######## qcom_tx_arb ########
**qcom_tx_arb: a small window of the routed layout**

Bar = 10 um. Window x 16 to 41, y 37 to 62 um. Cells in grey, sequential cells in the stronger grey; small squares are vias.
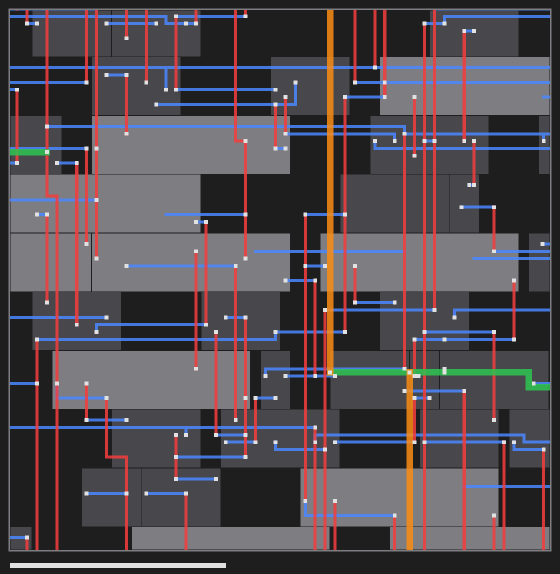

$ cat src/rtl/qcom_pkg.sv
// Shared QCOM definitions: header opcodes, legality check,
// TX pack-size table and the TX arbiter state encoding.
package qcom_pkg;

    // Opcode lives in header[3:1]; header[0] is a per-command flag.
    typedef enum logic [2:0] {
        OP_NOP  = 3'b000,
        OP_WR   = 3'b001,
        OP_RD   = 3'b010,
        OP_SYNC = 3'b011,
        OP_IRQ  = 3'b100,
        OP_CFG  = 3'b110
    } qcom_op_e;

    typedef enum logic [1:0] {
        ST_IDLE,
        ST_ISSUE,
        ST_WAIT_BUSY,
        ST_WAIT_DONE
    } qcom_st_e;

    function automatic logic qcom_legal(input logic [2:0] op);
        logic ok;
        ok = 1'b0;
        case (op)
            OP_NOP, OP_WR, OP_RD,
            OP_SYNC, OP_IRQ, OP_CFG: ok = 1'b1;
            default:                 ok = 1'b0;
        endcase
        return ok;
    endfunction

    // Link words per command (header word included).
    function automatic logic [2:0] qcom_pack_words(input logic [2:0] op);
        logic [2:0] n;
        n = 3'd0;
        case (op)
            OP_WR, OP_CFG:          n = 3'd2;
            OP_NOP, OP_RD,
            OP_SYNC, OP_IRQ:        n = 3'd1;
            default:                n = 3'd0;
        endcase
        return n;
    endfunction

endpackage

$ cat src/rtl/qcom_rr_arb.sv
// Stateless winner select: absolute priority for requester 0
// when enabled, else round-robin starting after the last grant.
// Ports: req (full-slot mask), last (previous grant), prio
// (requester 0 priority) -> grant (index), vld (any request).
module qcom_rr_arb #(
    parameter int NREQ = 3
) (
    input  logic [NREQ-1:0] req,
    input  logic [1:0]      last,
    input  logic            prio,
    output logic [1:0]      grant,
    output logic            vld
);

    logic found;
    int   idx;

    always_comb begin
        grant = last;
        vld   = |req;
        found = 1'b0;
        idx   = 0;
        for (int k = 1; k <= NREQ; k++) begin
            idx = (int'(last) + k) % NREQ;
            if (!found && req[idx]) begin
                grant = 2'(idx);
                found = 1'b1;
            end
        end
        if (prio && req[0]) begin
            grant = 2'd0;
        end
    end

endmodule

$ cat src/rtl/qcom_tx_arb.sv
// Arbitrates NREQ single-slot command requesters onto one link
// transmitter, with timeout, error flags and sent/drop counters.
// Ports: c_clk_i/c_rst_ni, per-requester req_vld_i/req_ready_o/
// req_header_i/req_data_i, link tx_vld_o/tx_ready_i/tx_header_o/
// tx_data_o, sync_prio_i, err_clr_i, status busy_o/grant_o/
// sent_cnt_o/drop_cnt_o/err_illegal_o/err_tout_o.
module qcom_tx_arb #(
    parameter int NREQ = 3,
    parameter int TOUT = 8
) (
    input  logic              c_clk_i,
    input  logic              c_rst_ni,
    input  logic [NREQ-1:0]   req_vld_i,
    output logic [NREQ-1:0]   req_ready_o,
    input  logic [NREQ*4-1:0] req_header_i,
    input  logic [NREQ*32-1:0] req_data_i,
    output logic              tx_vld_o,
    input  logic              tx_ready_i,
    output logic [3:0]        tx_header_o,
    output logic [31:0]       tx_data_o,
    input  logic              sync_prio_i,
    input  logic              err_clr_i,
    output logic              busy_o,
    output logic [1:0]        grant_o,
    output logic [15:0]       sent_cnt_o,
    output logic [7:0]        drop_cnt_o,
    output logic              err_illegal_o,
    output logic              err_tout_o
);
    import qcom_pkg::*;

    localparam int TW = (TOUT > 1) ? $clog2(TOUT) : 1;

    qcom_st_e        st_q, st_d;
    logic [NREQ-1:0] full_q, full_d, acc, ill;
    logic [3:0]      hdr_q [NREQ];
    logic [31:0]     dat_q [NREQ];
    logic [TW-1:0]   tcnt_q, tcnt_d;
    logic            arb_vld;
    logic [1:0]      arb_gnt;
    logic            issue, free, done, tout_ev;
    logic [3:0]      sel_hdr;
    logic [31:0]     sel_dat;
    logic [2:0]      ill_n;
    logic [8:0]      drop_sum;

    qcom_rr_arb #(.NREQ(NREQ)) u_arb (
        .req   (full_q),
        .last  (grant_o),
        .prio  (sync_prio_i),
        .grant (arb_gnt),
        .vld   (arb_vld)
    );

    assign busy_o = (st_q != ST_IDLE);

    always_comb begin
        st_d    = st_q;
        tcnt_d  = tcnt_q;
        issue   = 1'b0;
        free    = 1'b0;
        done    = 1'b0;
        tout_ev = 1'b0;
        unique case (st_q)
            ST_IDLE: begin
                if (arb_vld && tx_ready_i) begin
                    st_d  = ST_ISSUE;
                    issue = 1'b1;
                end
            end
            ST_ISSUE: begin
                st_d   = ST_WAIT_BUSY;
                tcnt_d = '0;
            end
            ST_WAIT_BUSY: begin
                if (!tx_ready_i) begin
                    st_d = ST_WAIT_DONE;
                end else if (tcnt_q == TW'(TOUT - 1)) begin
                    st_d    = ST_IDLE;
                    free    = 1'b1;
                    tout_ev = 1'b1;
                end else begin
                    tcnt_d = tcnt_q + 1'b1;
                end
            end
            ST_WAIT_DONE: begin
                if (tx_ready_i) begin
                    st_d = ST_IDLE;
                    free = 1'b1;
                    done = 1'b1;
                end
            end
            default: st_d = ST_IDLE;
        endcase
    end

    // req_ready_o is ~full one edge late, so a slot freed on an
    // edge cannot be reloaded on that same edge.
    always_comb begin
        full_d  = full_q;
        acc     = '0;
        ill     = '0;
        ill_n   = '0;
        sel_hdr = '0;
        sel_dat = '0;
        for (int i = 0; i < NREQ; i++) begin
            acc[i] = req_vld_i[i] & req_ready_o[i];
            ill[i] = acc[i] & ~qcom_legal(req_header_i[i*4+1 +: 3]);
            if (free && grant_o == 2'(i)) begin
                full_d[i] = 1'b0;
            end
            if (acc[i] && !ill[i]) begin
                full_d[i] = 1'b1;
            end
            ill_n = ill_n + 3'(ill[i]);
            if (arb_gnt == 2'(i)) begin
                sel_hdr = hdr_q[i];
                sel_dat = dat_q[i];
            end
        end
        drop_sum = {1'b0, drop_cnt_o} + 9'(ill_n);
    end

    always_ff @(posedge c_clk_i or negedge c_rst_ni) begin
        if (!c_rst_ni) begin
            st_q          <= ST_IDLE;
            tcnt_q        <= '0;
            full_q        <= '0;
            req_ready_o   <= '0;
            tx_vld_o      <= 1'b0;
            tx_header_o   <= '0;
            tx_data_o     <= '0;
            grant_o       <= '0;
            sent_cnt_o    <= '0;
            drop_cnt_o    <= '0;
            err_illegal_o <= 1'b0;
            err_tout_o    <= 1'b0;
            for (int i = 0; i < NREQ; i++) begin
                hdr_q[i] <= '0;
                dat_q[i] <= '0;
            end
        end else begin
            st_q        <= st_d;
            tcnt_q      <= tcnt_d;
            full_q      <= full_d;
            req_ready_o <= ~full_d;
            tx_vld_o    <= issue;
            if (issue) begin
                grant_o     <= arb_gnt;
                tx_header_o <= sel_hdr;
                tx_data_o   <= sel_dat;
            end
            if (done) begin
                sent_cnt_o <= sent_cnt_o + 16'd1;
            end
            // Set beats clear on the same edge.
            if (|ill) begin
                err_illegal_o <= 1'b1;
                drop_cnt_o    <= drop_sum[8] ? 8'hFF : drop_sum[7:0];
            end else if (err_clr_i) begin
                err_illegal_o <= 1'b0;
            end
            if (tout_ev) begin
                err_tout_o <= 1'b1;
            end else if (err_clr_i) begin
                err_tout_o <= 1'b0;
            end
            for (int i = 0; i < NREQ; i++) begin
                if (acc[i] && !ill[i]) begin
                    hdr_q[i] <= req_header_i[i*4 +: 4];
                    dat_q[i] <= req_data_i[i*32 +: 32];
                end
            end
        end
    end

endmodule

$ cat config.mk
export PLATFORM = sky130hd
export DESIGN_NAME = qcom_tx_arb
export DESIGN_NICKNAME = d
export VERILOG_FILES = /design/src/rtl/qcom_pkg.sv /design/src/rtl/qcom_rr_arb.sv /design/src/rtl/qcom_tx_arb.sv
export SDC_FILE = /design/constraint.sdc
export NUM_CORES = 1
export LEC_CHECK = 0
export CAP_MARGIN = 30
export CELL_PAD_IN_SITES_DETAIL_PLACEMENT = 0
export CELL_PAD_IN_SITES_GLOBAL_PLACEMENT = 1
export CORE_ASPECT_RATIO = 1.75
export CORE_UTILIZATION = 38
export CTS_BUF_LIST = sky130_fd_sc_hd__clkbuf_8
export CTS_CLUSTER_SIZE = 8
export DETAILED_ROUTE_END_ITERATION = 10
export GPL_ROUTABILITY_DRIVEN = 1
export PLACE_DENSITY = 0.81
export SETUP_SLACK_MARGIN = 0.15
export SLEW_MARGIN = 10
export SYNTH_ARGS = -nofsm -noshare
export SYNTH_HDL_FRONTEND = slang
export SYNTH_SLANG_ARGS = --single-unit
$ cat constraint.sdc
create_clock -name c_clk_i -period 2.25 [get_ports c_clk_i]
set_input_delay 0.225 -clock c_clk_i [delete_from_list [all_inputs] [get_ports c_clk_i]]
set_output_delay 0.225 -clock c_clk_i [all_outputs]
set_load 0.01 [all_outputs]
######## alu_ctrl_exec_seq ########
### config.mk
export PLATFORM = sky130hd
export DESIGN_NAME = alu_ctrl_exec_seq
export DESIGN_NICKNAME = d
export VERILOG_FILES = /design/src/rtl/alu_ctrl_exec_seq.sv
export SDC_FILE = /design/constraint.sdc
export NUM_CORES = 1
export LEC_CHECK = 0
export CAP_MARGIN = 25
export CORE_ASPECT_RATIO = 1.75
export CORE_MARGIN = 1.5
export CORE_UTILIZATION = 39
export DETAILED_ROUTE_END_ITERATION = 12
export HOLD_SLACK_MARGIN = 0.03
export PLACE_DENSITY = 0.66
export SETUP_SLACK_MARGIN = 0.02
export SYNTH_ARGS = -nofsm -noshare
export SYNTH_HDL_FRONTEND = slang
export SYNTH_SLANG_ARGS = --single-unit
### constraint.sdc
create_clock -name clk -period 19.65 [get_ports clk]
set_input_delay 3.93 -clock clk [delete_from_list [all_inputs] [get_ports clk]]
set_output_delay 3.93 -clock clk [all_outputs]
set_load 0.01 [all_outputs]
### src/rtl/alu_ctrl_exec_seq.sv
// alu_ctrl_exec_seq
//   Decodes ALUOp plus the R-format opcode (instruction[31:21]) into a 4-bit
//   ALU control code and executes the operation on operands captured at issue.
//   Single-cycle ops complete in one cycle. MUL (optional) is an iterative
//   shift-add sequencer taking WIDTH cycles. Valid/ready handshake on both the
//   issue side and the result side.
//
//   Build option: define ALU_MUL_EN to build the MUL state and sequencer.
//   Without it the MUL opcode decodes as illegal.
//
// Ports
//   clk          system clock, rising edge
//   rst          synchronous active-high reset
//   in_valid     issue request
//   in_ready     block can accept an issue this cycle
//   alu_op       ALUOp from main control
//   instruction  instruction word, opcode = instruction[31:21]
//   op_a, op_b   operands (WIDTH bits)
//   out_valid    result valid
//   out_ready    consumer accepts result
//   code         decoded ALU control code of the held result
//   result       ALU result (WIDTH bits)
//   zero         result == 0
//   illegal      opcode not decodable
//
// States
//   IDLE | waiting for an issue, in_ready=1
//   MUL  | shift-add multiply in progress, in_ready=0
//   DONE | result held, out_valid=1, in_ready follows out_ready
module alu_ctrl_exec_seq #(
  parameter int WIDTH = 64,
  parameter int OPC_W = 11
) (
  input  logic             clk,
  input  logic             rst,
  input  logic             in_valid,
  output logic             in_ready,
  input  logic [1:0]       alu_op,
  input  logic [31:0]      instruction,
  input  logic [WIDTH-1:0] op_a,
  input  logic [WIDTH-1:0] op_b,
  output logic             out_valid,
  input  logic             out_ready,
  output logic [3:0]       code,
  output logic [WIDTH-1:0] result,
  output logic             zero,
  output logic             illegal
);

  localparam logic [3:0] C_AND  = 4'b0000;
  localparam logic [3:0] C_ORR  = 4'b0001;
  localparam logic [3:0] C_ADD  = 4'b0010;
  localparam logic [3:0] C_SUB  = 4'b0110;
  localparam logic [3:0] C_PASS = 4'b0111;
  localparam logic [3:0] C_ILL  = 4'b1111;

  localparam logic [OPC_W-1:0] OPC_ADD = OPC_W'(11'b10001011000);
  localparam logic [OPC_W-1:0] OPC_SUB = OPC_W'(11'b11001011000);
  localparam logic [OPC_W-1:0] OPC_AND = OPC_W'(11'b10001010000);
  localparam logic [OPC_W-1:0] OPC_ORR = OPC_W'(11'b10101010000);
`ifdef ALU_MUL_EN
  localparam logic [3:0]       C_MUL   = 4'b1000;
  localparam logic [OPC_W-1:0] OPC_MUL = OPC_W'(11'b10011011000);
  localparam int               CNT_W   = $clog2(WIDTH);
`endif

`ifdef ALU_MUL_EN
  typedef enum logic [1:0] {S_IDLE = 2'd0, S_MUL = 2'd1, S_DONE = 2'd2} state_t;
`else
  typedef enum logic [1:0] {S_IDLE = 2'd0, S_DONE = 2'd2} state_t;
`endif

  state_t           state_q, state_nx;
  logic [OPC_W-1:0] opcode;
  logic [3:0]       dec_code;
  logic             dec_illegal;
  logic             dec_mul;
  logic [WIDTH-1:0] alu_res;
  logic             issue;
  logic             mul_last;

  logic [WIDTH-1:0] result_q;
  logic [3:0]       code_q;
  logic             zero_q;
  logic             illegal_q;

  // Only the opcode field of the instruction is decoded here.
  logic unused_instr_bits;
  assign unused_instr_bits = ^instruction[31-OPC_W:0];

  assign opcode = instruction[31 -: OPC_W];

  // alu_op[0] set means CBZ pass-through and wins over the R-format decode.
  always_comb begin
    dec_code = C_ILL;
    if (alu_op[0]) begin
      dec_code = C_PASS;
    end else if (!alu_op[1]) begin
      dec_code = C_ADD;
    end else begin
      case (opcode)
        OPC_ADD: dec_code = C_ADD;
        OPC_SUB: dec_code = C_SUB;
        OPC_AND: dec_code = C_AND;
        OPC_ORR: dec_code = C_ORR;
`ifdef ALU_MUL_EN
        OPC_MUL: dec_code = C_MUL;
`endif
        default: dec_code = C_ILL;
      endcase
    end
  end

  assign dec_illegal = (dec_code == C_ILL);
`ifdef ALU_MUL_EN
  assign dec_mul = (dec_code == C_MUL);
`else
  assign dec_mul = 1'b0;
`endif

  always_comb begin
    alu_res = '0;
    case (dec_code)
      C_ADD:   alu_res = op_a + op_b;
      C_SUB:   alu_res = op_a - op_b;
      C_AND:   alu_res = op_a & op_b;
      C_ORR:   alu_res = op_a | op_b;
      C_PASS:  alu_res = op_b;
      default: alu_res = '0;
    endcase
  end

  assign in_ready  = (state_q == S_IDLE) || ((state_q == S_DONE) && out_ready);
  assign out_valid = (state_q == S_DONE);
  assign issue     = in_valid && in_ready;

  always_ff @(posedge clk) begin
    if (rst) state_q <= S_IDLE;
    else     state_q <= state_nx;
  end

  always_comb begin
    state_nx = state_q;
    case (state_q)
      S_IDLE: state_nx = S_IDLE;
`ifdef ALU_MUL_EN
      S_MUL:  if (mul_last) state_nx = S_DONE;
`endif
      S_DONE: if (out_ready && !in_valid) state_nx = S_IDLE;
      default: state_nx = S_IDLE;
    endcase
    // An issue from IDLE or a back-to-back issue from DONE overrides the above.
    if (issue) state_nx = dec_mul ? state_t'(2'd1) : S_DONE;
  end

`ifdef ALU_MUL_EN
  logic [WIDTH-1:0] mcand_q, mplier_q, acc_q, acc_nx;
  logic [CNT_W-1:0] cnt_q;

  assign acc_nx   = acc_q + (mplier_q[0] ? mcand_q : '0);
  assign mul_last = (state_q == S_MUL) && (cnt_q == CNT_W'(WIDTH - 1));
`else
  assign mul_last = 1'b0;
`endif

  always_ff @(posedge clk) begin
    if (rst) begin
      result_q  <= '0;
      code_q    <= 4'b0000;
      zero_q    <= 1'b0;
      illegal_q <= 1'b0;
`ifdef ALU_MUL_EN
      mcand_q   <= '0;
      mplier_q  <= '0;
      acc_q     <= '0;
      cnt_q     <= '0;
`endif
    end else if (issue) begin
      code_q    <= dec_code;
      illegal_q <= dec_illegal;
`ifdef ALU_MUL_EN
      if (dec_mul) begin
        mcand_q  <= op_a;
        mplier_q <= op_b;
        acc_q    <= '0;
        cnt_q    <= '0;
      end else begin
        result_q <= alu_res;
        zero_q   <= (alu_res == '0);
      end
`else
      result_q  <= alu_res;
      zero_q    <= (alu_res == '0);
`endif
    end
`ifdef ALU_MUL_EN
    else if (state_q == S_MUL) begin
      acc_q    <= acc_nx;
      mcand_q  <= mcand_q << 1;
      mplier_q <= mplier_q >> 1;
      cnt_q    <= cnt_q + CNT_W'(1);
      // The last step writes the product straight into the result register.
      if (mul_last) begin
        result_q <= acc_nx;
        zero_q   <= (acc_nx == '0);
      end
    end
`endif
  end

  assign result  = result_q;
  assign code    = code_q;
  assign zero    = zero_q;
  assign illegal = illegal_q;

endmodule

######## mole_scheduler ########
$ cat config.mk
export PLATFORM = sky130hd
export DESIGN_NAME = mole_scheduler
export DESIGN_NICKNAME = d
export VERILOG_FILES = /design/src/rtl/mole_scheduler.sv
export SDC_FILE = /design/constraint.sdc
export NUM_CORES = 1
export LEC_CHECK = 0
export ABC_AREA = 1
export CAP_MARGIN = 5
export CORE_MARGIN = 4
export CORE_UTILIZATION = 40
export CTS_BUF_LIST = sky130_fd_sc_hd__clkbuf_4 sky130_fd_sc_hd__clkbuf_8 sky130_fd_sc_hd__clkbuf_16
export CTS_CLUSTER_SIZE = 20
export DETAILED_ROUTE_END_ITERATION = 8
export PLACE_DENSITY = 0.65
export RECOVER_POWER = 25
export SLEW_MARGIN = 20
export SYNTH_ARGS = -nofsm -noshare
export SYNTH_HDL_FRONTEND = slang
export SYNTH_SLANG_ARGS = --single-unit
$ cat constraint.sdc
create_clock -name clock -period 2.3 [get_ports clock]
set_input_delay 0.23 -clock clock [delete_from_list [all_inputs] [get_ports clock]]
set_output_delay 0.23 -clock clock [all_outputs]
set_load 0.02 [all_outputs]
$ cat src/rtl/mole_scheduler.sv
// -----------------------------------------------------------------------------
// mole_scheduler
//   Whack-a-mole game scheduler. After a random idle gap it picks a random hole
//   from the upstream LFSR word, raises a mole there for UP_TIME cycles, and
//   scores a hit (correct strike while up) or a miss (mole timed out). Score
//   and miss counters saturate at 16'hFFFF.
//
// Handshake/strobe semantics: hit_valid is a one-cycle input strobe qualified
//   by hit_index; it is only acted on while a mole is up and only when
//   hit_index matches mole_pos. hit_pulse / miss_pulse are one-cycle output
//   strobes and are mutually exclusive. There is no back-pressure.
//
// Optional feature: define MOLE_NO_REPEAT_EN to forbid a mole appearing in the
//   same hole as the previous mole (the first mole after reset is exempt).
//
// Ports:
//   clock       in   single clock, rising edge
//   reset       in   synchronous active-high reset
//   rand_data   in   32-bit free-running pseudo-random word
//   enable      in   game running; low forces IDLE
//   hit_valid   in   player strike strobe
//   hit_index   in   hole struck (valid with hit_valid)
//   mole_valid  out  a mole is currently up
//   mole_pos    out  hole of current/last mole
//   hit_pulse   out  correct hit strobe
//   miss_pulse  out  timed-out mole strobe
//   score       out  correct hit count
//   misses      out  timed-out mole count
//   dbg_state   out  FSM state (0 IDLE, 1 WAIT_GAP, 2 PICK, 3 UP)
// -----------------------------------------------------------------------------
module mole_scheduler #(
    parameter int NUM_HOLES = 9,
    parameter int MIN_GAP   = 25000000,
    parameter int GAP_BITS  = 24,
    parameter int UP_TIME   = 50000000
) (
    input  logic        clock,
    input  logic        reset,
    input  logic [31:0] rand_data,
    input  logic        enable,
    input  logic        hit_valid,
    input  logic [3:0]  hit_index,
    output logic        mole_valid,
    output logic [3:0]  mole_pos,
    output logic        hit_pulse,
    output logic        miss_pulse,
    output logic [15:0] score,
    output logic [15:0] misses,
    output logic [1:0]  dbg_state
);

    typedef enum logic [1:0] {
        IDLE     = 2'd0,
        WAIT_GAP = 2'd1,
        PICK     = 2'd2,
        UP       = 2'd3
    } state_t;

    state_t      state_q, state_d;
    logic [31:0] gap_cnt_q, gap_cnt_d;
    logic [31:0] up_cnt_q, up_cnt_d;
    logic        mole_valid_q, mole_valid_d;
    logic [3:0]  mole_pos_q, mole_pos_d;
    logic        hit_pulse_q, hit_pulse_d;
    logic        miss_pulse_q, miss_pulse_d;
    logic [15:0] score_q, score_d;
    logic [15:0] misses_q, misses_d;
`ifdef MOLE_NO_REPEAT_EN
    logic        has_prev_q, has_prev_d;
`endif

    logic [31:0] gap_load;
    logic [3:0]  cand;
    logic        cand_ok;
    logic        correct_hit;
    logic        unused_rand;

    // Only a slice of the random word is consumed; fold the rest away.
    assign unused_rand = ^rand_data;

    assign gap_load    = 32'(MIN_GAP) + 32'(rand_data[GAP_BITS+7:8]);
    assign cand        = rand_data[3:0];
    assign correct_hit = hit_valid && (hit_index == mole_pos_q);

`ifdef MOLE_NO_REPEAT_EN
    assign cand_ok = ({1'b0, cand} < 5'(NUM_HOLES)) &&
                     !(has_prev_q && (cand == mole_pos_q));
`else
    assign cand_ok = ({1'b0, cand} < 5'(NUM_HOLES));
`endif

    always_comb begin
        state_d      = state_q;
        gap_cnt_d    = gap_cnt_q;
        up_cnt_d     = up_cnt_q;
        mole_valid_d = mole_valid_q;
        mole_pos_d   = mole_pos_q;
        hit_pulse_d  = 1'b0;
        miss_pulse_d = 1'b0;
        score_d      = score_q;
        misses_d     = misses_q;
`ifdef MOLE_NO_REPEAT_EN
        has_prev_d   = has_prev_q;
`endif

        if (!enable) begin
            state_d      = IDLE;
            mole_valid_d = 1'b0;
            gap_cnt_d    = '0;
            up_cnt_d     = '0;
        end else begin
            case (state_q)
                IDLE: begin
                    state_d   = WAIT_GAP;
                    gap_cnt_d = gap_load;
                end
                WAIT_GAP: begin
                    // Count n..1, so the state lasts exactly the loaded count.
                    if (gap_cnt_q <= 32'd1) begin
                        state_d   = PICK;
                        gap_cnt_d = '0;
                    end else begin
                        gap_cnt_d = gap_cnt_q - 32'd1;
                    end
                end
                PICK: begin
                    if (cand_ok) begin
                        state_d      = UP;
                        mole_valid_d = 1'b1;
                        mole_pos_d   = cand;
                        up_cnt_d     = 32'(UP_TIME);
`ifdef MOLE_NO_REPEAT_EN
                        has_prev_d   = 1'b1;
`endif
                    end
                end
                UP: begin
                    // A correct hit wins even on the expiry cycle.
                    if (correct_hit) begin
                        state_d      = WAIT_GAP;
                        mole_valid_d = 1'b0;
                        hit_pulse_d  = 1'b1;
                        up_cnt_d     = '0;
                        gap_cnt_d    = gap_load;
                        if (score_q != 16'hFFFF) score_d = score_q + 16'd1;
                    end else if (up_cnt_q <= 32'd1) begin
                        state_d      = WAIT_GAP;
                        mole_valid_d = 1'b0;
                        miss_pulse_d = 1'b1;
                        up_cnt_d     = '0;
                        gap_cnt_d    = gap_load;
                        if (misses_q != 16'hFFFF) misses_d = misses_q + 16'd1;
                    end else begin
                        up_cnt_d = up_cnt_q - 32'd1;
                    end
                end
                default: state_d = IDLE;
            endcase
        end
    end

    always_ff @(posedge clock) begin
        if (reset) begin
            state_q      <= IDLE;
            gap_cnt_q    <= '0;
            up_cnt_q     <= '0;
            mole_valid_q <= 1'b0;
            mole_pos_q   <= '0;
            hit_pulse_q  <= 1'b0;
            miss_pulse_q <= 1'b0;
            score_q      <= '0;
            misses_q     <= '0;
`ifdef MOLE_NO_REPEAT_EN
            has_prev_q   <= 1'b0;
`endif
        end else begin
            state_q      <= state_d;
            gap_cnt_q    <= gap_cnt_d;
            up_cnt_q     <= up_cnt_d;
            mole_valid_q <= mole_valid_d;
            mole_pos_q   <= mole_pos_d;
            hit_pulse_q  <= hit_pulse_d;
            miss_pulse_q <= miss_pulse_d;
            score_q      <= score_d;
            misses_q     <= misses_d;
`ifdef MOLE_NO_REPEAT_EN
            has_prev_q   <= has_prev_d;
`endif
        end
    end

    assign mole_valid = mole_valid_q;
    assign mole_pos   = mole_pos_q;
    assign hit_pulse  = hit_pulse_q;
    assign miss_pulse = miss_pulse_q;
    assign score      = score_q;
    assign misses     = misses_q;
    assign dbg_state  = state_q;

endmodule


==> layout pictures side by side <==
Selected gate families.
picture 1
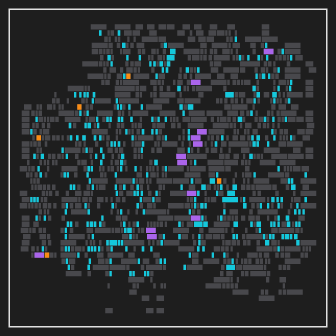
picture 2
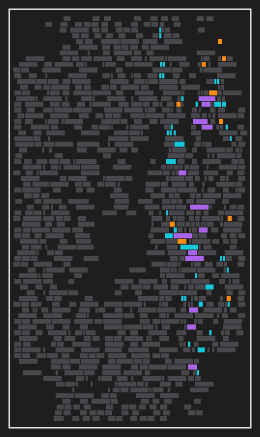
picture 3
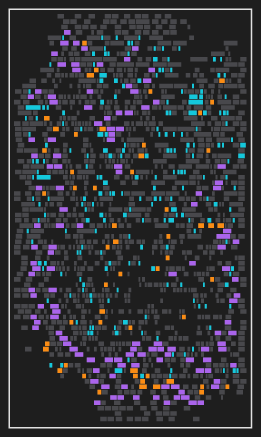
- picture 1 = mole_scheduler
- picture 2 = qcom_tx_arb
- picture 3 = alu_ctrl_exec_seq
Of these, most cells: picture 3
Of these, fewest cells: picture 2

**qcom_tx_arb: routing congestion**

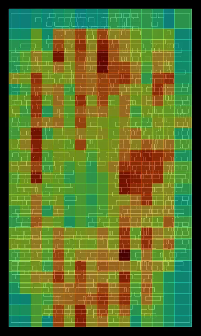
met2 track demand over resource: 0.396
met3 capacity usage during global routing: 0.0420
GR peak layer: met2
GR Util met1: 0.219
Global Route Usage Sum: 0.210

About 'a small window of the routed layout' of qcom_tx_arb:
[M1] blue
[M2] red
[M3] green
[M4] orange
most frequent: dfrtp_1 (7), clkdlybuf4s50_1 (6), mux2_2 (5)
sequential cells in the window: 7
cells with their middle in the window: 29
netlist names of flops here include: dat_q (5), tx_data_o (2)

==> metrics.log, qcom_tx_arb <==
[flow] summary of implementation run
INFO  metric outcome = finished, violations left
INFO  metric failed_checks = negative setup slack
INFO  metric post-route-min-period = 2260 ps
INFO  metric leakagePower = 5.43 nW
INFO  metric timing.final.setup_violations = 2
INFO  metric p_int = 10.3 mW
INFO  metric post_synth_ao_oa_area_fraction = 0.101
INFO  metric avgSynthCellArea = 12.8 um2
INFO  metric routabilityCongestion = 0.781
INFO  metric most_common_library_cells_after_synthesis = dfrtp_1, mux2_2, nand2_1
INFO  metric reg2reg_slack = -6 ps
INFO  metric ios = 185
INFO  metric antenna_cells = 0
INFO  metric grt_start_max_net_pins = 66
INFO  metric post-route-drc-count = 0
INFO  metric reg2reg_depth = 10
INFO  metric areaGrowthSynthToFinish = 44.1%
INFO  metric hold_class = in -> async
INFO  metric end_kind = flop
INFO  metric fin_ws = -6.26 ps
INFO  metric postSynth.topFlopCell = dfrtp_1
qcom_tx_arb: critical path, cell delays in order (launching register included):
cell       delay (ps)
dfrtp_2           470
inv_4             100
ha_4              240
buf_6             130
nor4b_4           270
a31oi_4            80
o2111ai_2         240
a22o_4            210
buf_6             140
buf_12            140
o221ai_2           90
qcom_tx_arb: per-stage QoR:
stage                     area (um2)   util  std cells
after global placement         10900  0.505       1144
after global routing           12100  0.560       1210
after CTS                      12000  0.555       1203
after floorplan                 8430      -        654
final                          12100  0.560       1210
after detailed placement       10900  0.505       1144
qcom_tx_arb: power by group through the flow:
stage                     clock, mW  combinational [mW]  sequential [mW]
after floorplan                   0                4.13             5.61
after global placement            0                6.43             5.66
after detailed placement          0                6.57             5.70
after CTS                      2.23                7.92             5.73
after global routing           2.34                8.71             5.94
final                          2.16                8.10             5.75
qcom_tx_arb: area by class of cell:
class	instances	area, um2
well taps	292	365
flip-flops and latches	184	4610
multi-input cells	388	3670
clock buffers	20	275
fillers	1877	9490
inverters	51	196
clock inverters	12	103
repair buffers	263	2880
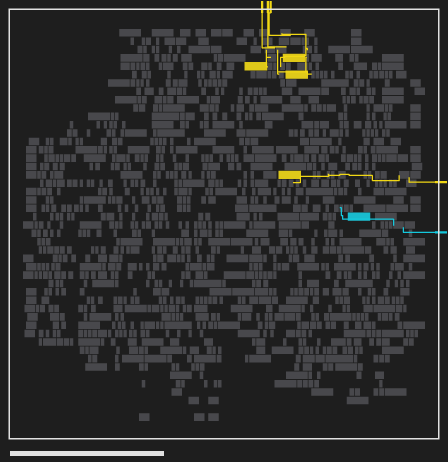
**Above:** mole_scheduler (port wiring).
Bar = 50 um.
[mole_pos] yellow | bits: 4 | direction: output | edge: 3 north, 1 east | end cells: 4 | buffers: 4 | wire: 161 um
[mole_valid] cyan | bits: 1 | direction: output | edge: east | end cells: 1 | buffers: 1 | wire: 35.6 um
I/O Pins: 81
number of buffers inserted by port buffering: 76

==> metrics.log, mole_scheduler <==
[flow] summary of implementation run
INFO  metric outcome = complete, no violations
INFO  metric synth_cells = 1103
INFO  metric final_layout_size_suffix_gt1_frac = 0.0629
INFO  metric family_with_the_most_delay_on_the_worst_path = simple AND/OR/NAND/NOR gates
INFO  metric fin_setup_tns = 0 ps
INFO  metric clk-insertion-delay-late = 350 ps
INFO  metric worst_path_most_repeated_cell = nand2_2
INFO  metric cpMaxStageDelayCell = dfxtp_1
INFO  metric synth_stat.cells = 1103
INFO  metric syn_area = 6900 um2
INFO  metric yosys.stat.chipArea = 6900 um2
INFO  metric regArea = 2100 um2
INFO  metric synth.most_common_cell = nor2_1
INFO  metric timing.hold.worst_endpoint = mole_pos[1]$_SDFFE_PP0P_
INFO  metric min-delay-start = rand_data[1]
INFO  metric synth-edff-count = 0
INFO  metric fill_cells = 1753
INFO  metric antenna_left = 0
INFO  metric dp_hpwl = 13600 um
INFO  metric vias = 7046
INFO  metric placed_area = 7990 um2
INFO  metric comb.multi_input.count = 871
## mole_scheduler: per-layer routing
metal / up-vias / track usage
met5: - / 0
met4: 0 / 0.0654
met3: 22 / 0.0213
met2: 126 / 0.322
met1: 3135 / 0.239
li1: 3763 / -
## mole_scheduler: per-stage QoR
stage,std cells,hold slack [ps]
after global routing,1413,458
after detailed placement,1397,472
after CTS,1413,434
after floorplan,1103,377
after global placement,1397,467
final,1413,450
## mole_scheduler: report_power, final
group / switching, mW / internal, mW / total, mW
clock: 0.679 / 0.814 / 1.49
combinational: 0.842 / 0.495 / 1.34
sequential: 0.0693 / 1.87 / 1.94
## mole_scheduler: logic make-up after synthesis
kind of cell,Yosys count,synth area share
AOI/OAI and AO/OA,160,0.122
xor gates and xnor gates,50,0.0635
adders and majority gates,12,0.0218
buffers and inverters,127,0.0752
DFF,105,0.305
and+or+nand+nor,649,0.413
## mole_scheduler: registers in the layout, summed over array words and instances, names as in the netlist
| register | flops |
|---|---|
| hit_pulse | 1 |
| misses | 16 |
| mole_pos | 4 |
| miss_pulse | 1 |
| score | 16 |
| up_cnt_q | 32 |
| gap_cnt_q | 32 |
| dbg_state | 2 |
| mole_valid | 1 |
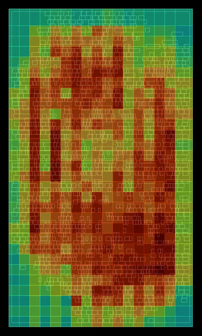
**Above:** alu_ctrl_exec_seq (routing congestion).
Global Route Usage Sum: 0.332
Post-Route Utilization: 0.504
met2 track demand over resource: 0.610

==> metrics.log, alu_ctrl_exec_seq <==
[flow] summary of implementation run
INFO  metric htreeDepth = 3
INFO  metric syn_area = 9660 um2
INFO  metric antenna_found_initial = 2
INFO  metric max_cap_violations = 0
INFO  metric post_synth_ao_oa_area_fraction = 0.311
INFO  metric grt.busiest_layer = met2
INFO  metric clk-insertion-delay-late = 350 ps
INFO  metric finalPower = 635 uW
INFO  metric outcome = complete, no violations
INFO  metric fin_setup_tns = 0 ps
INFO  metric antenna_left = 0
INFO  metric ys_seq_share = 0.147
INFO  metric crit_chain = clkdlybuf4s50_1 -> or4_1 -> or2_1 -> or2_2 -> or4_1 -> or4_1 -> o41ai_1 -> xor2_1 -> ha_1 -> nand4_1 -> nor3_1 -> nand4_1 -> a31oi_1 -> a21oi_1 -> o21ai_0 -> xnor2_1 -> a211oi_1 -> nand4_1 -> nor4_1 -> nand4_1 -> nor4_1 -> a31o_2
INFO  metric pwr-share-clk = 0.265
INFO  metric reg2reg_from = state_q[1]$_SDFFE_PP0P_
INFO  metric met3_wirelength = 3130 um
INFO  metric grt_first_pass_wirelength = 64500 um
INFO  metric core.rowCount = 76
INFO  metric hold_class = reg -> reg
INFO  metric rr_endpoint = zero$_SDFFE_PP0P_
INFO  metric die_height = 211 um
INFO  metric grt_pass1_vias = 11100
INFO  metric ys.flops = 71
alu_ctrl_exec_seq: worst reg2reg max path, stage by stage, from the launching register on:
cell,delay [ps]
dfxtp_1,310
nand2b_1,130
nand2_1,70
buf_4,240
a221oi_1,380
nand4b_1,150
nor4_1,270
nand4_1,150
nor4b_1,310
nand4_1,170
nor4_1,360
nand4b_1,240
nor4_1,340
a31o_2,200
alu_ctrl_exec_seq: sequential cells by signal, summed over array words and instances (netlist names):
signal	cells
state_q	1
code	4
result	64
zero	1
illegal	1
alu_ctrl_exec_seq: metrics by stage:
stage / cells / util / instance area, um2
CTS: 1827 / 0.504 / 12300
global placement: 1812 / 0.492 / 12000
finish: 1829 / 0.504 / 12300
detailed placement: 1812 / 0.492 / 12000
global route: 1827 / 0.504 / 12300
floorplan: 1352 / - / 9660
alu_ctrl_exec_seq: final cells by class:
cell class / instances / share of cell area
Clock buffer: 12 / 0.0200
Clock inverter: 3 / 0.00355
Inverter: 37 / 0.0113
Antenna cell: 2 / 0.000406
Multi-Input combinational cell: 1161 / 0.634
Tap cell: 312 / 0.0317
Timing Repair Buffer: 231 / 0.184
Sequential cell: 71 / 0.115

######## disp14_scan_ctrl ########
**disp14_scan_ctrl: selected gate families**

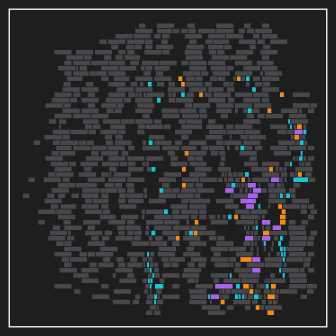

## src/rtl/disp14_scan_ctrl.sv

```systemverilog
// Scan controller for a multiplexed 14-segment display.
// Holds a glyph buffer written by the host, walks a one-hot digit select
// with a blanking gap at the start of every slot, and optionally scrolls
// the message left one digit every SCROLL_FRAMES frames.
//
// state    | meaning
// ---------+-----------------------------------------------------------
// ST_BLANK | pc < BLANK: digit lines and segments dark (anti-ghosting)
// ST_ON    | pc >= BLANK: selected digit driven with the staged glyph
module disp14_scan_ctrl #(
    parameter int N_DIG         = 12,
    parameter int SEG_W         = 14,
    parameter int DIV           = 1000,
    parameter int BLANK         = 8,
    parameter int SCROLL_FRAMES = 64
) (
    input  logic               clk,
    input  logic               rst_n,
    input  logic               wr_valid,
    output logic               wr_ready,
    input  logic [3:0]         wr_addr,
    input  logic [SEG_W-1:0]   wr_data,
    input  logic               scroll_en,
    input  logic               blank,
    output logic [N_DIG-1:0]   sel,
    output logic [SEG_W-1:0]   segm,
    output logic               frame_tick
);

    localparam int PC_W  = (DIV > 1) ? $clog2(DIV) : 1;
    localparam int IDX_W = (N_DIG > 1) ? $clog2(N_DIG) : 1;
    localparam int FC_W  = (SCROLL_FRAMES > 1) ? $clog2(SCROLL_FRAMES) : 1;

    localparam logic [PC_W-1:0]  PC_LAST  = PC_W'(DIV - 1);
    localparam logic [PC_W-1:0]  PC_BLANK = PC_W'(BLANK);
    localparam logic [IDX_W-1:0] IDX_LAST = IDX_W'(N_DIG - 1);
    localparam logic [IDX_W:0]   N_EXT    = (IDX_W + 1)'(N_DIG);
    localparam logic [FC_W-1:0]  FC_LAST  = FC_W'(SCROLL_FRAMES - 1);

    typedef enum logic {
        ST_BLANK = 1'b0,
        ST_ON    = 1'b1
    } state_t;

    state_t state_q, state_d;

    logic [PC_W-1:0]  pc_q, pc_d;
    logic [IDX_W-1:0] idx_q, idx_d;
    logic [IDX_W-1:0] offset_q, offset_d;
    logic [FC_W-1:0]  fc_q, fc_d;
    logic [SEG_W-1:0] glyph_q, glyph_d;
    logic [SEG_W-1:0] glyph_buf_q [N_DIG];
    logic [SEG_W-1:0] glyph_buf_d [N_DIG];

    logic [N_DIG-1:0] sel_q, sel_d;
    logic [SEG_W-1:0] segm_q, segm_d;
    logic             frame_tick_q, frame_tick_d;
    logic             wr_ready_q, wr_ready_d;

    logic             fetch;
    logic             tick;
    logic             wr_fire;
    logic             addr_ok;
    logic [IDX_W-1:0] idx_next;
    logic [IDX_W:0]   fetch_sum;
    logic [IDX_W-1:0] fetch_addr;

    assign fetch    = (pc_q == PC_LAST);
    assign tick     = fetch && (idx_q == IDX_LAST);
    assign idx_next = (idx_q == IDX_LAST) ? '0 : idx_q + 1'b1;
    // wr_ready_q is low exactly in the fetch cycle, so a write can never
    // collide with the buffer read of the fetch.
    assign wr_fire  = wr_valid && wr_ready_q;
    assign addr_ok  = ({1'b0, wr_addr} < 5'(N_DIG));

    // Scan timing, scroll bookkeeping, glyph fetch and host buffer writes.
    always_comb begin
        pc_d        = fetch ? '0 : pc_q + 1'b1;
        idx_d       = fetch ? idx_next : idx_q;
        fc_d        = fc_q;
        offset_d    = offset_q;
        glyph_d     = glyph_q;
        glyph_buf_d = glyph_buf_q;
        fetch_sum   = '0;
        fetch_addr  = '0;

        if (!scroll_en) begin
            fc_d = '0;
        end else if (tick) begin
            if (fc_q == FC_LAST) begin
                fc_d     = '0;
                offset_d = (offset_q == IDX_LAST) ? '0 : offset_q + 1'b1;
            end else begin
                fc_d = fc_q + 1'b1;
            end
        end

        // The fetch uses the offset after this cycle's scroll step so the
        // new frame starts already shifted.
        if (fetch) begin
            fetch_sum  = {1'b0, idx_next} + {1'b0, offset_d};
            fetch_addr = (fetch_sum >= N_EXT) ? IDX_W'(fetch_sum - N_EXT)
                                              : IDX_W'(fetch_sum);
            glyph_d    = glyph_buf_q[fetch_addr];
        end

        // Out-of-range addresses complete the handshake but are dropped.
        if (wr_fire && addr_ok) begin
            glyph_buf_d[wr_addr] = wr_data;
        end
    end

    // Slot FSM next state and registered output values.
    always_comb begin
        state_d      = state_q;
        sel_d        = '0;
        segm_d       = '0;
        frame_tick_d = (pc_d == PC_LAST) && (idx_d == IDX_LAST);
        wr_ready_d   = (pc_d != PC_LAST);

        case (state_q)
            ST_BLANK: if (pc_d >= PC_BLANK) state_d = ST_ON;
            ST_ON:    if (pc_d <  PC_BLANK) state_d = ST_BLANK;
            default:  state_d = ST_BLANK;
        endcase

        // Outputs trail the slot state by one cycle; blank gates them
        // without disturbing the scan.
        if (state_q == ST_ON && !blank) begin
            sel_d  = N_DIG'(1) << idx_q;
            segm_d = glyph_q;
        end
    end

    // State, counters, buffer and output registers.
    always_ff @(posedge clk or negedge rst_n) begin
        if (!rst_n) begin
            state_q      <= ST_BLANK;
            pc_q         <= '0;
            idx_q        <= '0;
            offset_q     <= '0;
            fc_q         <= '0;
            glyph_q      <= '0;
            sel_q        <= '0;
            segm_q       <= '0;
            frame_tick_q <= 1'b0;
            wr_ready_q   <= 1'b0;
            for (int i = 0; i < N_DIG; i++) begin
                glyph_buf_q[i] <= '0;
            end
        end else begin
            state_q      <= state_d;
            pc_q         <= pc_d;
            idx_q        <= idx_d;
            offset_q     <= offset_d;
            fc_q         <= fc_d;
            glyph_q      <= glyph_d;
            sel_q        <= sel_d;
            segm_q       <= segm_d;
            frame_tick_q <= frame_tick_d;
            wr_ready_q   <= wr_ready_d;
            glyph_buf_q  <= glyph_buf_d;
        end
    end

    assign sel        = sel_q;
    assign segm       = segm_q;
    assign frame_tick = frame_tick_q;
    assign wr_ready   = wr_ready_q;

endmodule

```

## config.mk

```make
export PLATFORM = sky130hd
export DESIGN_NAME = disp14_scan_ctrl
export DESIGN_NICKNAME = d
export VERILOG_FILES = /design/src/rtl/disp14_scan_ctrl.sv
export SDC_FILE = /design/constraint.sdc
export NUM_CORES = 1
export LEC_CHECK = 0
export CORE_MARGIN = 4
export CORE_UTILIZATION = 45
export DETAILED_ROUTE_END_ITERATION = 10
export PLACE_DENSITY = 0.65
export SETUP_SLACK_MARGIN = 0.02
export SLEW_MARGIN = 20
export SYNTH_ARGS = -nofsm -noshare
export SYNTH_HDL_FRONTEND = slang
export SYNTH_SLANG_ARGS = --single-unit
```

## constraint.sdc

```tcl
create_clock -name clk -period 4.3 [get_ports clk]
set_input_delay 0.86 -clock clk [delete_from_list [all_inputs] [get_ports clk]]
set_output_delay 0.86 -clock clk [all_outputs]
set_load 0.05 [all_outputs]
```

######## llr_reliability_sorter_flat ########
File: src/rtl/llr_reliability_sorter_if.sv
// Handshake and data bundle between the LLR reliability sorter and its neighbours.
// The producer side supplies LLR words. The consumer side takes hard decisions and the reliability order.
interface llr_reliability_sorter_if #(
  parameter int WIDTH = 8,
  parameter int LLR_W = 6,
  parameter int K_W   = 9
);
  logic                   in_valid;
  logic                   in_ready;
  logic [WIDTH*LLR_W-1:0] llr_in;
  logic                   out_valid;
  logic                   out_ready;
  logic [0:WIDTH-1]       c_hat;
  logic [WIDTH*K_W-1:0]   k_out;

  // Testbench / upstream view: drives words in, takes results out
  modport master (
    output in_valid, llr_in, out_ready,
    input  in_ready, out_valid, c_hat, k_out
  );

  // Sorter view
  modport slave (
    input  in_valid, llr_in, out_ready,
    output in_ready, out_valid, c_hat, k_out
  );
endinterface

File: src/rtl/llr_reliability_sorter.sv
// Soft GRAND front end. It captures one word of signed LLRs and registers the hard decisions.
// It then orders the bit positions by |LLR|, least reliable first, using odd-even transposition with one pass per clock.
// The result is a 1-based index list k_out.
module llr_reliability_sorter #(
  parameter int WIDTH = 8,
  parameter int LLR_W = 6,
  parameter int K_W   = 9
) (
  input logic                   clk,
  input logic                   rst_n,
  llr_reliability_sorter_if.slave bus
);

  localparam int IDX_W = (WIDTH > 1) ? $clog2(WIDTH) : 1;
  localparam int MAG_W = LLR_W - 1;
  localparam logic [IDX_W-1:0] LAST_PASS = IDX_W'(WIDTH - 1);
  localparam logic [K_W-1:0]   K_ONE     = K_W'(1);
  localparam logic [LLR_W-1:0] LLR_MIN   = {1'b1, {MAG_W{1'b0}}};
  localparam logic [MAG_W-1:0] MAG_MAX   = {MAG_W{1'b1}};

  typedef enum logic [1:0] {
    IDLE = 2'd0,
    SORT = 2'd1,
    DONE = 2'd2
  } state_t;

  state_t                 state_r, state_nxt;
  logic [MAG_W-1:0]       mag_r   [WIDTH];
  logic [IDX_W-1:0]       idx_r   [WIDTH];
  logic [MAG_W-1:0]       mag_nxt [WIDTH];
  logic [IDX_W-1:0]       idx_nxt [WIDTH];
  logic [WIDTH-2:0]       swap_s;
  logic [WIDTH*K_W-1:0]   k_nxt;
  logic [IDX_W-1:0]       pass_cnt_r;
  logic                   capture_s;
  logic                   last_pass_s;
  logic                   release_s;
  logic                   in_ready_r;
  logic                   out_valid_r;
  logic [0:WIDTH-1]       c_hat_r;
  logic [WIDTH*K_W-1:0]   k_out_r;

  // Saturating magnitude. The most negative code has no positive twin, so it clips to the largest magnitude.
  function automatic logic [MAG_W-1:0] sat_abs(input logic [LLR_W-1:0] v);
    logic [LLR_W-1:0] neg;
    neg = ~v + LLR_W'(1);
    if (!v[LLR_W-1]) begin
      return v[MAG_W-1:0];
    end else if (v == LLR_MIN) begin
      return MAG_MAX;
    end else begin
      return neg[MAG_W-1:0];
    end
  endfunction

  // State register
  always_ff @(posedge clk or negedge rst_n) begin
    if (!rst_n) begin
      state_r <= IDLE;
    end else begin
      state_r <= state_nxt;
    end
  end

  // Next-state decode and the one-cycle event strobes that steer the datapath
  always_comb begin
    state_nxt   = state_r;
    capture_s   = 1'b0;
    last_pass_s = 1'b0;
    release_s   = 1'b0;
    case (state_r)
      IDLE: begin
        if (bus.in_valid) begin
          capture_s = 1'b1;
          state_nxt = SORT;
        end else begin
          state_nxt = IDLE;
        end
      end
      SORT: begin
        if (pass_cnt_r == LAST_PASS) begin
          last_pass_s = 1'b1;
          state_nxt   = DONE;
        end else begin
          state_nxt = SORT;
        end
      end
      DONE: begin
        if (bus.out_ready) begin
          release_s = 1'b1;
          state_nxt = IDLE;
        end else begin
          state_nxt = DONE;
        end
      end
      default: begin
        state_nxt = IDLE;
      end
    endcase
  end

  // Pair-swap decisions for this pass. Pairs start at even slots on even passes and odd slots on odd passes.
  // Equal magnitudes keep ascending original index.
  always_comb begin
    swap_s = '0;
    for (int a = 0; a < WIDTH - 1; a++) begin
      swap_s[a] = (1'(a) == pass_cnt_r[0]) &&
                  ((mag_r[a] > mag_r[a+1]) ||
                   ((mag_r[a] == mag_r[a+1]) && (idx_r[a] > idx_r[a+1])));
    end
  end

  // Apply the swaps. Active pairs never overlap, so each slot moves at most once.
  always_comb begin
    for (int j = 0; j < WIDTH; j++) begin
      mag_nxt[j] = mag_r[j];
      idx_nxt[j] = idx_r[j];
    end
    for (int a = 0; a < WIDTH - 1; a++) begin
      if (swap_s[a]) begin
        mag_nxt[a]   = mag_r[a+1];
        mag_nxt[a+1] = mag_r[a];
        idx_nxt[a]   = idx_r[a+1];
        idx_nxt[a+1] = idx_r[a];
      end
    end
  end

  // 1-based permutation built from the post-pass order
  always_comb begin
    k_nxt = '0;
    for (int j = 0; j < WIDTH; j++) begin
      k_nxt[j*K_W +: K_W] = K_W'(idx_nxt[j]) + K_ONE;
    end
  end

  // Datapath: capture, per-pass update, result load and handshake flags
  always_ff @(posedge clk or negedge rst_n) begin
    if (!rst_n) begin
      pass_cnt_r  <= '0;
      in_ready_r  <= 1'b1;
      out_valid_r <= 1'b0;
      c_hat_r     <= '0;
      k_out_r     <= '0;
      for (int i = 0; i < WIDTH; i++) begin
        mag_r[i] <= '0;
        idx_r[i] <= '0;
      end
    end else begin
      in_ready_r <= (state_nxt == IDLE);
      if (capture_s) begin
        pass_cnt_r <= '0;
        for (int i = 0; i < WIDTH; i++) begin
          c_hat_r[i] <= bus.llr_in[i*LLR_W + LLR_W - 1];
          mag_r[i]   <= sat_abs(bus.llr_in[i*LLR_W +: LLR_W]);
          idx_r[i]   <= IDX_W'(i);
        end
      end else if (state_r == SORT) begin
        pass_cnt_r <= pass_cnt_r + IDX_W'(1);
        for (int i = 0; i < WIDTH; i++) begin
          mag_r[i] <= mag_nxt[i];
          idx_r[i] <= idx_nxt[i];
        end
        if (last_pass_s) begin
          k_out_r     <= k_nxt;
          out_valid_r <= 1'b1;
        end
      end else if (release_s) begin
        out_valid_r <= 1'b0;
      end
    end
  end

  assign bus.in_ready  = in_ready_r;
  assign bus.out_valid = out_valid_r;
  assign bus.c_hat     = c_hat_r;
  assign bus.k_out     = k_out_r;

endmodule
File: src/flat_wrapper.sv
// flat-port wrapper written by rule: the top's interface ports become plain ports
module llr_reliability_sorter_flat 
#(
  parameter int WIDTH = 8,
  parameter int LLR_W = 6,
  parameter int K_W   = 9
)
  (clk, rst_n, bus_in_valid, bus_llr_in, bus_out_ready, bus_in_ready, bus_out_valid, bus_c_hat, bus_k_out);
  llr_reliability_sorter_if #(.WIDTH(WIDTH), .LLR_W(LLR_W), .K_W(K_W)) bus_i ();
  input logic clk;
  input logic rst_n;
  input wire logic [$bits(bus_i.in_valid)-1:0] bus_in_valid;
  input wire logic [$bits(bus_i.llr_in)-1:0] bus_llr_in;
  input wire logic [$bits(bus_i.out_ready)-1:0] bus_out_ready;
  output wire logic [$bits(bus_i.in_ready)-1:0] bus_in_ready;
  output wire logic [$bits(bus_i.out_valid)-1:0] bus_out_valid;
  output wire logic [$bits(bus_i.c_hat)-1:0] bus_c_hat;
  output wire logic [$bits(bus_i.k_out)-1:0] bus_k_out;
  assign bus_i.in_valid = bus_in_valid;
  assign bus_i.llr_in = bus_llr_in;
  assign bus_i.out_ready = bus_out_ready;
  assign bus_in_ready = bus_i.in_ready;
  assign bus_out_valid = bus_i.out_valid;
  assign bus_c_hat = bus_i.c_hat;
  assign bus_k_out = bus_i.k_out;
  llr_reliability_sorter #(.WIDTH(WIDTH), .LLR_W(LLR_W), .K_W(K_W)) u_core (.clk(clk), .rst_n(rst_n), .bus(bus_i));
endmodule
File: config.mk
export PLATFORM = sky130hd
export DESIGN_NAME = llr_reliability_sorter_flat
export DESIGN_NICKNAME = d
export VERILOG_FILES = /design/src/rtl/llr_reliability_sorter_if.sv /design/src/rtl/llr_reliability_sorter.sv /design/src/flat_wrapper.sv
export SDC_FILE = /design/constraint.sdc
export NUM_CORES = 1
export LEC_CHECK = 0
export CAP_MARGIN = 20
export CORE_AREA = 2 2 150 115
export CTS_CLUSTER_DIAMETER = 200
export CTS_CLUSTER_SIZE = 24
export DETAILED_ROUTE_END_ITERATION = 7
export DIE_AREA = 0 0 152 117
export GPL_TIMING_DRIVEN = 0
export PLACE_DENSITY = 0.87
export SYNTH_ARGS = -nofsm -noshare
export SYNTH_HDL_FRONTEND = slang
export SYNTH_SLANG_ARGS = --single-unit
File: constraint.sdc
create_clock -name clk -period 3.1 [get_ports clk]
set_clock_uncertainty 0.2 [all_clocks]
set_input_delay 0.465 -clock clk [delete_from_list [all_inputs] [get_ports clk]]
set_output_delay 0.465 -clock clk [all_outputs]
set_load 0.005 [all_outputs]
**llr_reliability_sorter_flat: register map, names as in the netlist**

Bar = 50 um. Other sequential cells in the stronger grey, the rest of the logic in the fainter grey.
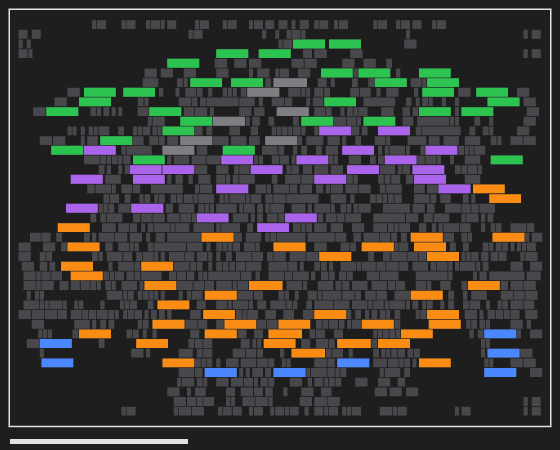
[u_core.bus.c_hat] blue | sequential cells: 8
[u_core.mag_r] orange | sequential cells: 40
[u_core.idx_r] purple | sequential cells: 24
[u_core.bus.k_out] green | sequential cells: 32 | where: a band across the top
not coloured: 7
Storage cell area: 2780 um2
Post-Route Utilization: 0.592

==> metrics.log, llr_reliability_sorter_flat <==
[flow] summary of implementation run
INFO  metric path_class = reg -> reg
INFO  metric outcome = complete, no violations
INFO  metric antenna_found_initial = 0
INFO  metric timing.final.max_slew_violations = 0
INFO  metric layout.nonclk_buf_frac = 0.140
INFO  metric timing.final.setup_violations = 0
INFO  metric final.period_utilization = 0.952
INFO  metric layout.sequential_cells = 111
INFO  metric cts_made_buffers = 9
INFO  metric post-route-cell-area = 9740 um2
INFO  metric die_height = 117 um
INFO  metric leakagePower = 4.55 nW
INFO  metric min-delay-start = bus_llr_in[5]
INFO  metric post-route-drc-count = 0
INFO  metric post_synth_ao_oa_area_fraction = 0.266
INFO  metric crit_path_start_kind = flop
INFO  metric htreeDepth = 3
[llr_reliability_sorter_flat: worst max-delay path: stages, from the launching register on]
cell      delay (ps)
dfrtp_1          400
inv_1            190
ha_1             290
nand3_1           70
o21ai_0          110
o2111a_1         330
nor3_4           310
mux2i_1          270
mux2i_1          160
o211a_1          240
a211o_1          260
[llr_reliability_sorter_flat: state kept, by name, summed over array words and instances (netlist names)]
signal and cells:
u_core.bus.in_ready 1, u_core.mag_r 40, u_core.idx_r 24, u_core.bus.k_out 32
u_core.bus.c_hat 8, u_core.pass_cnt_r 3, u_core.state_r 2, u_core.bus.out_valid 1
[llr_reliability_sorter_flat: what timing repair did]
item	4_1_cts	5_1_grt
buffers inserted	0	0
endpoints found under the setup margin	0	22
endpoints found under the hold margin	54	0
resized	0	21
hold buffers	1	0
[llr_reliability_sorter_flat: per-layer routing]
layer,wire length [um],share of wire,GRT usage,up-vias
met5,0,0,0,-
met4,381,0.017,0.0723,0
met3,1480,0.067,0.0328,39
met2,10400,0.48,0.414,294
met1,9610,0.44,0.324,3595
li1,-,-,-,3563
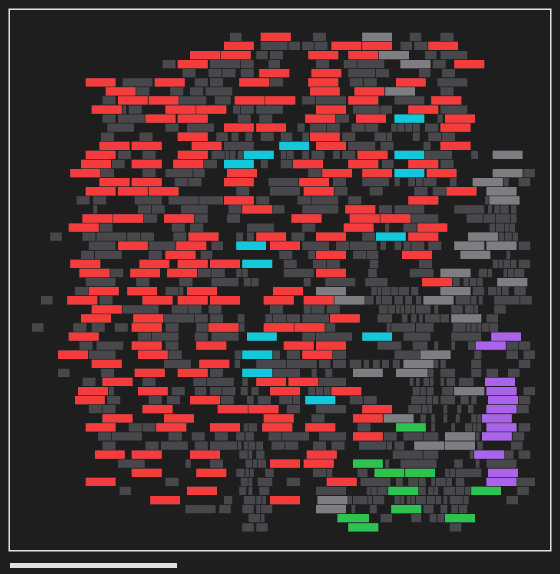
**Above:** disp14_scan_ctrl (register map, names as in the netlist).
Bar = 50 um. Other sequential cells in the stronger grey, the rest of the logic in the fainter grey.
[sel] purple | sequential cells: 12 | where: south-east
[glyph_q] cyan | sequential cells: 14
[glyph_buf_q] red | sequential cells: 168
[pc_q] green | sequential cells: 10 | where: south-east
Storage cell area: 5880 um2
Post-Route Utilization: 0.542
power consumed by sequential cells: 2.75 mW

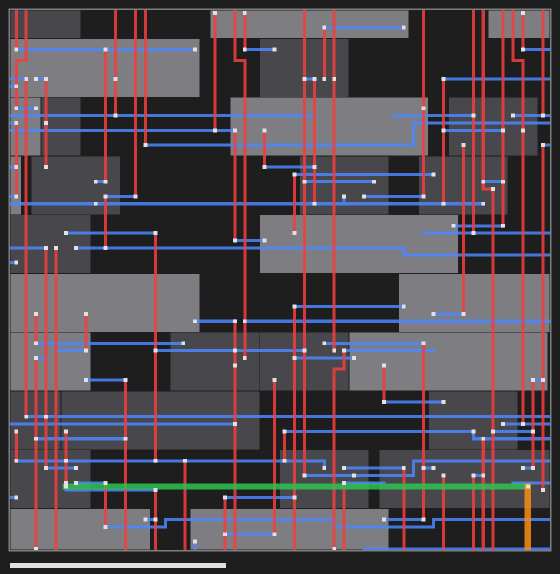
**Above:** disp14_scan_ctrl (a small window of the routed layout).
Bar = 10 um. Window x 28 to 53, y 28 to 53 um. Cells in grey, sequential cells in the stronger grey; small squares are vias.
[M3] green
[M1] blue
[M2] red
[M4] orange
cells with their middle in the window: 23
most frequent: mux2_2 (12), dfrtp_1 (8)
sequential cells in the window: 8
netlist names of flops here include: glyph_buf_q (8)

About 'selected gate families' of disp14_scan_ctrl:
[and/or cells] orange | cells: 31 | most used: and2_1
[nor cells] cyan | cells: 56 | most used: nor2_1
[fa/ha/maj cells] purple | cells: 16 | most used: ha_1

==> metrics.log, disp14_scan_ctrl <==
[flow] summary of implementation run
INFO  metric count_of_plain_and_timing_repair_buffers = 75
INFO  metric most_common_library_cells_after_synthesis = dfrtp_1, mux2_2, mux4_2
INFO  metric use_met2 = 0.314
INFO  metric clkTransAtPathRegs = 60 ps
INFO  metric skew = 11.8 ps
INFO  metric final_layout_size_suffix_gt1_frac = 0.361
INFO  metric outcome = complete, no violations
INFO  metric critical_path_peak_fanout = 14
INFO  metric synth_area_leader_cell = dfrtp_1
INFO  metric fin_setup_tns = 0 ps
INFO  metric cpPeakStageDelay = 420 ps
INFO  metric fill_cells = 1847
INFO  metric clock_net_power = 2.23 mW
INFO  metric ys_warn_count = 0
INFO  metric post_layout_nets = 843
INFO  metric wl_met2 = 11800 um
INFO  metric inverters_excl_clock = 13
INFO  metric family_with_the_most_delay_on_the_worst_path = simple AND/OR/NAND/NOR gates
## disp14_scan_ctrl: final timing paths
path | depth (start not counted) | endpoint | from | slack, ps
worst max-delay path | 18 | glyph_q[5]$_DFFE_PN0N_ | pc_q[1]$_DFF_PN0_ | 340
worst min register to register | 1 | segm[2]$_DFF_PN0_ | glyph_q[2]$_DFFE_PN0N_ | 470
worst min-delay path | 1 | pc_q[8]$_DFF_PN0_ | rst_n | 400
min in group clk | 1 | segm[2]$_DFF_PN0_ | glyph_q[2]$_DFFE_PN0N_ | 470
max in group asynchronous | 2 | pc_q[0]$_DFF_PN0_ | rst_n | 2840
worst max register to register | 18 | glyph_q[5]$_DFFE_PN0N_ | pc_q[1]$_DFF_PN0_ | 340
## disp14_scan_ctrl: logic make-up (layout without fill, tap and decap cells)
logic type,after synthesis,in the layout,synth area share
buffers and inverters,63,133,0.0273
AND/OR/NAND/NOR,139,139,0.0738
XOR/XNOR,8,8,0.00659
adder cells (fa/ha/maj),16,16,0.0195
flip-flops,235,235,0.553
AND-OR/OR-AND,63,63,0.0358
multiplexers,228,228,0.284

######## voxel_column_sequencer ########
<file path="config.mk">
export PLATFORM = sky130hd
export DESIGN_NAME = voxel_column_sequencer
export DESIGN_NICKNAME = d
export VERILOG_FILES = /design/src/rtl/voxel_column_sequencer.sv
export SDC_FILE = /design/constraint.sdc
export NUM_CORES = 1
export LEC_CHECK = 0
export CAP_MARGIN = 20
export CORE_MARGIN = 2
export CORE_UTILIZATION = 51
export DETAILED_ROUTE_END_ITERATION = 8
export GPL_ROUTABILITY_DRIVEN = 0
export PLACE_DENSITY = 0.81
export SYNTH_ARGS = -nofsm -noshare
export SYNTH_HDL_FRONTEND = slang
export SYNTH_SLANG_ARGS = --single-unit
</file>
<file path="constraint.sdc">
create_clock -name clk -period 5.4 [get_ports clk]
set_input_delay 0.54 -clock clk [delete_from_list [all_inputs] [get_ports clk]]
set_output_delay 0.54 -clock clk [all_outputs]
set_load 0.05 [all_outputs]
</file>
<file path="src/rtl/voxel_column_sequencer.sv">
// Renders the voxel volume into the framebuffer: one front-to-back z scan per (x,y) column and
// one shaded pixel write per column, sharing the framebuffer write port with a CPU requester.
module voxel_column_sequencer #(
    parameter int unsigned GRID_BITS = 3,
    parameter logic [11:0] FB_BASE   = 12'h000,
    parameter int unsigned FB_STRIDE = 64,
    parameter logic [7:0]  BG_COLOR  = 8'h00
) (
    input  logic                   clk,
    input  logic                   reset,
    input  logic                   start,
    input  logic                   vblank,
    output logic                   vox_rd,
    output logic [3*GRID_BITS-1:0] vox_addr,
    input  logic                   vox_q,
    input  logic                   cpu_req,
    input  logic [11:0]            cpu_addr,
    input  logic [7:0]             cpu_data,
    output logic                   cpu_gnt,
    output logic                   we,
    output logic [11:0]            addr,
    output logic [7:0]             ram_d,
    output logic                   busy,
    output logic                   done
);

    localparam int unsigned          ShadeShift = 8 - GRID_BITS;
    localparam logic [GRID_BITS-1:0] AxisMax    = '1;

    typedef enum logic [2:0] {
        StIdle,
        StRead,
        StWait,
        StWrite,
        StDone
    } state_e;

    state_e state_q, state_d;

    logic [GRID_BITS-1:0] x_q, x_d;
    logic [GRID_BITS-1:0] y_q, y_d;
    logic [GRID_BITS-1:0] z_q, z_d;
    logic [7:0]           pix_q, pix_d;

    logic                   vox_rd_q, vox_rd_d;
    logic [3*GRID_BITS-1:0] vox_addr_q, vox_addr_d;
    logic                   cpu_gnt_q, cpu_gnt_d;
    logic                   we_q, we_d;
    logic [11:0]            addr_q, addr_d;
    logic [7:0]             wr_data_q, wr_data_d;
    logic                   busy_q, busy_d;
    logic                   done_q, done_d;

    logic        cpu_win;
    logic        seq_fire;
    logic        last_col;
    logic [11:0] seq_addr;
    logic [7:0]  shade;

    // Nearer voxels are brighter: depth occupies the top GRID_BITS bits of the pixel.
    always_comb begin
        shade    = 8'hFF - (8'(z_q) << ShadeShift);
        seq_addr = 12'(32'(FB_BASE) + 32'(y_q) * FB_STRIDE + 32'(x_q));
        last_col = (x_q == AxisMax) && (y_q == AxisMax);
    end

    // The CPU is refused in its grant cycle so a held request yields exactly one write.
    always_comb begin
        cpu_win = vblank && cpu_req && !cpu_gnt_q;
    end

    always_comb begin
        state_d  = state_q;
        x_d      = x_q;
        y_d      = y_q;
        z_d      = z_q;
        pix_d    = pix_q;
        busy_d   = busy_q;
        seq_fire = 1'b0;

        unique case (state_q)
            StIdle: begin
                if (start) begin
                    x_d     = '0;
                    y_d     = '0;
                    z_d     = '0;
                    busy_d  = 1'b1;
                    state_d = StRead;
                end
            end
            StRead: begin
                state_d = StWait;
            end
            StWait: begin
                if (vox_q) begin
                    pix_d   = shade;
                    state_d = StWrite;
                end else if (z_q == AxisMax) begin
                    pix_d   = BG_COLOR;
                    state_d = StWrite;
                end else begin
                    z_d     = z_q + 1'b1;
                    state_d = StRead;
                end
            end
            StWrite: begin
                if (vblank && !cpu_win) begin
                    seq_fire = 1'b1;
                    z_d      = '0;
                    x_d      = x_q + 1'b1;
                    if (x_q == AxisMax) begin
                        y_d = y_q + 1'b1;
                    end
                    state_d = last_col ? StDone : StRead;
                end
            end
            StDone: begin
                busy_d  = 1'b0;
                state_d = StIdle;
            end
            default: begin
                state_d = StIdle;
            end
        endcase
    end

    always_comb begin
        we_d       = cpu_win || seq_fire;
        cpu_gnt_d  = cpu_win;
        addr_d     = addr_q;
        wr_data_d  = wr_data_q;
        if (cpu_win) begin
            addr_d    = cpu_addr;
            wr_data_d = cpu_data;
        end else if (seq_fire) begin
            addr_d    = seq_addr;
            wr_data_d = pix_q;
        end
        vox_rd_d   = (state_d == StRead);
        vox_addr_d = vox_rd_d ? {x_d, y_d, z_d} : vox_addr_q;
        done_d     = (state_q == StDone);
    end

    always_ff @(posedge clk or posedge reset) begin
        if (reset) begin
            state_q    <= StIdle;
            x_q        <= '0;
            y_q        <= '0;
            z_q        <= '0;
            pix_q      <= '0;
            vox_rd_q   <= 1'b0;
            vox_addr_q <= '0;
            cpu_gnt_q  <= 1'b0;
            we_q       <= 1'b0;
            addr_q     <= '0;
            wr_data_q  <= '0;
            busy_q     <= 1'b0;
            done_q     <= 1'b0;
        end else begin
            state_q    <= state_d;
            x_q        <= x_d;
            y_q        <= y_d;
            z_q        <= z_d;
            pix_q      <= pix_d;
            vox_rd_q   <= vox_rd_d;
            vox_addr_q <= vox_addr_d;
            cpu_gnt_q  <= cpu_gnt_d;
            we_q       <= we_d;
            addr_q     <= addr_d;
            wr_data_q  <= wr_data_d;
            busy_q     <= busy_d;
            done_q     <= done_d;
        end
    end

    assign vox_rd   = vox_rd_q;
    assign vox_addr = vox_addr_q;
    assign cpu_gnt  = cpu_gnt_q;
    assign we       = we_q;
    assign addr     = addr_q;
    assign ram_d    = wr_data_q;
    assign busy     = busy_q;
    assign done     = done_q;

    a_we_needs_vblank : assert property (@(posedge clk) disable iff (reset) we |-> $past(vblank));
    a_gnt_is_write    : assert property (@(posedge clk) disable iff (reset) cpu_gnt |-> we);
    a_done_not_busy   : assert property (@(posedge clk) disable iff (reset) done |-> !busy);

endmodule
</file>
######## bcd_digit_entry ########
File: config.mk
export PLATFORM = sky130hd
export DESIGN_NAME = bcd_digit_entry
export DESIGN_NICKNAME = d
export VERILOG_FILES = /design/src/rtl/bcd_digit_entry.sv
export SDC_FILE = /design/constraint.sdc
export NUM_CORES = 1
export LEC_CHECK = 0
export CORE_MARGIN = 2
export CORE_UTILIZATION = 50
export CTS_BUF_LIST = sky130_fd_sc_hd__clkbuf_4 sky130_fd_sc_hd__clkbuf_8
export CTS_CLUSTER_SIZE = 30
export DETAILED_ROUTE_END_ITERATION = 12
export PLACE_DENSITY = 0.68
export SETUP_SLACK_MARGIN = 0.05
export SLEW_MARGIN = 20
export SYNTH_ARGS = -nofsm -noshare
export SYNTH_HDL_FRONTEND = slang
export SYNTH_SLANG_ARGS = --single-unit
File: constraint.sdc
create_clock -name clk -period 6.9 [get_ports clk]
set_input_delay 1.035 -clock clk [delete_from_list [all_inputs] [get_ports clk]]
set_output_delay 1.035 -clock clk [all_outputs]
set_load 0.01 [all_outputs]
File: src/rtl/bcd_digit_entry.sv
// ============================================================================
//  Module   : bcd_digit_entry
//  Purpose  : Assembles decimal key presses into a signed 9-bit value
//             {sign, magnitude 0..255}. It drives a live preview for the
//             7-segment BCD display driver while the user types, and commits
//             the value with a one-cycle valid pulse on ENTER.
//  Ports    : clk, rst (async, active-high)
//             i_key_valid / i_key_code : key strobe and code
//                 0-9 digit, 10 SIGN, 11 CLEAR, 12 ENTER, 13 BACKSPACE
//             o_disp_val / o_disp_en   : display preview and its enable
//             o_value / o_value_valid  : committed value and its pulse
//             o_err                    : one-cycle pulse on a rejected key
//             o_digit_cnt              : digits currently entered (0..3)
//  Revision : 1.0  initial release
// ============================================================================
`default_nettype none

module bcd_digit_entry #(
    parameter int TIMEOUT_CYC = 50_000_000,
    parameter int SHOW_CYC    = 100_000_000
) (
    input  logic       clk,
    input  logic       rst,
    input  logic       i_key_valid,
    input  logic [3:0] i_key_code,
    output logic [8:0] o_disp_val,
    output logic       o_disp_en,
    output logic [8:0] o_value,
    output logic       o_value_valid,
    output logic       o_err,
    output logic [1:0] o_digit_cnt
);

    localparam logic [3:0] c_KEY_SIGN  = 4'd10;
    localparam logic [3:0] c_KEY_CLEAR = 4'd11;
    localparam logic [3:0] c_KEY_ENTER = 4'd12;
    localparam logic [3:0] c_KEY_BKSP  = 4'd13;

    localparam int c_TO_W = $clog2(TIMEOUT_CYC + 1);
    localparam int c_SH_W = $clog2(SHOW_CYC + 1);
    // Timers count down to zero; loading N-1 makes expiry fire on the Nth
    // idle edge after the load.
    localparam logic [c_TO_W-1:0] c_TO_LOAD = c_TO_W'(TIMEOUT_CYC - 1);
    localparam logic [c_SH_W-1:0] c_SH_LOAD = c_SH_W'(SHOW_CYC - 1);

    typedef enum logic [1:0] {
        ST_IDLE  = 2'd0,
        ST_ENTRY = 2'd1,
        ST_SHOW  = 2'd2
    } state_t;

    state_t            r_state;
    logic [7:0]        r_acc;
    logic              r_sign;
    logic [1:0]        r_cnt;
    logic [8:0]        r_value;
    logic              r_vv;
    logic              r_err;
    logic              r_disp_en;
    logic [8:0]        r_disp_val;
    logic [c_TO_W-1:0] r_to;
    logic [c_SH_W-1:0] r_show;

    state_t            w_state_n;
    logic [7:0]        w_acc_n;
    logic              w_sign_n;
    logic [1:0]        w_cnt_n;
    logic [8:0]        w_value_n;
    logic              w_vv_n;
    logic              w_err_n;
    logic [c_TO_W-1:0] w_to_n;
    logic [c_SH_W-1:0] w_show_n;
    logic [11:0]       w_new;
    logic              w_is_digit;

    assign w_is_digit = (i_key_code <= 4'd9);
    // Wide enough for 255*10+9, so overflow is detected rather than wrapped.
    assign w_new      = ({4'd0, r_acc} * 12'd10) + {8'd0, i_key_code};

    always_comb begin
        w_state_n = r_state;
        w_acc_n   = r_acc;
        w_sign_n  = r_sign;
        w_cnt_n   = r_cnt;
        w_value_n = r_value;
        w_vv_n    = 1'b0;
        w_err_n   = 1'b0;
        w_to_n    = r_to;
        w_show_n  = r_show;

        case (r_state)
            ST_ENTRY: begin
                if (i_key_valid) begin
                    w_to_n = c_TO_LOAD;
                    if (w_is_digit) begin
                        if ((r_cnt < 2'd3) && (w_new <= 12'd255)) begin
                            w_acc_n = w_new[7:0];
                            w_cnt_n = r_cnt + 2'd1;
                        end else begin
                            w_err_n = 1'b1;
                        end
                    end else if (i_key_code == c_KEY_SIGN) begin
                        w_sign_n = ~r_sign;
                    end else if (i_key_code == c_KEY_BKSP) begin
                        if (r_cnt != 2'd0) begin
                            w_acc_n = r_acc / 8'd10;
                            w_cnt_n = r_cnt - 2'd1;
                        end else begin
                            w_err_n = 1'b1;
                        end
                    end else if (i_key_code == c_KEY_CLEAR) begin
                        w_acc_n   = 8'd0;
                        w_sign_n  = 1'b0;
                        w_cnt_n   = 2'd0;
                        w_state_n = ST_IDLE;
                    end else if (i_key_code == c_KEY_ENTER) begin
                        if (r_cnt == 2'd0) begin
                            w_err_n = 1'b1;
                        end else begin
                            // A negative zero is committed as plus zero.
                            w_value_n = {r_sign & (r_acc != 8'd0), r_acc};
                            w_vv_n    = 1'b1;
                            w_acc_n   = 8'd0;
                            w_sign_n  = 1'b0;
                            w_cnt_n   = 2'd0;
                            w_show_n  = c_SH_LOAD;
                            w_state_n = ST_SHOW;
                        end
                    end
                end else if (r_to == '0) begin
                    w_acc_n   = 8'd0;
                    w_sign_n  = 1'b0;
                    w_cnt_n   = 2'd0;
                    w_state_n = ST_IDLE;
                end else begin
                    w_to_n = r_to - 1'b1;
                end
            end

            default: begin
                // IDLE and SHOW share key handling; a key in SHOW is acted on
                // in the same cycle so typing can start without waiting.
                if (i_key_valid) begin
                    if (w_is_digit) begin
                        w_acc_n   = {4'd0, i_key_code};
                        w_sign_n  = 1'b0;
                        w_cnt_n   = 2'd1;
                        w_to_n    = c_TO_LOAD;
                        w_state_n = ST_ENTRY;
                    end else if (i_key_code == c_KEY_SIGN) begin
                        w_acc_n   = 8'd0;
                        w_sign_n  = 1'b1;
                        w_cnt_n   = 2'd0;
                        w_to_n    = c_TO_LOAD;
                        w_state_n = ST_ENTRY;
                    end else if (i_key_code == c_KEY_ENTER) begin
                        w_err_n = 1'b1;
                    end else if ((i_key_code == c_KEY_CLEAR) && (r_state == ST_SHOW)) begin
                        w_state_n = ST_IDLE;
                    end
                end else if (r_state == ST_SHOW) begin
                    if (r_show == '0) begin
                        w_state_n = ST_IDLE;
                    end else begin
                        w_show_n = r_show - 1'b1;
                    end
                end
            end
        endcase
    end

    always_ff @(posedge clk or posedge rst) begin
        if (rst) begin
            r_state    <= ST_IDLE;
            r_acc      <= 8'd0;
            r_sign     <= 1'b0;
            r_cnt      <= 2'd0;
            r_value    <= 9'd0;
            r_vv       <= 1'b0;
            r_err      <= 1'b0;
            r_disp_en  <= 1'b0;
            r_disp_val <= 9'd0;
            r_to       <= '0;
            r_show     <= '0;
        end else begin
            r_state   <= w_state_n;
            r_acc     <= w_acc_n;
            r_sign    <= w_sign_n;
            r_cnt     <= w_cnt_n;
            r_value   <= w_value_n;
            r_vv      <= w_vv_n;
            r_err     <= w_err_n;
            r_to      <= w_to_n;
            r_show    <= w_show_n;
            r_disp_en <= (w_state_n != ST_IDLE);
            case (w_state_n)
                ST_ENTRY: r_disp_val <= {w_sign_n, w_acc_n};
                ST_SHOW:  r_disp_val <= w_value_n;
                default:  r_disp_val <= 9'd0;
            endcase
        end
    end

    assign o_disp_val    = r_disp_val;
    assign o_disp_en     = r_disp_en;
    assign o_value       = r_value;
    assign o_value_valid = r_vv;
    assign o_err         = r_err;
    assign o_digit_cnt   = r_cnt;

endmodule

`default_nettype wire
######## sum_result_buffer ########
**config.mk**
```make
export PLATFORM = sky130hd
export DESIGN_NAME = sum_result_buffer
export DESIGN_NICKNAME = d
export VERILOG_FILES = /design/src/rtl/sum_result_buffer_pkg.sv /design/src/rtl/sum_buf_mem.sv /design/src/rtl/sum_result_buffer.sv
export SDC_FILE = /design/constraint.sdc
export NUM_CORES = 1
export LEC_CHECK = 0
export ABC_AREA = 1
export CELL_PAD_IN_SITES_DETAIL_PLACEMENT = 1
export CELL_PAD_IN_SITES_GLOBAL_PLACEMENT = 1
export CORE_MARGIN = 2
export CORE_UTILIZATION = 42
export CTS_BUF_LIST = sky130_fd_sc_hd__clkbuf_4 sky130_fd_sc_hd__clkbuf_8 sky130_fd_sc_hd__clkbuf_16
export DETAILED_ROUTE_END_ITERATION = 10
export PLACE_DENSITY = 0.87
export SYNTH_ARGS = -nofsm -noshare
export SYNTH_HDL_FRONTEND = slang
export SYNTH_SLANG_ARGS = --single-unit
```
**constraint.sdc**
```tcl
create_clock -name clk -period 3 [get_ports clk]
set_input_delay 0.45 -clock clk [delete_from_list [all_inputs] [get_ports clk]]
set_output_delay 0.45 -clock clk [all_outputs]
set_load 0.01 [all_outputs]
```
**src/rtl/sum_result_buffer_pkg.sv**
```systemverilog
// Shared defaults for the adder result buffer: result width, adder latency and FIFO depth.
// Also holds the per-cycle event record the top level decodes from its inputs.
package sum_result_buffer_pkg;

    localparam int SUM_WIDTH_DEF     = 32;
    localparam int ADDER_LATENCY     = 5;
    localparam int SUM_BUF_DEPTH_DEF = 8;

    // Decoded per-cycle buffer events.
    typedef struct packed {
        logic wr;     // result written into the array
        logic pop;    // downstream transfer (array head or bypassed result)
        logic unsol;  // result arrived with nothing in flight and was kept
        logic err;    // overflow or unsolicited result
    } buf_evt_t;

endpackage

```
**src/rtl/sum_buf_mem.sv**
```systemverilog
// DEPTH x WIDTH register array for the result buffer.
// Synchronous write, asynchronous read, so the head entry is visible without a read cycle.
module sum_buf_mem #(
    parameter int WIDTH = 32,
    parameter int DEPTH = 8
) (
    input  logic                     clk,
    input  logic                     we,
    input  logic [$clog2(DEPTH)-1:0] waddr,
    input  logic [WIDTH-1:0]         wdata,
    input  logic [$clog2(DEPTH)-1:0] raddr,
    output logic [WIDTH-1:0]         rdata
);

    logic [WIDTH-1:0] mem [DEPTH];

    always_ff @(posedge clk) begin
        if (we) begin
            mem[waddr] <= wdata;
        end
    end

    assign rdata = mem[raddr];

endmodule

```
**src/rtl/sum_result_buffer.sv**
```systemverilog
// Result FIFO behind the pipelined adder, with issue credits so stored plus in-flight results never exceed DEPTH.
// Optional SUM_RESULT_BUFFER_BYPASS_EN: an arriving result is presented in the same cycle when the FIFO is empty.
module sum_result_buffer
    import sum_result_buffer_pkg::*;
#(
    parameter int WIDTH = SUM_WIDTH_DEF,
    parameter int DEPTH = SUM_BUF_DEPTH_DEF
) (
    input  logic                   clk,
    input  logic                   rst_n,
    input  logic                   issue,
    output logic                   issue_ok,
    input  logic                   in_v,
    input  logic [WIDTH-1:0]       in_sum,
    output logic                   m_valid,
    input  logic                   m_ready,
    output logic [WIDTH-1:0]       m_data,
    output logic [$clog2(DEPTH):0] count,
    output logic                   err,
    input  logic                   err_clr
);

    localparam int AW = $clog2(DEPTH);
    localparam int CW = AW + 1;
    localparam logic [CW-1:0] DEPTH_C  = CW'(DEPTH);
    localparam logic [CW:0]   DEPTH_CX = (CW + 1)'(DEPTH);

    logic [AW-1:0]    wr_ptr;
    logic [AW-1:0]    rd_ptr;
    logic [CW-1:0]    reserved;
    logic [CW-1:0]    reserved_nxt;
    logic [CW:0]      reserved_sum;
    logic [WIDTH-1:0] rd_data;
    logic             empty;
    logic             full;
    logic             issue_acc;
    logic             byp_take;
    logic             rd_adv;
    buf_evt_t         evt;

    assign empty     = (count == '0);
    assign full      = (count == DEPTH_C);
    assign issue_ok  = (reserved < DEPTH_C);
    assign issue_acc = issue && issue_ok;

    // m_valid/m_ready: one result transfers on each rising edge where both are high;
    // m_valid and m_data stay stable until that transfer, and there is no other way to drop m_valid.
`ifdef SUM_RESULT_BUFFER_BYPASS_EN
    logic byp;
    assign byp      = in_v && empty;
    assign m_valid  = !empty || byp;
    assign m_data   = !empty ? rd_data : (byp ? in_sum : '0);
    assign byp_take = byp && m_ready;
`else
    assign m_valid  = !empty;
    assign m_data   = !empty ? rd_data : '0;
    assign byp_take = 1'b0;
`endif

    always_comb begin
        evt       = '0;
        evt.pop   = m_valid && m_ready;
        evt.wr    = in_v && !full && !byp_take;
        // A stored unsolicited result still occupies a slot, so it takes a credit too.
        evt.unsol = in_v && !full && (reserved == count);
        evt.err   = in_v && (full || (reserved == count));
    end

    assign rd_adv = evt.pop && !empty;

    // Credit total; only an unsolicited arrival alongside an accepted issue can overshoot DEPTH.
    always_comb begin
        reserved_sum = {1'b0, reserved} + (CW + 1)'(issue_acc)
                     + (CW + 1)'(evt.unsol) - (CW + 1)'(evt.pop);
        reserved_nxt = (reserved_sum > DEPTH_CX) ? DEPTH_C : reserved_sum[CW-1:0];
    end

    always_ff @(posedge clk or negedge rst_n) begin
        if (!rst_n) begin
            wr_ptr   <= '0;
            rd_ptr   <= '0;
            count    <= '0;
            reserved <= '0;
            err      <= 1'b0;
        end else begin
            if (evt.wr) begin
                wr_ptr <= wr_ptr + AW'(1);
            end
            if (rd_adv) begin
                rd_ptr <= rd_ptr + AW'(1);
            end
            count    <= count + CW'(evt.wr) - CW'(rd_adv);
            reserved <= reserved_nxt;
            if (evt.err) begin
                err <= 1'b1;
            end else if (err_clr) begin
                err <= 1'b0;
            end
        end
    end

    sum_buf_mem #(
        .WIDTH (WIDTH),
        .DEPTH (DEPTH)
    ) u_mem (
        .clk   (clk),
        .we    (evt.wr),
        .waddr (wr_ptr),
        .wdata (in_sum),
        .raddr (rd_ptr),
        .rdata (rd_data)
    );

endmodule

```
######## traffic_injector ########
[src/rtl/traffic_injector.sv]
`default_nettype none
// ============================================================================
// Module   : traffic_injector
// Purpose  : Per-node NoC packet injection controller. A Bernoulli request is
//            drawn each cycle from a free-running random word against a
//            programmed rate. Requests are queued as a pending count, and each
//            packet is sequenced out as a FLITS-long valid/ready flit stream.
//            Sent packets are counted, and the block stops at an optional
//            packet limit.
// Ports    : clk_i          - clock, all state updates on the rising edge
//            reset_i        - asynchronous active-high reset
//            rand_i[31:0]   - random word, fresh every cycle
//            ena_i          - injection enable (gates new requests only)
//            flit_ready_i   - router accepts the current flit
//            flit_valid_o   - flit_out_o holds a valid flit
//            flit_out_o     - {head, tail, dest[3:0], seq[9:0], idx[7:0], payload[7:0]}
//            pkt_count_o    - packets whose tail has been handshaken
//            pending_o      - packets requested but not yet started
//            busy_o         - high exactly while a packet is being sent
//            done_o         - packet limit reached (absorbing until reset)
// Revision : 1.0 - initial release
// ============================================================================
module traffic_injector #(
    parameter int RATE     = 64,   // request when rand_i[7:0] < RATE, 0..256
    parameter int FLITS    = 4,    // flits per packet, 1..255
    parameter int MAX_PKTS = 0     // packet limit, 0 = unlimited
) (
    input  logic        clk_i,
    input  logic        reset_i,
    input  logic [31:0] rand_i,
    input  logic        ena_i,
    input  logic        flit_ready_i,
    output logic        flit_valid_o,
    output logic [31:0] flit_out_o,
    output logic [15:0] pkt_count_o,
    output logic [7:0]  pending_o,
    output logic        busy_o,
    output logic        done_o
);

    typedef enum logic [1:0] {
        S_IDLE = 2'd0,
        S_SEND = 2'd1,
        S_DONE = 2'd2
    } state_t;

    // Nine bits so that RATE=256 makes every 8-bit draw request.
    localparam logic [8:0]  RATE_C   = 9'(RATE);
    localparam logic [7:0]  LAST_IDX = 8'(FLITS - 1);
    localparam logic [15:0] MAX_C    = 16'(MAX_PKTS);

    state_t      state_q;
    logic        flit_valid_q;
    logic [31:0] flit_out_q;
    logic [15:0] pkt_count_q;
    logic [7:0]  pending_q;
    logic [7:0]  pending_d;
    logic        busy_q;
    logic        done_q;

    logic        req;
    logic        start;
    logic        fire;
    logic [7:0]  idx_q;
    logic [7:0]  idx_d;
    logic [15:0] pkt_count_d;

    // Only the low twelve bits of the random word carry information here.
    logic        unused_rand_bits;
    assign unused_rand_bits = ^rand_i[31:12];

    assign req         = ena_i && !done_q && ({1'b0, rand_i[7:0]} < RATE_C);
    assign start       = (state_q == S_IDLE) && (pending_q != 8'd0);
    assign fire        = flit_valid_q && flit_ready_i;
    // The flit index lives inside the registered flit word itself.
    assign idx_q       = flit_out_q[15:8];
    assign idx_d       = idx_q + 8'd1;
    assign pkt_count_d = pkt_count_q + 16'd1;

    // Pending queue depth: a request and a start in the same cycle cancel,
    // which also covers the saturated-at-255 case.
    always_comb begin
        pending_d = pending_q;
        if (req && !start) begin
            if (pending_q != 8'hFF) begin
                pending_d = pending_q + 8'd1;
            end
        end else if (!req && start) begin
            pending_d = pending_q - 8'd1;
        end
    end

    always_ff @(posedge clk_i or posedge reset_i) begin
        if (reset_i) begin
            state_q      <= S_IDLE;
            flit_valid_q <= 1'b0;
            flit_out_q   <= 32'd0;
            pkt_count_q  <= 16'd0;
            pending_q    <= 8'd0;
            busy_q       <= 1'b0;
            done_q       <= 1'b0;
        end else begin
            pending_q <= pending_d;
            case (state_q)
                S_IDLE: begin
                    if (pending_q != 8'd0) begin
                        state_q      <= S_SEND;
                        busy_q       <= 1'b1;
                        flit_valid_q <= 1'b1;
                        // Head flit: dest and payload are captured here and
                        // reused by every later flit of the packet.
                        flit_out_q   <= {1'b1, (LAST_IDX == 8'd0), rand_i[11:8],
                                         pkt_count_q[9:0], 8'd0, rand_i[7:0]};
                    end
                end
                S_SEND: begin
                    if (fire) begin
                        if (idx_q == LAST_IDX) begin
                            pkt_count_q  <= pkt_count_d;
                            flit_valid_q <= 1'b0;
                            busy_q       <= 1'b0;
                            if ((MAX_C != 16'd0) && (pkt_count_d == MAX_C)) begin
                                state_q <= S_DONE;
                                done_q  <= 1'b1;
                            end else begin
                                state_q <= S_IDLE;
                            end
                        end else begin
                            flit_out_q[31]   <= 1'b0;
                            flit_out_q[30]   <= (idx_d == LAST_IDX);
                            flit_out_q[15:8] <= idx_d;
                        end
                    end
                end
                S_DONE: begin
                    flit_valid_q <= 1'b0;
                    busy_q       <= 1'b0;
                    done_q       <= 1'b1;
                end
                default: begin
                    state_q      <= S_IDLE;
                    flit_valid_q <= 1'b0;
                    busy_q       <= 1'b0;
                end
            endcase
        end
    end

    assign flit_valid_o = flit_valid_q;
    assign flit_out_o   = flit_out_q;
    assign pkt_count_o  = pkt_count_q;
    assign pending_o    = pending_q;
    assign busy_o       = busy_q;
    assign done_o       = done_q;

endmodule
`default_nettype wire

[config.mk]
export PLATFORM = sky130hd
export DESIGN_NAME = traffic_injector
export DESIGN_NICKNAME = d
export VERILOG_FILES = /design/src/rtl/traffic_injector.sv
export SDC_FILE = /design/constraint.sdc
export NUM_CORES = 1
export LEC_CHECK = 0
export CORE_MARGIN = 1
export CORE_UTILIZATION = 30
export CTS_BUF_LIST = sky130_fd_sc_hd__clkbuf_2 sky130_fd_sc_hd__clkbuf_4 sky130_fd_sc_hd__clkbuf_8
export DETAILED_ROUTE_END_ITERATION = 7
export REMOVE_ABC_BUFFERS = 1
export SYNTH_ARGS = -nofsm -noshare
export SYNTH_HDL_FRONTEND = slang
export SYNTH_SLANG_ARGS = --single-unit
export TNS_END_PERCENT = 30
[constraint.sdc]
create_clock -name clk_i -period 3.9 [get_ports clk_i]
set_input_delay 0.39 -clock clk_i [delete_from_list [all_inputs] [get_ports clk_i]]
set_output_delay 0.39 -clock clk_i [all_outputs]
set_load 0.05 [all_outputs]

==> notes/layouts.md <==
Pictures saved along the way, in no particular order.

A small window of the routed layout.
shot_01.png
Bar = 10 um. Window x 15 to 40, y 15 to 40 um. Cells in grey, sequential cells in the stronger grey; small squares are vias.
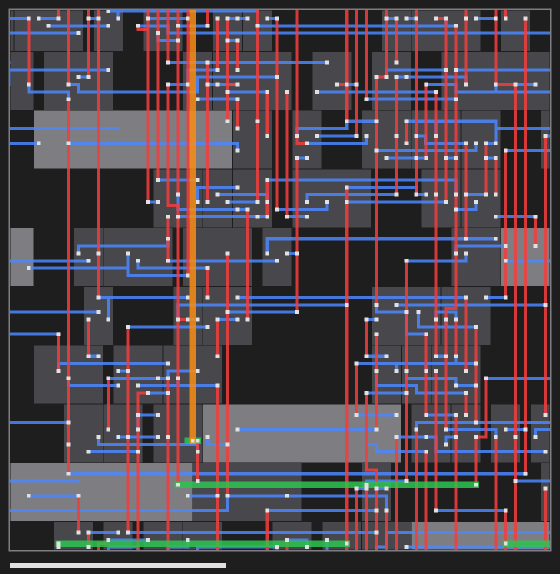
shot_02.png
Bar = 10 um. Window x 12 to 37, y 12 to 37 um. Cells in grey, sequential cells in the stronger grey; small squares are vias.
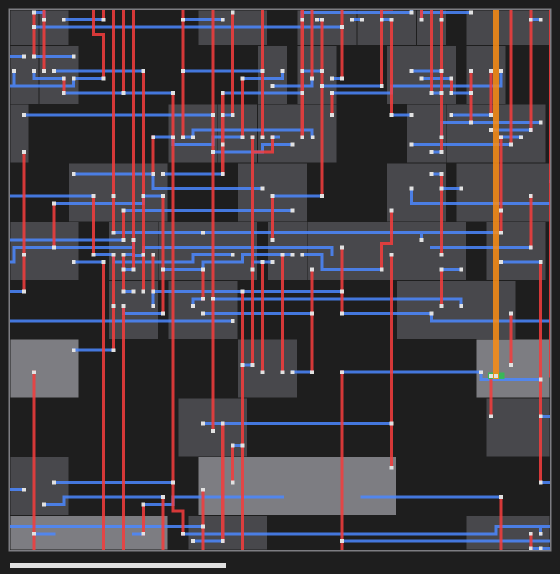
shot_03.png
Bar = 10 um. Window x 30 to 55, y 30 to 55 um. Cells in grey, sequential cells in the stronger grey; small squares are vias.
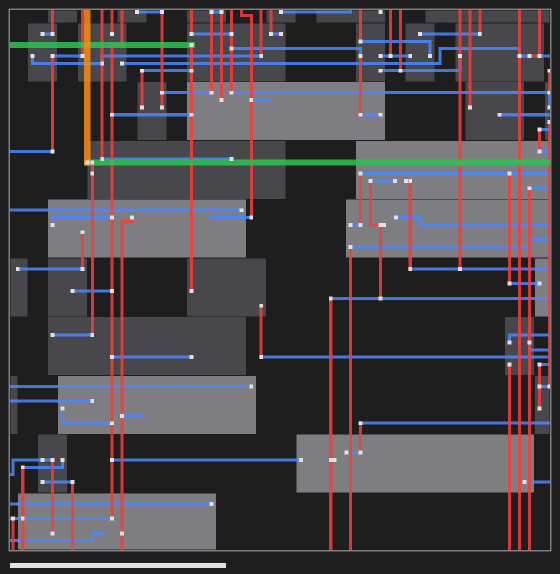
shot_04.png
Bar = 10 um. Window x 5 to 30, y 5 to 30 um. Cells in grey, sequential cells in the stronger grey; small squares are vias.
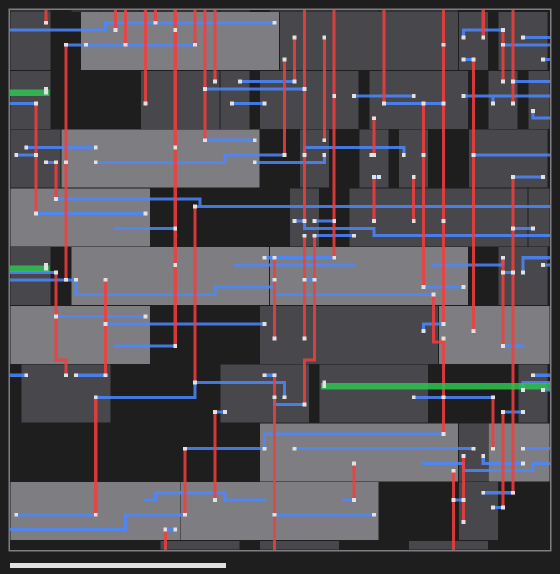
shot_01.png is bcd_digit_entry.
shot_02.png is traffic_injector.
shot_03.png is sum_result_buffer.
shot_04.png is voxel_column_sequencer.

**traffic_injector: port wiring**

Bar = 20 um.
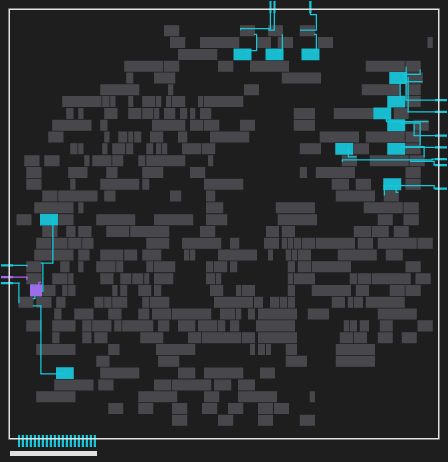
[ena_i] purple | bits: 1 | direction: input | edge: west | end cells: 1 | buffers: 1 | wire: 6.10 um
[rand_i] cyan | bits: 32 | direction: input | edge: 20 south, 7 east, 3 north, 2 west | end cells: 13 | buffers: 12 | wire: 232 um

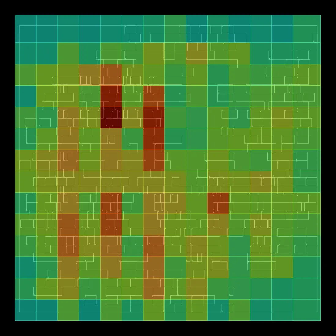
**Above:** traffic_injector (routing congestion).
GR peak layer: met2
met2 track demand over resource: 0.215
GR Util met1: 0.179

==> metrics.log, traffic_injector <==
[flow] summary of implementation run
INFO  metric post_synth_ao_oa_area_fraction = 0.0737
INFO  metric reg2reg_slack = 790 ps
INFO  metric seq_share = 0.374
INFO  metric crit_path_start_kind = flop
INFO  metric clk_buf = 13
INFO  metric cpPeakStageDelay = 550 ps
INFO  metric post_layout_nets = 367
INFO  metric antenna_left = 0
INFO  metric post_drt_via_cell_ratio = 4.88
INFO  metric outcome = complete, no violations
INFO  metric synth_stat.cells = 242
INFO  metric xor_area_frac = 0.0875
INFO  metric floorplan.die_area = 9730 um2
INFO  metric timing.critical_path.to = pending_o[6]$_DFFE_PP0P_
INFO  metric cts.repair_timing.setup_buffer_count = 0
INFO  metric inverters_excl_clock = 3
traffic_injector: per-layer routing:
metal | track usage | routed length (um) | up-vias
li1 | - | - | 1010
met1 | 0.179 | 2870 | 1033
met2 | 0.215 | 2780 | 57
met3 | 0.0326 | 335 | 12
met4 | 0.0758 | 106 | 0
met5 | 0 | 0 | -
traffic_injector: where the power goes:
group          total [mW]  switching, mW  internal, mW
logic                1.74           1.05         0.694
clock network       0.507          0.231         0.276
registers           0.958          0.190         0.767
traffic_injector: Yosys cell counts (all sizes together), types with 2 or more instances:
library cell / number / area (um2)
nand2: 25 / 93.8
and2: 2 / 12.5
o21ai: 10 / 53.8
inv: 3 / 11.3
nand3: 10 / 50.1
mux2: 27 / 323
nand4: 6 / 37.5
ha: 10 / 125
nor4: 3 / 33.8
buf: 6 / 41.3
a21o: 4 / 31.3
nor3: 6 / 30.0
xor2: 11 / 96.3
and3: 4 / 25.0
a21oi: 7 / 38.8
nor3b: 3 / 22.5
clkbuf: 3 / 11.3
xnor2: 17 / 149
o31ai: 2 / 15.0
nor2: 12 / 45.0
dfrtp: 57 / 1430
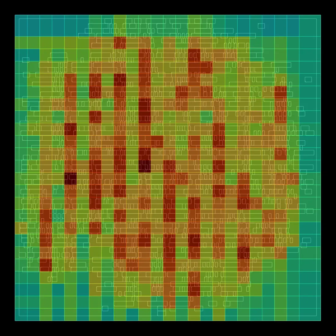
**Above:** sum_result_buffer (routing congestion).
Post-Route Utilization: 0.511
met3 capacity usage during global routing: 0.0296
Global Route Usage Sum: 0.212
GR Util met1: 0.246
met2 track demand over resource: 0.395

==> metrics.log, sum_result_buffer <==
[flow] summary of implementation run
INFO  metric finalNonFillerCells = 1595
INFO  metric critical_path_peak_fanout = 22
INFO  metric and_or_nand_nor_area_frac = 0.193
INFO  metric finalPower = 14.5 mW
INFO  metric power_frac_seq = 0.354
INFO  metric antenna_cells = 0
INFO  metric worst_hold_slack = 375 ps
INFO  metric cts_made_buffers = 28
INFO  metric count_of_plain_and_timing_repair_buffers = 115
INFO  metric mi_logic_area = 2930 um2
INFO  metric dr.pass1.iters = 4
INFO  metric outcome = complete, no violations
INFO  metric regArea = 8070 um2
INFO  metric comb.multi_input.count = 663
INFO  metric fin_setup_tns = 0 ps
INFO  metric fin_ws = 60.2 ps
INFO  metric initial_core_utilization = 0.424
INFO  metric topRoutingLayerUsed = met4
INFO  metric regMostFlops = u_mem.mem
INFO  metric yosys.stat.chipArea = 11700 um2
INFO  metric areaGrowthSynthToFinish = 20.6%
INFO  metric clk-insertion-delay-late = 540 ps
INFO  metric drt-wirelength-per-cell = 19.6 um
INFO  metric met3_wirelength = 1290 um
INFO  metric powerDensity = 1030 nW/um2
INFO  metric cts.hold.buffers_added = 0
==> sum_result_buffer: path summary, 6_finish.rpt <==
check | from | endpoint | cells after the start
min reg2reg | err$_DFFE_PN0P_ | err$_DFFE_PN0P_ | 2
min in group clk | err$_DFFE_PN0P_ | err$_DFFE_PN0P_ | 2
max | rd_ptr[0]$_DFFE_PN0P_ | m_data[19] | 8
max reg2reg | count[2]$_DFF_PN0_ | reserved[1]$_DFF_PN0_ | 15
max in group asynchronous | rst_n | rd_ptr[1]$_DFFE_PN0P_ | 1
min | rst_n | rd_ptr[0]$_DFFE_PN0P_ | 1
==> sum_result_buffer: cells in the mapped netlist <==
cell type / instances
buf_2: 23
o21ai_1: 23
buf_4: 3
buf_1: 7
nand3b_1: 1
nor2_1: 268
xnor2_1: 3
or2_2: 1
buf_6: 8
ha_1: 12
clkbuf_1: 11
inv_1: 120
inv_4: 1
o21ai_0: 43
xor2_1: 3
edfxtp_1: 256
nand2_1: 231
a21oi_1: 3
dfrtp_1: 15
nand3_1: 72
fa_1: 3
==> sum_result_buffer: what timing repair did <==
action,CTS,global route
endpoints found under the setup margin,32,26
gates cloned,0,2
buffers inserted,5,2
resized,16,28
pin swaps,0,0
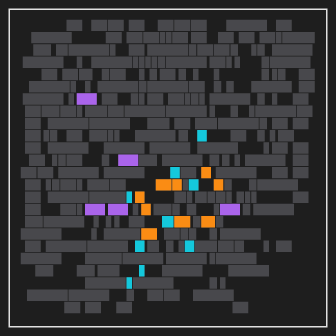
**Above:** voxel_column_sequencer (selected gate families).
[and/or cells] orange | cells: 9 | where: centre
[nor cells] cyan | cells: 9 | most used: nor2b_1
[fa/ha/maj cells] purple | cells: 5 | most used: ha_1

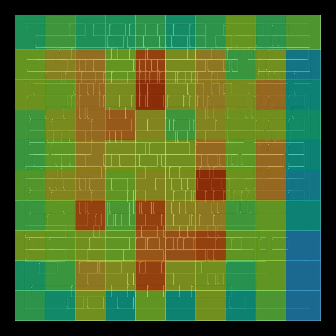
**Above:** voxel_column_sequencer (routing congestion).
met3 capacity usage during global routing: 0.0462
Global Route Usage Sum: 0.186
met2 track demand over resource: 0.309
GR Util met1: 0.248
GR peak layer: met2

==> metrics.log, voxel_column_sequencer <==
[flow] summary of implementation run
INFO  metric outcome = complete, no violations
INFO  metric critical_path.startpoint = vblank
INFO  metric place_inst = 305
INFO  metric tritoncts = built
INFO  metric post-route-cell-area = 2930 um2
INFO  metric max_cap_violations = 0
INFO  metric leakagePower = 1.38 nW
INFO  metric topRoutingLayerUsed = met4
INFO  metric cpPeakStageDelay = 820 ps
INFO  metric timing.critical_path.to = vox_addr[2]$_DFFE_PP0N_
INFO  metric synth_stat.cells = 204
INFO  metric wl_met2 = 2100 um
INFO  metric vias = 1643
INFO  metric antenna_left = 0
INFO  metric synth_cells = 204
INFO  metric cts.repair.resized = 0
INFO  metric crit_path_start_kind = primary input
-- voxel_column_sequencer: synth_stat cells, types with 3 or more instances --
| cell | number | share of area |
|---|---|---|
| nor2b_1 | 4 | 0.011 |
| dfrtp_1 | 50 | 0.56 |
| inv_1 | 11 | 0.019 |
| buf_2 | 3 | 0.0067 |
| mux2_2 | 4 | 0.020 |
| clkbuf_1 | 3 | 0.0051 |
| mux2i_1 | 12 | 0.054 |
| nor2_1 | 3 | 0.0051 |
| o21ai_0 | 18 | 0.040 |
| nand3_1 | 9 | 0.020 |
| nand2_1 | 39 | 0.066 |
| ha_1 | 5 | 0.028 |
| a21oi_1 | 10 | 0.022 |
| mux2i_4 | 3 | 0.030 |
| mux2_1 | 3 | 0.015 |
-- voxel_column_sequencer: cell type report --
class / count / area, um2
timing repair buffer: 60 / 611
sequential: 50 / 1250
inverter: 11 / 41.3
multi-input combinational: 133 / 872
fill: 331 / 1330
tap: 52 / 65.1
clock buffer: 7 / 86.3
clock inverter: 1 / 5.00
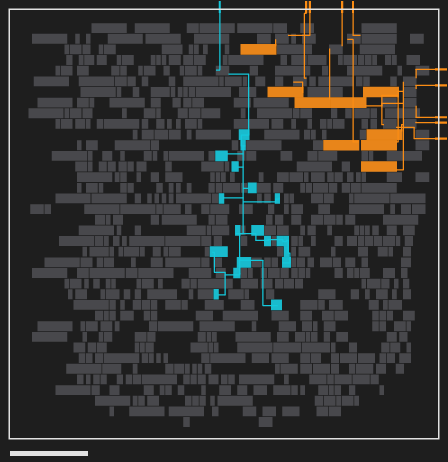
**Above:** bcd_digit_entry (port wiring).
Bar = 20 um.
[i_key_valid] cyan | bits: 1 | direction: input | edge: north | end cells: 19 | buffers: 1 | wire: 163 um
[o_disp_val] orange | bits: 9 | direction: output | edge: 5 east, 4 north | end cells: 9 | buffers: 9 | wire: 200 um
number of buffers inserted by port buffering: 29
I/O Pins: 30

==> metrics.log, bcd_digit_entry <==
[flow] summary of implementation run
INFO  metric core.rowCount = 38
INFO  metric hold_class = reg -> reg
INFO  metric fill_cells = 1006
INFO  metric most_common_library_cells_after_synthesis = dfrtp_1, nand2_1, nor2_1
INFO  metric comb_power_share = 0.445
INFO  metric areaGrowthSynthToFinish = 10.1%
INFO  metric die_height = 109 um
INFO  metric netlist_logic_family_top = simple AND/OR/NAND/NOR gates
INFO  metric seq_share = 0.356
INFO  metric arrival = 4380 ps
INFO  metric antenna_cells = 0
INFO  metric synth.mux.area_fraction = 0.0176
INFO  metric outcome = complete, no violations
INFO  metric ys_warn_count = 0
INFO  metric largest_reg_flops = 27
INFO  metric largest_cells_by_area_after_synthesis = dfrtp_1, ha_1, nand2_1
INFO  metric timing.slew.headroom = 0.420
INFO  metric cpMaxStageDelayCell = dfrtp_1
INFO  metric reg2reg_depth = 12
INFO  metric cpPeakStageDelay = 750 ps
INFO  metric most_common_cell_after_layout_fill_and_taps_aside = dfrtp_1
INFO  metric cts_made_buffers = 9
INFO  metric synth_area_leader_cell = dfrtp_1
INFO  metric layout.sequential_cells = 87
INFO  metric max_freq = 0.243 GHz
INFO  metric critical_path_peak_fanout = 18
-- bcd_digit_entry: power groups by stage --
| stage | sequential, mW | clock [mW] | combinational (mW) |
|---|---|---|---|
| 2_1_floorplan | 0.775 | 0 | 0.665 |
| 5_1_grt | 0.833 | 0.375 | 1.04 |
| 3_5_place_dp | 0.820 | 0 | 0.920 |
| 3_3_place_gp | 0.814 | 0 | 0.892 |
| 6_report | 0.813 | 0.345 | 0.928 |
| 4_1_cts | 0.811 | 0.351 | 0.922 |
-- bcd_digit_entry: path summary, 6_finish.rpt --
kind / startpoint / end / slack, ps
min in group asynchronous: rst / r_show[8]$_DFFE_PP0P_ / 960
max in group asynchronous: rst / r_show[25]$_DFFE_PP0P_ / 4830
worst min register to register: r_show[3]$_DFFE_PP0P_ / r_show[3]$_DFFE_PP0P_ / 500
worst min-delay path: r_show[3]$_DFFE_PP0P_ / r_show[3]$_DFFE_PP0P_ / 500
worst max register to register: r_acc[3]$_DFF_PP0_ / o_disp_val[3]$_DFF_PP0_ / 2790
worst max-delay path: r_acc[3]$_DFF_PP0_ / o_disp_val[3]$_DFF_PP0_ / 2790

######## uart_tx_arb ########
**uart_tx_arb: port wiring**

Bar = 10 um.
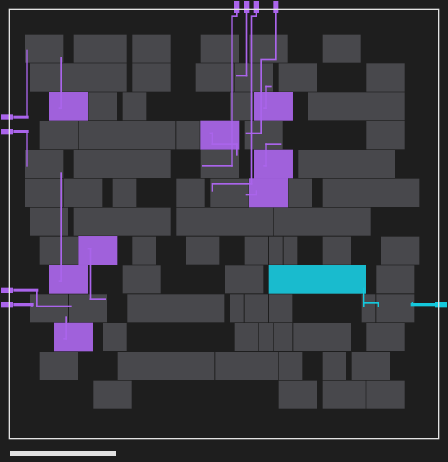

[src/rtl/uart_tx_arb_pkg.sv]
// Shared constants and types for the UART TX arbiter.
// State encoding, default EOL byte, character time and TX write bundle.
package uart_tx_arb_pkg;

  localparam logic ARB_IDLE = 1'b0;
  localparam logic ARB_OWN  = 1'b1;

  localparam logic [7:0]  EOL_DEF   = 8'h0A;
  // One character time: 50 MHz / 9600 bps.
  localparam logic [15:0] CHAR_TIME = 16'd5208;
  // Ten character times of owner silence.
  localparam logic [15:0] LOCK_TMO_DEF = CHAR_TIME * 16'd10;

  typedef enum logic {
    ST_IDLE = ARB_IDLE,
    ST_OWN  = ARB_OWN
  } arb_state_t;

  typedef struct packed {
    logic       wten;
    logic [7:0] data;
  } tx_wr_t;

endpackage

[src/rtl/uart_arb_timer.sv]
// 16-bit saturating idle counter for the line lock.
// Ports: clk, rst_n, clr (load 0), en (count), hit (limit reached this cycle).
module uart_arb_timer #(
  parameter logic [15:0] LIMIT = 16'd52080
) (
  input  logic clk,
  input  logic rst_n,
  input  logic clr,
  input  logic en,
  output logic hit
);

  logic [15:0] cnt;
  logic [16:0] cnt_inc;

  assign cnt_inc = {1'b0, cnt} + 17'd1;

  // hit marks the cycle whose increment brings the count to LIMIT,
  // so the release edge lands LIMIT cycles after the last clear.
  assign hit = en && !clr
            && (cnt_inc >= {1'b0, LIMIT});

  always_ff @(posedge clk or negedge rst_n) begin
    if (!rst_n) begin
      cnt <= '0;
    end else if (clr) begin
      cnt <= '0;
    end else if (en && cnt != 16'hFFFF) begin
      cnt <= cnt_inc[15:0];
    end
  end

endmodule

[src/rtl/uart_tx_arb.sv]
// Two-requester arbiter in front of the monitor UART TX FIFO.
// Ports: req0/req1 valid/ready/wdata in, tx_wdata/tx_wten to FIFO,
// tx_fifo_full in, arb_owner/arb_busy status. Macro UART_TX_ARB_LOCK_EN
// selects line locking (EOL or timeout release); else per-byte round-robin.
module uart_tx_arb
  import uart_tx_arb_pkg::*;
#(
  parameter logic [7:0]  EOL_CHAR = EOL_DEF,
  parameter logic [15:0] LOCK_TMO = LOCK_TMO_DEF
) (
  input  logic       clk,
  input  logic       rst_n,
  input  logic [7:0] req0_wdata,
  input  logic       req0_valid,
  output logic       req0_ready,
  input  logic [7:0] req1_wdata,
  input  logic       req1_valid,
  output logic       req1_ready,
  output logic [7:0] tx_wdata,
  output logic       tx_wten,
  input  logic       tx_fifo_full,
  output logic       arb_owner,
  output logic       arb_busy
);

  arb_state_t state, state_nxt;
  logic owner, owner_nxt;
  logic prio, prio_nxt;

  logic       has_gnt;
  logic       gnt;
  logic       gnt_vld;
  logic [7:0] gnt_data;
  logic       acc;
  logic       rel_byte;
  logic       tmo_hit;

  tx_wr_t tx_q;

  always_comb begin
    has_gnt = 1'b0;
    gnt     = owner;
    if (state == ST_OWN) begin
      has_gnt = 1'b1;
    end else begin
      unique case (1'b1)
        req0_valid && req1_valid: begin
          has_gnt = 1'b1;
          gnt     = prio;
        end
        req0_valid && !req1_valid: begin
          has_gnt = 1'b1;
          gnt     = 1'b0;
        end
        !req0_valid && req1_valid: begin
          has_gnt = 1'b1;
          gnt     = 1'b1;
        end
        default: ;
      endcase
    end
  end

  assign gnt_vld  = gnt ? req1_valid : req0_valid;
  assign gnt_data = gnt ? req1_wdata : req0_wdata;

  // Holding off while a write strobe is out gives the FIFO a cycle
  // to update its full flag before the next accept.
  assign acc = has_gnt && gnt_vld
            && !tx_fifo_full && !tx_q.wten;

  assign req0_ready = acc && !gnt;
  assign req1_ready = acc && gnt;

`ifdef UART_TX_ARB_LOCK_EN
  logic tmr_clr;
  logic tmr_en;

  assign tmr_clr = acc
                || (state == ST_IDLE && has_gnt);
  assign tmr_en  = (state == ST_OWN);

  uart_arb_timer #(
    .LIMIT(LOCK_TMO)
  ) u_timer (
    .clk  (clk),
    .rst_n(rst_n),
    .clr  (tmr_clr),
    .en   (tmr_en),
    .hit  (tmo_hit)
  );

  assign rel_byte = acc && (gnt_data == EOL_CHAR);
`else
  logic [23:0] unused_cfg;

  assign unused_cfg = {EOL_CHAR, LOCK_TMO};
  assign tmo_hit    = 1'b0;
  // Every accepted byte ends the grant.
  assign rel_byte   = acc;
`endif

  always_comb begin
    state_nxt = state;
    owner_nxt = owner;
    prio_nxt  = prio;
    unique case (state)
      ST_IDLE: begin
        if (has_gnt) begin
          owner_nxt = gnt;
          if (rel_byte) begin
            prio_nxt = !gnt;
          end else begin
            state_nxt = ST_OWN;
          end
        end
      end
      ST_OWN: begin
        // EOL and timeout are exclusive (timer idles
        // on accept), so priority flips once.
        if (rel_byte || tmo_hit) begin
          state_nxt = ST_IDLE;
          prio_nxt  = !owner;
        end
      end
    endcase
  end

  always_ff @(posedge clk or negedge rst_n) begin
    if (!rst_n) begin
      state <= ST_IDLE;
      owner <= 1'b0;
      prio  <= 1'b0;
      tx_q  <= '0;
    end else begin
      state     <= state_nxt;
      owner     <= owner_nxt;
      prio      <= prio_nxt;
      tx_q.wten <= acc;
      if (acc) begin
        tx_q.data <= gnt_data;
      end
    end
  end

  assign tx_wdata  = tx_q.data;
  assign tx_wten   = tx_q.wten;
  assign arb_owner = owner;
  assign arb_busy  = (state == ST_OWN);

endmodule
[config.mk]
export PLATFORM = sky130hd
export DESIGN_NAME = uart_tx_arb
export DESIGN_NICKNAME = d
export VERILOG_FILES = /design/src/rtl/uart_tx_arb_pkg.sv /design/src/rtl/uart_arb_timer.sv /design/src/rtl/uart_tx_arb.sv
export SDC_FILE = /design/constraint.sdc
export NUM_CORES = 1
export LEC_CHECK = 0
export CORE_UTILIZATION = 38
export CTS_BUF_LIST = sky130_fd_sc_hd__clkbuf_4 sky130_fd_sc_hd__clkbuf_8 sky130_fd_sc_hd__clkbuf_16
export DETAILED_ROUTE_END_ITERATION = 8
export PLACE_DENSITY_LB_ADDON = 0.25
export SLEW_MARGIN = 20
export SYNTH_ARGS = -nofsm -noshare
export SYNTH_HDL_FRONTEND = slang
export SYNTH_SLANG_ARGS = --single-unit
[constraint.sdc]
create_clock -name clk -period 3.8 [get_ports clk]
set_clock_uncertainty 0.05 [all_clocks]
set_input_delay 0.38 -clock clk [delete_from_list [all_inputs] [get_ports clk]]
set_output_delay 0.38 -clock clk [all_outputs]
set_load 0.05 [all_outputs]
######## mips ########
**src/rtl/mips.sv**
```systemverilog
// Single-cycle MIPS core: add, sub, and, or, slt, lw, sw, beq, addi, j.
// Combinational decode with a PC register and a 32x32 register file; one instruction retires per clock.
module mips (
  input  logic        clk,
  input  logic        reset,
  output logic [31:0] pc,
  input  logic [31:0] instr,
  output logic        memwrite,
  output logic [31:0] aluout,
  output logic [31:0] writedata,
  input  logic [31:0] readdata
);

  typedef enum logic [5:0] {
    OP_RTYPE = 6'b000000,
    OP_LW    = 6'b100011,
    OP_SW    = 6'b101011,
    OP_BEQ   = 6'b000100,
    OP_ADDI  = 6'b001000,
    OP_J     = 6'b000010
  } opcode_e;

  typedef enum logic [2:0] {
    ALU_ADD,
    ALU_SUB,
    ALU_AND,
    ALU_OR,
    ALU_SLT,
    ALU_NONE
  } alu_ctl_e;

  logic [5:0]  opcode;
  logic [5:0]  funct;
  logic [4:0]  rs;
  logic [4:0]  rt;
  logic [4:0]  rd;

  logic        regwrite;
  logic        regdst;
  logic        alusrc;
  logic        branch;
  logic        memtoreg;
  logic        jump;
  logic [1:0]  aluop;
  alu_ctl_e    alu_ctl;

  logic [31:0] pc_next;
  logic [31:0] pcplus4;
  logic [31:0] pcbranch;
  logic [31:0] signimm;
  logic [31:0] srca;
  logic [31:0] srcb;
  logic [31:0] result;
  logic [4:0]  write_reg;
  logic        zero;

  logic [31:0] rf [32];

  assign opcode = instr[31:26];
  assign rs     = instr[25:21];
  assign rt     = instr[20:16];
  assign rd     = instr[15:11];
  assign funct  = instr[5:0];

  // Main decoder; opcodes outside the subset fall through as no-ops.
  // NOTE: every output gets a default first so no path through the case leaves a latch.
  always_comb begin
    regwrite = 1'b0;
    regdst   = 1'b0;
    alusrc   = 1'b0;
    branch   = 1'b0;
    memwrite = 1'b0;
    memtoreg = 1'b0;
    jump     = 1'b0;
    aluop    = 2'b00;
    case (opcode)
      OP_RTYPE: begin
        regwrite = 1'b1;
        regdst   = 1'b1;
        aluop    = 2'b10;
      end
      OP_LW: begin
        regwrite = 1'b1;
        alusrc   = 1'b1;
        memtoreg = 1'b1;
      end
      OP_SW: begin
        alusrc   = 1'b1;
        memwrite = 1'b1;
      end
      OP_BEQ: begin
        branch   = 1'b1;
        aluop    = 2'b01;
      end
      OP_ADDI: begin
        regwrite = 1'b1;
        alusrc   = 1'b1;
      end
      OP_J: jump = 1'b1;
      default: ;
    endcase
  end

  always_comb begin
    alu_ctl = ALU_NONE;
    case (aluop)
      2'b00: alu_ctl = ALU_ADD;
      2'b01: alu_ctl = ALU_SUB;
      default: begin
        case (funct)
          6'b100000: alu_ctl = ALU_ADD;
          6'b100010: alu_ctl = ALU_SUB;
          6'b100100: alu_ctl = ALU_AND;
          6'b100101: alu_ctl = ALU_OR;
          6'b101010: alu_ctl = ALU_SLT;
          default:   alu_ctl = ALU_NONE;
        endcase
      end
    endcase
  end

  assign signimm   = {{16{instr[15]}}, instr[15:0]};
  assign srca      = (rs == 5'd0) ? 32'd0 : rf[rs];
  assign writedata = (rt == 5'd0) ? 32'd0 : rf[rt];
  assign srcb      = alusrc ? signimm : writedata;

  always_comb begin
    result = 32'd0;
    case (alu_ctl)
      ALU_ADD: result = srca + srcb;
      ALU_SUB: result = srca - srcb;
      ALU_AND: result = srca & srcb;
      ALU_OR:  result = srca | srcb;
      ALU_SLT: result = {31'd0, $signed(srca) < $signed(srcb)};
      default: result = 32'd0;
    endcase
  end

  assign aluout = result;
  assign zero   = (result == 32'd0);

  assign pcplus4  = pc + 32'd4;
  assign pcbranch = pcplus4 + {signimm[29:0], 2'b00};

  always_comb begin
    pc_next = pcplus4;
    if (jump)
      pc_next = {pcplus4[31:28], instr[25:0], 2'b00};
    else if (branch && zero)
      pc_next = pcbranch;
  end

  // NOTE: sequential state uses non-blocking assignments so every register samples pre-edge values.
  always_ff @(posedge clk or negedge reset) begin
    if (!reset) pc <= 32'd0;
    else        pc <= pc_next;
  end

  assign write_reg = regdst ? rd : rt;

  // NOTE: the register file is deliberately left out of reset; it maps onto plain RAM and software initialises it.
  always_ff @(posedge clk) begin
    if (regwrite && (write_reg != 5'd0))
      rf[write_reg] <= memtoreg ? readdata : result;
  end

endmodule

```
**config.mk**
```make
export PLATFORM = sky130hd
export DESIGN_NAME = mips
export DESIGN_NICKNAME = d
export VERILOG_FILES = /design/src/rtl/mips.sv
export SDC_FILE = /design/constraint.sdc
export NUM_CORES = 2
export LEC_CHECK = 0
export ABC_AREA = 0
export CORE_MARGIN = 4
export CORE_UTILIZATION = 61
export CTS_BUF_LIST = sky130_fd_sc_hd__clkbuf_16
export CTS_CLUSTER_DIAMETER = 40
export CTS_CLUSTER_SIZE = 14
export DETAILED_ROUTE_END_ITERATION = 16
export PLACE_DENSITY = 0.75
export RECOVER_POWER = 100
export SYNTH_ARGS = -nofsm -noshare
export SYNTH_HDL_FRONTEND = slang
export SYNTH_SLANG_ARGS = --single-unit
export TNS_END_PERCENT = 1
```
**constraint.sdc**
```tcl
create_clock -name clk -period 19 [get_ports clk]
set_input_delay 4.75 -clock clk [delete_from_list [all_inputs] [get_ports clk]]
set_output_delay 4.75 -clock clk [all_outputs]
set_load 0.01 [all_outputs]
```
######## sram_bank_router ########
===== config.mk =====
export PLATFORM = sky130hd
export DESIGN_NAME = sram_bank_router
export DESIGN_NICKNAME = d
export VERILOG_FILES = /design/src/rtl/sram_bank_router.sv
export SDC_FILE = /design/constraint.sdc
export NUM_CORES = 1
export LEC_CHECK = 0
export CORE_AREA = 4 4 139 141
export CTS_BUF_LIST = sky130_fd_sc_hd__clkbuf_16
export CTS_CLUSTER_DIAMETER = 100
export DETAILED_ROUTE_END_ITERATION = 10
export DIE_AREA = 0 0 143 145
export PLACE_DENSITY = 0.78
export SKIP_CTS_REPAIR_TIMING = 1
export SLEW_MARGIN = 20
export SYNTH_ARGS = -nofsm -noshare
export SYNTH_HDL_FRONTEND = slang
export SYNTH_SLANG_ARGS = --single-unit

===== constraint.sdc =====
create_clock -name clk_in -period 2.95 [get_ports clk_in]
set_input_delay 0.7375 -clock clk_in [delete_from_list [all_inputs] [get_ports clk_in]]
set_output_delay 0.7375 -clock clk_in [all_outputs]
set_load 0.05 [all_outputs]

===== src/rtl/sram_bank_router.sv =====
// Routes one command packet at a time to one of NUM_BANKS 1rw1r SRAM banks and returns read data.
// Define SRAM_ROUTER_WACK_EN to also acknowledge write-only packets on the response channel.
module sram_bank_router #(
  parameter int NUM_BANKS = 2,
  parameter int ADDR_W    = 8,
  parameter int DATA_W    = 32,
  parameter int READ_LAT  = 1,
  localparam int SEL_W    = $clog2(NUM_BANKS),
  localparam int MASK_W   = DATA_W / 8,
  localparam int PKT_W    = SEL_W + 2 + MASK_W + ADDR_W + DATA_W + 1 + ADDR_W
) (
  input  logic                        clk_in,
  input  logic                        rst_n,
  input  logic                        pkt_valid,
  output logic                        pkt_ready,
  input  logic [PKT_W-1:0]            pkt,
  output logic [NUM_BANKS-1:0]        sram_csb0,
  output logic [NUM_BANKS-1:0]        sram_web0,
  output logic [NUM_BANKS*MASK_W-1:0] sram_wmask0,
  output logic [NUM_BANKS*ADDR_W-1:0] sram_addr0,
  output logic [NUM_BANKS*DATA_W-1:0] sram_din0,
  output logic [NUM_BANKS-1:0]        sram_csb1,
  output logic [NUM_BANKS*ADDR_W-1:0] sram_addr1,
  input  logic [NUM_BANKS*DATA_W-1:0] sram_dout0,
  input  logic [NUM_BANKS*DATA_W-1:0] sram_dout1,
  output logic                        rsp_valid,
  input  logic                        rsp_ready,
  output logic [SEL_W-1:0]            rsp_bank,
  output logic                        rsp_rd0_valid,
  output logic                        rsp_rd1_valid,
  output logic [DATA_W-1:0]           rsp_data0,
  output logic [DATA_W-1:0]           rsp_data1,
  output logic                        rsp_wack,
  output logic                        err_sel
);

  localparam int CNT_W = (READ_LAT > 1) ? $clog2(READ_LAT) : 1;
  localparam logic [SEL_W:0]   BANK_LIMIT = (SEL_W + 1)'(NUM_BANKS);
  localparam logic [CNT_W-1:0] CNT_LOAD   = CNT_W'(READ_LAT - 1);

`ifdef SRAM_ROUTER_WACK_EN
  localparam logic WACK_EN = 1'b1;
`else
  localparam logic WACK_EN = 1'b0;
`endif

  localparam logic [1:0] S_IDLE  = 2'd0;
  localparam logic [1:0] S_ISSUE = 2'd1;
  localparam logic [1:0] S_WAIT  = 2'd2;
  localparam logic [1:0] S_RESP  = 2'd3;

  // Packet field offsets, LSB upward
  localparam int P_CSB1  = ADDR_W;
  localparam int P_WDATA = ADDR_W + 1;
  localparam int P_ADDR0 = P_WDATA + DATA_W;
  localparam int P_WMASK = P_ADDR0 + ADDR_W;
  localparam int P_WEB0  = P_WMASK + MASK_W;
  localparam int P_CSB0  = P_WEB0 + 1;
  localparam int P_SEL   = P_CSB0 + 1;

  logic [SEL_W-1:0]  f_sel_s;
  logic              f_csb0_s;
  logic              f_web0_s;
  logic [MASK_W-1:0] f_wmask_s;
  logic [ADDR_W-1:0] f_addr0_s;
  logic [DATA_W-1:0] f_wdata_s;
  logic              f_csb1_s;
  logic [ADDR_W-1:0] f_addr1_s;

  assign f_sel_s   = pkt[P_SEL +: SEL_W];
  assign f_csb0_s  = pkt[P_CSB0];
  assign f_web0_s  = pkt[P_WEB0];
  assign f_wmask_s = pkt[P_WMASK +: MASK_W];
  assign f_addr0_s = pkt[P_ADDR0 +: ADDR_W];
  assign f_wdata_s = pkt[P_WDATA +: DATA_W];
  assign f_csb1_s  = pkt[P_CSB1];
  assign f_addr1_s = pkt[ADDR_W-1:0];

  logic [1:0]       state_r;
  logic [SEL_W-1:0] sel_r;
  logic             rd0_r;
  logic             rd1_r;
  logic             wr0_r;
  logic [CNT_W-1:0] cnt_r;

  logic [NUM_BANKS-1:0]        csb0_r, web0_r, csb1_r;
  logic [NUM_BANKS*MASK_W-1:0] wmask0_r;
  logic [NUM_BANKS*ADDR_W-1:0] addr0_r, addr1_r;
  logic [NUM_BANKS*DATA_W-1:0] din0_r;

  logic [NUM_BANKS-1:0]        csb0_s, web0_s, csb1_s;
  logic [NUM_BANKS*MASK_W-1:0] wmask0_s;
  logic [NUM_BANKS*ADDR_W-1:0] addr0_s, addr1_s;
  logic [NUM_BANKS*DATA_W-1:0] din0_s;

  logic              rsp_valid_r, rsp_rd0_valid_r, rsp_rd1_valid_r, rsp_wack_r, err_sel_r;
  logic [SEL_W-1:0]  rsp_bank_r;
  logic [DATA_W-1:0] rsp_data0_r, rsp_data1_r;
  logic [DATA_W-1:0] bank_dout0_s, bank_dout1_s;

  logic accept_s;
  logic sel_ok_s;
  logic issue_s;

  assign pkt_ready = (state_r == S_IDLE) && rst_n;
  assign accept_s  = pkt_valid && pkt_ready;
  assign sel_ok_s  = ({1'b0, f_sel_s} < BANK_LIMIT);
  assign issue_s   = accept_s && sel_ok_s;

  // Next-cycle pin image: only the addressed bank is driven, and only on an accepted packet
  always_comb begin
    csb0_s   = {NUM_BANKS{1'b1}};
    web0_s   = {NUM_BANKS{1'b1}};
    csb1_s   = {NUM_BANKS{1'b1}};
    wmask0_s = {(NUM_BANKS*MASK_W){1'b0}};
    addr0_s  = {(NUM_BANKS*ADDR_W){1'b0}};
    addr1_s  = {(NUM_BANKS*ADDR_W){1'b0}};
    din0_s   = {(NUM_BANKS*DATA_W){1'b0}};
    for (int b = 0; b < NUM_BANKS; b++) begin
      if (issue_s && (f_sel_s == SEL_W'(b))) begin
        csb0_s[b]                     = f_csb0_s;
        web0_s[b]                     = f_web0_s;
        csb1_s[b]                     = f_csb1_s;
        wmask0_s[b*MASK_W +: MASK_W]  = f_wmask_s;
        addr0_s[b*ADDR_W +: ADDR_W]   = f_addr0_s;
        addr1_s[b*ADDR_W +: ADDR_W]   = f_addr1_s;
        din0_s[b*DATA_W +: DATA_W]    = f_wdata_s;
      end else begin
        csb0_s[b] = 1'b1;
        web0_s[b] = 1'b1;
        csb1_s[b] = 1'b1;
      end
    end
  end

  // Read-data mux for the bank that owns the current transaction
  always_comb begin
    bank_dout0_s = {DATA_W{1'b0}};
    bank_dout1_s = {DATA_W{1'b0}};
    for (int b = 0; b < NUM_BANKS; b++) begin
      bank_dout0_s = (sel_r == SEL_W'(b)) ? sram_dout0[b*DATA_W +: DATA_W] : bank_dout0_s;
      bank_dout1_s = (sel_r == SEL_W'(b)) ? sram_dout1[b*DATA_W +: DATA_W] : bank_dout1_s;
    end
  end

  // Transaction state machine, registered SRAM pins and response registers
  always_ff @(posedge clk_in) begin
    if (!rst_n) begin
      state_r         <= S_IDLE;
      sel_r           <= {SEL_W{1'b0}};
      rd0_r           <= 1'b0;
      rd1_r           <= 1'b0;
      wr0_r           <= 1'b0;
      cnt_r           <= {CNT_W{1'b0}};
      csb0_r          <= {NUM_BANKS{1'b1}};
      web0_r          <= {NUM_BANKS{1'b1}};
      csb1_r          <= {NUM_BANKS{1'b1}};
      wmask0_r        <= {(NUM_BANKS*MASK_W){1'b0}};
      addr0_r         <= {(NUM_BANKS*ADDR_W){1'b0}};
      addr1_r         <= {(NUM_BANKS*ADDR_W){1'b0}};
      din0_r          <= {(NUM_BANKS*DATA_W){1'b0}};
      rsp_valid_r     <= 1'b0;
      rsp_bank_r      <= {SEL_W{1'b0}};
      rsp_rd0_valid_r <= 1'b0;
      rsp_rd1_valid_r <= 1'b0;
      rsp_data0_r     <= {DATA_W{1'b0}};
      rsp_data1_r     <= {DATA_W{1'b0}};
      rsp_wack_r      <= 1'b0;
      err_sel_r       <= 1'b0;
    end else begin
      csb0_r   <= csb0_s;
      web0_r   <= web0_s;
      csb1_r   <= csb1_s;
      wmask0_r <= wmask0_s;
      addr0_r  <= addr0_s;
      addr1_r  <= addr1_s;
      din0_r   <= din0_s;
      case (state_r)
        S_IDLE: begin
          if (issue_s) begin
            state_r <= S_ISSUE;
            sel_r   <= f_sel_s;
            rd0_r   <= !f_csb0_s && f_web0_s;
            wr0_r   <= !f_csb0_s && !f_web0_s;
            rd1_r   <= !f_csb1_s;
          end else if (accept_s) begin
            err_sel_r <= 1'b1;
          end
        end
        S_ISSUE: begin
          if (rd0_r || rd1_r) begin
            state_r <= S_WAIT;
            cnt_r   <= CNT_LOAD;
          end else if (WACK_EN && wr0_r) begin
            // Write-only acknowledge carries no read data
            state_r         <= S_RESP;
            rsp_valid_r     <= 1'b1;
            rsp_bank_r      <= sel_r;
            rsp_rd0_valid_r <= 1'b0;
            rsp_rd1_valid_r <= 1'b0;
            rsp_data0_r     <= {DATA_W{1'b0}};
            rsp_data1_r     <= {DATA_W{1'b0}};
            rsp_wack_r      <= 1'b1;
          end else begin
            state_r <= S_IDLE;
          end
        end
        S_WAIT: begin
          if (cnt_r == {CNT_W{1'b0}}) begin
            state_r         <= S_RESP;
            rsp_valid_r     <= 1'b1;
            rsp_bank_r      <= sel_r;
            rsp_rd0_valid_r <= rd0_r;
            rsp_rd1_valid_r <= rd1_r;
            rsp_data0_r     <= rd0_r ? bank_dout0_s : {DATA_W{1'b0}};
            rsp_data1_r     <= rd1_r ? bank_dout1_s : {DATA_W{1'b0}};
            rsp_wack_r      <= WACK_EN && wr0_r;
          end else begin
            cnt_r <= cnt_r - {{(CNT_W-1){1'b0}}, 1'b1};
          end
        end
        S_RESP: begin
          if (rsp_ready) begin
            state_r     <= S_IDLE;
            rsp_valid_r <= 1'b0;
          end
        end
        default: state_r <= S_IDLE;
      endcase
    end
  end

  assign sram_csb0     = csb0_r;
  assign sram_web0     = web0_r;
  assign sram_wmask0   = wmask0_r;
  assign sram_addr0    = addr0_r;
  assign sram_din0     = din0_r;
  assign sram_csb1     = csb1_r;
  assign sram_addr1    = addr1_r;
  assign rsp_valid     = rsp_valid_r;
  assign rsp_bank      = rsp_bank_r;
  assign rsp_rd0_valid = rsp_rd0_valid_r;
  assign rsp_rd1_valid = rsp_rd1_valid_r;
  assign rsp_data0     = rsp_data0_r;
  assign rsp_data1     = rsp_data1_r;
  assign rsp_wack      = rsp_wack_r;
  assign err_sel       = err_sel_r;

endmodule


######## fetch_unit_flat ########
<file path="src/rtl/fetch_unit_if.sv">
// -----------------------------------------------------------------------------
// fetch_unit_if
// Instruction-memory request/acknowledge bundle between the fetch stage and
// instruction memory.
//   imem_req   : fetch request, held until acknowledged   (master -> slave)
//   imem_addr  : word address of the request              (master -> slave)
//   imem_ack   : acknowledge, imem_rdata valid this cycle (slave  -> master)
//   imem_rdata : instruction word                         (slave  -> master)
// -----------------------------------------------------------------------------
interface fetch_unit_if;
  logic        imem_req;
  logic [31:0] imem_addr;
  logic        imem_ack;
  logic [31:0] imem_rdata;

  modport master (
    output imem_req,
    output imem_addr,
    input  imem_ack,
    input  imem_rdata
  );

  modport slave (
    input  imem_req,
    input  imem_addr,
    output imem_ack,
    output imem_rdata
  );
endinterface

</file>
<file path="src/rtl/fetch_unit.sv">
// -----------------------------------------------------------------------------
// fetch_unit
// Instruction-fetch stage of the multi-cycle core. Owns the program counter,
// issues one instruction-memory request per FETCH phase, latches the returned
// word for decode, and updates the PC once on the first cycle of WRITE.
//
// Parameters:
//   RESET_PC        : PC value after reset.
// Ports:
//   clk, rst        : clock, synchronous active-high reset
//   state           : global phase (FETCH=0, DECODE=1, EXEC=2, MEM=3, WRITE=4)
//   imem            : instruction-memory handshake (fetch_unit_if.master)
//   instr_raw       : latched instruction word for decode
//   pc, pc_plus4    : current PC and its link value pc+4
//   fetch_done      : one-cycle pulse when instr_raw has been updated
//   branch_uc/_c    : unconditional / conditional branch from decode
//   branch_relative : 1 = target pc+imm, 0 = target alu_result (jalr)
//   imm, alu_result : branch offset, ALU result (bit 0 = compare outcome)
//   fetch_misalign  : sticky misaligned-target flag
//
// Optional feature macro: FETCH_MISALIGN_TRAP_EN
//   defined   : misaligned taken targets are loaded as-is and set the sticky
//               fetch_misalign flag, which blocks further fetches until rst.
//   undefined : taken targets are forced word-aligned, fetch_misalign is 0.
// -----------------------------------------------------------------------------
module fetch_unit #(
  parameter logic [31:0] RESET_PC = 32'h0000_0000
) (
  input  logic        clk,
  input  logic        rst,
  input  logic [2:0]  state,
  fetch_unit_if.master imem,
  output logic [31:0] instr_raw,
  output logic [31:0] pc,
  output logic [31:0] pc_plus4,
  output logic        fetch_done,
  input  logic        branch_uc,
  input  logic        branch_c,
  input  logic        branch_relative,
  input  logic [31:0] imm,
  input  logic [31:0] alu_result,
  output logic        fetch_misalign
);

  localparam logic [2:0] PH_FETCH = 3'd0;
  localparam logic [2:0] PH_WRITE = 3'd4;

  typedef enum logic [1:0] {
    IDLE = 2'd0,
    REQ  = 2'd1,
    DONE = 2'd2
  } fsm_t;

  fsm_t        fsm_q, fsm_d;
  logic [2:0]  prev_state_q, prev_state_d;
  logic [31:0] pc_q, pc_d;
  logic [31:0] instr_q, instr_d;
  logic        done_q, done_d;
  logic        misalign_q, misalign_d;

  logic        write_first;
  logic        taken;
  logic [31:0] target;

  assign pc_plus4    = pc_q + 32'd4;
  // Edge-detect on the phase so a multi-cycle WRITE updates the PC only once.
  assign write_first = (state == PH_WRITE) && (prev_state_q != PH_WRITE);
  assign taken       = branch_uc | (branch_c & alu_result[0]);
  assign target      = branch_relative ? (pc_q + imm) : {alu_result[31:1], 1'b0};

  always_comb begin
    fsm_d        = fsm_q;
    instr_d      = instr_q;
    done_d       = 1'b0;
    pc_d         = pc_q;
    misalign_d   = misalign_q;
    prev_state_d = state;

    case (fsm_q)
      IDLE: begin
        // A pending misalign trap parks the fetcher here until reset.
        if (state == PH_FETCH && !misalign_q) fsm_d = REQ;
      end
      REQ: begin
        if (imem.imem_ack) begin
          instr_d = imem.imem_rdata;
          done_d  = 1'b1;
          fsm_d   = DONE;
        end
      end
      DONE: begin
        // Wait for the phase to leave FETCH so one FETCH yields one fetch.
        if (state != PH_FETCH) fsm_d = IDLE;
      end
      default: fsm_d = IDLE;
    endcase

    if (write_first) begin
      if (taken) begin
`ifdef FETCH_MISALIGN_TRAP_EN
        pc_d = target;
        if (target[1:0] != 2'b00) misalign_d = 1'b1;
`else
        pc_d = target & ~32'h3;
`endif
      end else begin
        pc_d = pc_plus4;
      end
    end
  end

  always_ff @(posedge clk) begin
    if (rst) begin
      fsm_q        <= IDLE;
      prev_state_q <= 3'd0;
      pc_q         <= RESET_PC;
      instr_q      <= 32'd0;
      done_q       <= 1'b0;
      misalign_q   <= 1'b0;
    end else begin
      fsm_q        <= fsm_d;
      prev_state_q <= prev_state_d;
      pc_q         <= pc_d;
      instr_q      <= instr_d;
      done_q       <= done_d;
      misalign_q   <= misalign_d;
    end
  end

  assign imem.imem_req  = (fsm_q == REQ);
  assign imem.imem_addr = pc_q;
  assign instr_raw      = instr_q;
  assign pc             = pc_q;
  assign fetch_done     = done_q;
  assign fetch_misalign = misalign_q;

endmodule

</file>
<file path="src/flat_wrapper.sv">
// flat-port wrapper written by rule: the top's interface ports become plain ports
module fetch_unit_flat 
#(
  parameter logic [31:0] RESET_PC = 32'h0000_0000
)
  (clk, rst, state, instr_raw, pc, pc_plus4, fetch_done, branch_uc, branch_c, branch_relative, imm, alu_result, fetch_misalign, imem_imem_req, imem_imem_addr, imem_imem_ack, imem_imem_rdata);
  fetch_unit_if imem_i ();
  input  logic clk;
  input  logic rst;
  input  logic [2:0] state;
  output logic [31:0] instr_raw;
  output logic [31:0] pc;
  output logic [31:0] pc_plus4;
  output logic fetch_done;
  input  logic branch_uc;
  input  logic branch_c;
  input  logic branch_relative;
  input  logic [31:0] imm;
  input  logic [31:0] alu_result;
  output logic fetch_misalign;
  output wire logic [$bits(imem_i.imem_req)-1:0] imem_imem_req;
  output wire logic [$bits(imem_i.imem_addr)-1:0] imem_imem_addr;
  input wire logic [$bits(imem_i.imem_ack)-1:0] imem_imem_ack;
  input wire logic [$bits(imem_i.imem_rdata)-1:0] imem_imem_rdata;
  assign imem_imem_req = imem_i.imem_req;
  assign imem_imem_addr = imem_i.imem_addr;
  assign imem_i.imem_ack = imem_imem_ack;
  assign imem_i.imem_rdata = imem_imem_rdata;
  fetch_unit #(.RESET_PC(RESET_PC)) u_core (.clk(clk), .rst(rst), .state(state), .imem(imem_i), .instr_raw(instr_raw), .pc(pc), .pc_plus4(pc_plus4), .fetch_done(fetch_done), .branch_uc(branch_uc), .branch_c(branch_c), .branch_relative(branch_relative), .imm(imm), .alu_result(alu_result), .fetch_misalign(fetch_misalign));
endmodule
</file>
<file path="config.mk">
export PLATFORM = sky130hd
export DESIGN_NAME = fetch_unit_flat
export DESIGN_NICKNAME = d
export VERILOG_FILES = /design/src/rtl/fetch_unit_if.sv /design/src/rtl/fetch_unit.sv /design/src/flat_wrapper.sv
export SDC_FILE = /design/constraint.sdc
export NUM_CORES = 1
export LEC_CHECK = 0
export CAP_MARGIN = 20
export CORE_AREA = 2 2 126 128
export CTS_BUF_LIST = sky130_fd_sc_hd__clkbuf_4
export CTS_CLUSTER_DIAMETER = 100
export CTS_CLUSTER_SIZE = 40
export DETAILED_ROUTE_END_ITERATION = 10
export DIE_AREA = 0 0 128 130
export PLACE_DENSITY = 0.71
export SETUP_SLACK_MARGIN = 0.4
export SLEW_MARGIN = 20
export SYNTH_ARGS = -nofsm -noshare
export SYNTH_HDL_FRONTEND = slang
export SYNTH_SLANG_ARGS = --single-unit
</file>
<file path="constraint.sdc">
create_clock -name clk -period 5 [get_ports clk]
set_clock_uncertainty 0.05 [all_clocks]
set_input_delay 1.25 -clock clk [delete_from_list [all_inputs] [get_ports clk]]
set_output_delay 1.25 -clock clk [all_outputs]
set_load 0.02 [all_outputs]
</file>

## Gallery

Register map, names as in the netlist.
image #1
Bar = 100 um. Other cells in grey.
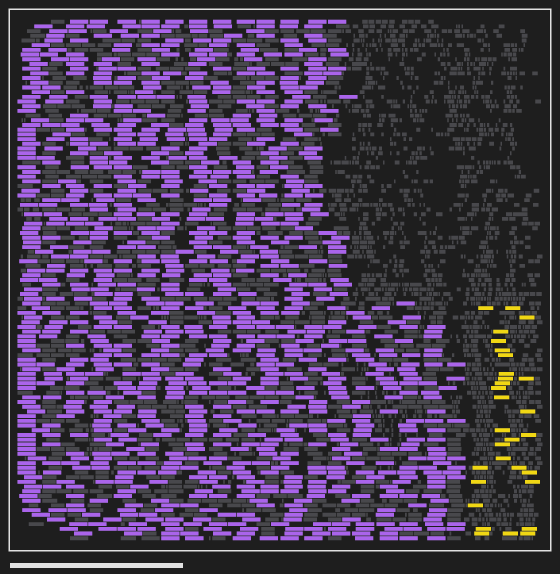
image #2
Bar = 50 um. Other sequential cells in the stronger grey, the rest of the logic in the fainter grey.
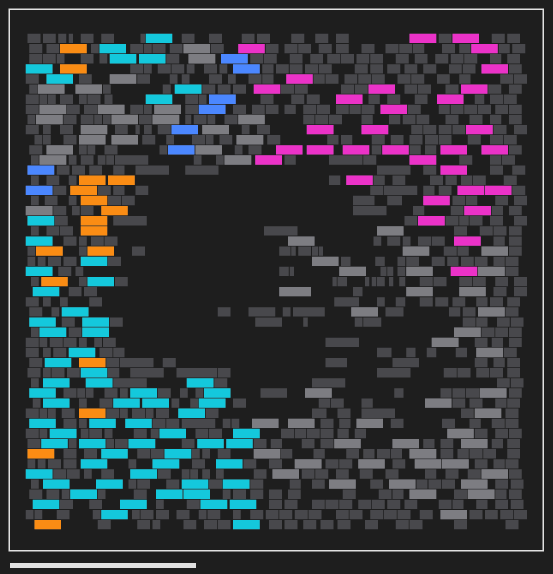
image #3
Bar = 50 um. Other sequential cells in the stronger grey, the rest of the logic in the fainter grey.
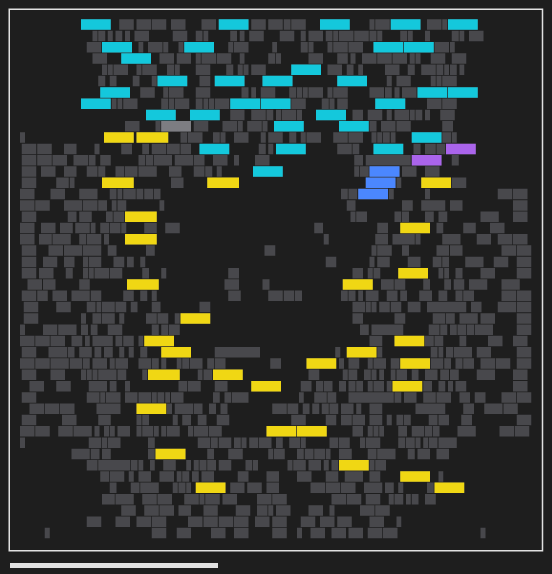
Of these, most sequential cells: image #1
Of these, largest die: image #1
- fetch_unit_flat = image #3
- sram_bank_router = image #2
- mips = image #1

Key to image #1:
[pc] yellow | sequential cells: 30 | where: south-east
[rf] purple | sequential cells: 1024

**fetch_unit_flat: selected gate families**

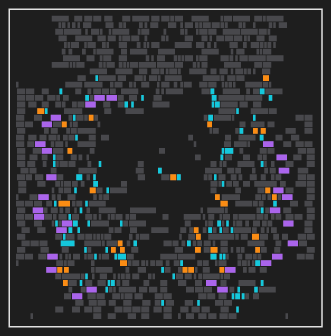
[and/or cells] orange | cells: 31 | most used: and3_1
[fa/ha/maj cells] purple | cells: 30 | most used: ha_1
[nor cells] cyan | cells: 83 | most used: nor2_1
final std cells w/o fill: 1062
multi-input gate share of the layout cell area: 0.450
most common cell after layout, fill and taps aside: clkdlybuf4s50_1

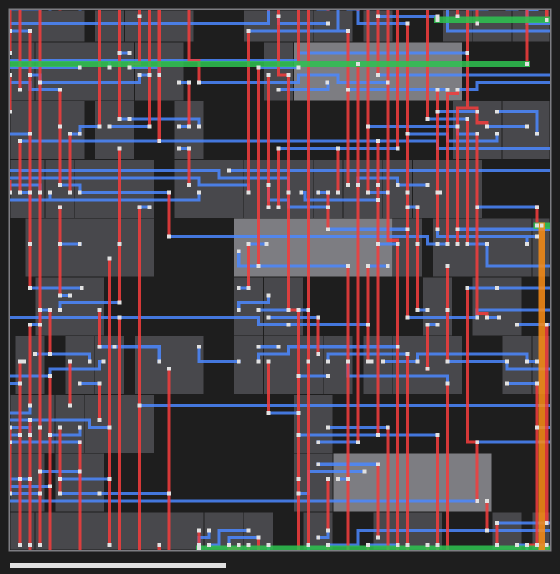
**Above:** fetch_unit_flat (a small window of the routed layout).
Bar = 10 um. Window x 20 to 45, y 20 to 45 um. Cells in grey, sequential cells in the stronger grey; small squares are vias.
[M1] blue
[M3] green
[M2] red
[M4] orange
most frequent: nand2_1 (12), nor2_1 (9), xnor2_1 (8)
sequential cells in the window: 3
netlist names of flops here include: u_core.imem.imem_addr (3)
cells with their middle in the window: 62

==> metrics.log, fetch_unit_flat <==
[flow] summary of implementation run
INFO  metric post-route-min-period = 4430 ps
INFO  metric outcome = complete, no violations
INFO  metric grt.busiest_layer = met2
INFO  metric max_cap_violations = 0
INFO  metric drt-wirelength-per-cell = 16.3 um
INFO  metric finalCoreUtilization = 0.491
INFO  metric power.switching = 443 uW
INFO  metric tritoncts = built
INFO  metric synth_stat.cells = 689
INFO  metric antenna_found_initial = 1
INFO  metric post-route-drc-count = 0
INFO  metric layout.cells.largest_class = logic gates
INFO  metric synth_largest_type_area_fraction = 0.258
INFO  metric antenna_cells = 0
INFO  metric topRoutingLayerUsed = met5
INFO  metric grt_pass1_vias = 5183
INFO  metric clkTransAtPathRegs = 110 ps
INFO  metric cpPeakStageDelay = 650 ps
INFO  metric critical_path.n_buffers_inverters = 1
INFO  metric async_reset_ff_frac = 0
INFO  metric post_drt_via_cell_ratio = 5.18
INFO  metric crit_path_start_kind = flop
INFO  metric ys_seq_share = 0.258
INFO  metric met3_wirelength = 993 um
INFO  metric family_with_the_most_delay_on_the_worst_path = simple AND/OR/NAND/NOR gates
INFO  metric wl_met1 = 7650 um
INFO  metric layout.nonclk_buf_frac = 0.306
INFO  metric port_buffers = 225
==> fetch_unit_flat: stage by stage <==
| stage | setup WS [ps] | area [um2] |
|---|---|---|
| 3_5_place_dp | 702 | 7360 |
| 5_1_grt | 383 | 7580 |
| 4_1_cts | 424 | 7550 |
| 3_3_place_gp | 737 | 7360 |
| 2_1_floorplan | 1520 | 5290 |
| 6_report | 570 | 7580 |
==> fetch_unit_flat: final timing paths <==
| path | slack (ps) | depth (start not counted) | end |
|---|---|---|---|
| max | 570 | 9 | pc_plus4[24] |
| min | 400 | 1 | u_core.fsm_q[0]$_SDFFE_PP0P_ |
| min reg2reg | 400 | 1 | u_core.fsm_q[0]$_SDFFE_PP0P_ |
| max reg2reg | 1880 | 10 | u_core.imem.imem_addr[27]$_SDFFE_PP0P_ |
==> fetch_unit_flat: cell families after synthesis <==
| logic type | Yosys count | share of synthesized area |
|---|---|---|
| compound gates | 180 | 0.227 |
| other cells | 1 | 0.000712 |
| xor+xnor | 53 | 0.0881 |
| flops | 68 | 0.258 |
| buf+inv | 87 | 0.101 |
| fa+ha+maj | 30 | 0.0712 |
| mux | 9 | 0.0173 |
| simple gates | 261 | 0.237 |
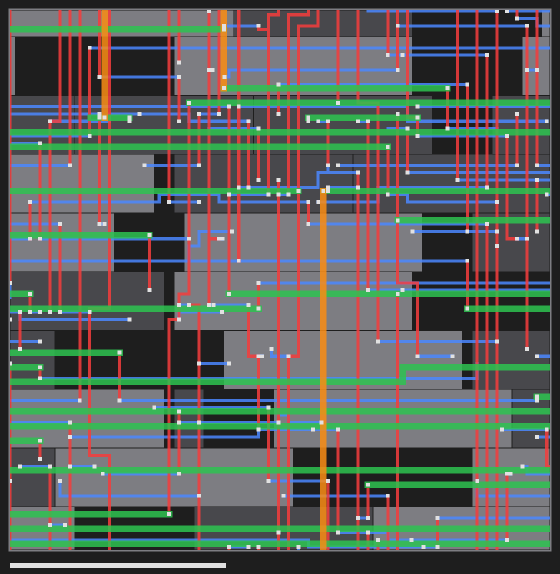
**Above:** mips (a small window of the routed layout).
Bar = 10 um. Window x 66 to 91, y 66 to 91 um. Cells in grey, sequential cells in the stronger grey; small squares are vias.
[M1] blue
[M4] orange
[M2] red
[M3] green
netlist names of flops here include: rf (9)
most frequent: edfxtp_1 (9), mux4_2 (5)
sequential cells in the window: 9
cells with their middle in the window: 16

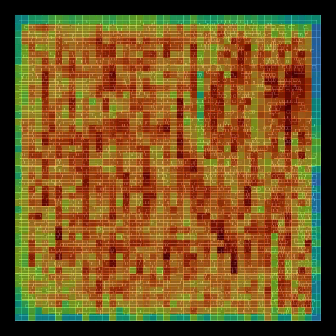
**Above:** mips (routing congestion).
GR peak layer: met2
met2 track demand over resource: 0.606
detailed-route wire length per cell: 38.7 um

==> metrics.log, mips <==
[flow] summary of implementation run
INFO  metric post_drt_via_cell_ratio = 7.64
INFO  metric final.period_utilization = 0.934
INFO  metric most_common_cell_after_layout_fill_and_taps_aside = edfxtp_1
INFO  metric outcome = finished, violations left
INFO  metric post_layout_nets = 3831
INFO  metric worst_pin_slew = 3590 ps
INFO  metric min-delay-start = pc[2]$_DFF_PN0_
INFO  metric cts_made_buffers = 119
INFO  metric dp_hpwl = 118000 um
INFO  metric max_cap_violations = 62
INFO  metric ios = 163
INFO  metric postSynth.topFlopCell = edfxtp_1
INFO  metric areaGrowthSynthToFinish = 12.3%
INFO  metric grt_pass1_vias = 38400
INFO  metric failed_checks = max-capacitance violations, max-slew violations
INFO  metric core_area = 91900 um2
INFO  metric post-route-drc-count = 0
INFO  metric fin_setup_tns = 0 ps
INFO  metric end_kind = output port
INFO  metric timing.final.max_slew_violations = 1386
INFO  metric critical_path_required = 14250 ps
INFO  metric antenna_found_initial = 10
INFO  metric group_with_the_largest_share_of_power = sequential cells
INFO  metric clock_tree.root_cell = clkbuf_16
INFO  metric reg2reg_depth = 18
INFO  metric cpMaxStageDelayCell = nor2_1
INFO  metric power.switching = 2.08 mW
INFO  metric ys.flops = 1054
INFO  metric power_switching_share = 0.307
INFO  metric hold_class = reg -> reg
## mips: layout make-up
type,instances,area [um2]
repair buffers,259,2260
diodes,8,20.0
flip-flops and latches,1054,31500
well taps,1243,1560
clock inverters,100,1050
multi-input cells,2069,23800
fillers,5783,28300
inverters,128,483
clock buffers,119,2980
## mips: logic make-up (layout without fill, tap and decap cells)
group | count (synthesis) | after routing | synth area share
AOI/OAI and AO/OA | 522 | 522 | 0.0626
xor gates and xnor gates | 61 | 61 | 0.00943
adders and majority gates | 134 | 134 | 0.0300
buffers and inverters | 369 | 606 | 0.0253
DFF | 1054 | 1054 | 0.556
muxes | 680 | 680 | 0.262
other | 1 | 42 | 0.0000662
and+or+nand+nor | 638 | 638 | 0.0545
## mips: routing by layer
layer	track usage	up-vias	routed length [um]
met5	0	-	24
met4	0.189	4	11400
met3	0.128	628	28100
met2	0.606	3383	88800
met1	0.528	19400	64500
li1	-	14600	-
## mips: sequential cells by signal (all words and copies together) (netlist names)
signal / cells
pc: 30
rf: 1024
## mips: per-stage QoR
step,power [mW],hold WS [ps]
6_report,6.77,568
5_1_grt,7.00,607
4_1_cts,6.79,569
3_5_place_dp,4.48,562
3_3_place_gp,4.44,546
2_1_floorplan,3.85,573
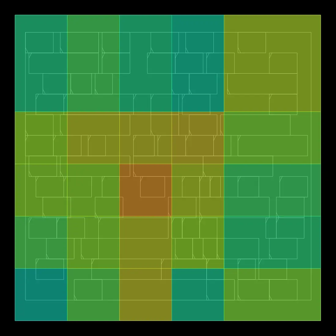
**Above:** uart_tx_arb (routing congestion).
met3 capacity usage during global routing: 0.0833
Post-Route Utilization: 0.691
GR Util met1: 0.212
detailed-route wire length per cell: 13.0 um

Notes on 'port wiring' of uart_tx_arb above:
[tx_wten] cyan | bits: 1 | direction: output | edge: east | end cells: 1 | buffers: 1 | wire: 6.00 um
[req1_wdata] purple | bits: 8 | direction: input | edge: 4 north, 4 west | end cells: 8 | buffers: 8 | wire: 116 um
number of buffers inserted by port buffering: 33
I/O Pins: 34

==> metrics.log, uart_tx_arb <==
[flow] summary of implementation run
INFO  metric arrival = 2620 ps
INFO  metric timing.slew.headroom = 0.657
INFO  metric core_area = 1330 um2
INFO  metric ys_seq_share = 0.537
INFO  metric avgSynthCellArea = 12.4 um2
INFO  metric routabilityCongestion = 0.646
INFO  metric post-route-cell-area = 922 um2
INFO  metric async_reset_ff_frac = 1.00
INFO  metric post_drt_via_cell_ratio = 5.04
INFO  metric vias = 479
INFO  metric grt_start_max_net_pins = 13
INFO  metric leakagePower = 0.395 nW
INFO  metric synth_cells = 45
INFO  metric place_inst = 91
INFO  metric outcome = complete, no violations
==> uart_tx_arb: registers in the layout, indices dropped and copies added, names as in the netlist <==
name       flops
tx_wten        1
prio           1
arb_busy       1
arb_owner      1
tx_wdata       8
==> uart_tx_arb: layer usage <==
layer  global-route usage  vias to the layer above  wire length, um  share of wire
met1                0.212                      222              516           0.42
met5                    0                        -                0              0
met4               0.0500                        0                0              0
met2                0.278                       23              639           0.52
li1                     -                      234                -              -
met3               0.0833                        0               76          0.062
==> uart_tx_arb: where the power goes <==
group,internal [mW],switching (mW)
Combinational,0.172,0.270
Clock,0.0583,0.0433
Sequential,0.182,0.0346
Total,0.413,0.348
==> uart_tx_arb: logic make-up after synthesis <==
group | synth area share
simple gates | 0.168
flops | 0.537
compound gates | 0.235
buf+inv | 0.0604
==> uart_tx_arb: worst min-delay path by stage <==
stage	cells after the start	end
2_1_floorplan	0	arb_busy$_DFF_PN0_
4_1_cts	1	tx_wdata[4]$_DFFE_PN0P_
3_5_place_dp	1	prio$_DFFE_PN0P_
3_3_place_gp	1	prio$_DFFE_PN0P_
5_1_grt	1	arb_busy$_DFF_PN0_
6_report	1	tx_wten$_DFF_PN0_
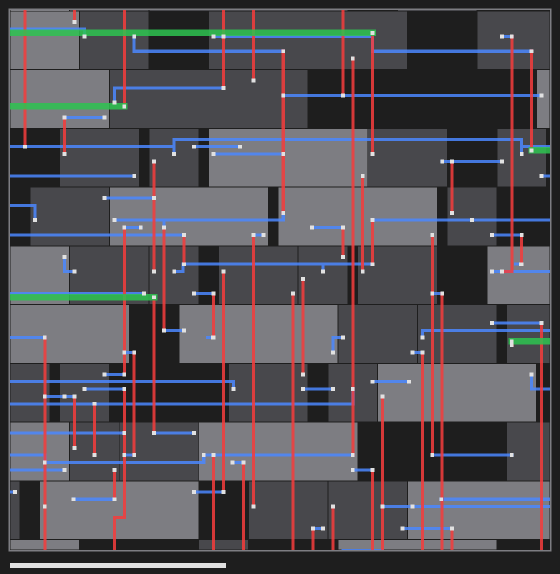
**Above:** sram_bank_router (a small window of the routed layout).
Bar = 10 um. Window x 23 to 48, y 24 to 49 um. Cells in grey, sequential cells in the stronger grey; small squares are vias.
[M3] green
[M1] blue
[M2] red
netlist names of flops here include: sram_din0 (10)
cells with their middle in the window: 35
sequential cells in the window: 10
most frequent: clkdlybuf4s50_1 (14), dfxtp_1 (10), and2_1 (8)

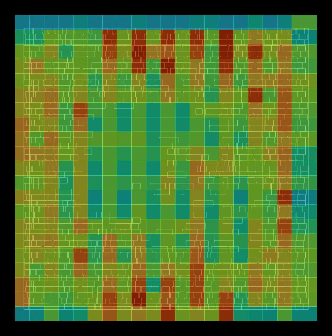
**Above:** sram_bank_router (routing congestion).
GR peak layer: met2
Post-Route Utilization: 0.583
met3 capacity usage during global routing: 0.0833
detailed-route wire length per cell: 17.1 um

==> metrics.log, sram_bank_router <==
[flow] summary of implementation run
INFO  metric skew = 18.8 ps
INFO  metric clk_buf = 17
INFO  metric finalHoldViolations = 0
INFO  metric layout.sequential_cells = 183
INFO  metric dp_hpwl = 14400 um
INFO  metric port_buffers = 366
INFO  metric clk-insertion-delay-late = 420 ps
INFO  metric timing.slew.headroom = 0.599
INFO  metric max_freq = 0.403 GHz
INFO  metric vias = 4968
INFO  metric syn_area = 5990 um2
INFO  metric inverters_excl_clock = 1
INFO  metric outcome = complete, no violations
INFO  metric comb_power_share = 0.132
INFO  metric max_cap_violations = 0
INFO  metric mostFrequentLayoutCells = clkdlybuf4s50_1, dfxtp_1, and2_1, mux2i_1, o2bb2ai_1
INFO  metric critical_path.n_buffers_inverters = 2
INFO  metric largest_cells_by_area_after_synthesis = dfxtp_1, mux2i_1, and2_1
INFO  metric dr.pass1.iters = 4
INFO  metric reg2reg_slack = 1220 ps
INFO  metric initial_core_utilization = 0.334
INFO  metric final_layout_size_suffix_gt1_frac = 0.0544
INFO  metric avgSynthCellArea = 12.2 um2
INFO  metric core_area = 18000 um2
INFO  metric count_of_plain_and_timing_repair_buffers = 376
INFO  metric placed_area = 9890 um2
INFO  metric fin_ws = 469 ps
==> sram_bank_router: power by group through the flow <==
stage                     Combinational, mW  Sequential [mW]  Clock, mW
after floorplan                       0.192             2.75          0
after global placement                0.729             2.61          0
after detailed placement              0.736             2.61          0
after CTS                             0.738             2.55       2.32
after global routing                  0.770             2.55       2.42
final                                 0.728             2.55       2.24
==> sram_bank_router: cells by family after synthesis <==
logic type / after synthesis
buf+inv: 38
other cells: 1
simple gates: 132
mux: 67
compound gates: 71
flops: 183
==> sram_bank_router: Yosys cell counts <==
library cell,n
o2bb2ai_1,64
buf_4,10
nand2b_1,7
nand2b_4,1
nand2_1,6
o211ai_1,1
inv_1,1
nand4b_1,1
nor3b_4,1
clkbuf_2,10
nand3_1,2
o211a_1,1
a21boi_0,2
and2_1,104
and3_1,1
nor2_1,1
nor4b_4,1
buf_2,6
mux2i_1,67
nor2b_1,7
dfxtp_1,183
o21bai_1,1
a21oi_1,1
clkbuf_1,11
conb_1,1
o21ai_0,1
==> sram_bank_router: per-layer routing <==
metal,GRT usage,wire length [um],vias to the layer above
li1,-,-,2405
met1,0.180,6800,2297
met2,0.302,9360,237
met3,0.0833,2110,27
met4,0.0642,410,2
met5,0,13,-

######## itype_exec_ctrl_flat ########
**itype_exec_ctrl_flat: routing congestion**

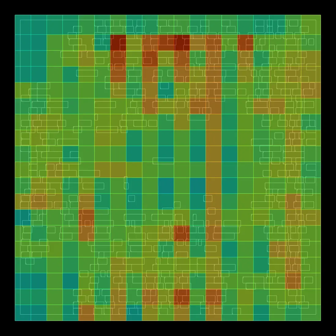
**itype_exec_ctrl_flat: port wiring**

Bar = 50 um.
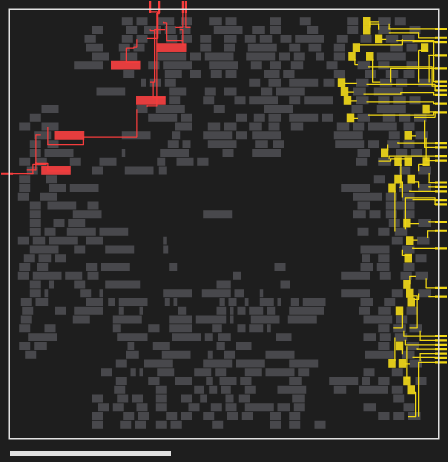
**itype_exec_ctrl_flat: register map, names as in the netlist**

Bar = 50 um. Other sequential cells in the stronger grey, the rest of the logic in the fainter grey.
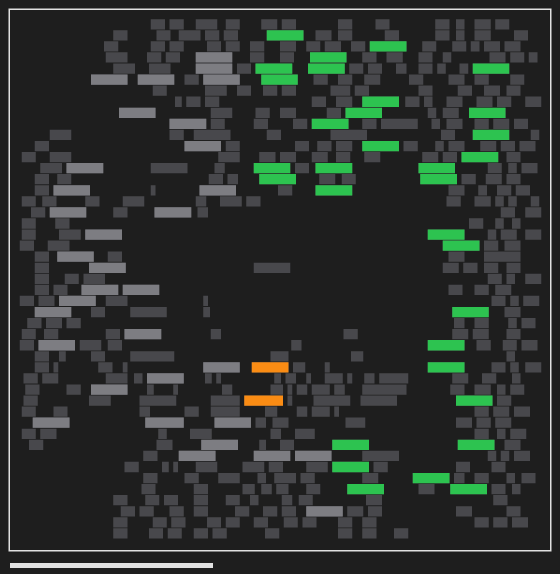
$ cat src/rtl/itype_exec_ctrl_if.sv
// rtl/itype_exec_ctrl_if.sv - decode, register-file and ALU signal bundle of the OP-IMM sequencer
interface itype_exec_ctrl_if #(
  parameter int XLEN = 32,
  parameter int RA_W = 5
) ();
  logic            flush;
  logic            in_valid;
  logic            in_ready;
  logic [31:0]     in_instr;
  logic            rf_re;
  logic [RA_W-1:0] rf_raddr;
  logic [XLEN-1:0] rf_rdata;
  logic [31:0]     alu_instr;
  logic [XLEN-1:0] alu_rv1;
  logic [XLEN-1:0] alu_imm;
  logic [XLEN-1:0] alu_result;
  logic            rf_we;
  logic [RA_W-1:0] rf_waddr;
  logic [XLEN-1:0] rf_wdata;
  logic            done;
  logic            illegal;
  logic            busy;

  modport slave (
    input  flush, in_valid, in_instr, rf_rdata, alu_result,
    output in_ready, rf_re, rf_raddr, alu_instr, alu_rv1, alu_imm,
           rf_we, rf_waddr, rf_wdata, done, illegal, busy
  );

  modport master (
    output flush, in_valid, in_instr, rf_rdata, alu_result,
    input  in_ready, rf_re, rf_raddr, alu_instr, alu_rv1, alu_imm,
           rf_we, rf_waddr, rf_wdata, done, illegal, busy
  );
endinterface

$ cat src/rtl/itype_exec_ctrl.sv
// rtl/itype_exec_ctrl.sv - OP-IMM sequencer: accept, read rs1, drive ALU, write back rd
// Optional ITYPE_BYPASS_EN: a last-write bypass register lets a dependent op skip the READ state.
module itype_exec_ctrl #(
  parameter int         XLEN      = 32,
  parameter int         RA_W      = 5,
  parameter logic [6:0] OPC_OPIMM = 7'h13
) (
  input  logic          clk,
  input  logic          rst_n,
  itype_exec_ctrl_if.slave bus
);

  typedef enum logic [1:0] {
    S_IDLE = 2'd0,
    S_READ = 2'd1,
    S_EXEC = 2'd2,
    S_WB   = 2'd3
  } state_t;

  state_t          state;
  state_t          state_nx;
  logic [31:0]     instr_q;
  logic            illegal_q;
  logic [XLEN-1:0] result_q;
  logic [XLEN-1:0] exec_rv1;
  logic [RA_W-1:0] in_rs1;
  logic [RA_W-1:0] wb_rd;
  logic [2:0]      in_f3;
  logic [6:0]      in_f7;
  logic            accept;
  logic            bad_op;
  logic            byp_hit;
  logic            wb_fire;
  logic            wb_write;

  assign in_rs1 = bus.in_instr[19:15];
  assign in_f3  = bus.in_instr[14:12];
  assign in_f7  = bus.in_instr[31:25];
  assign wb_rd  = instr_q[11:7];

  assign bus.in_ready = (state == S_IDLE) && !bus.flush;
  assign accept       = bus.in_valid && bus.in_ready;

  // Shift encodings reserve funct7; everything else only needs the right opcode.
  always_comb begin
    bad_op = 1'b0;
    if (bus.in_instr[6:0] != OPC_OPIMM)
      bad_op = 1'b1;
    else if (in_f3 == 3'b001 && in_f7 != 7'b0000000)
      bad_op = 1'b1;
    else if (in_f3 == 3'b101 && in_f7 != 7'b0000000 && in_f7 != 7'b0100000)
      bad_op = 1'b1;
  end

`ifdef ITYPE_BYPASS_EN
  logic            byp_valid;
  logic [RA_W-1:0] byp_rd;
  logic [XLEN-1:0] byp_data;
  logic            byp_use_q;

  // Holds the last value this block wrote; the RF copy is identical, so only flush needs to kill it.
  always_ff @(posedge clk or negedge rst_n) begin
    if (!rst_n) begin
      byp_valid <= 1'b0;
      byp_rd    <= '0;
      byp_data  <= '0;
    end else if (bus.flush) begin
      byp_valid <= 1'b0;
    end else if (wb_write) begin
      byp_valid <= 1'b1;
      byp_rd    <= wb_rd;
      byp_data  <= result_q;
    end
  end

  always_ff @(posedge clk or negedge rst_n) begin
    if (!rst_n)
      byp_use_q <= 1'b0;
    else if (accept)
      byp_use_q <= byp_hit && !bad_op;
  end

  assign byp_hit  = byp_valid && (in_rs1 != '0) && (in_rs1 == byp_rd);
  assign exec_rv1 = byp_use_q ? byp_data : bus.rf_rdata;
`else
  assign byp_hit  = 1'b0;
  assign exec_rv1 = bus.rf_rdata;
`endif

  always_ff @(posedge clk or negedge rst_n) begin
    if (!rst_n)
      state <= S_IDLE;
    else
      state <= state_nx;
  end

  always_comb begin
    state_nx = state;
    case (state)
      S_IDLE: begin
        if (accept) begin
          if (bad_op)
            state_nx = S_WB;
          else if (byp_hit)
            state_nx = S_EXEC;
          else
            state_nx = S_READ;
        end
      end
      S_READ:  state_nx = S_EXEC;
      S_EXEC:  state_nx = S_WB;
      S_WB:    state_nx = S_IDLE;
      default: state_nx = S_IDLE;
    endcase
    if (bus.flush)
      state_nx = S_IDLE;
  end

  always_ff @(posedge clk or negedge rst_n) begin
    if (!rst_n) begin
      instr_q   <= '0;
      illegal_q <= 1'b0;
      result_q  <= '0;
    end else begin
      if (accept) begin
        instr_q   <= bus.in_instr;
        illegal_q <= bad_op;
      end
      if (state == S_EXEC)
        result_q <= bus.alu_result;
    end
  end

  // A flush landing on WB kills both the write and the completion pulse.
  assign wb_fire  = (state == S_WB) && !bus.flush;
  assign wb_write = wb_fire && !illegal_q && (wb_rd != '0);

  assign bus.rf_re     = (state == S_READ);
  assign bus.rf_raddr  = instr_q[19:15];
  assign bus.alu_instr = instr_q;
  assign bus.alu_imm   = {{(XLEN-12){instr_q[31]}}, instr_q[31:20]};
  assign bus.alu_rv1   = (state == S_EXEC) ? exec_rv1 : '0;
  assign bus.rf_we     = wb_write;
  assign bus.rf_waddr  = wb_rd;
  assign bus.rf_wdata  = result_q;
  assign bus.done      = wb_fire;
  assign bus.illegal   = wb_fire && illegal_q;
  assign bus.busy      = (state != S_IDLE);

endmodule

$ cat src/flat_wrapper.sv
// flat-port wrapper written by rule: the top's interface ports become plain ports
module itype_exec_ctrl_flat 
#(
  parameter int         XLEN      = 32,
  parameter int         RA_W      = 5,
  parameter logic [6:0] OPC_OPIMM = 7'h13
)
  (clk, rst_n, bus_flush, bus_in_valid, bus_in_instr, bus_rf_rdata, bus_alu_result, bus_in_ready, bus_rf_re, bus_rf_raddr, bus_alu_instr, bus_alu_rv1, bus_alu_imm, bus_rf_we, bus_rf_waddr, bus_rf_wdata, bus_done, bus_illegal, bus_busy);
  itype_exec_ctrl_if #(.XLEN(XLEN), .RA_W(RA_W)) bus_i ();
  input  logic clk;
  input  logic rst_n;
  input wire logic [$bits(bus_i.flush)-1:0] bus_flush;
  input wire logic [$bits(bus_i.in_valid)-1:0] bus_in_valid;
  input wire logic [$bits(bus_i.in_instr)-1:0] bus_in_instr;
  input wire logic [$bits(bus_i.rf_rdata)-1:0] bus_rf_rdata;
  input wire logic [$bits(bus_i.alu_result)-1:0] bus_alu_result;
  output wire logic [$bits(bus_i.in_ready)-1:0] bus_in_ready;
  output wire logic [$bits(bus_i.rf_re)-1:0] bus_rf_re;
  output wire logic [$bits(bus_i.rf_raddr)-1:0] bus_rf_raddr;
  output wire logic [$bits(bus_i.alu_instr)-1:0] bus_alu_instr;
  output wire logic [$bits(bus_i.alu_rv1)-1:0] bus_alu_rv1;
  output wire logic [$bits(bus_i.alu_imm)-1:0] bus_alu_imm;
  output wire logic [$bits(bus_i.rf_we)-1:0] bus_rf_we;
  output wire logic [$bits(bus_i.rf_waddr)-1:0] bus_rf_waddr;
  output wire logic [$bits(bus_i.rf_wdata)-1:0] bus_rf_wdata;
  output wire logic [$bits(bus_i.done)-1:0] bus_done;
  output wire logic [$bits(bus_i.illegal)-1:0] bus_illegal;
  output wire logic [$bits(bus_i.busy)-1:0] bus_busy;
  assign bus_i.flush = bus_flush;
  assign bus_i.in_valid = bus_in_valid;
  assign bus_i.in_instr = bus_in_instr;
  assign bus_i.rf_rdata = bus_rf_rdata;
  assign bus_i.alu_result = bus_alu_result;
  assign bus_in_ready = bus_i.in_ready;
  assign bus_rf_re = bus_i.rf_re;
  assign bus_rf_raddr = bus_i.rf_raddr;
  assign bus_alu_instr = bus_i.alu_instr;
  assign bus_alu_rv1 = bus_i.alu_rv1;
  assign bus_alu_imm = bus_i.alu_imm;
  assign bus_rf_we = bus_i.rf_we;
  assign bus_rf_waddr = bus_i.rf_waddr;
  assign bus_rf_wdata = bus_i.rf_wdata;
  assign bus_done = bus_i.done;
  assign bus_illegal = bus_i.illegal;
  assign bus_busy = bus_i.busy;
  itype_exec_ctrl #(.XLEN(XLEN), .RA_W(RA_W), .OPC_OPIMM(OPC_OPIMM)) u_core (.clk(clk), .rst_n(rst_n), .bus(bus_i));
endmodule
$ cat config.mk
export PLATFORM = sky130hd
export DESIGN_NAME = itype_exec_ctrl_flat
export DESIGN_NICKNAME = d
export VERILOG_FILES = /design/src/rtl/itype_exec_ctrl_if.sv /design/src/rtl/itype_exec_ctrl.sv /design/src/flat_wrapper.sv
export SDC_FILE = /design/constraint.sdc
export NUM_CORES = 1
export LEC_CHECK = 0
export CAP_MARGIN = 20
export CELL_PAD_IN_SITES_DETAIL_PLACEMENT = 1
export CELL_PAD_IN_SITES_GLOBAL_PLACEMENT = 2
export CORE_MARGIN = 2
export CORE_UTILIZATION = 20
export DETAILED_ROUTE_END_ITERATION = 7
export PLACE_DENSITY = 0.83
export SYNTH_ARGS = -nofsm -noshare
export SYNTH_HDL_FRONTEND = slang
export SYNTH_SLANG_ARGS = --single-unit
$ cat constraint.sdc
create_clock -name clk -period 2.2 [get_ports clk]
set_input_delay 0.44 -clock clk [delete_from_list [all_inputs] [get_ports clk]]
set_output_delay 0.44 -clock clk [all_outputs]
set_load 0.02 [all_outputs]
==> metrics.log <==
[flow] summary of implementation run
INFO  metric syn_area = 3310 um2
INFO  metric timing.slew.headroom = 0.733
INFO  metric antenna_left = 0
INFO  metric place_inst = 676
INFO  metric synth-edff-count = 0
INFO  metric mi_logic_area = 1250 um2
INFO  metric critical_path_peak_fanout = 21
INFO  metric leakagePower = 2.61 nW
INFO  metric comb.multi_input.count = 126
INFO  metric reg2reg_slack = 430 ps
INFO  metric outcome = complete, no violations
INFO  metric avgSynthCellArea = 13.3 um2
INFO  metric xor_area_frac = 0
INFO  metric dr.pass1.iters = 3
INFO  metric synth_stat.cells = 250
INFO  metric reg2reg_from = u_core.state[0]$_DFFE_PN0P_
Notes on 'routing congestion' of itype_exec_ctrl_flat above:
Global Route Usage Sum: 0.124
GR Util met1: 0.134
GR peak layer: met2
detailed-route wire length per cell: 15.9 um
met2 track demand over resource: 0.212

Notes on 'port wiring' of itype_exec_ctrl_flat above:
[bus_alu_rv1] yellow | bits: 32 | direction: output | edge: east | end cells: 32 | buffers: 32 | wire: 582 um
[bus_rf_raddr] red | bits: 5 | direction: output | edge: 4 north, 1 west | end cells: 5 | buffers: 5 | wire: 210 um
I/O Pins: 244
number of buffers inserted by port buffering: 243

Notes on 'register map, names as in the netlist' of itype_exec_ctrl_flat above:
[u_core.bus.rf_wdata] green | sequential cells: 32
[u_core.state] orange | sequential cells: 2
Post-Route Utilization: 0.378
register share of the cell area: 0.271
power consumed by sequential cells: 2.33 mW

layer usage:
metal | vias to the layer above | routed length [um]
met5 | - | 0
met4 | 0 | 254
met3 | 16 | 1040
met2 | 144 | 5530
met1 | 1309 | 4250
li1 | 1231 | -
registers in the layout, indices dropped and copies added, names as in the netlist:
| name | count |
|---|---|
| u_core.illegal_q | 1 |
| u_core.bus.alu_instr | 32 |
| u_core.state | 2 |
| u_core.bus.rf_wdata | 32 |
critical path, cell delays in order, from the launching register on:
cell and delay (ps):
dfrtp_1 410, inv_1 150, ha_4 200, clkbuf_16 190, and2_1 130, clkdlybuf4s15_2 260
power by group:
group	internal, mW	leakage, nW	switching [mW]
sequential	1.88	0.790	0.455
combinational	3.11	1.67	2.68
clock	1.05	0.159	0.550
through the flow:
| stage | util | hold slack, ps | setup slack [ps] |
|---|---|---|---|
| 6_report | 0.378 | 14.5 | 80.3 |
| 5_1_grt | 0.378 | 41.1 | 4.77 |
| 4_1_cts | 0.376 | 25.5 | 8.75 |
| 3_5_place_dp | 0.353 | 396 | -229 |
| 3_3_place_gp | 0.353 | 394 | -240 |
| 2_1_floorplan | - | 144 | 480 |


==> notes/layouts.md <==
Pictures saved along the way, in no particular order.

A small window of the routed layout.
(a)
Bar = 10 um. Window x 18 to 43, y 40 to 65 um. Cells in grey, sequential cells in the stronger grey; small squares are vias.
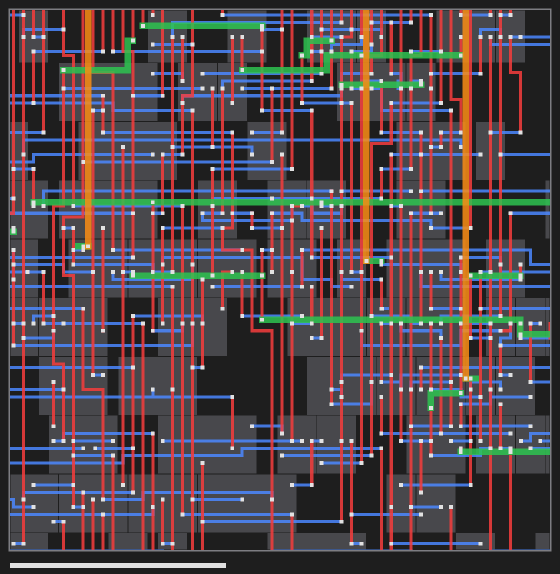
(b)
Bar = 10 um. Window x 26 to 51, y 17 to 42 um. Cells in grey, sequential cells in the stronger grey; small squares are vias.
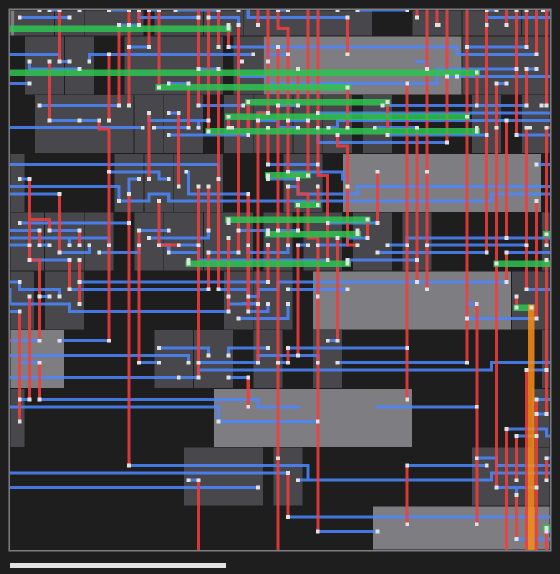
(c)
Bar = 10 um. Window x 0 to 25, y 0 to 25 um. Cells in grey, sequential cells in the stronger grey; small squares are vias.
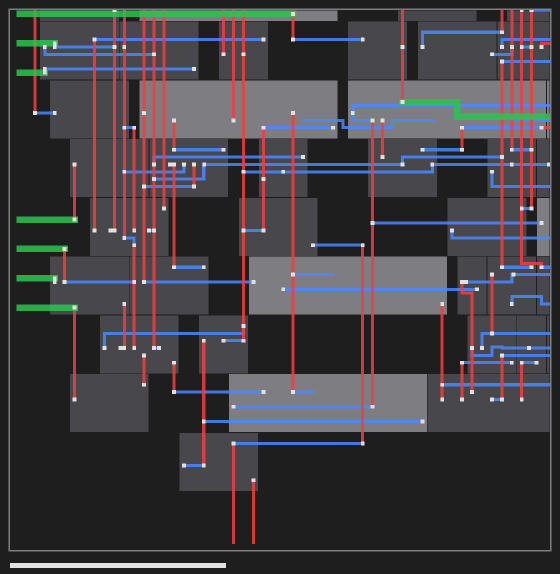
(d)
Bar = 10 um. Window x 21 to 46, y 21 to 46 um. Cells in grey, sequential cells in the stronger grey; small squares are vias.
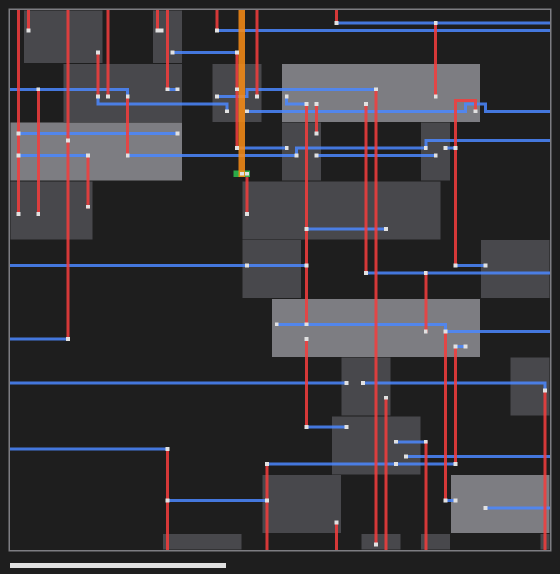
(e)
Bar = 10 um. Window x 22 to 47, y 22 to 47 um. Cells in grey, sequential cells in the stronger grey; small squares are vias.
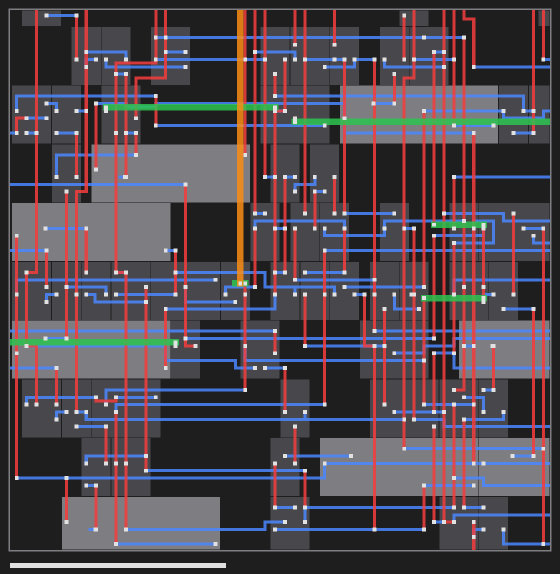
| picture | from |
|---|---|
| (a) | alu_ctrl_exec_seq |
| (e) | mole_scheduler |
| (c) | uart_tx_arb |
| (b) | llr_reliability_sorter_flat |
| (d) | itype_exec_ctrl_flat |

Key to (d):
[M4] orange
[M2] red
[M3] green
[M1] blue
sequential cells in the window: 3
cells with their middle in the window: 16
most frequent: clkdlybuf4s50_1 (3), mux2_4 (2), dfrtp_1 (2)
netlist names of flops here include: u_core.bus.alu_instr (3)


## Gallery

Port wiring.
panel A
Bar = 50 um.
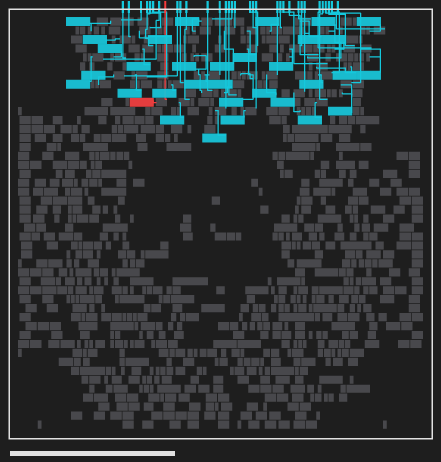
panel B
Bar = 100 um.
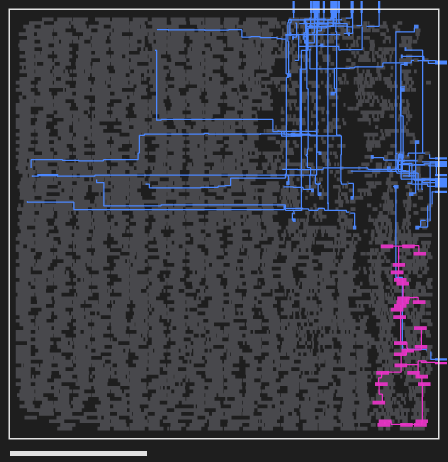
panel C
Bar = 20 um.
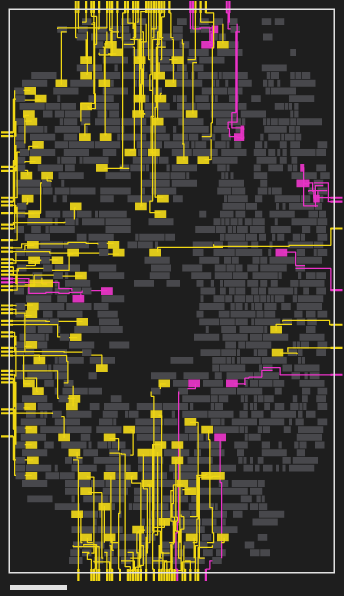
panel D
Bar = 50 um.
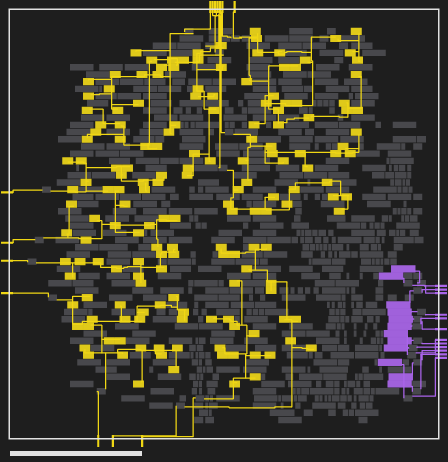
panel E
Bar = 20 um.
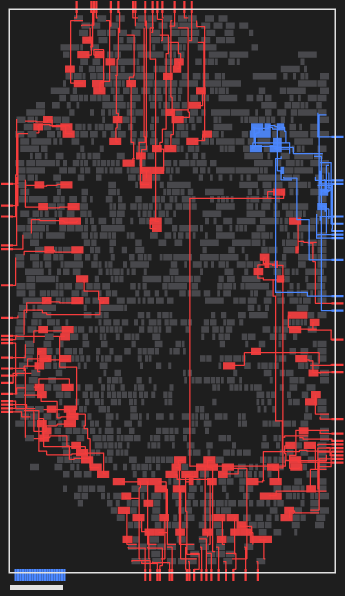
panel F
Bar = 50 um.
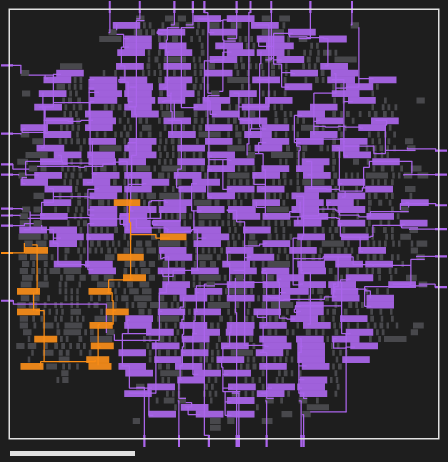
| from | picture |
|---|---|
| fetch_unit_flat | panel A |
| disp14_scan_ctrl | panel D |
| qcom_tx_arb | panel C |
| alu_ctrl_exec_seq | panel E |
| sum_result_buffer | panel F |
| mips | panel B |
Of these, most cells: panel B
Of these, largest die: panel B

Key to panel D:
[sel] purple | bits: 12 | direction: output | edge: east | end cells: 12 | buffers: 12 | wire: 174 um
[wr_data] yellow | bits: 14 | direction: input | edge: 7 north, 4 west, 3 south | end cells: 168 | buffers: 14 | wire: 1860 um

Power figures rest on the tool's default switching activity, not on a simulated workload.
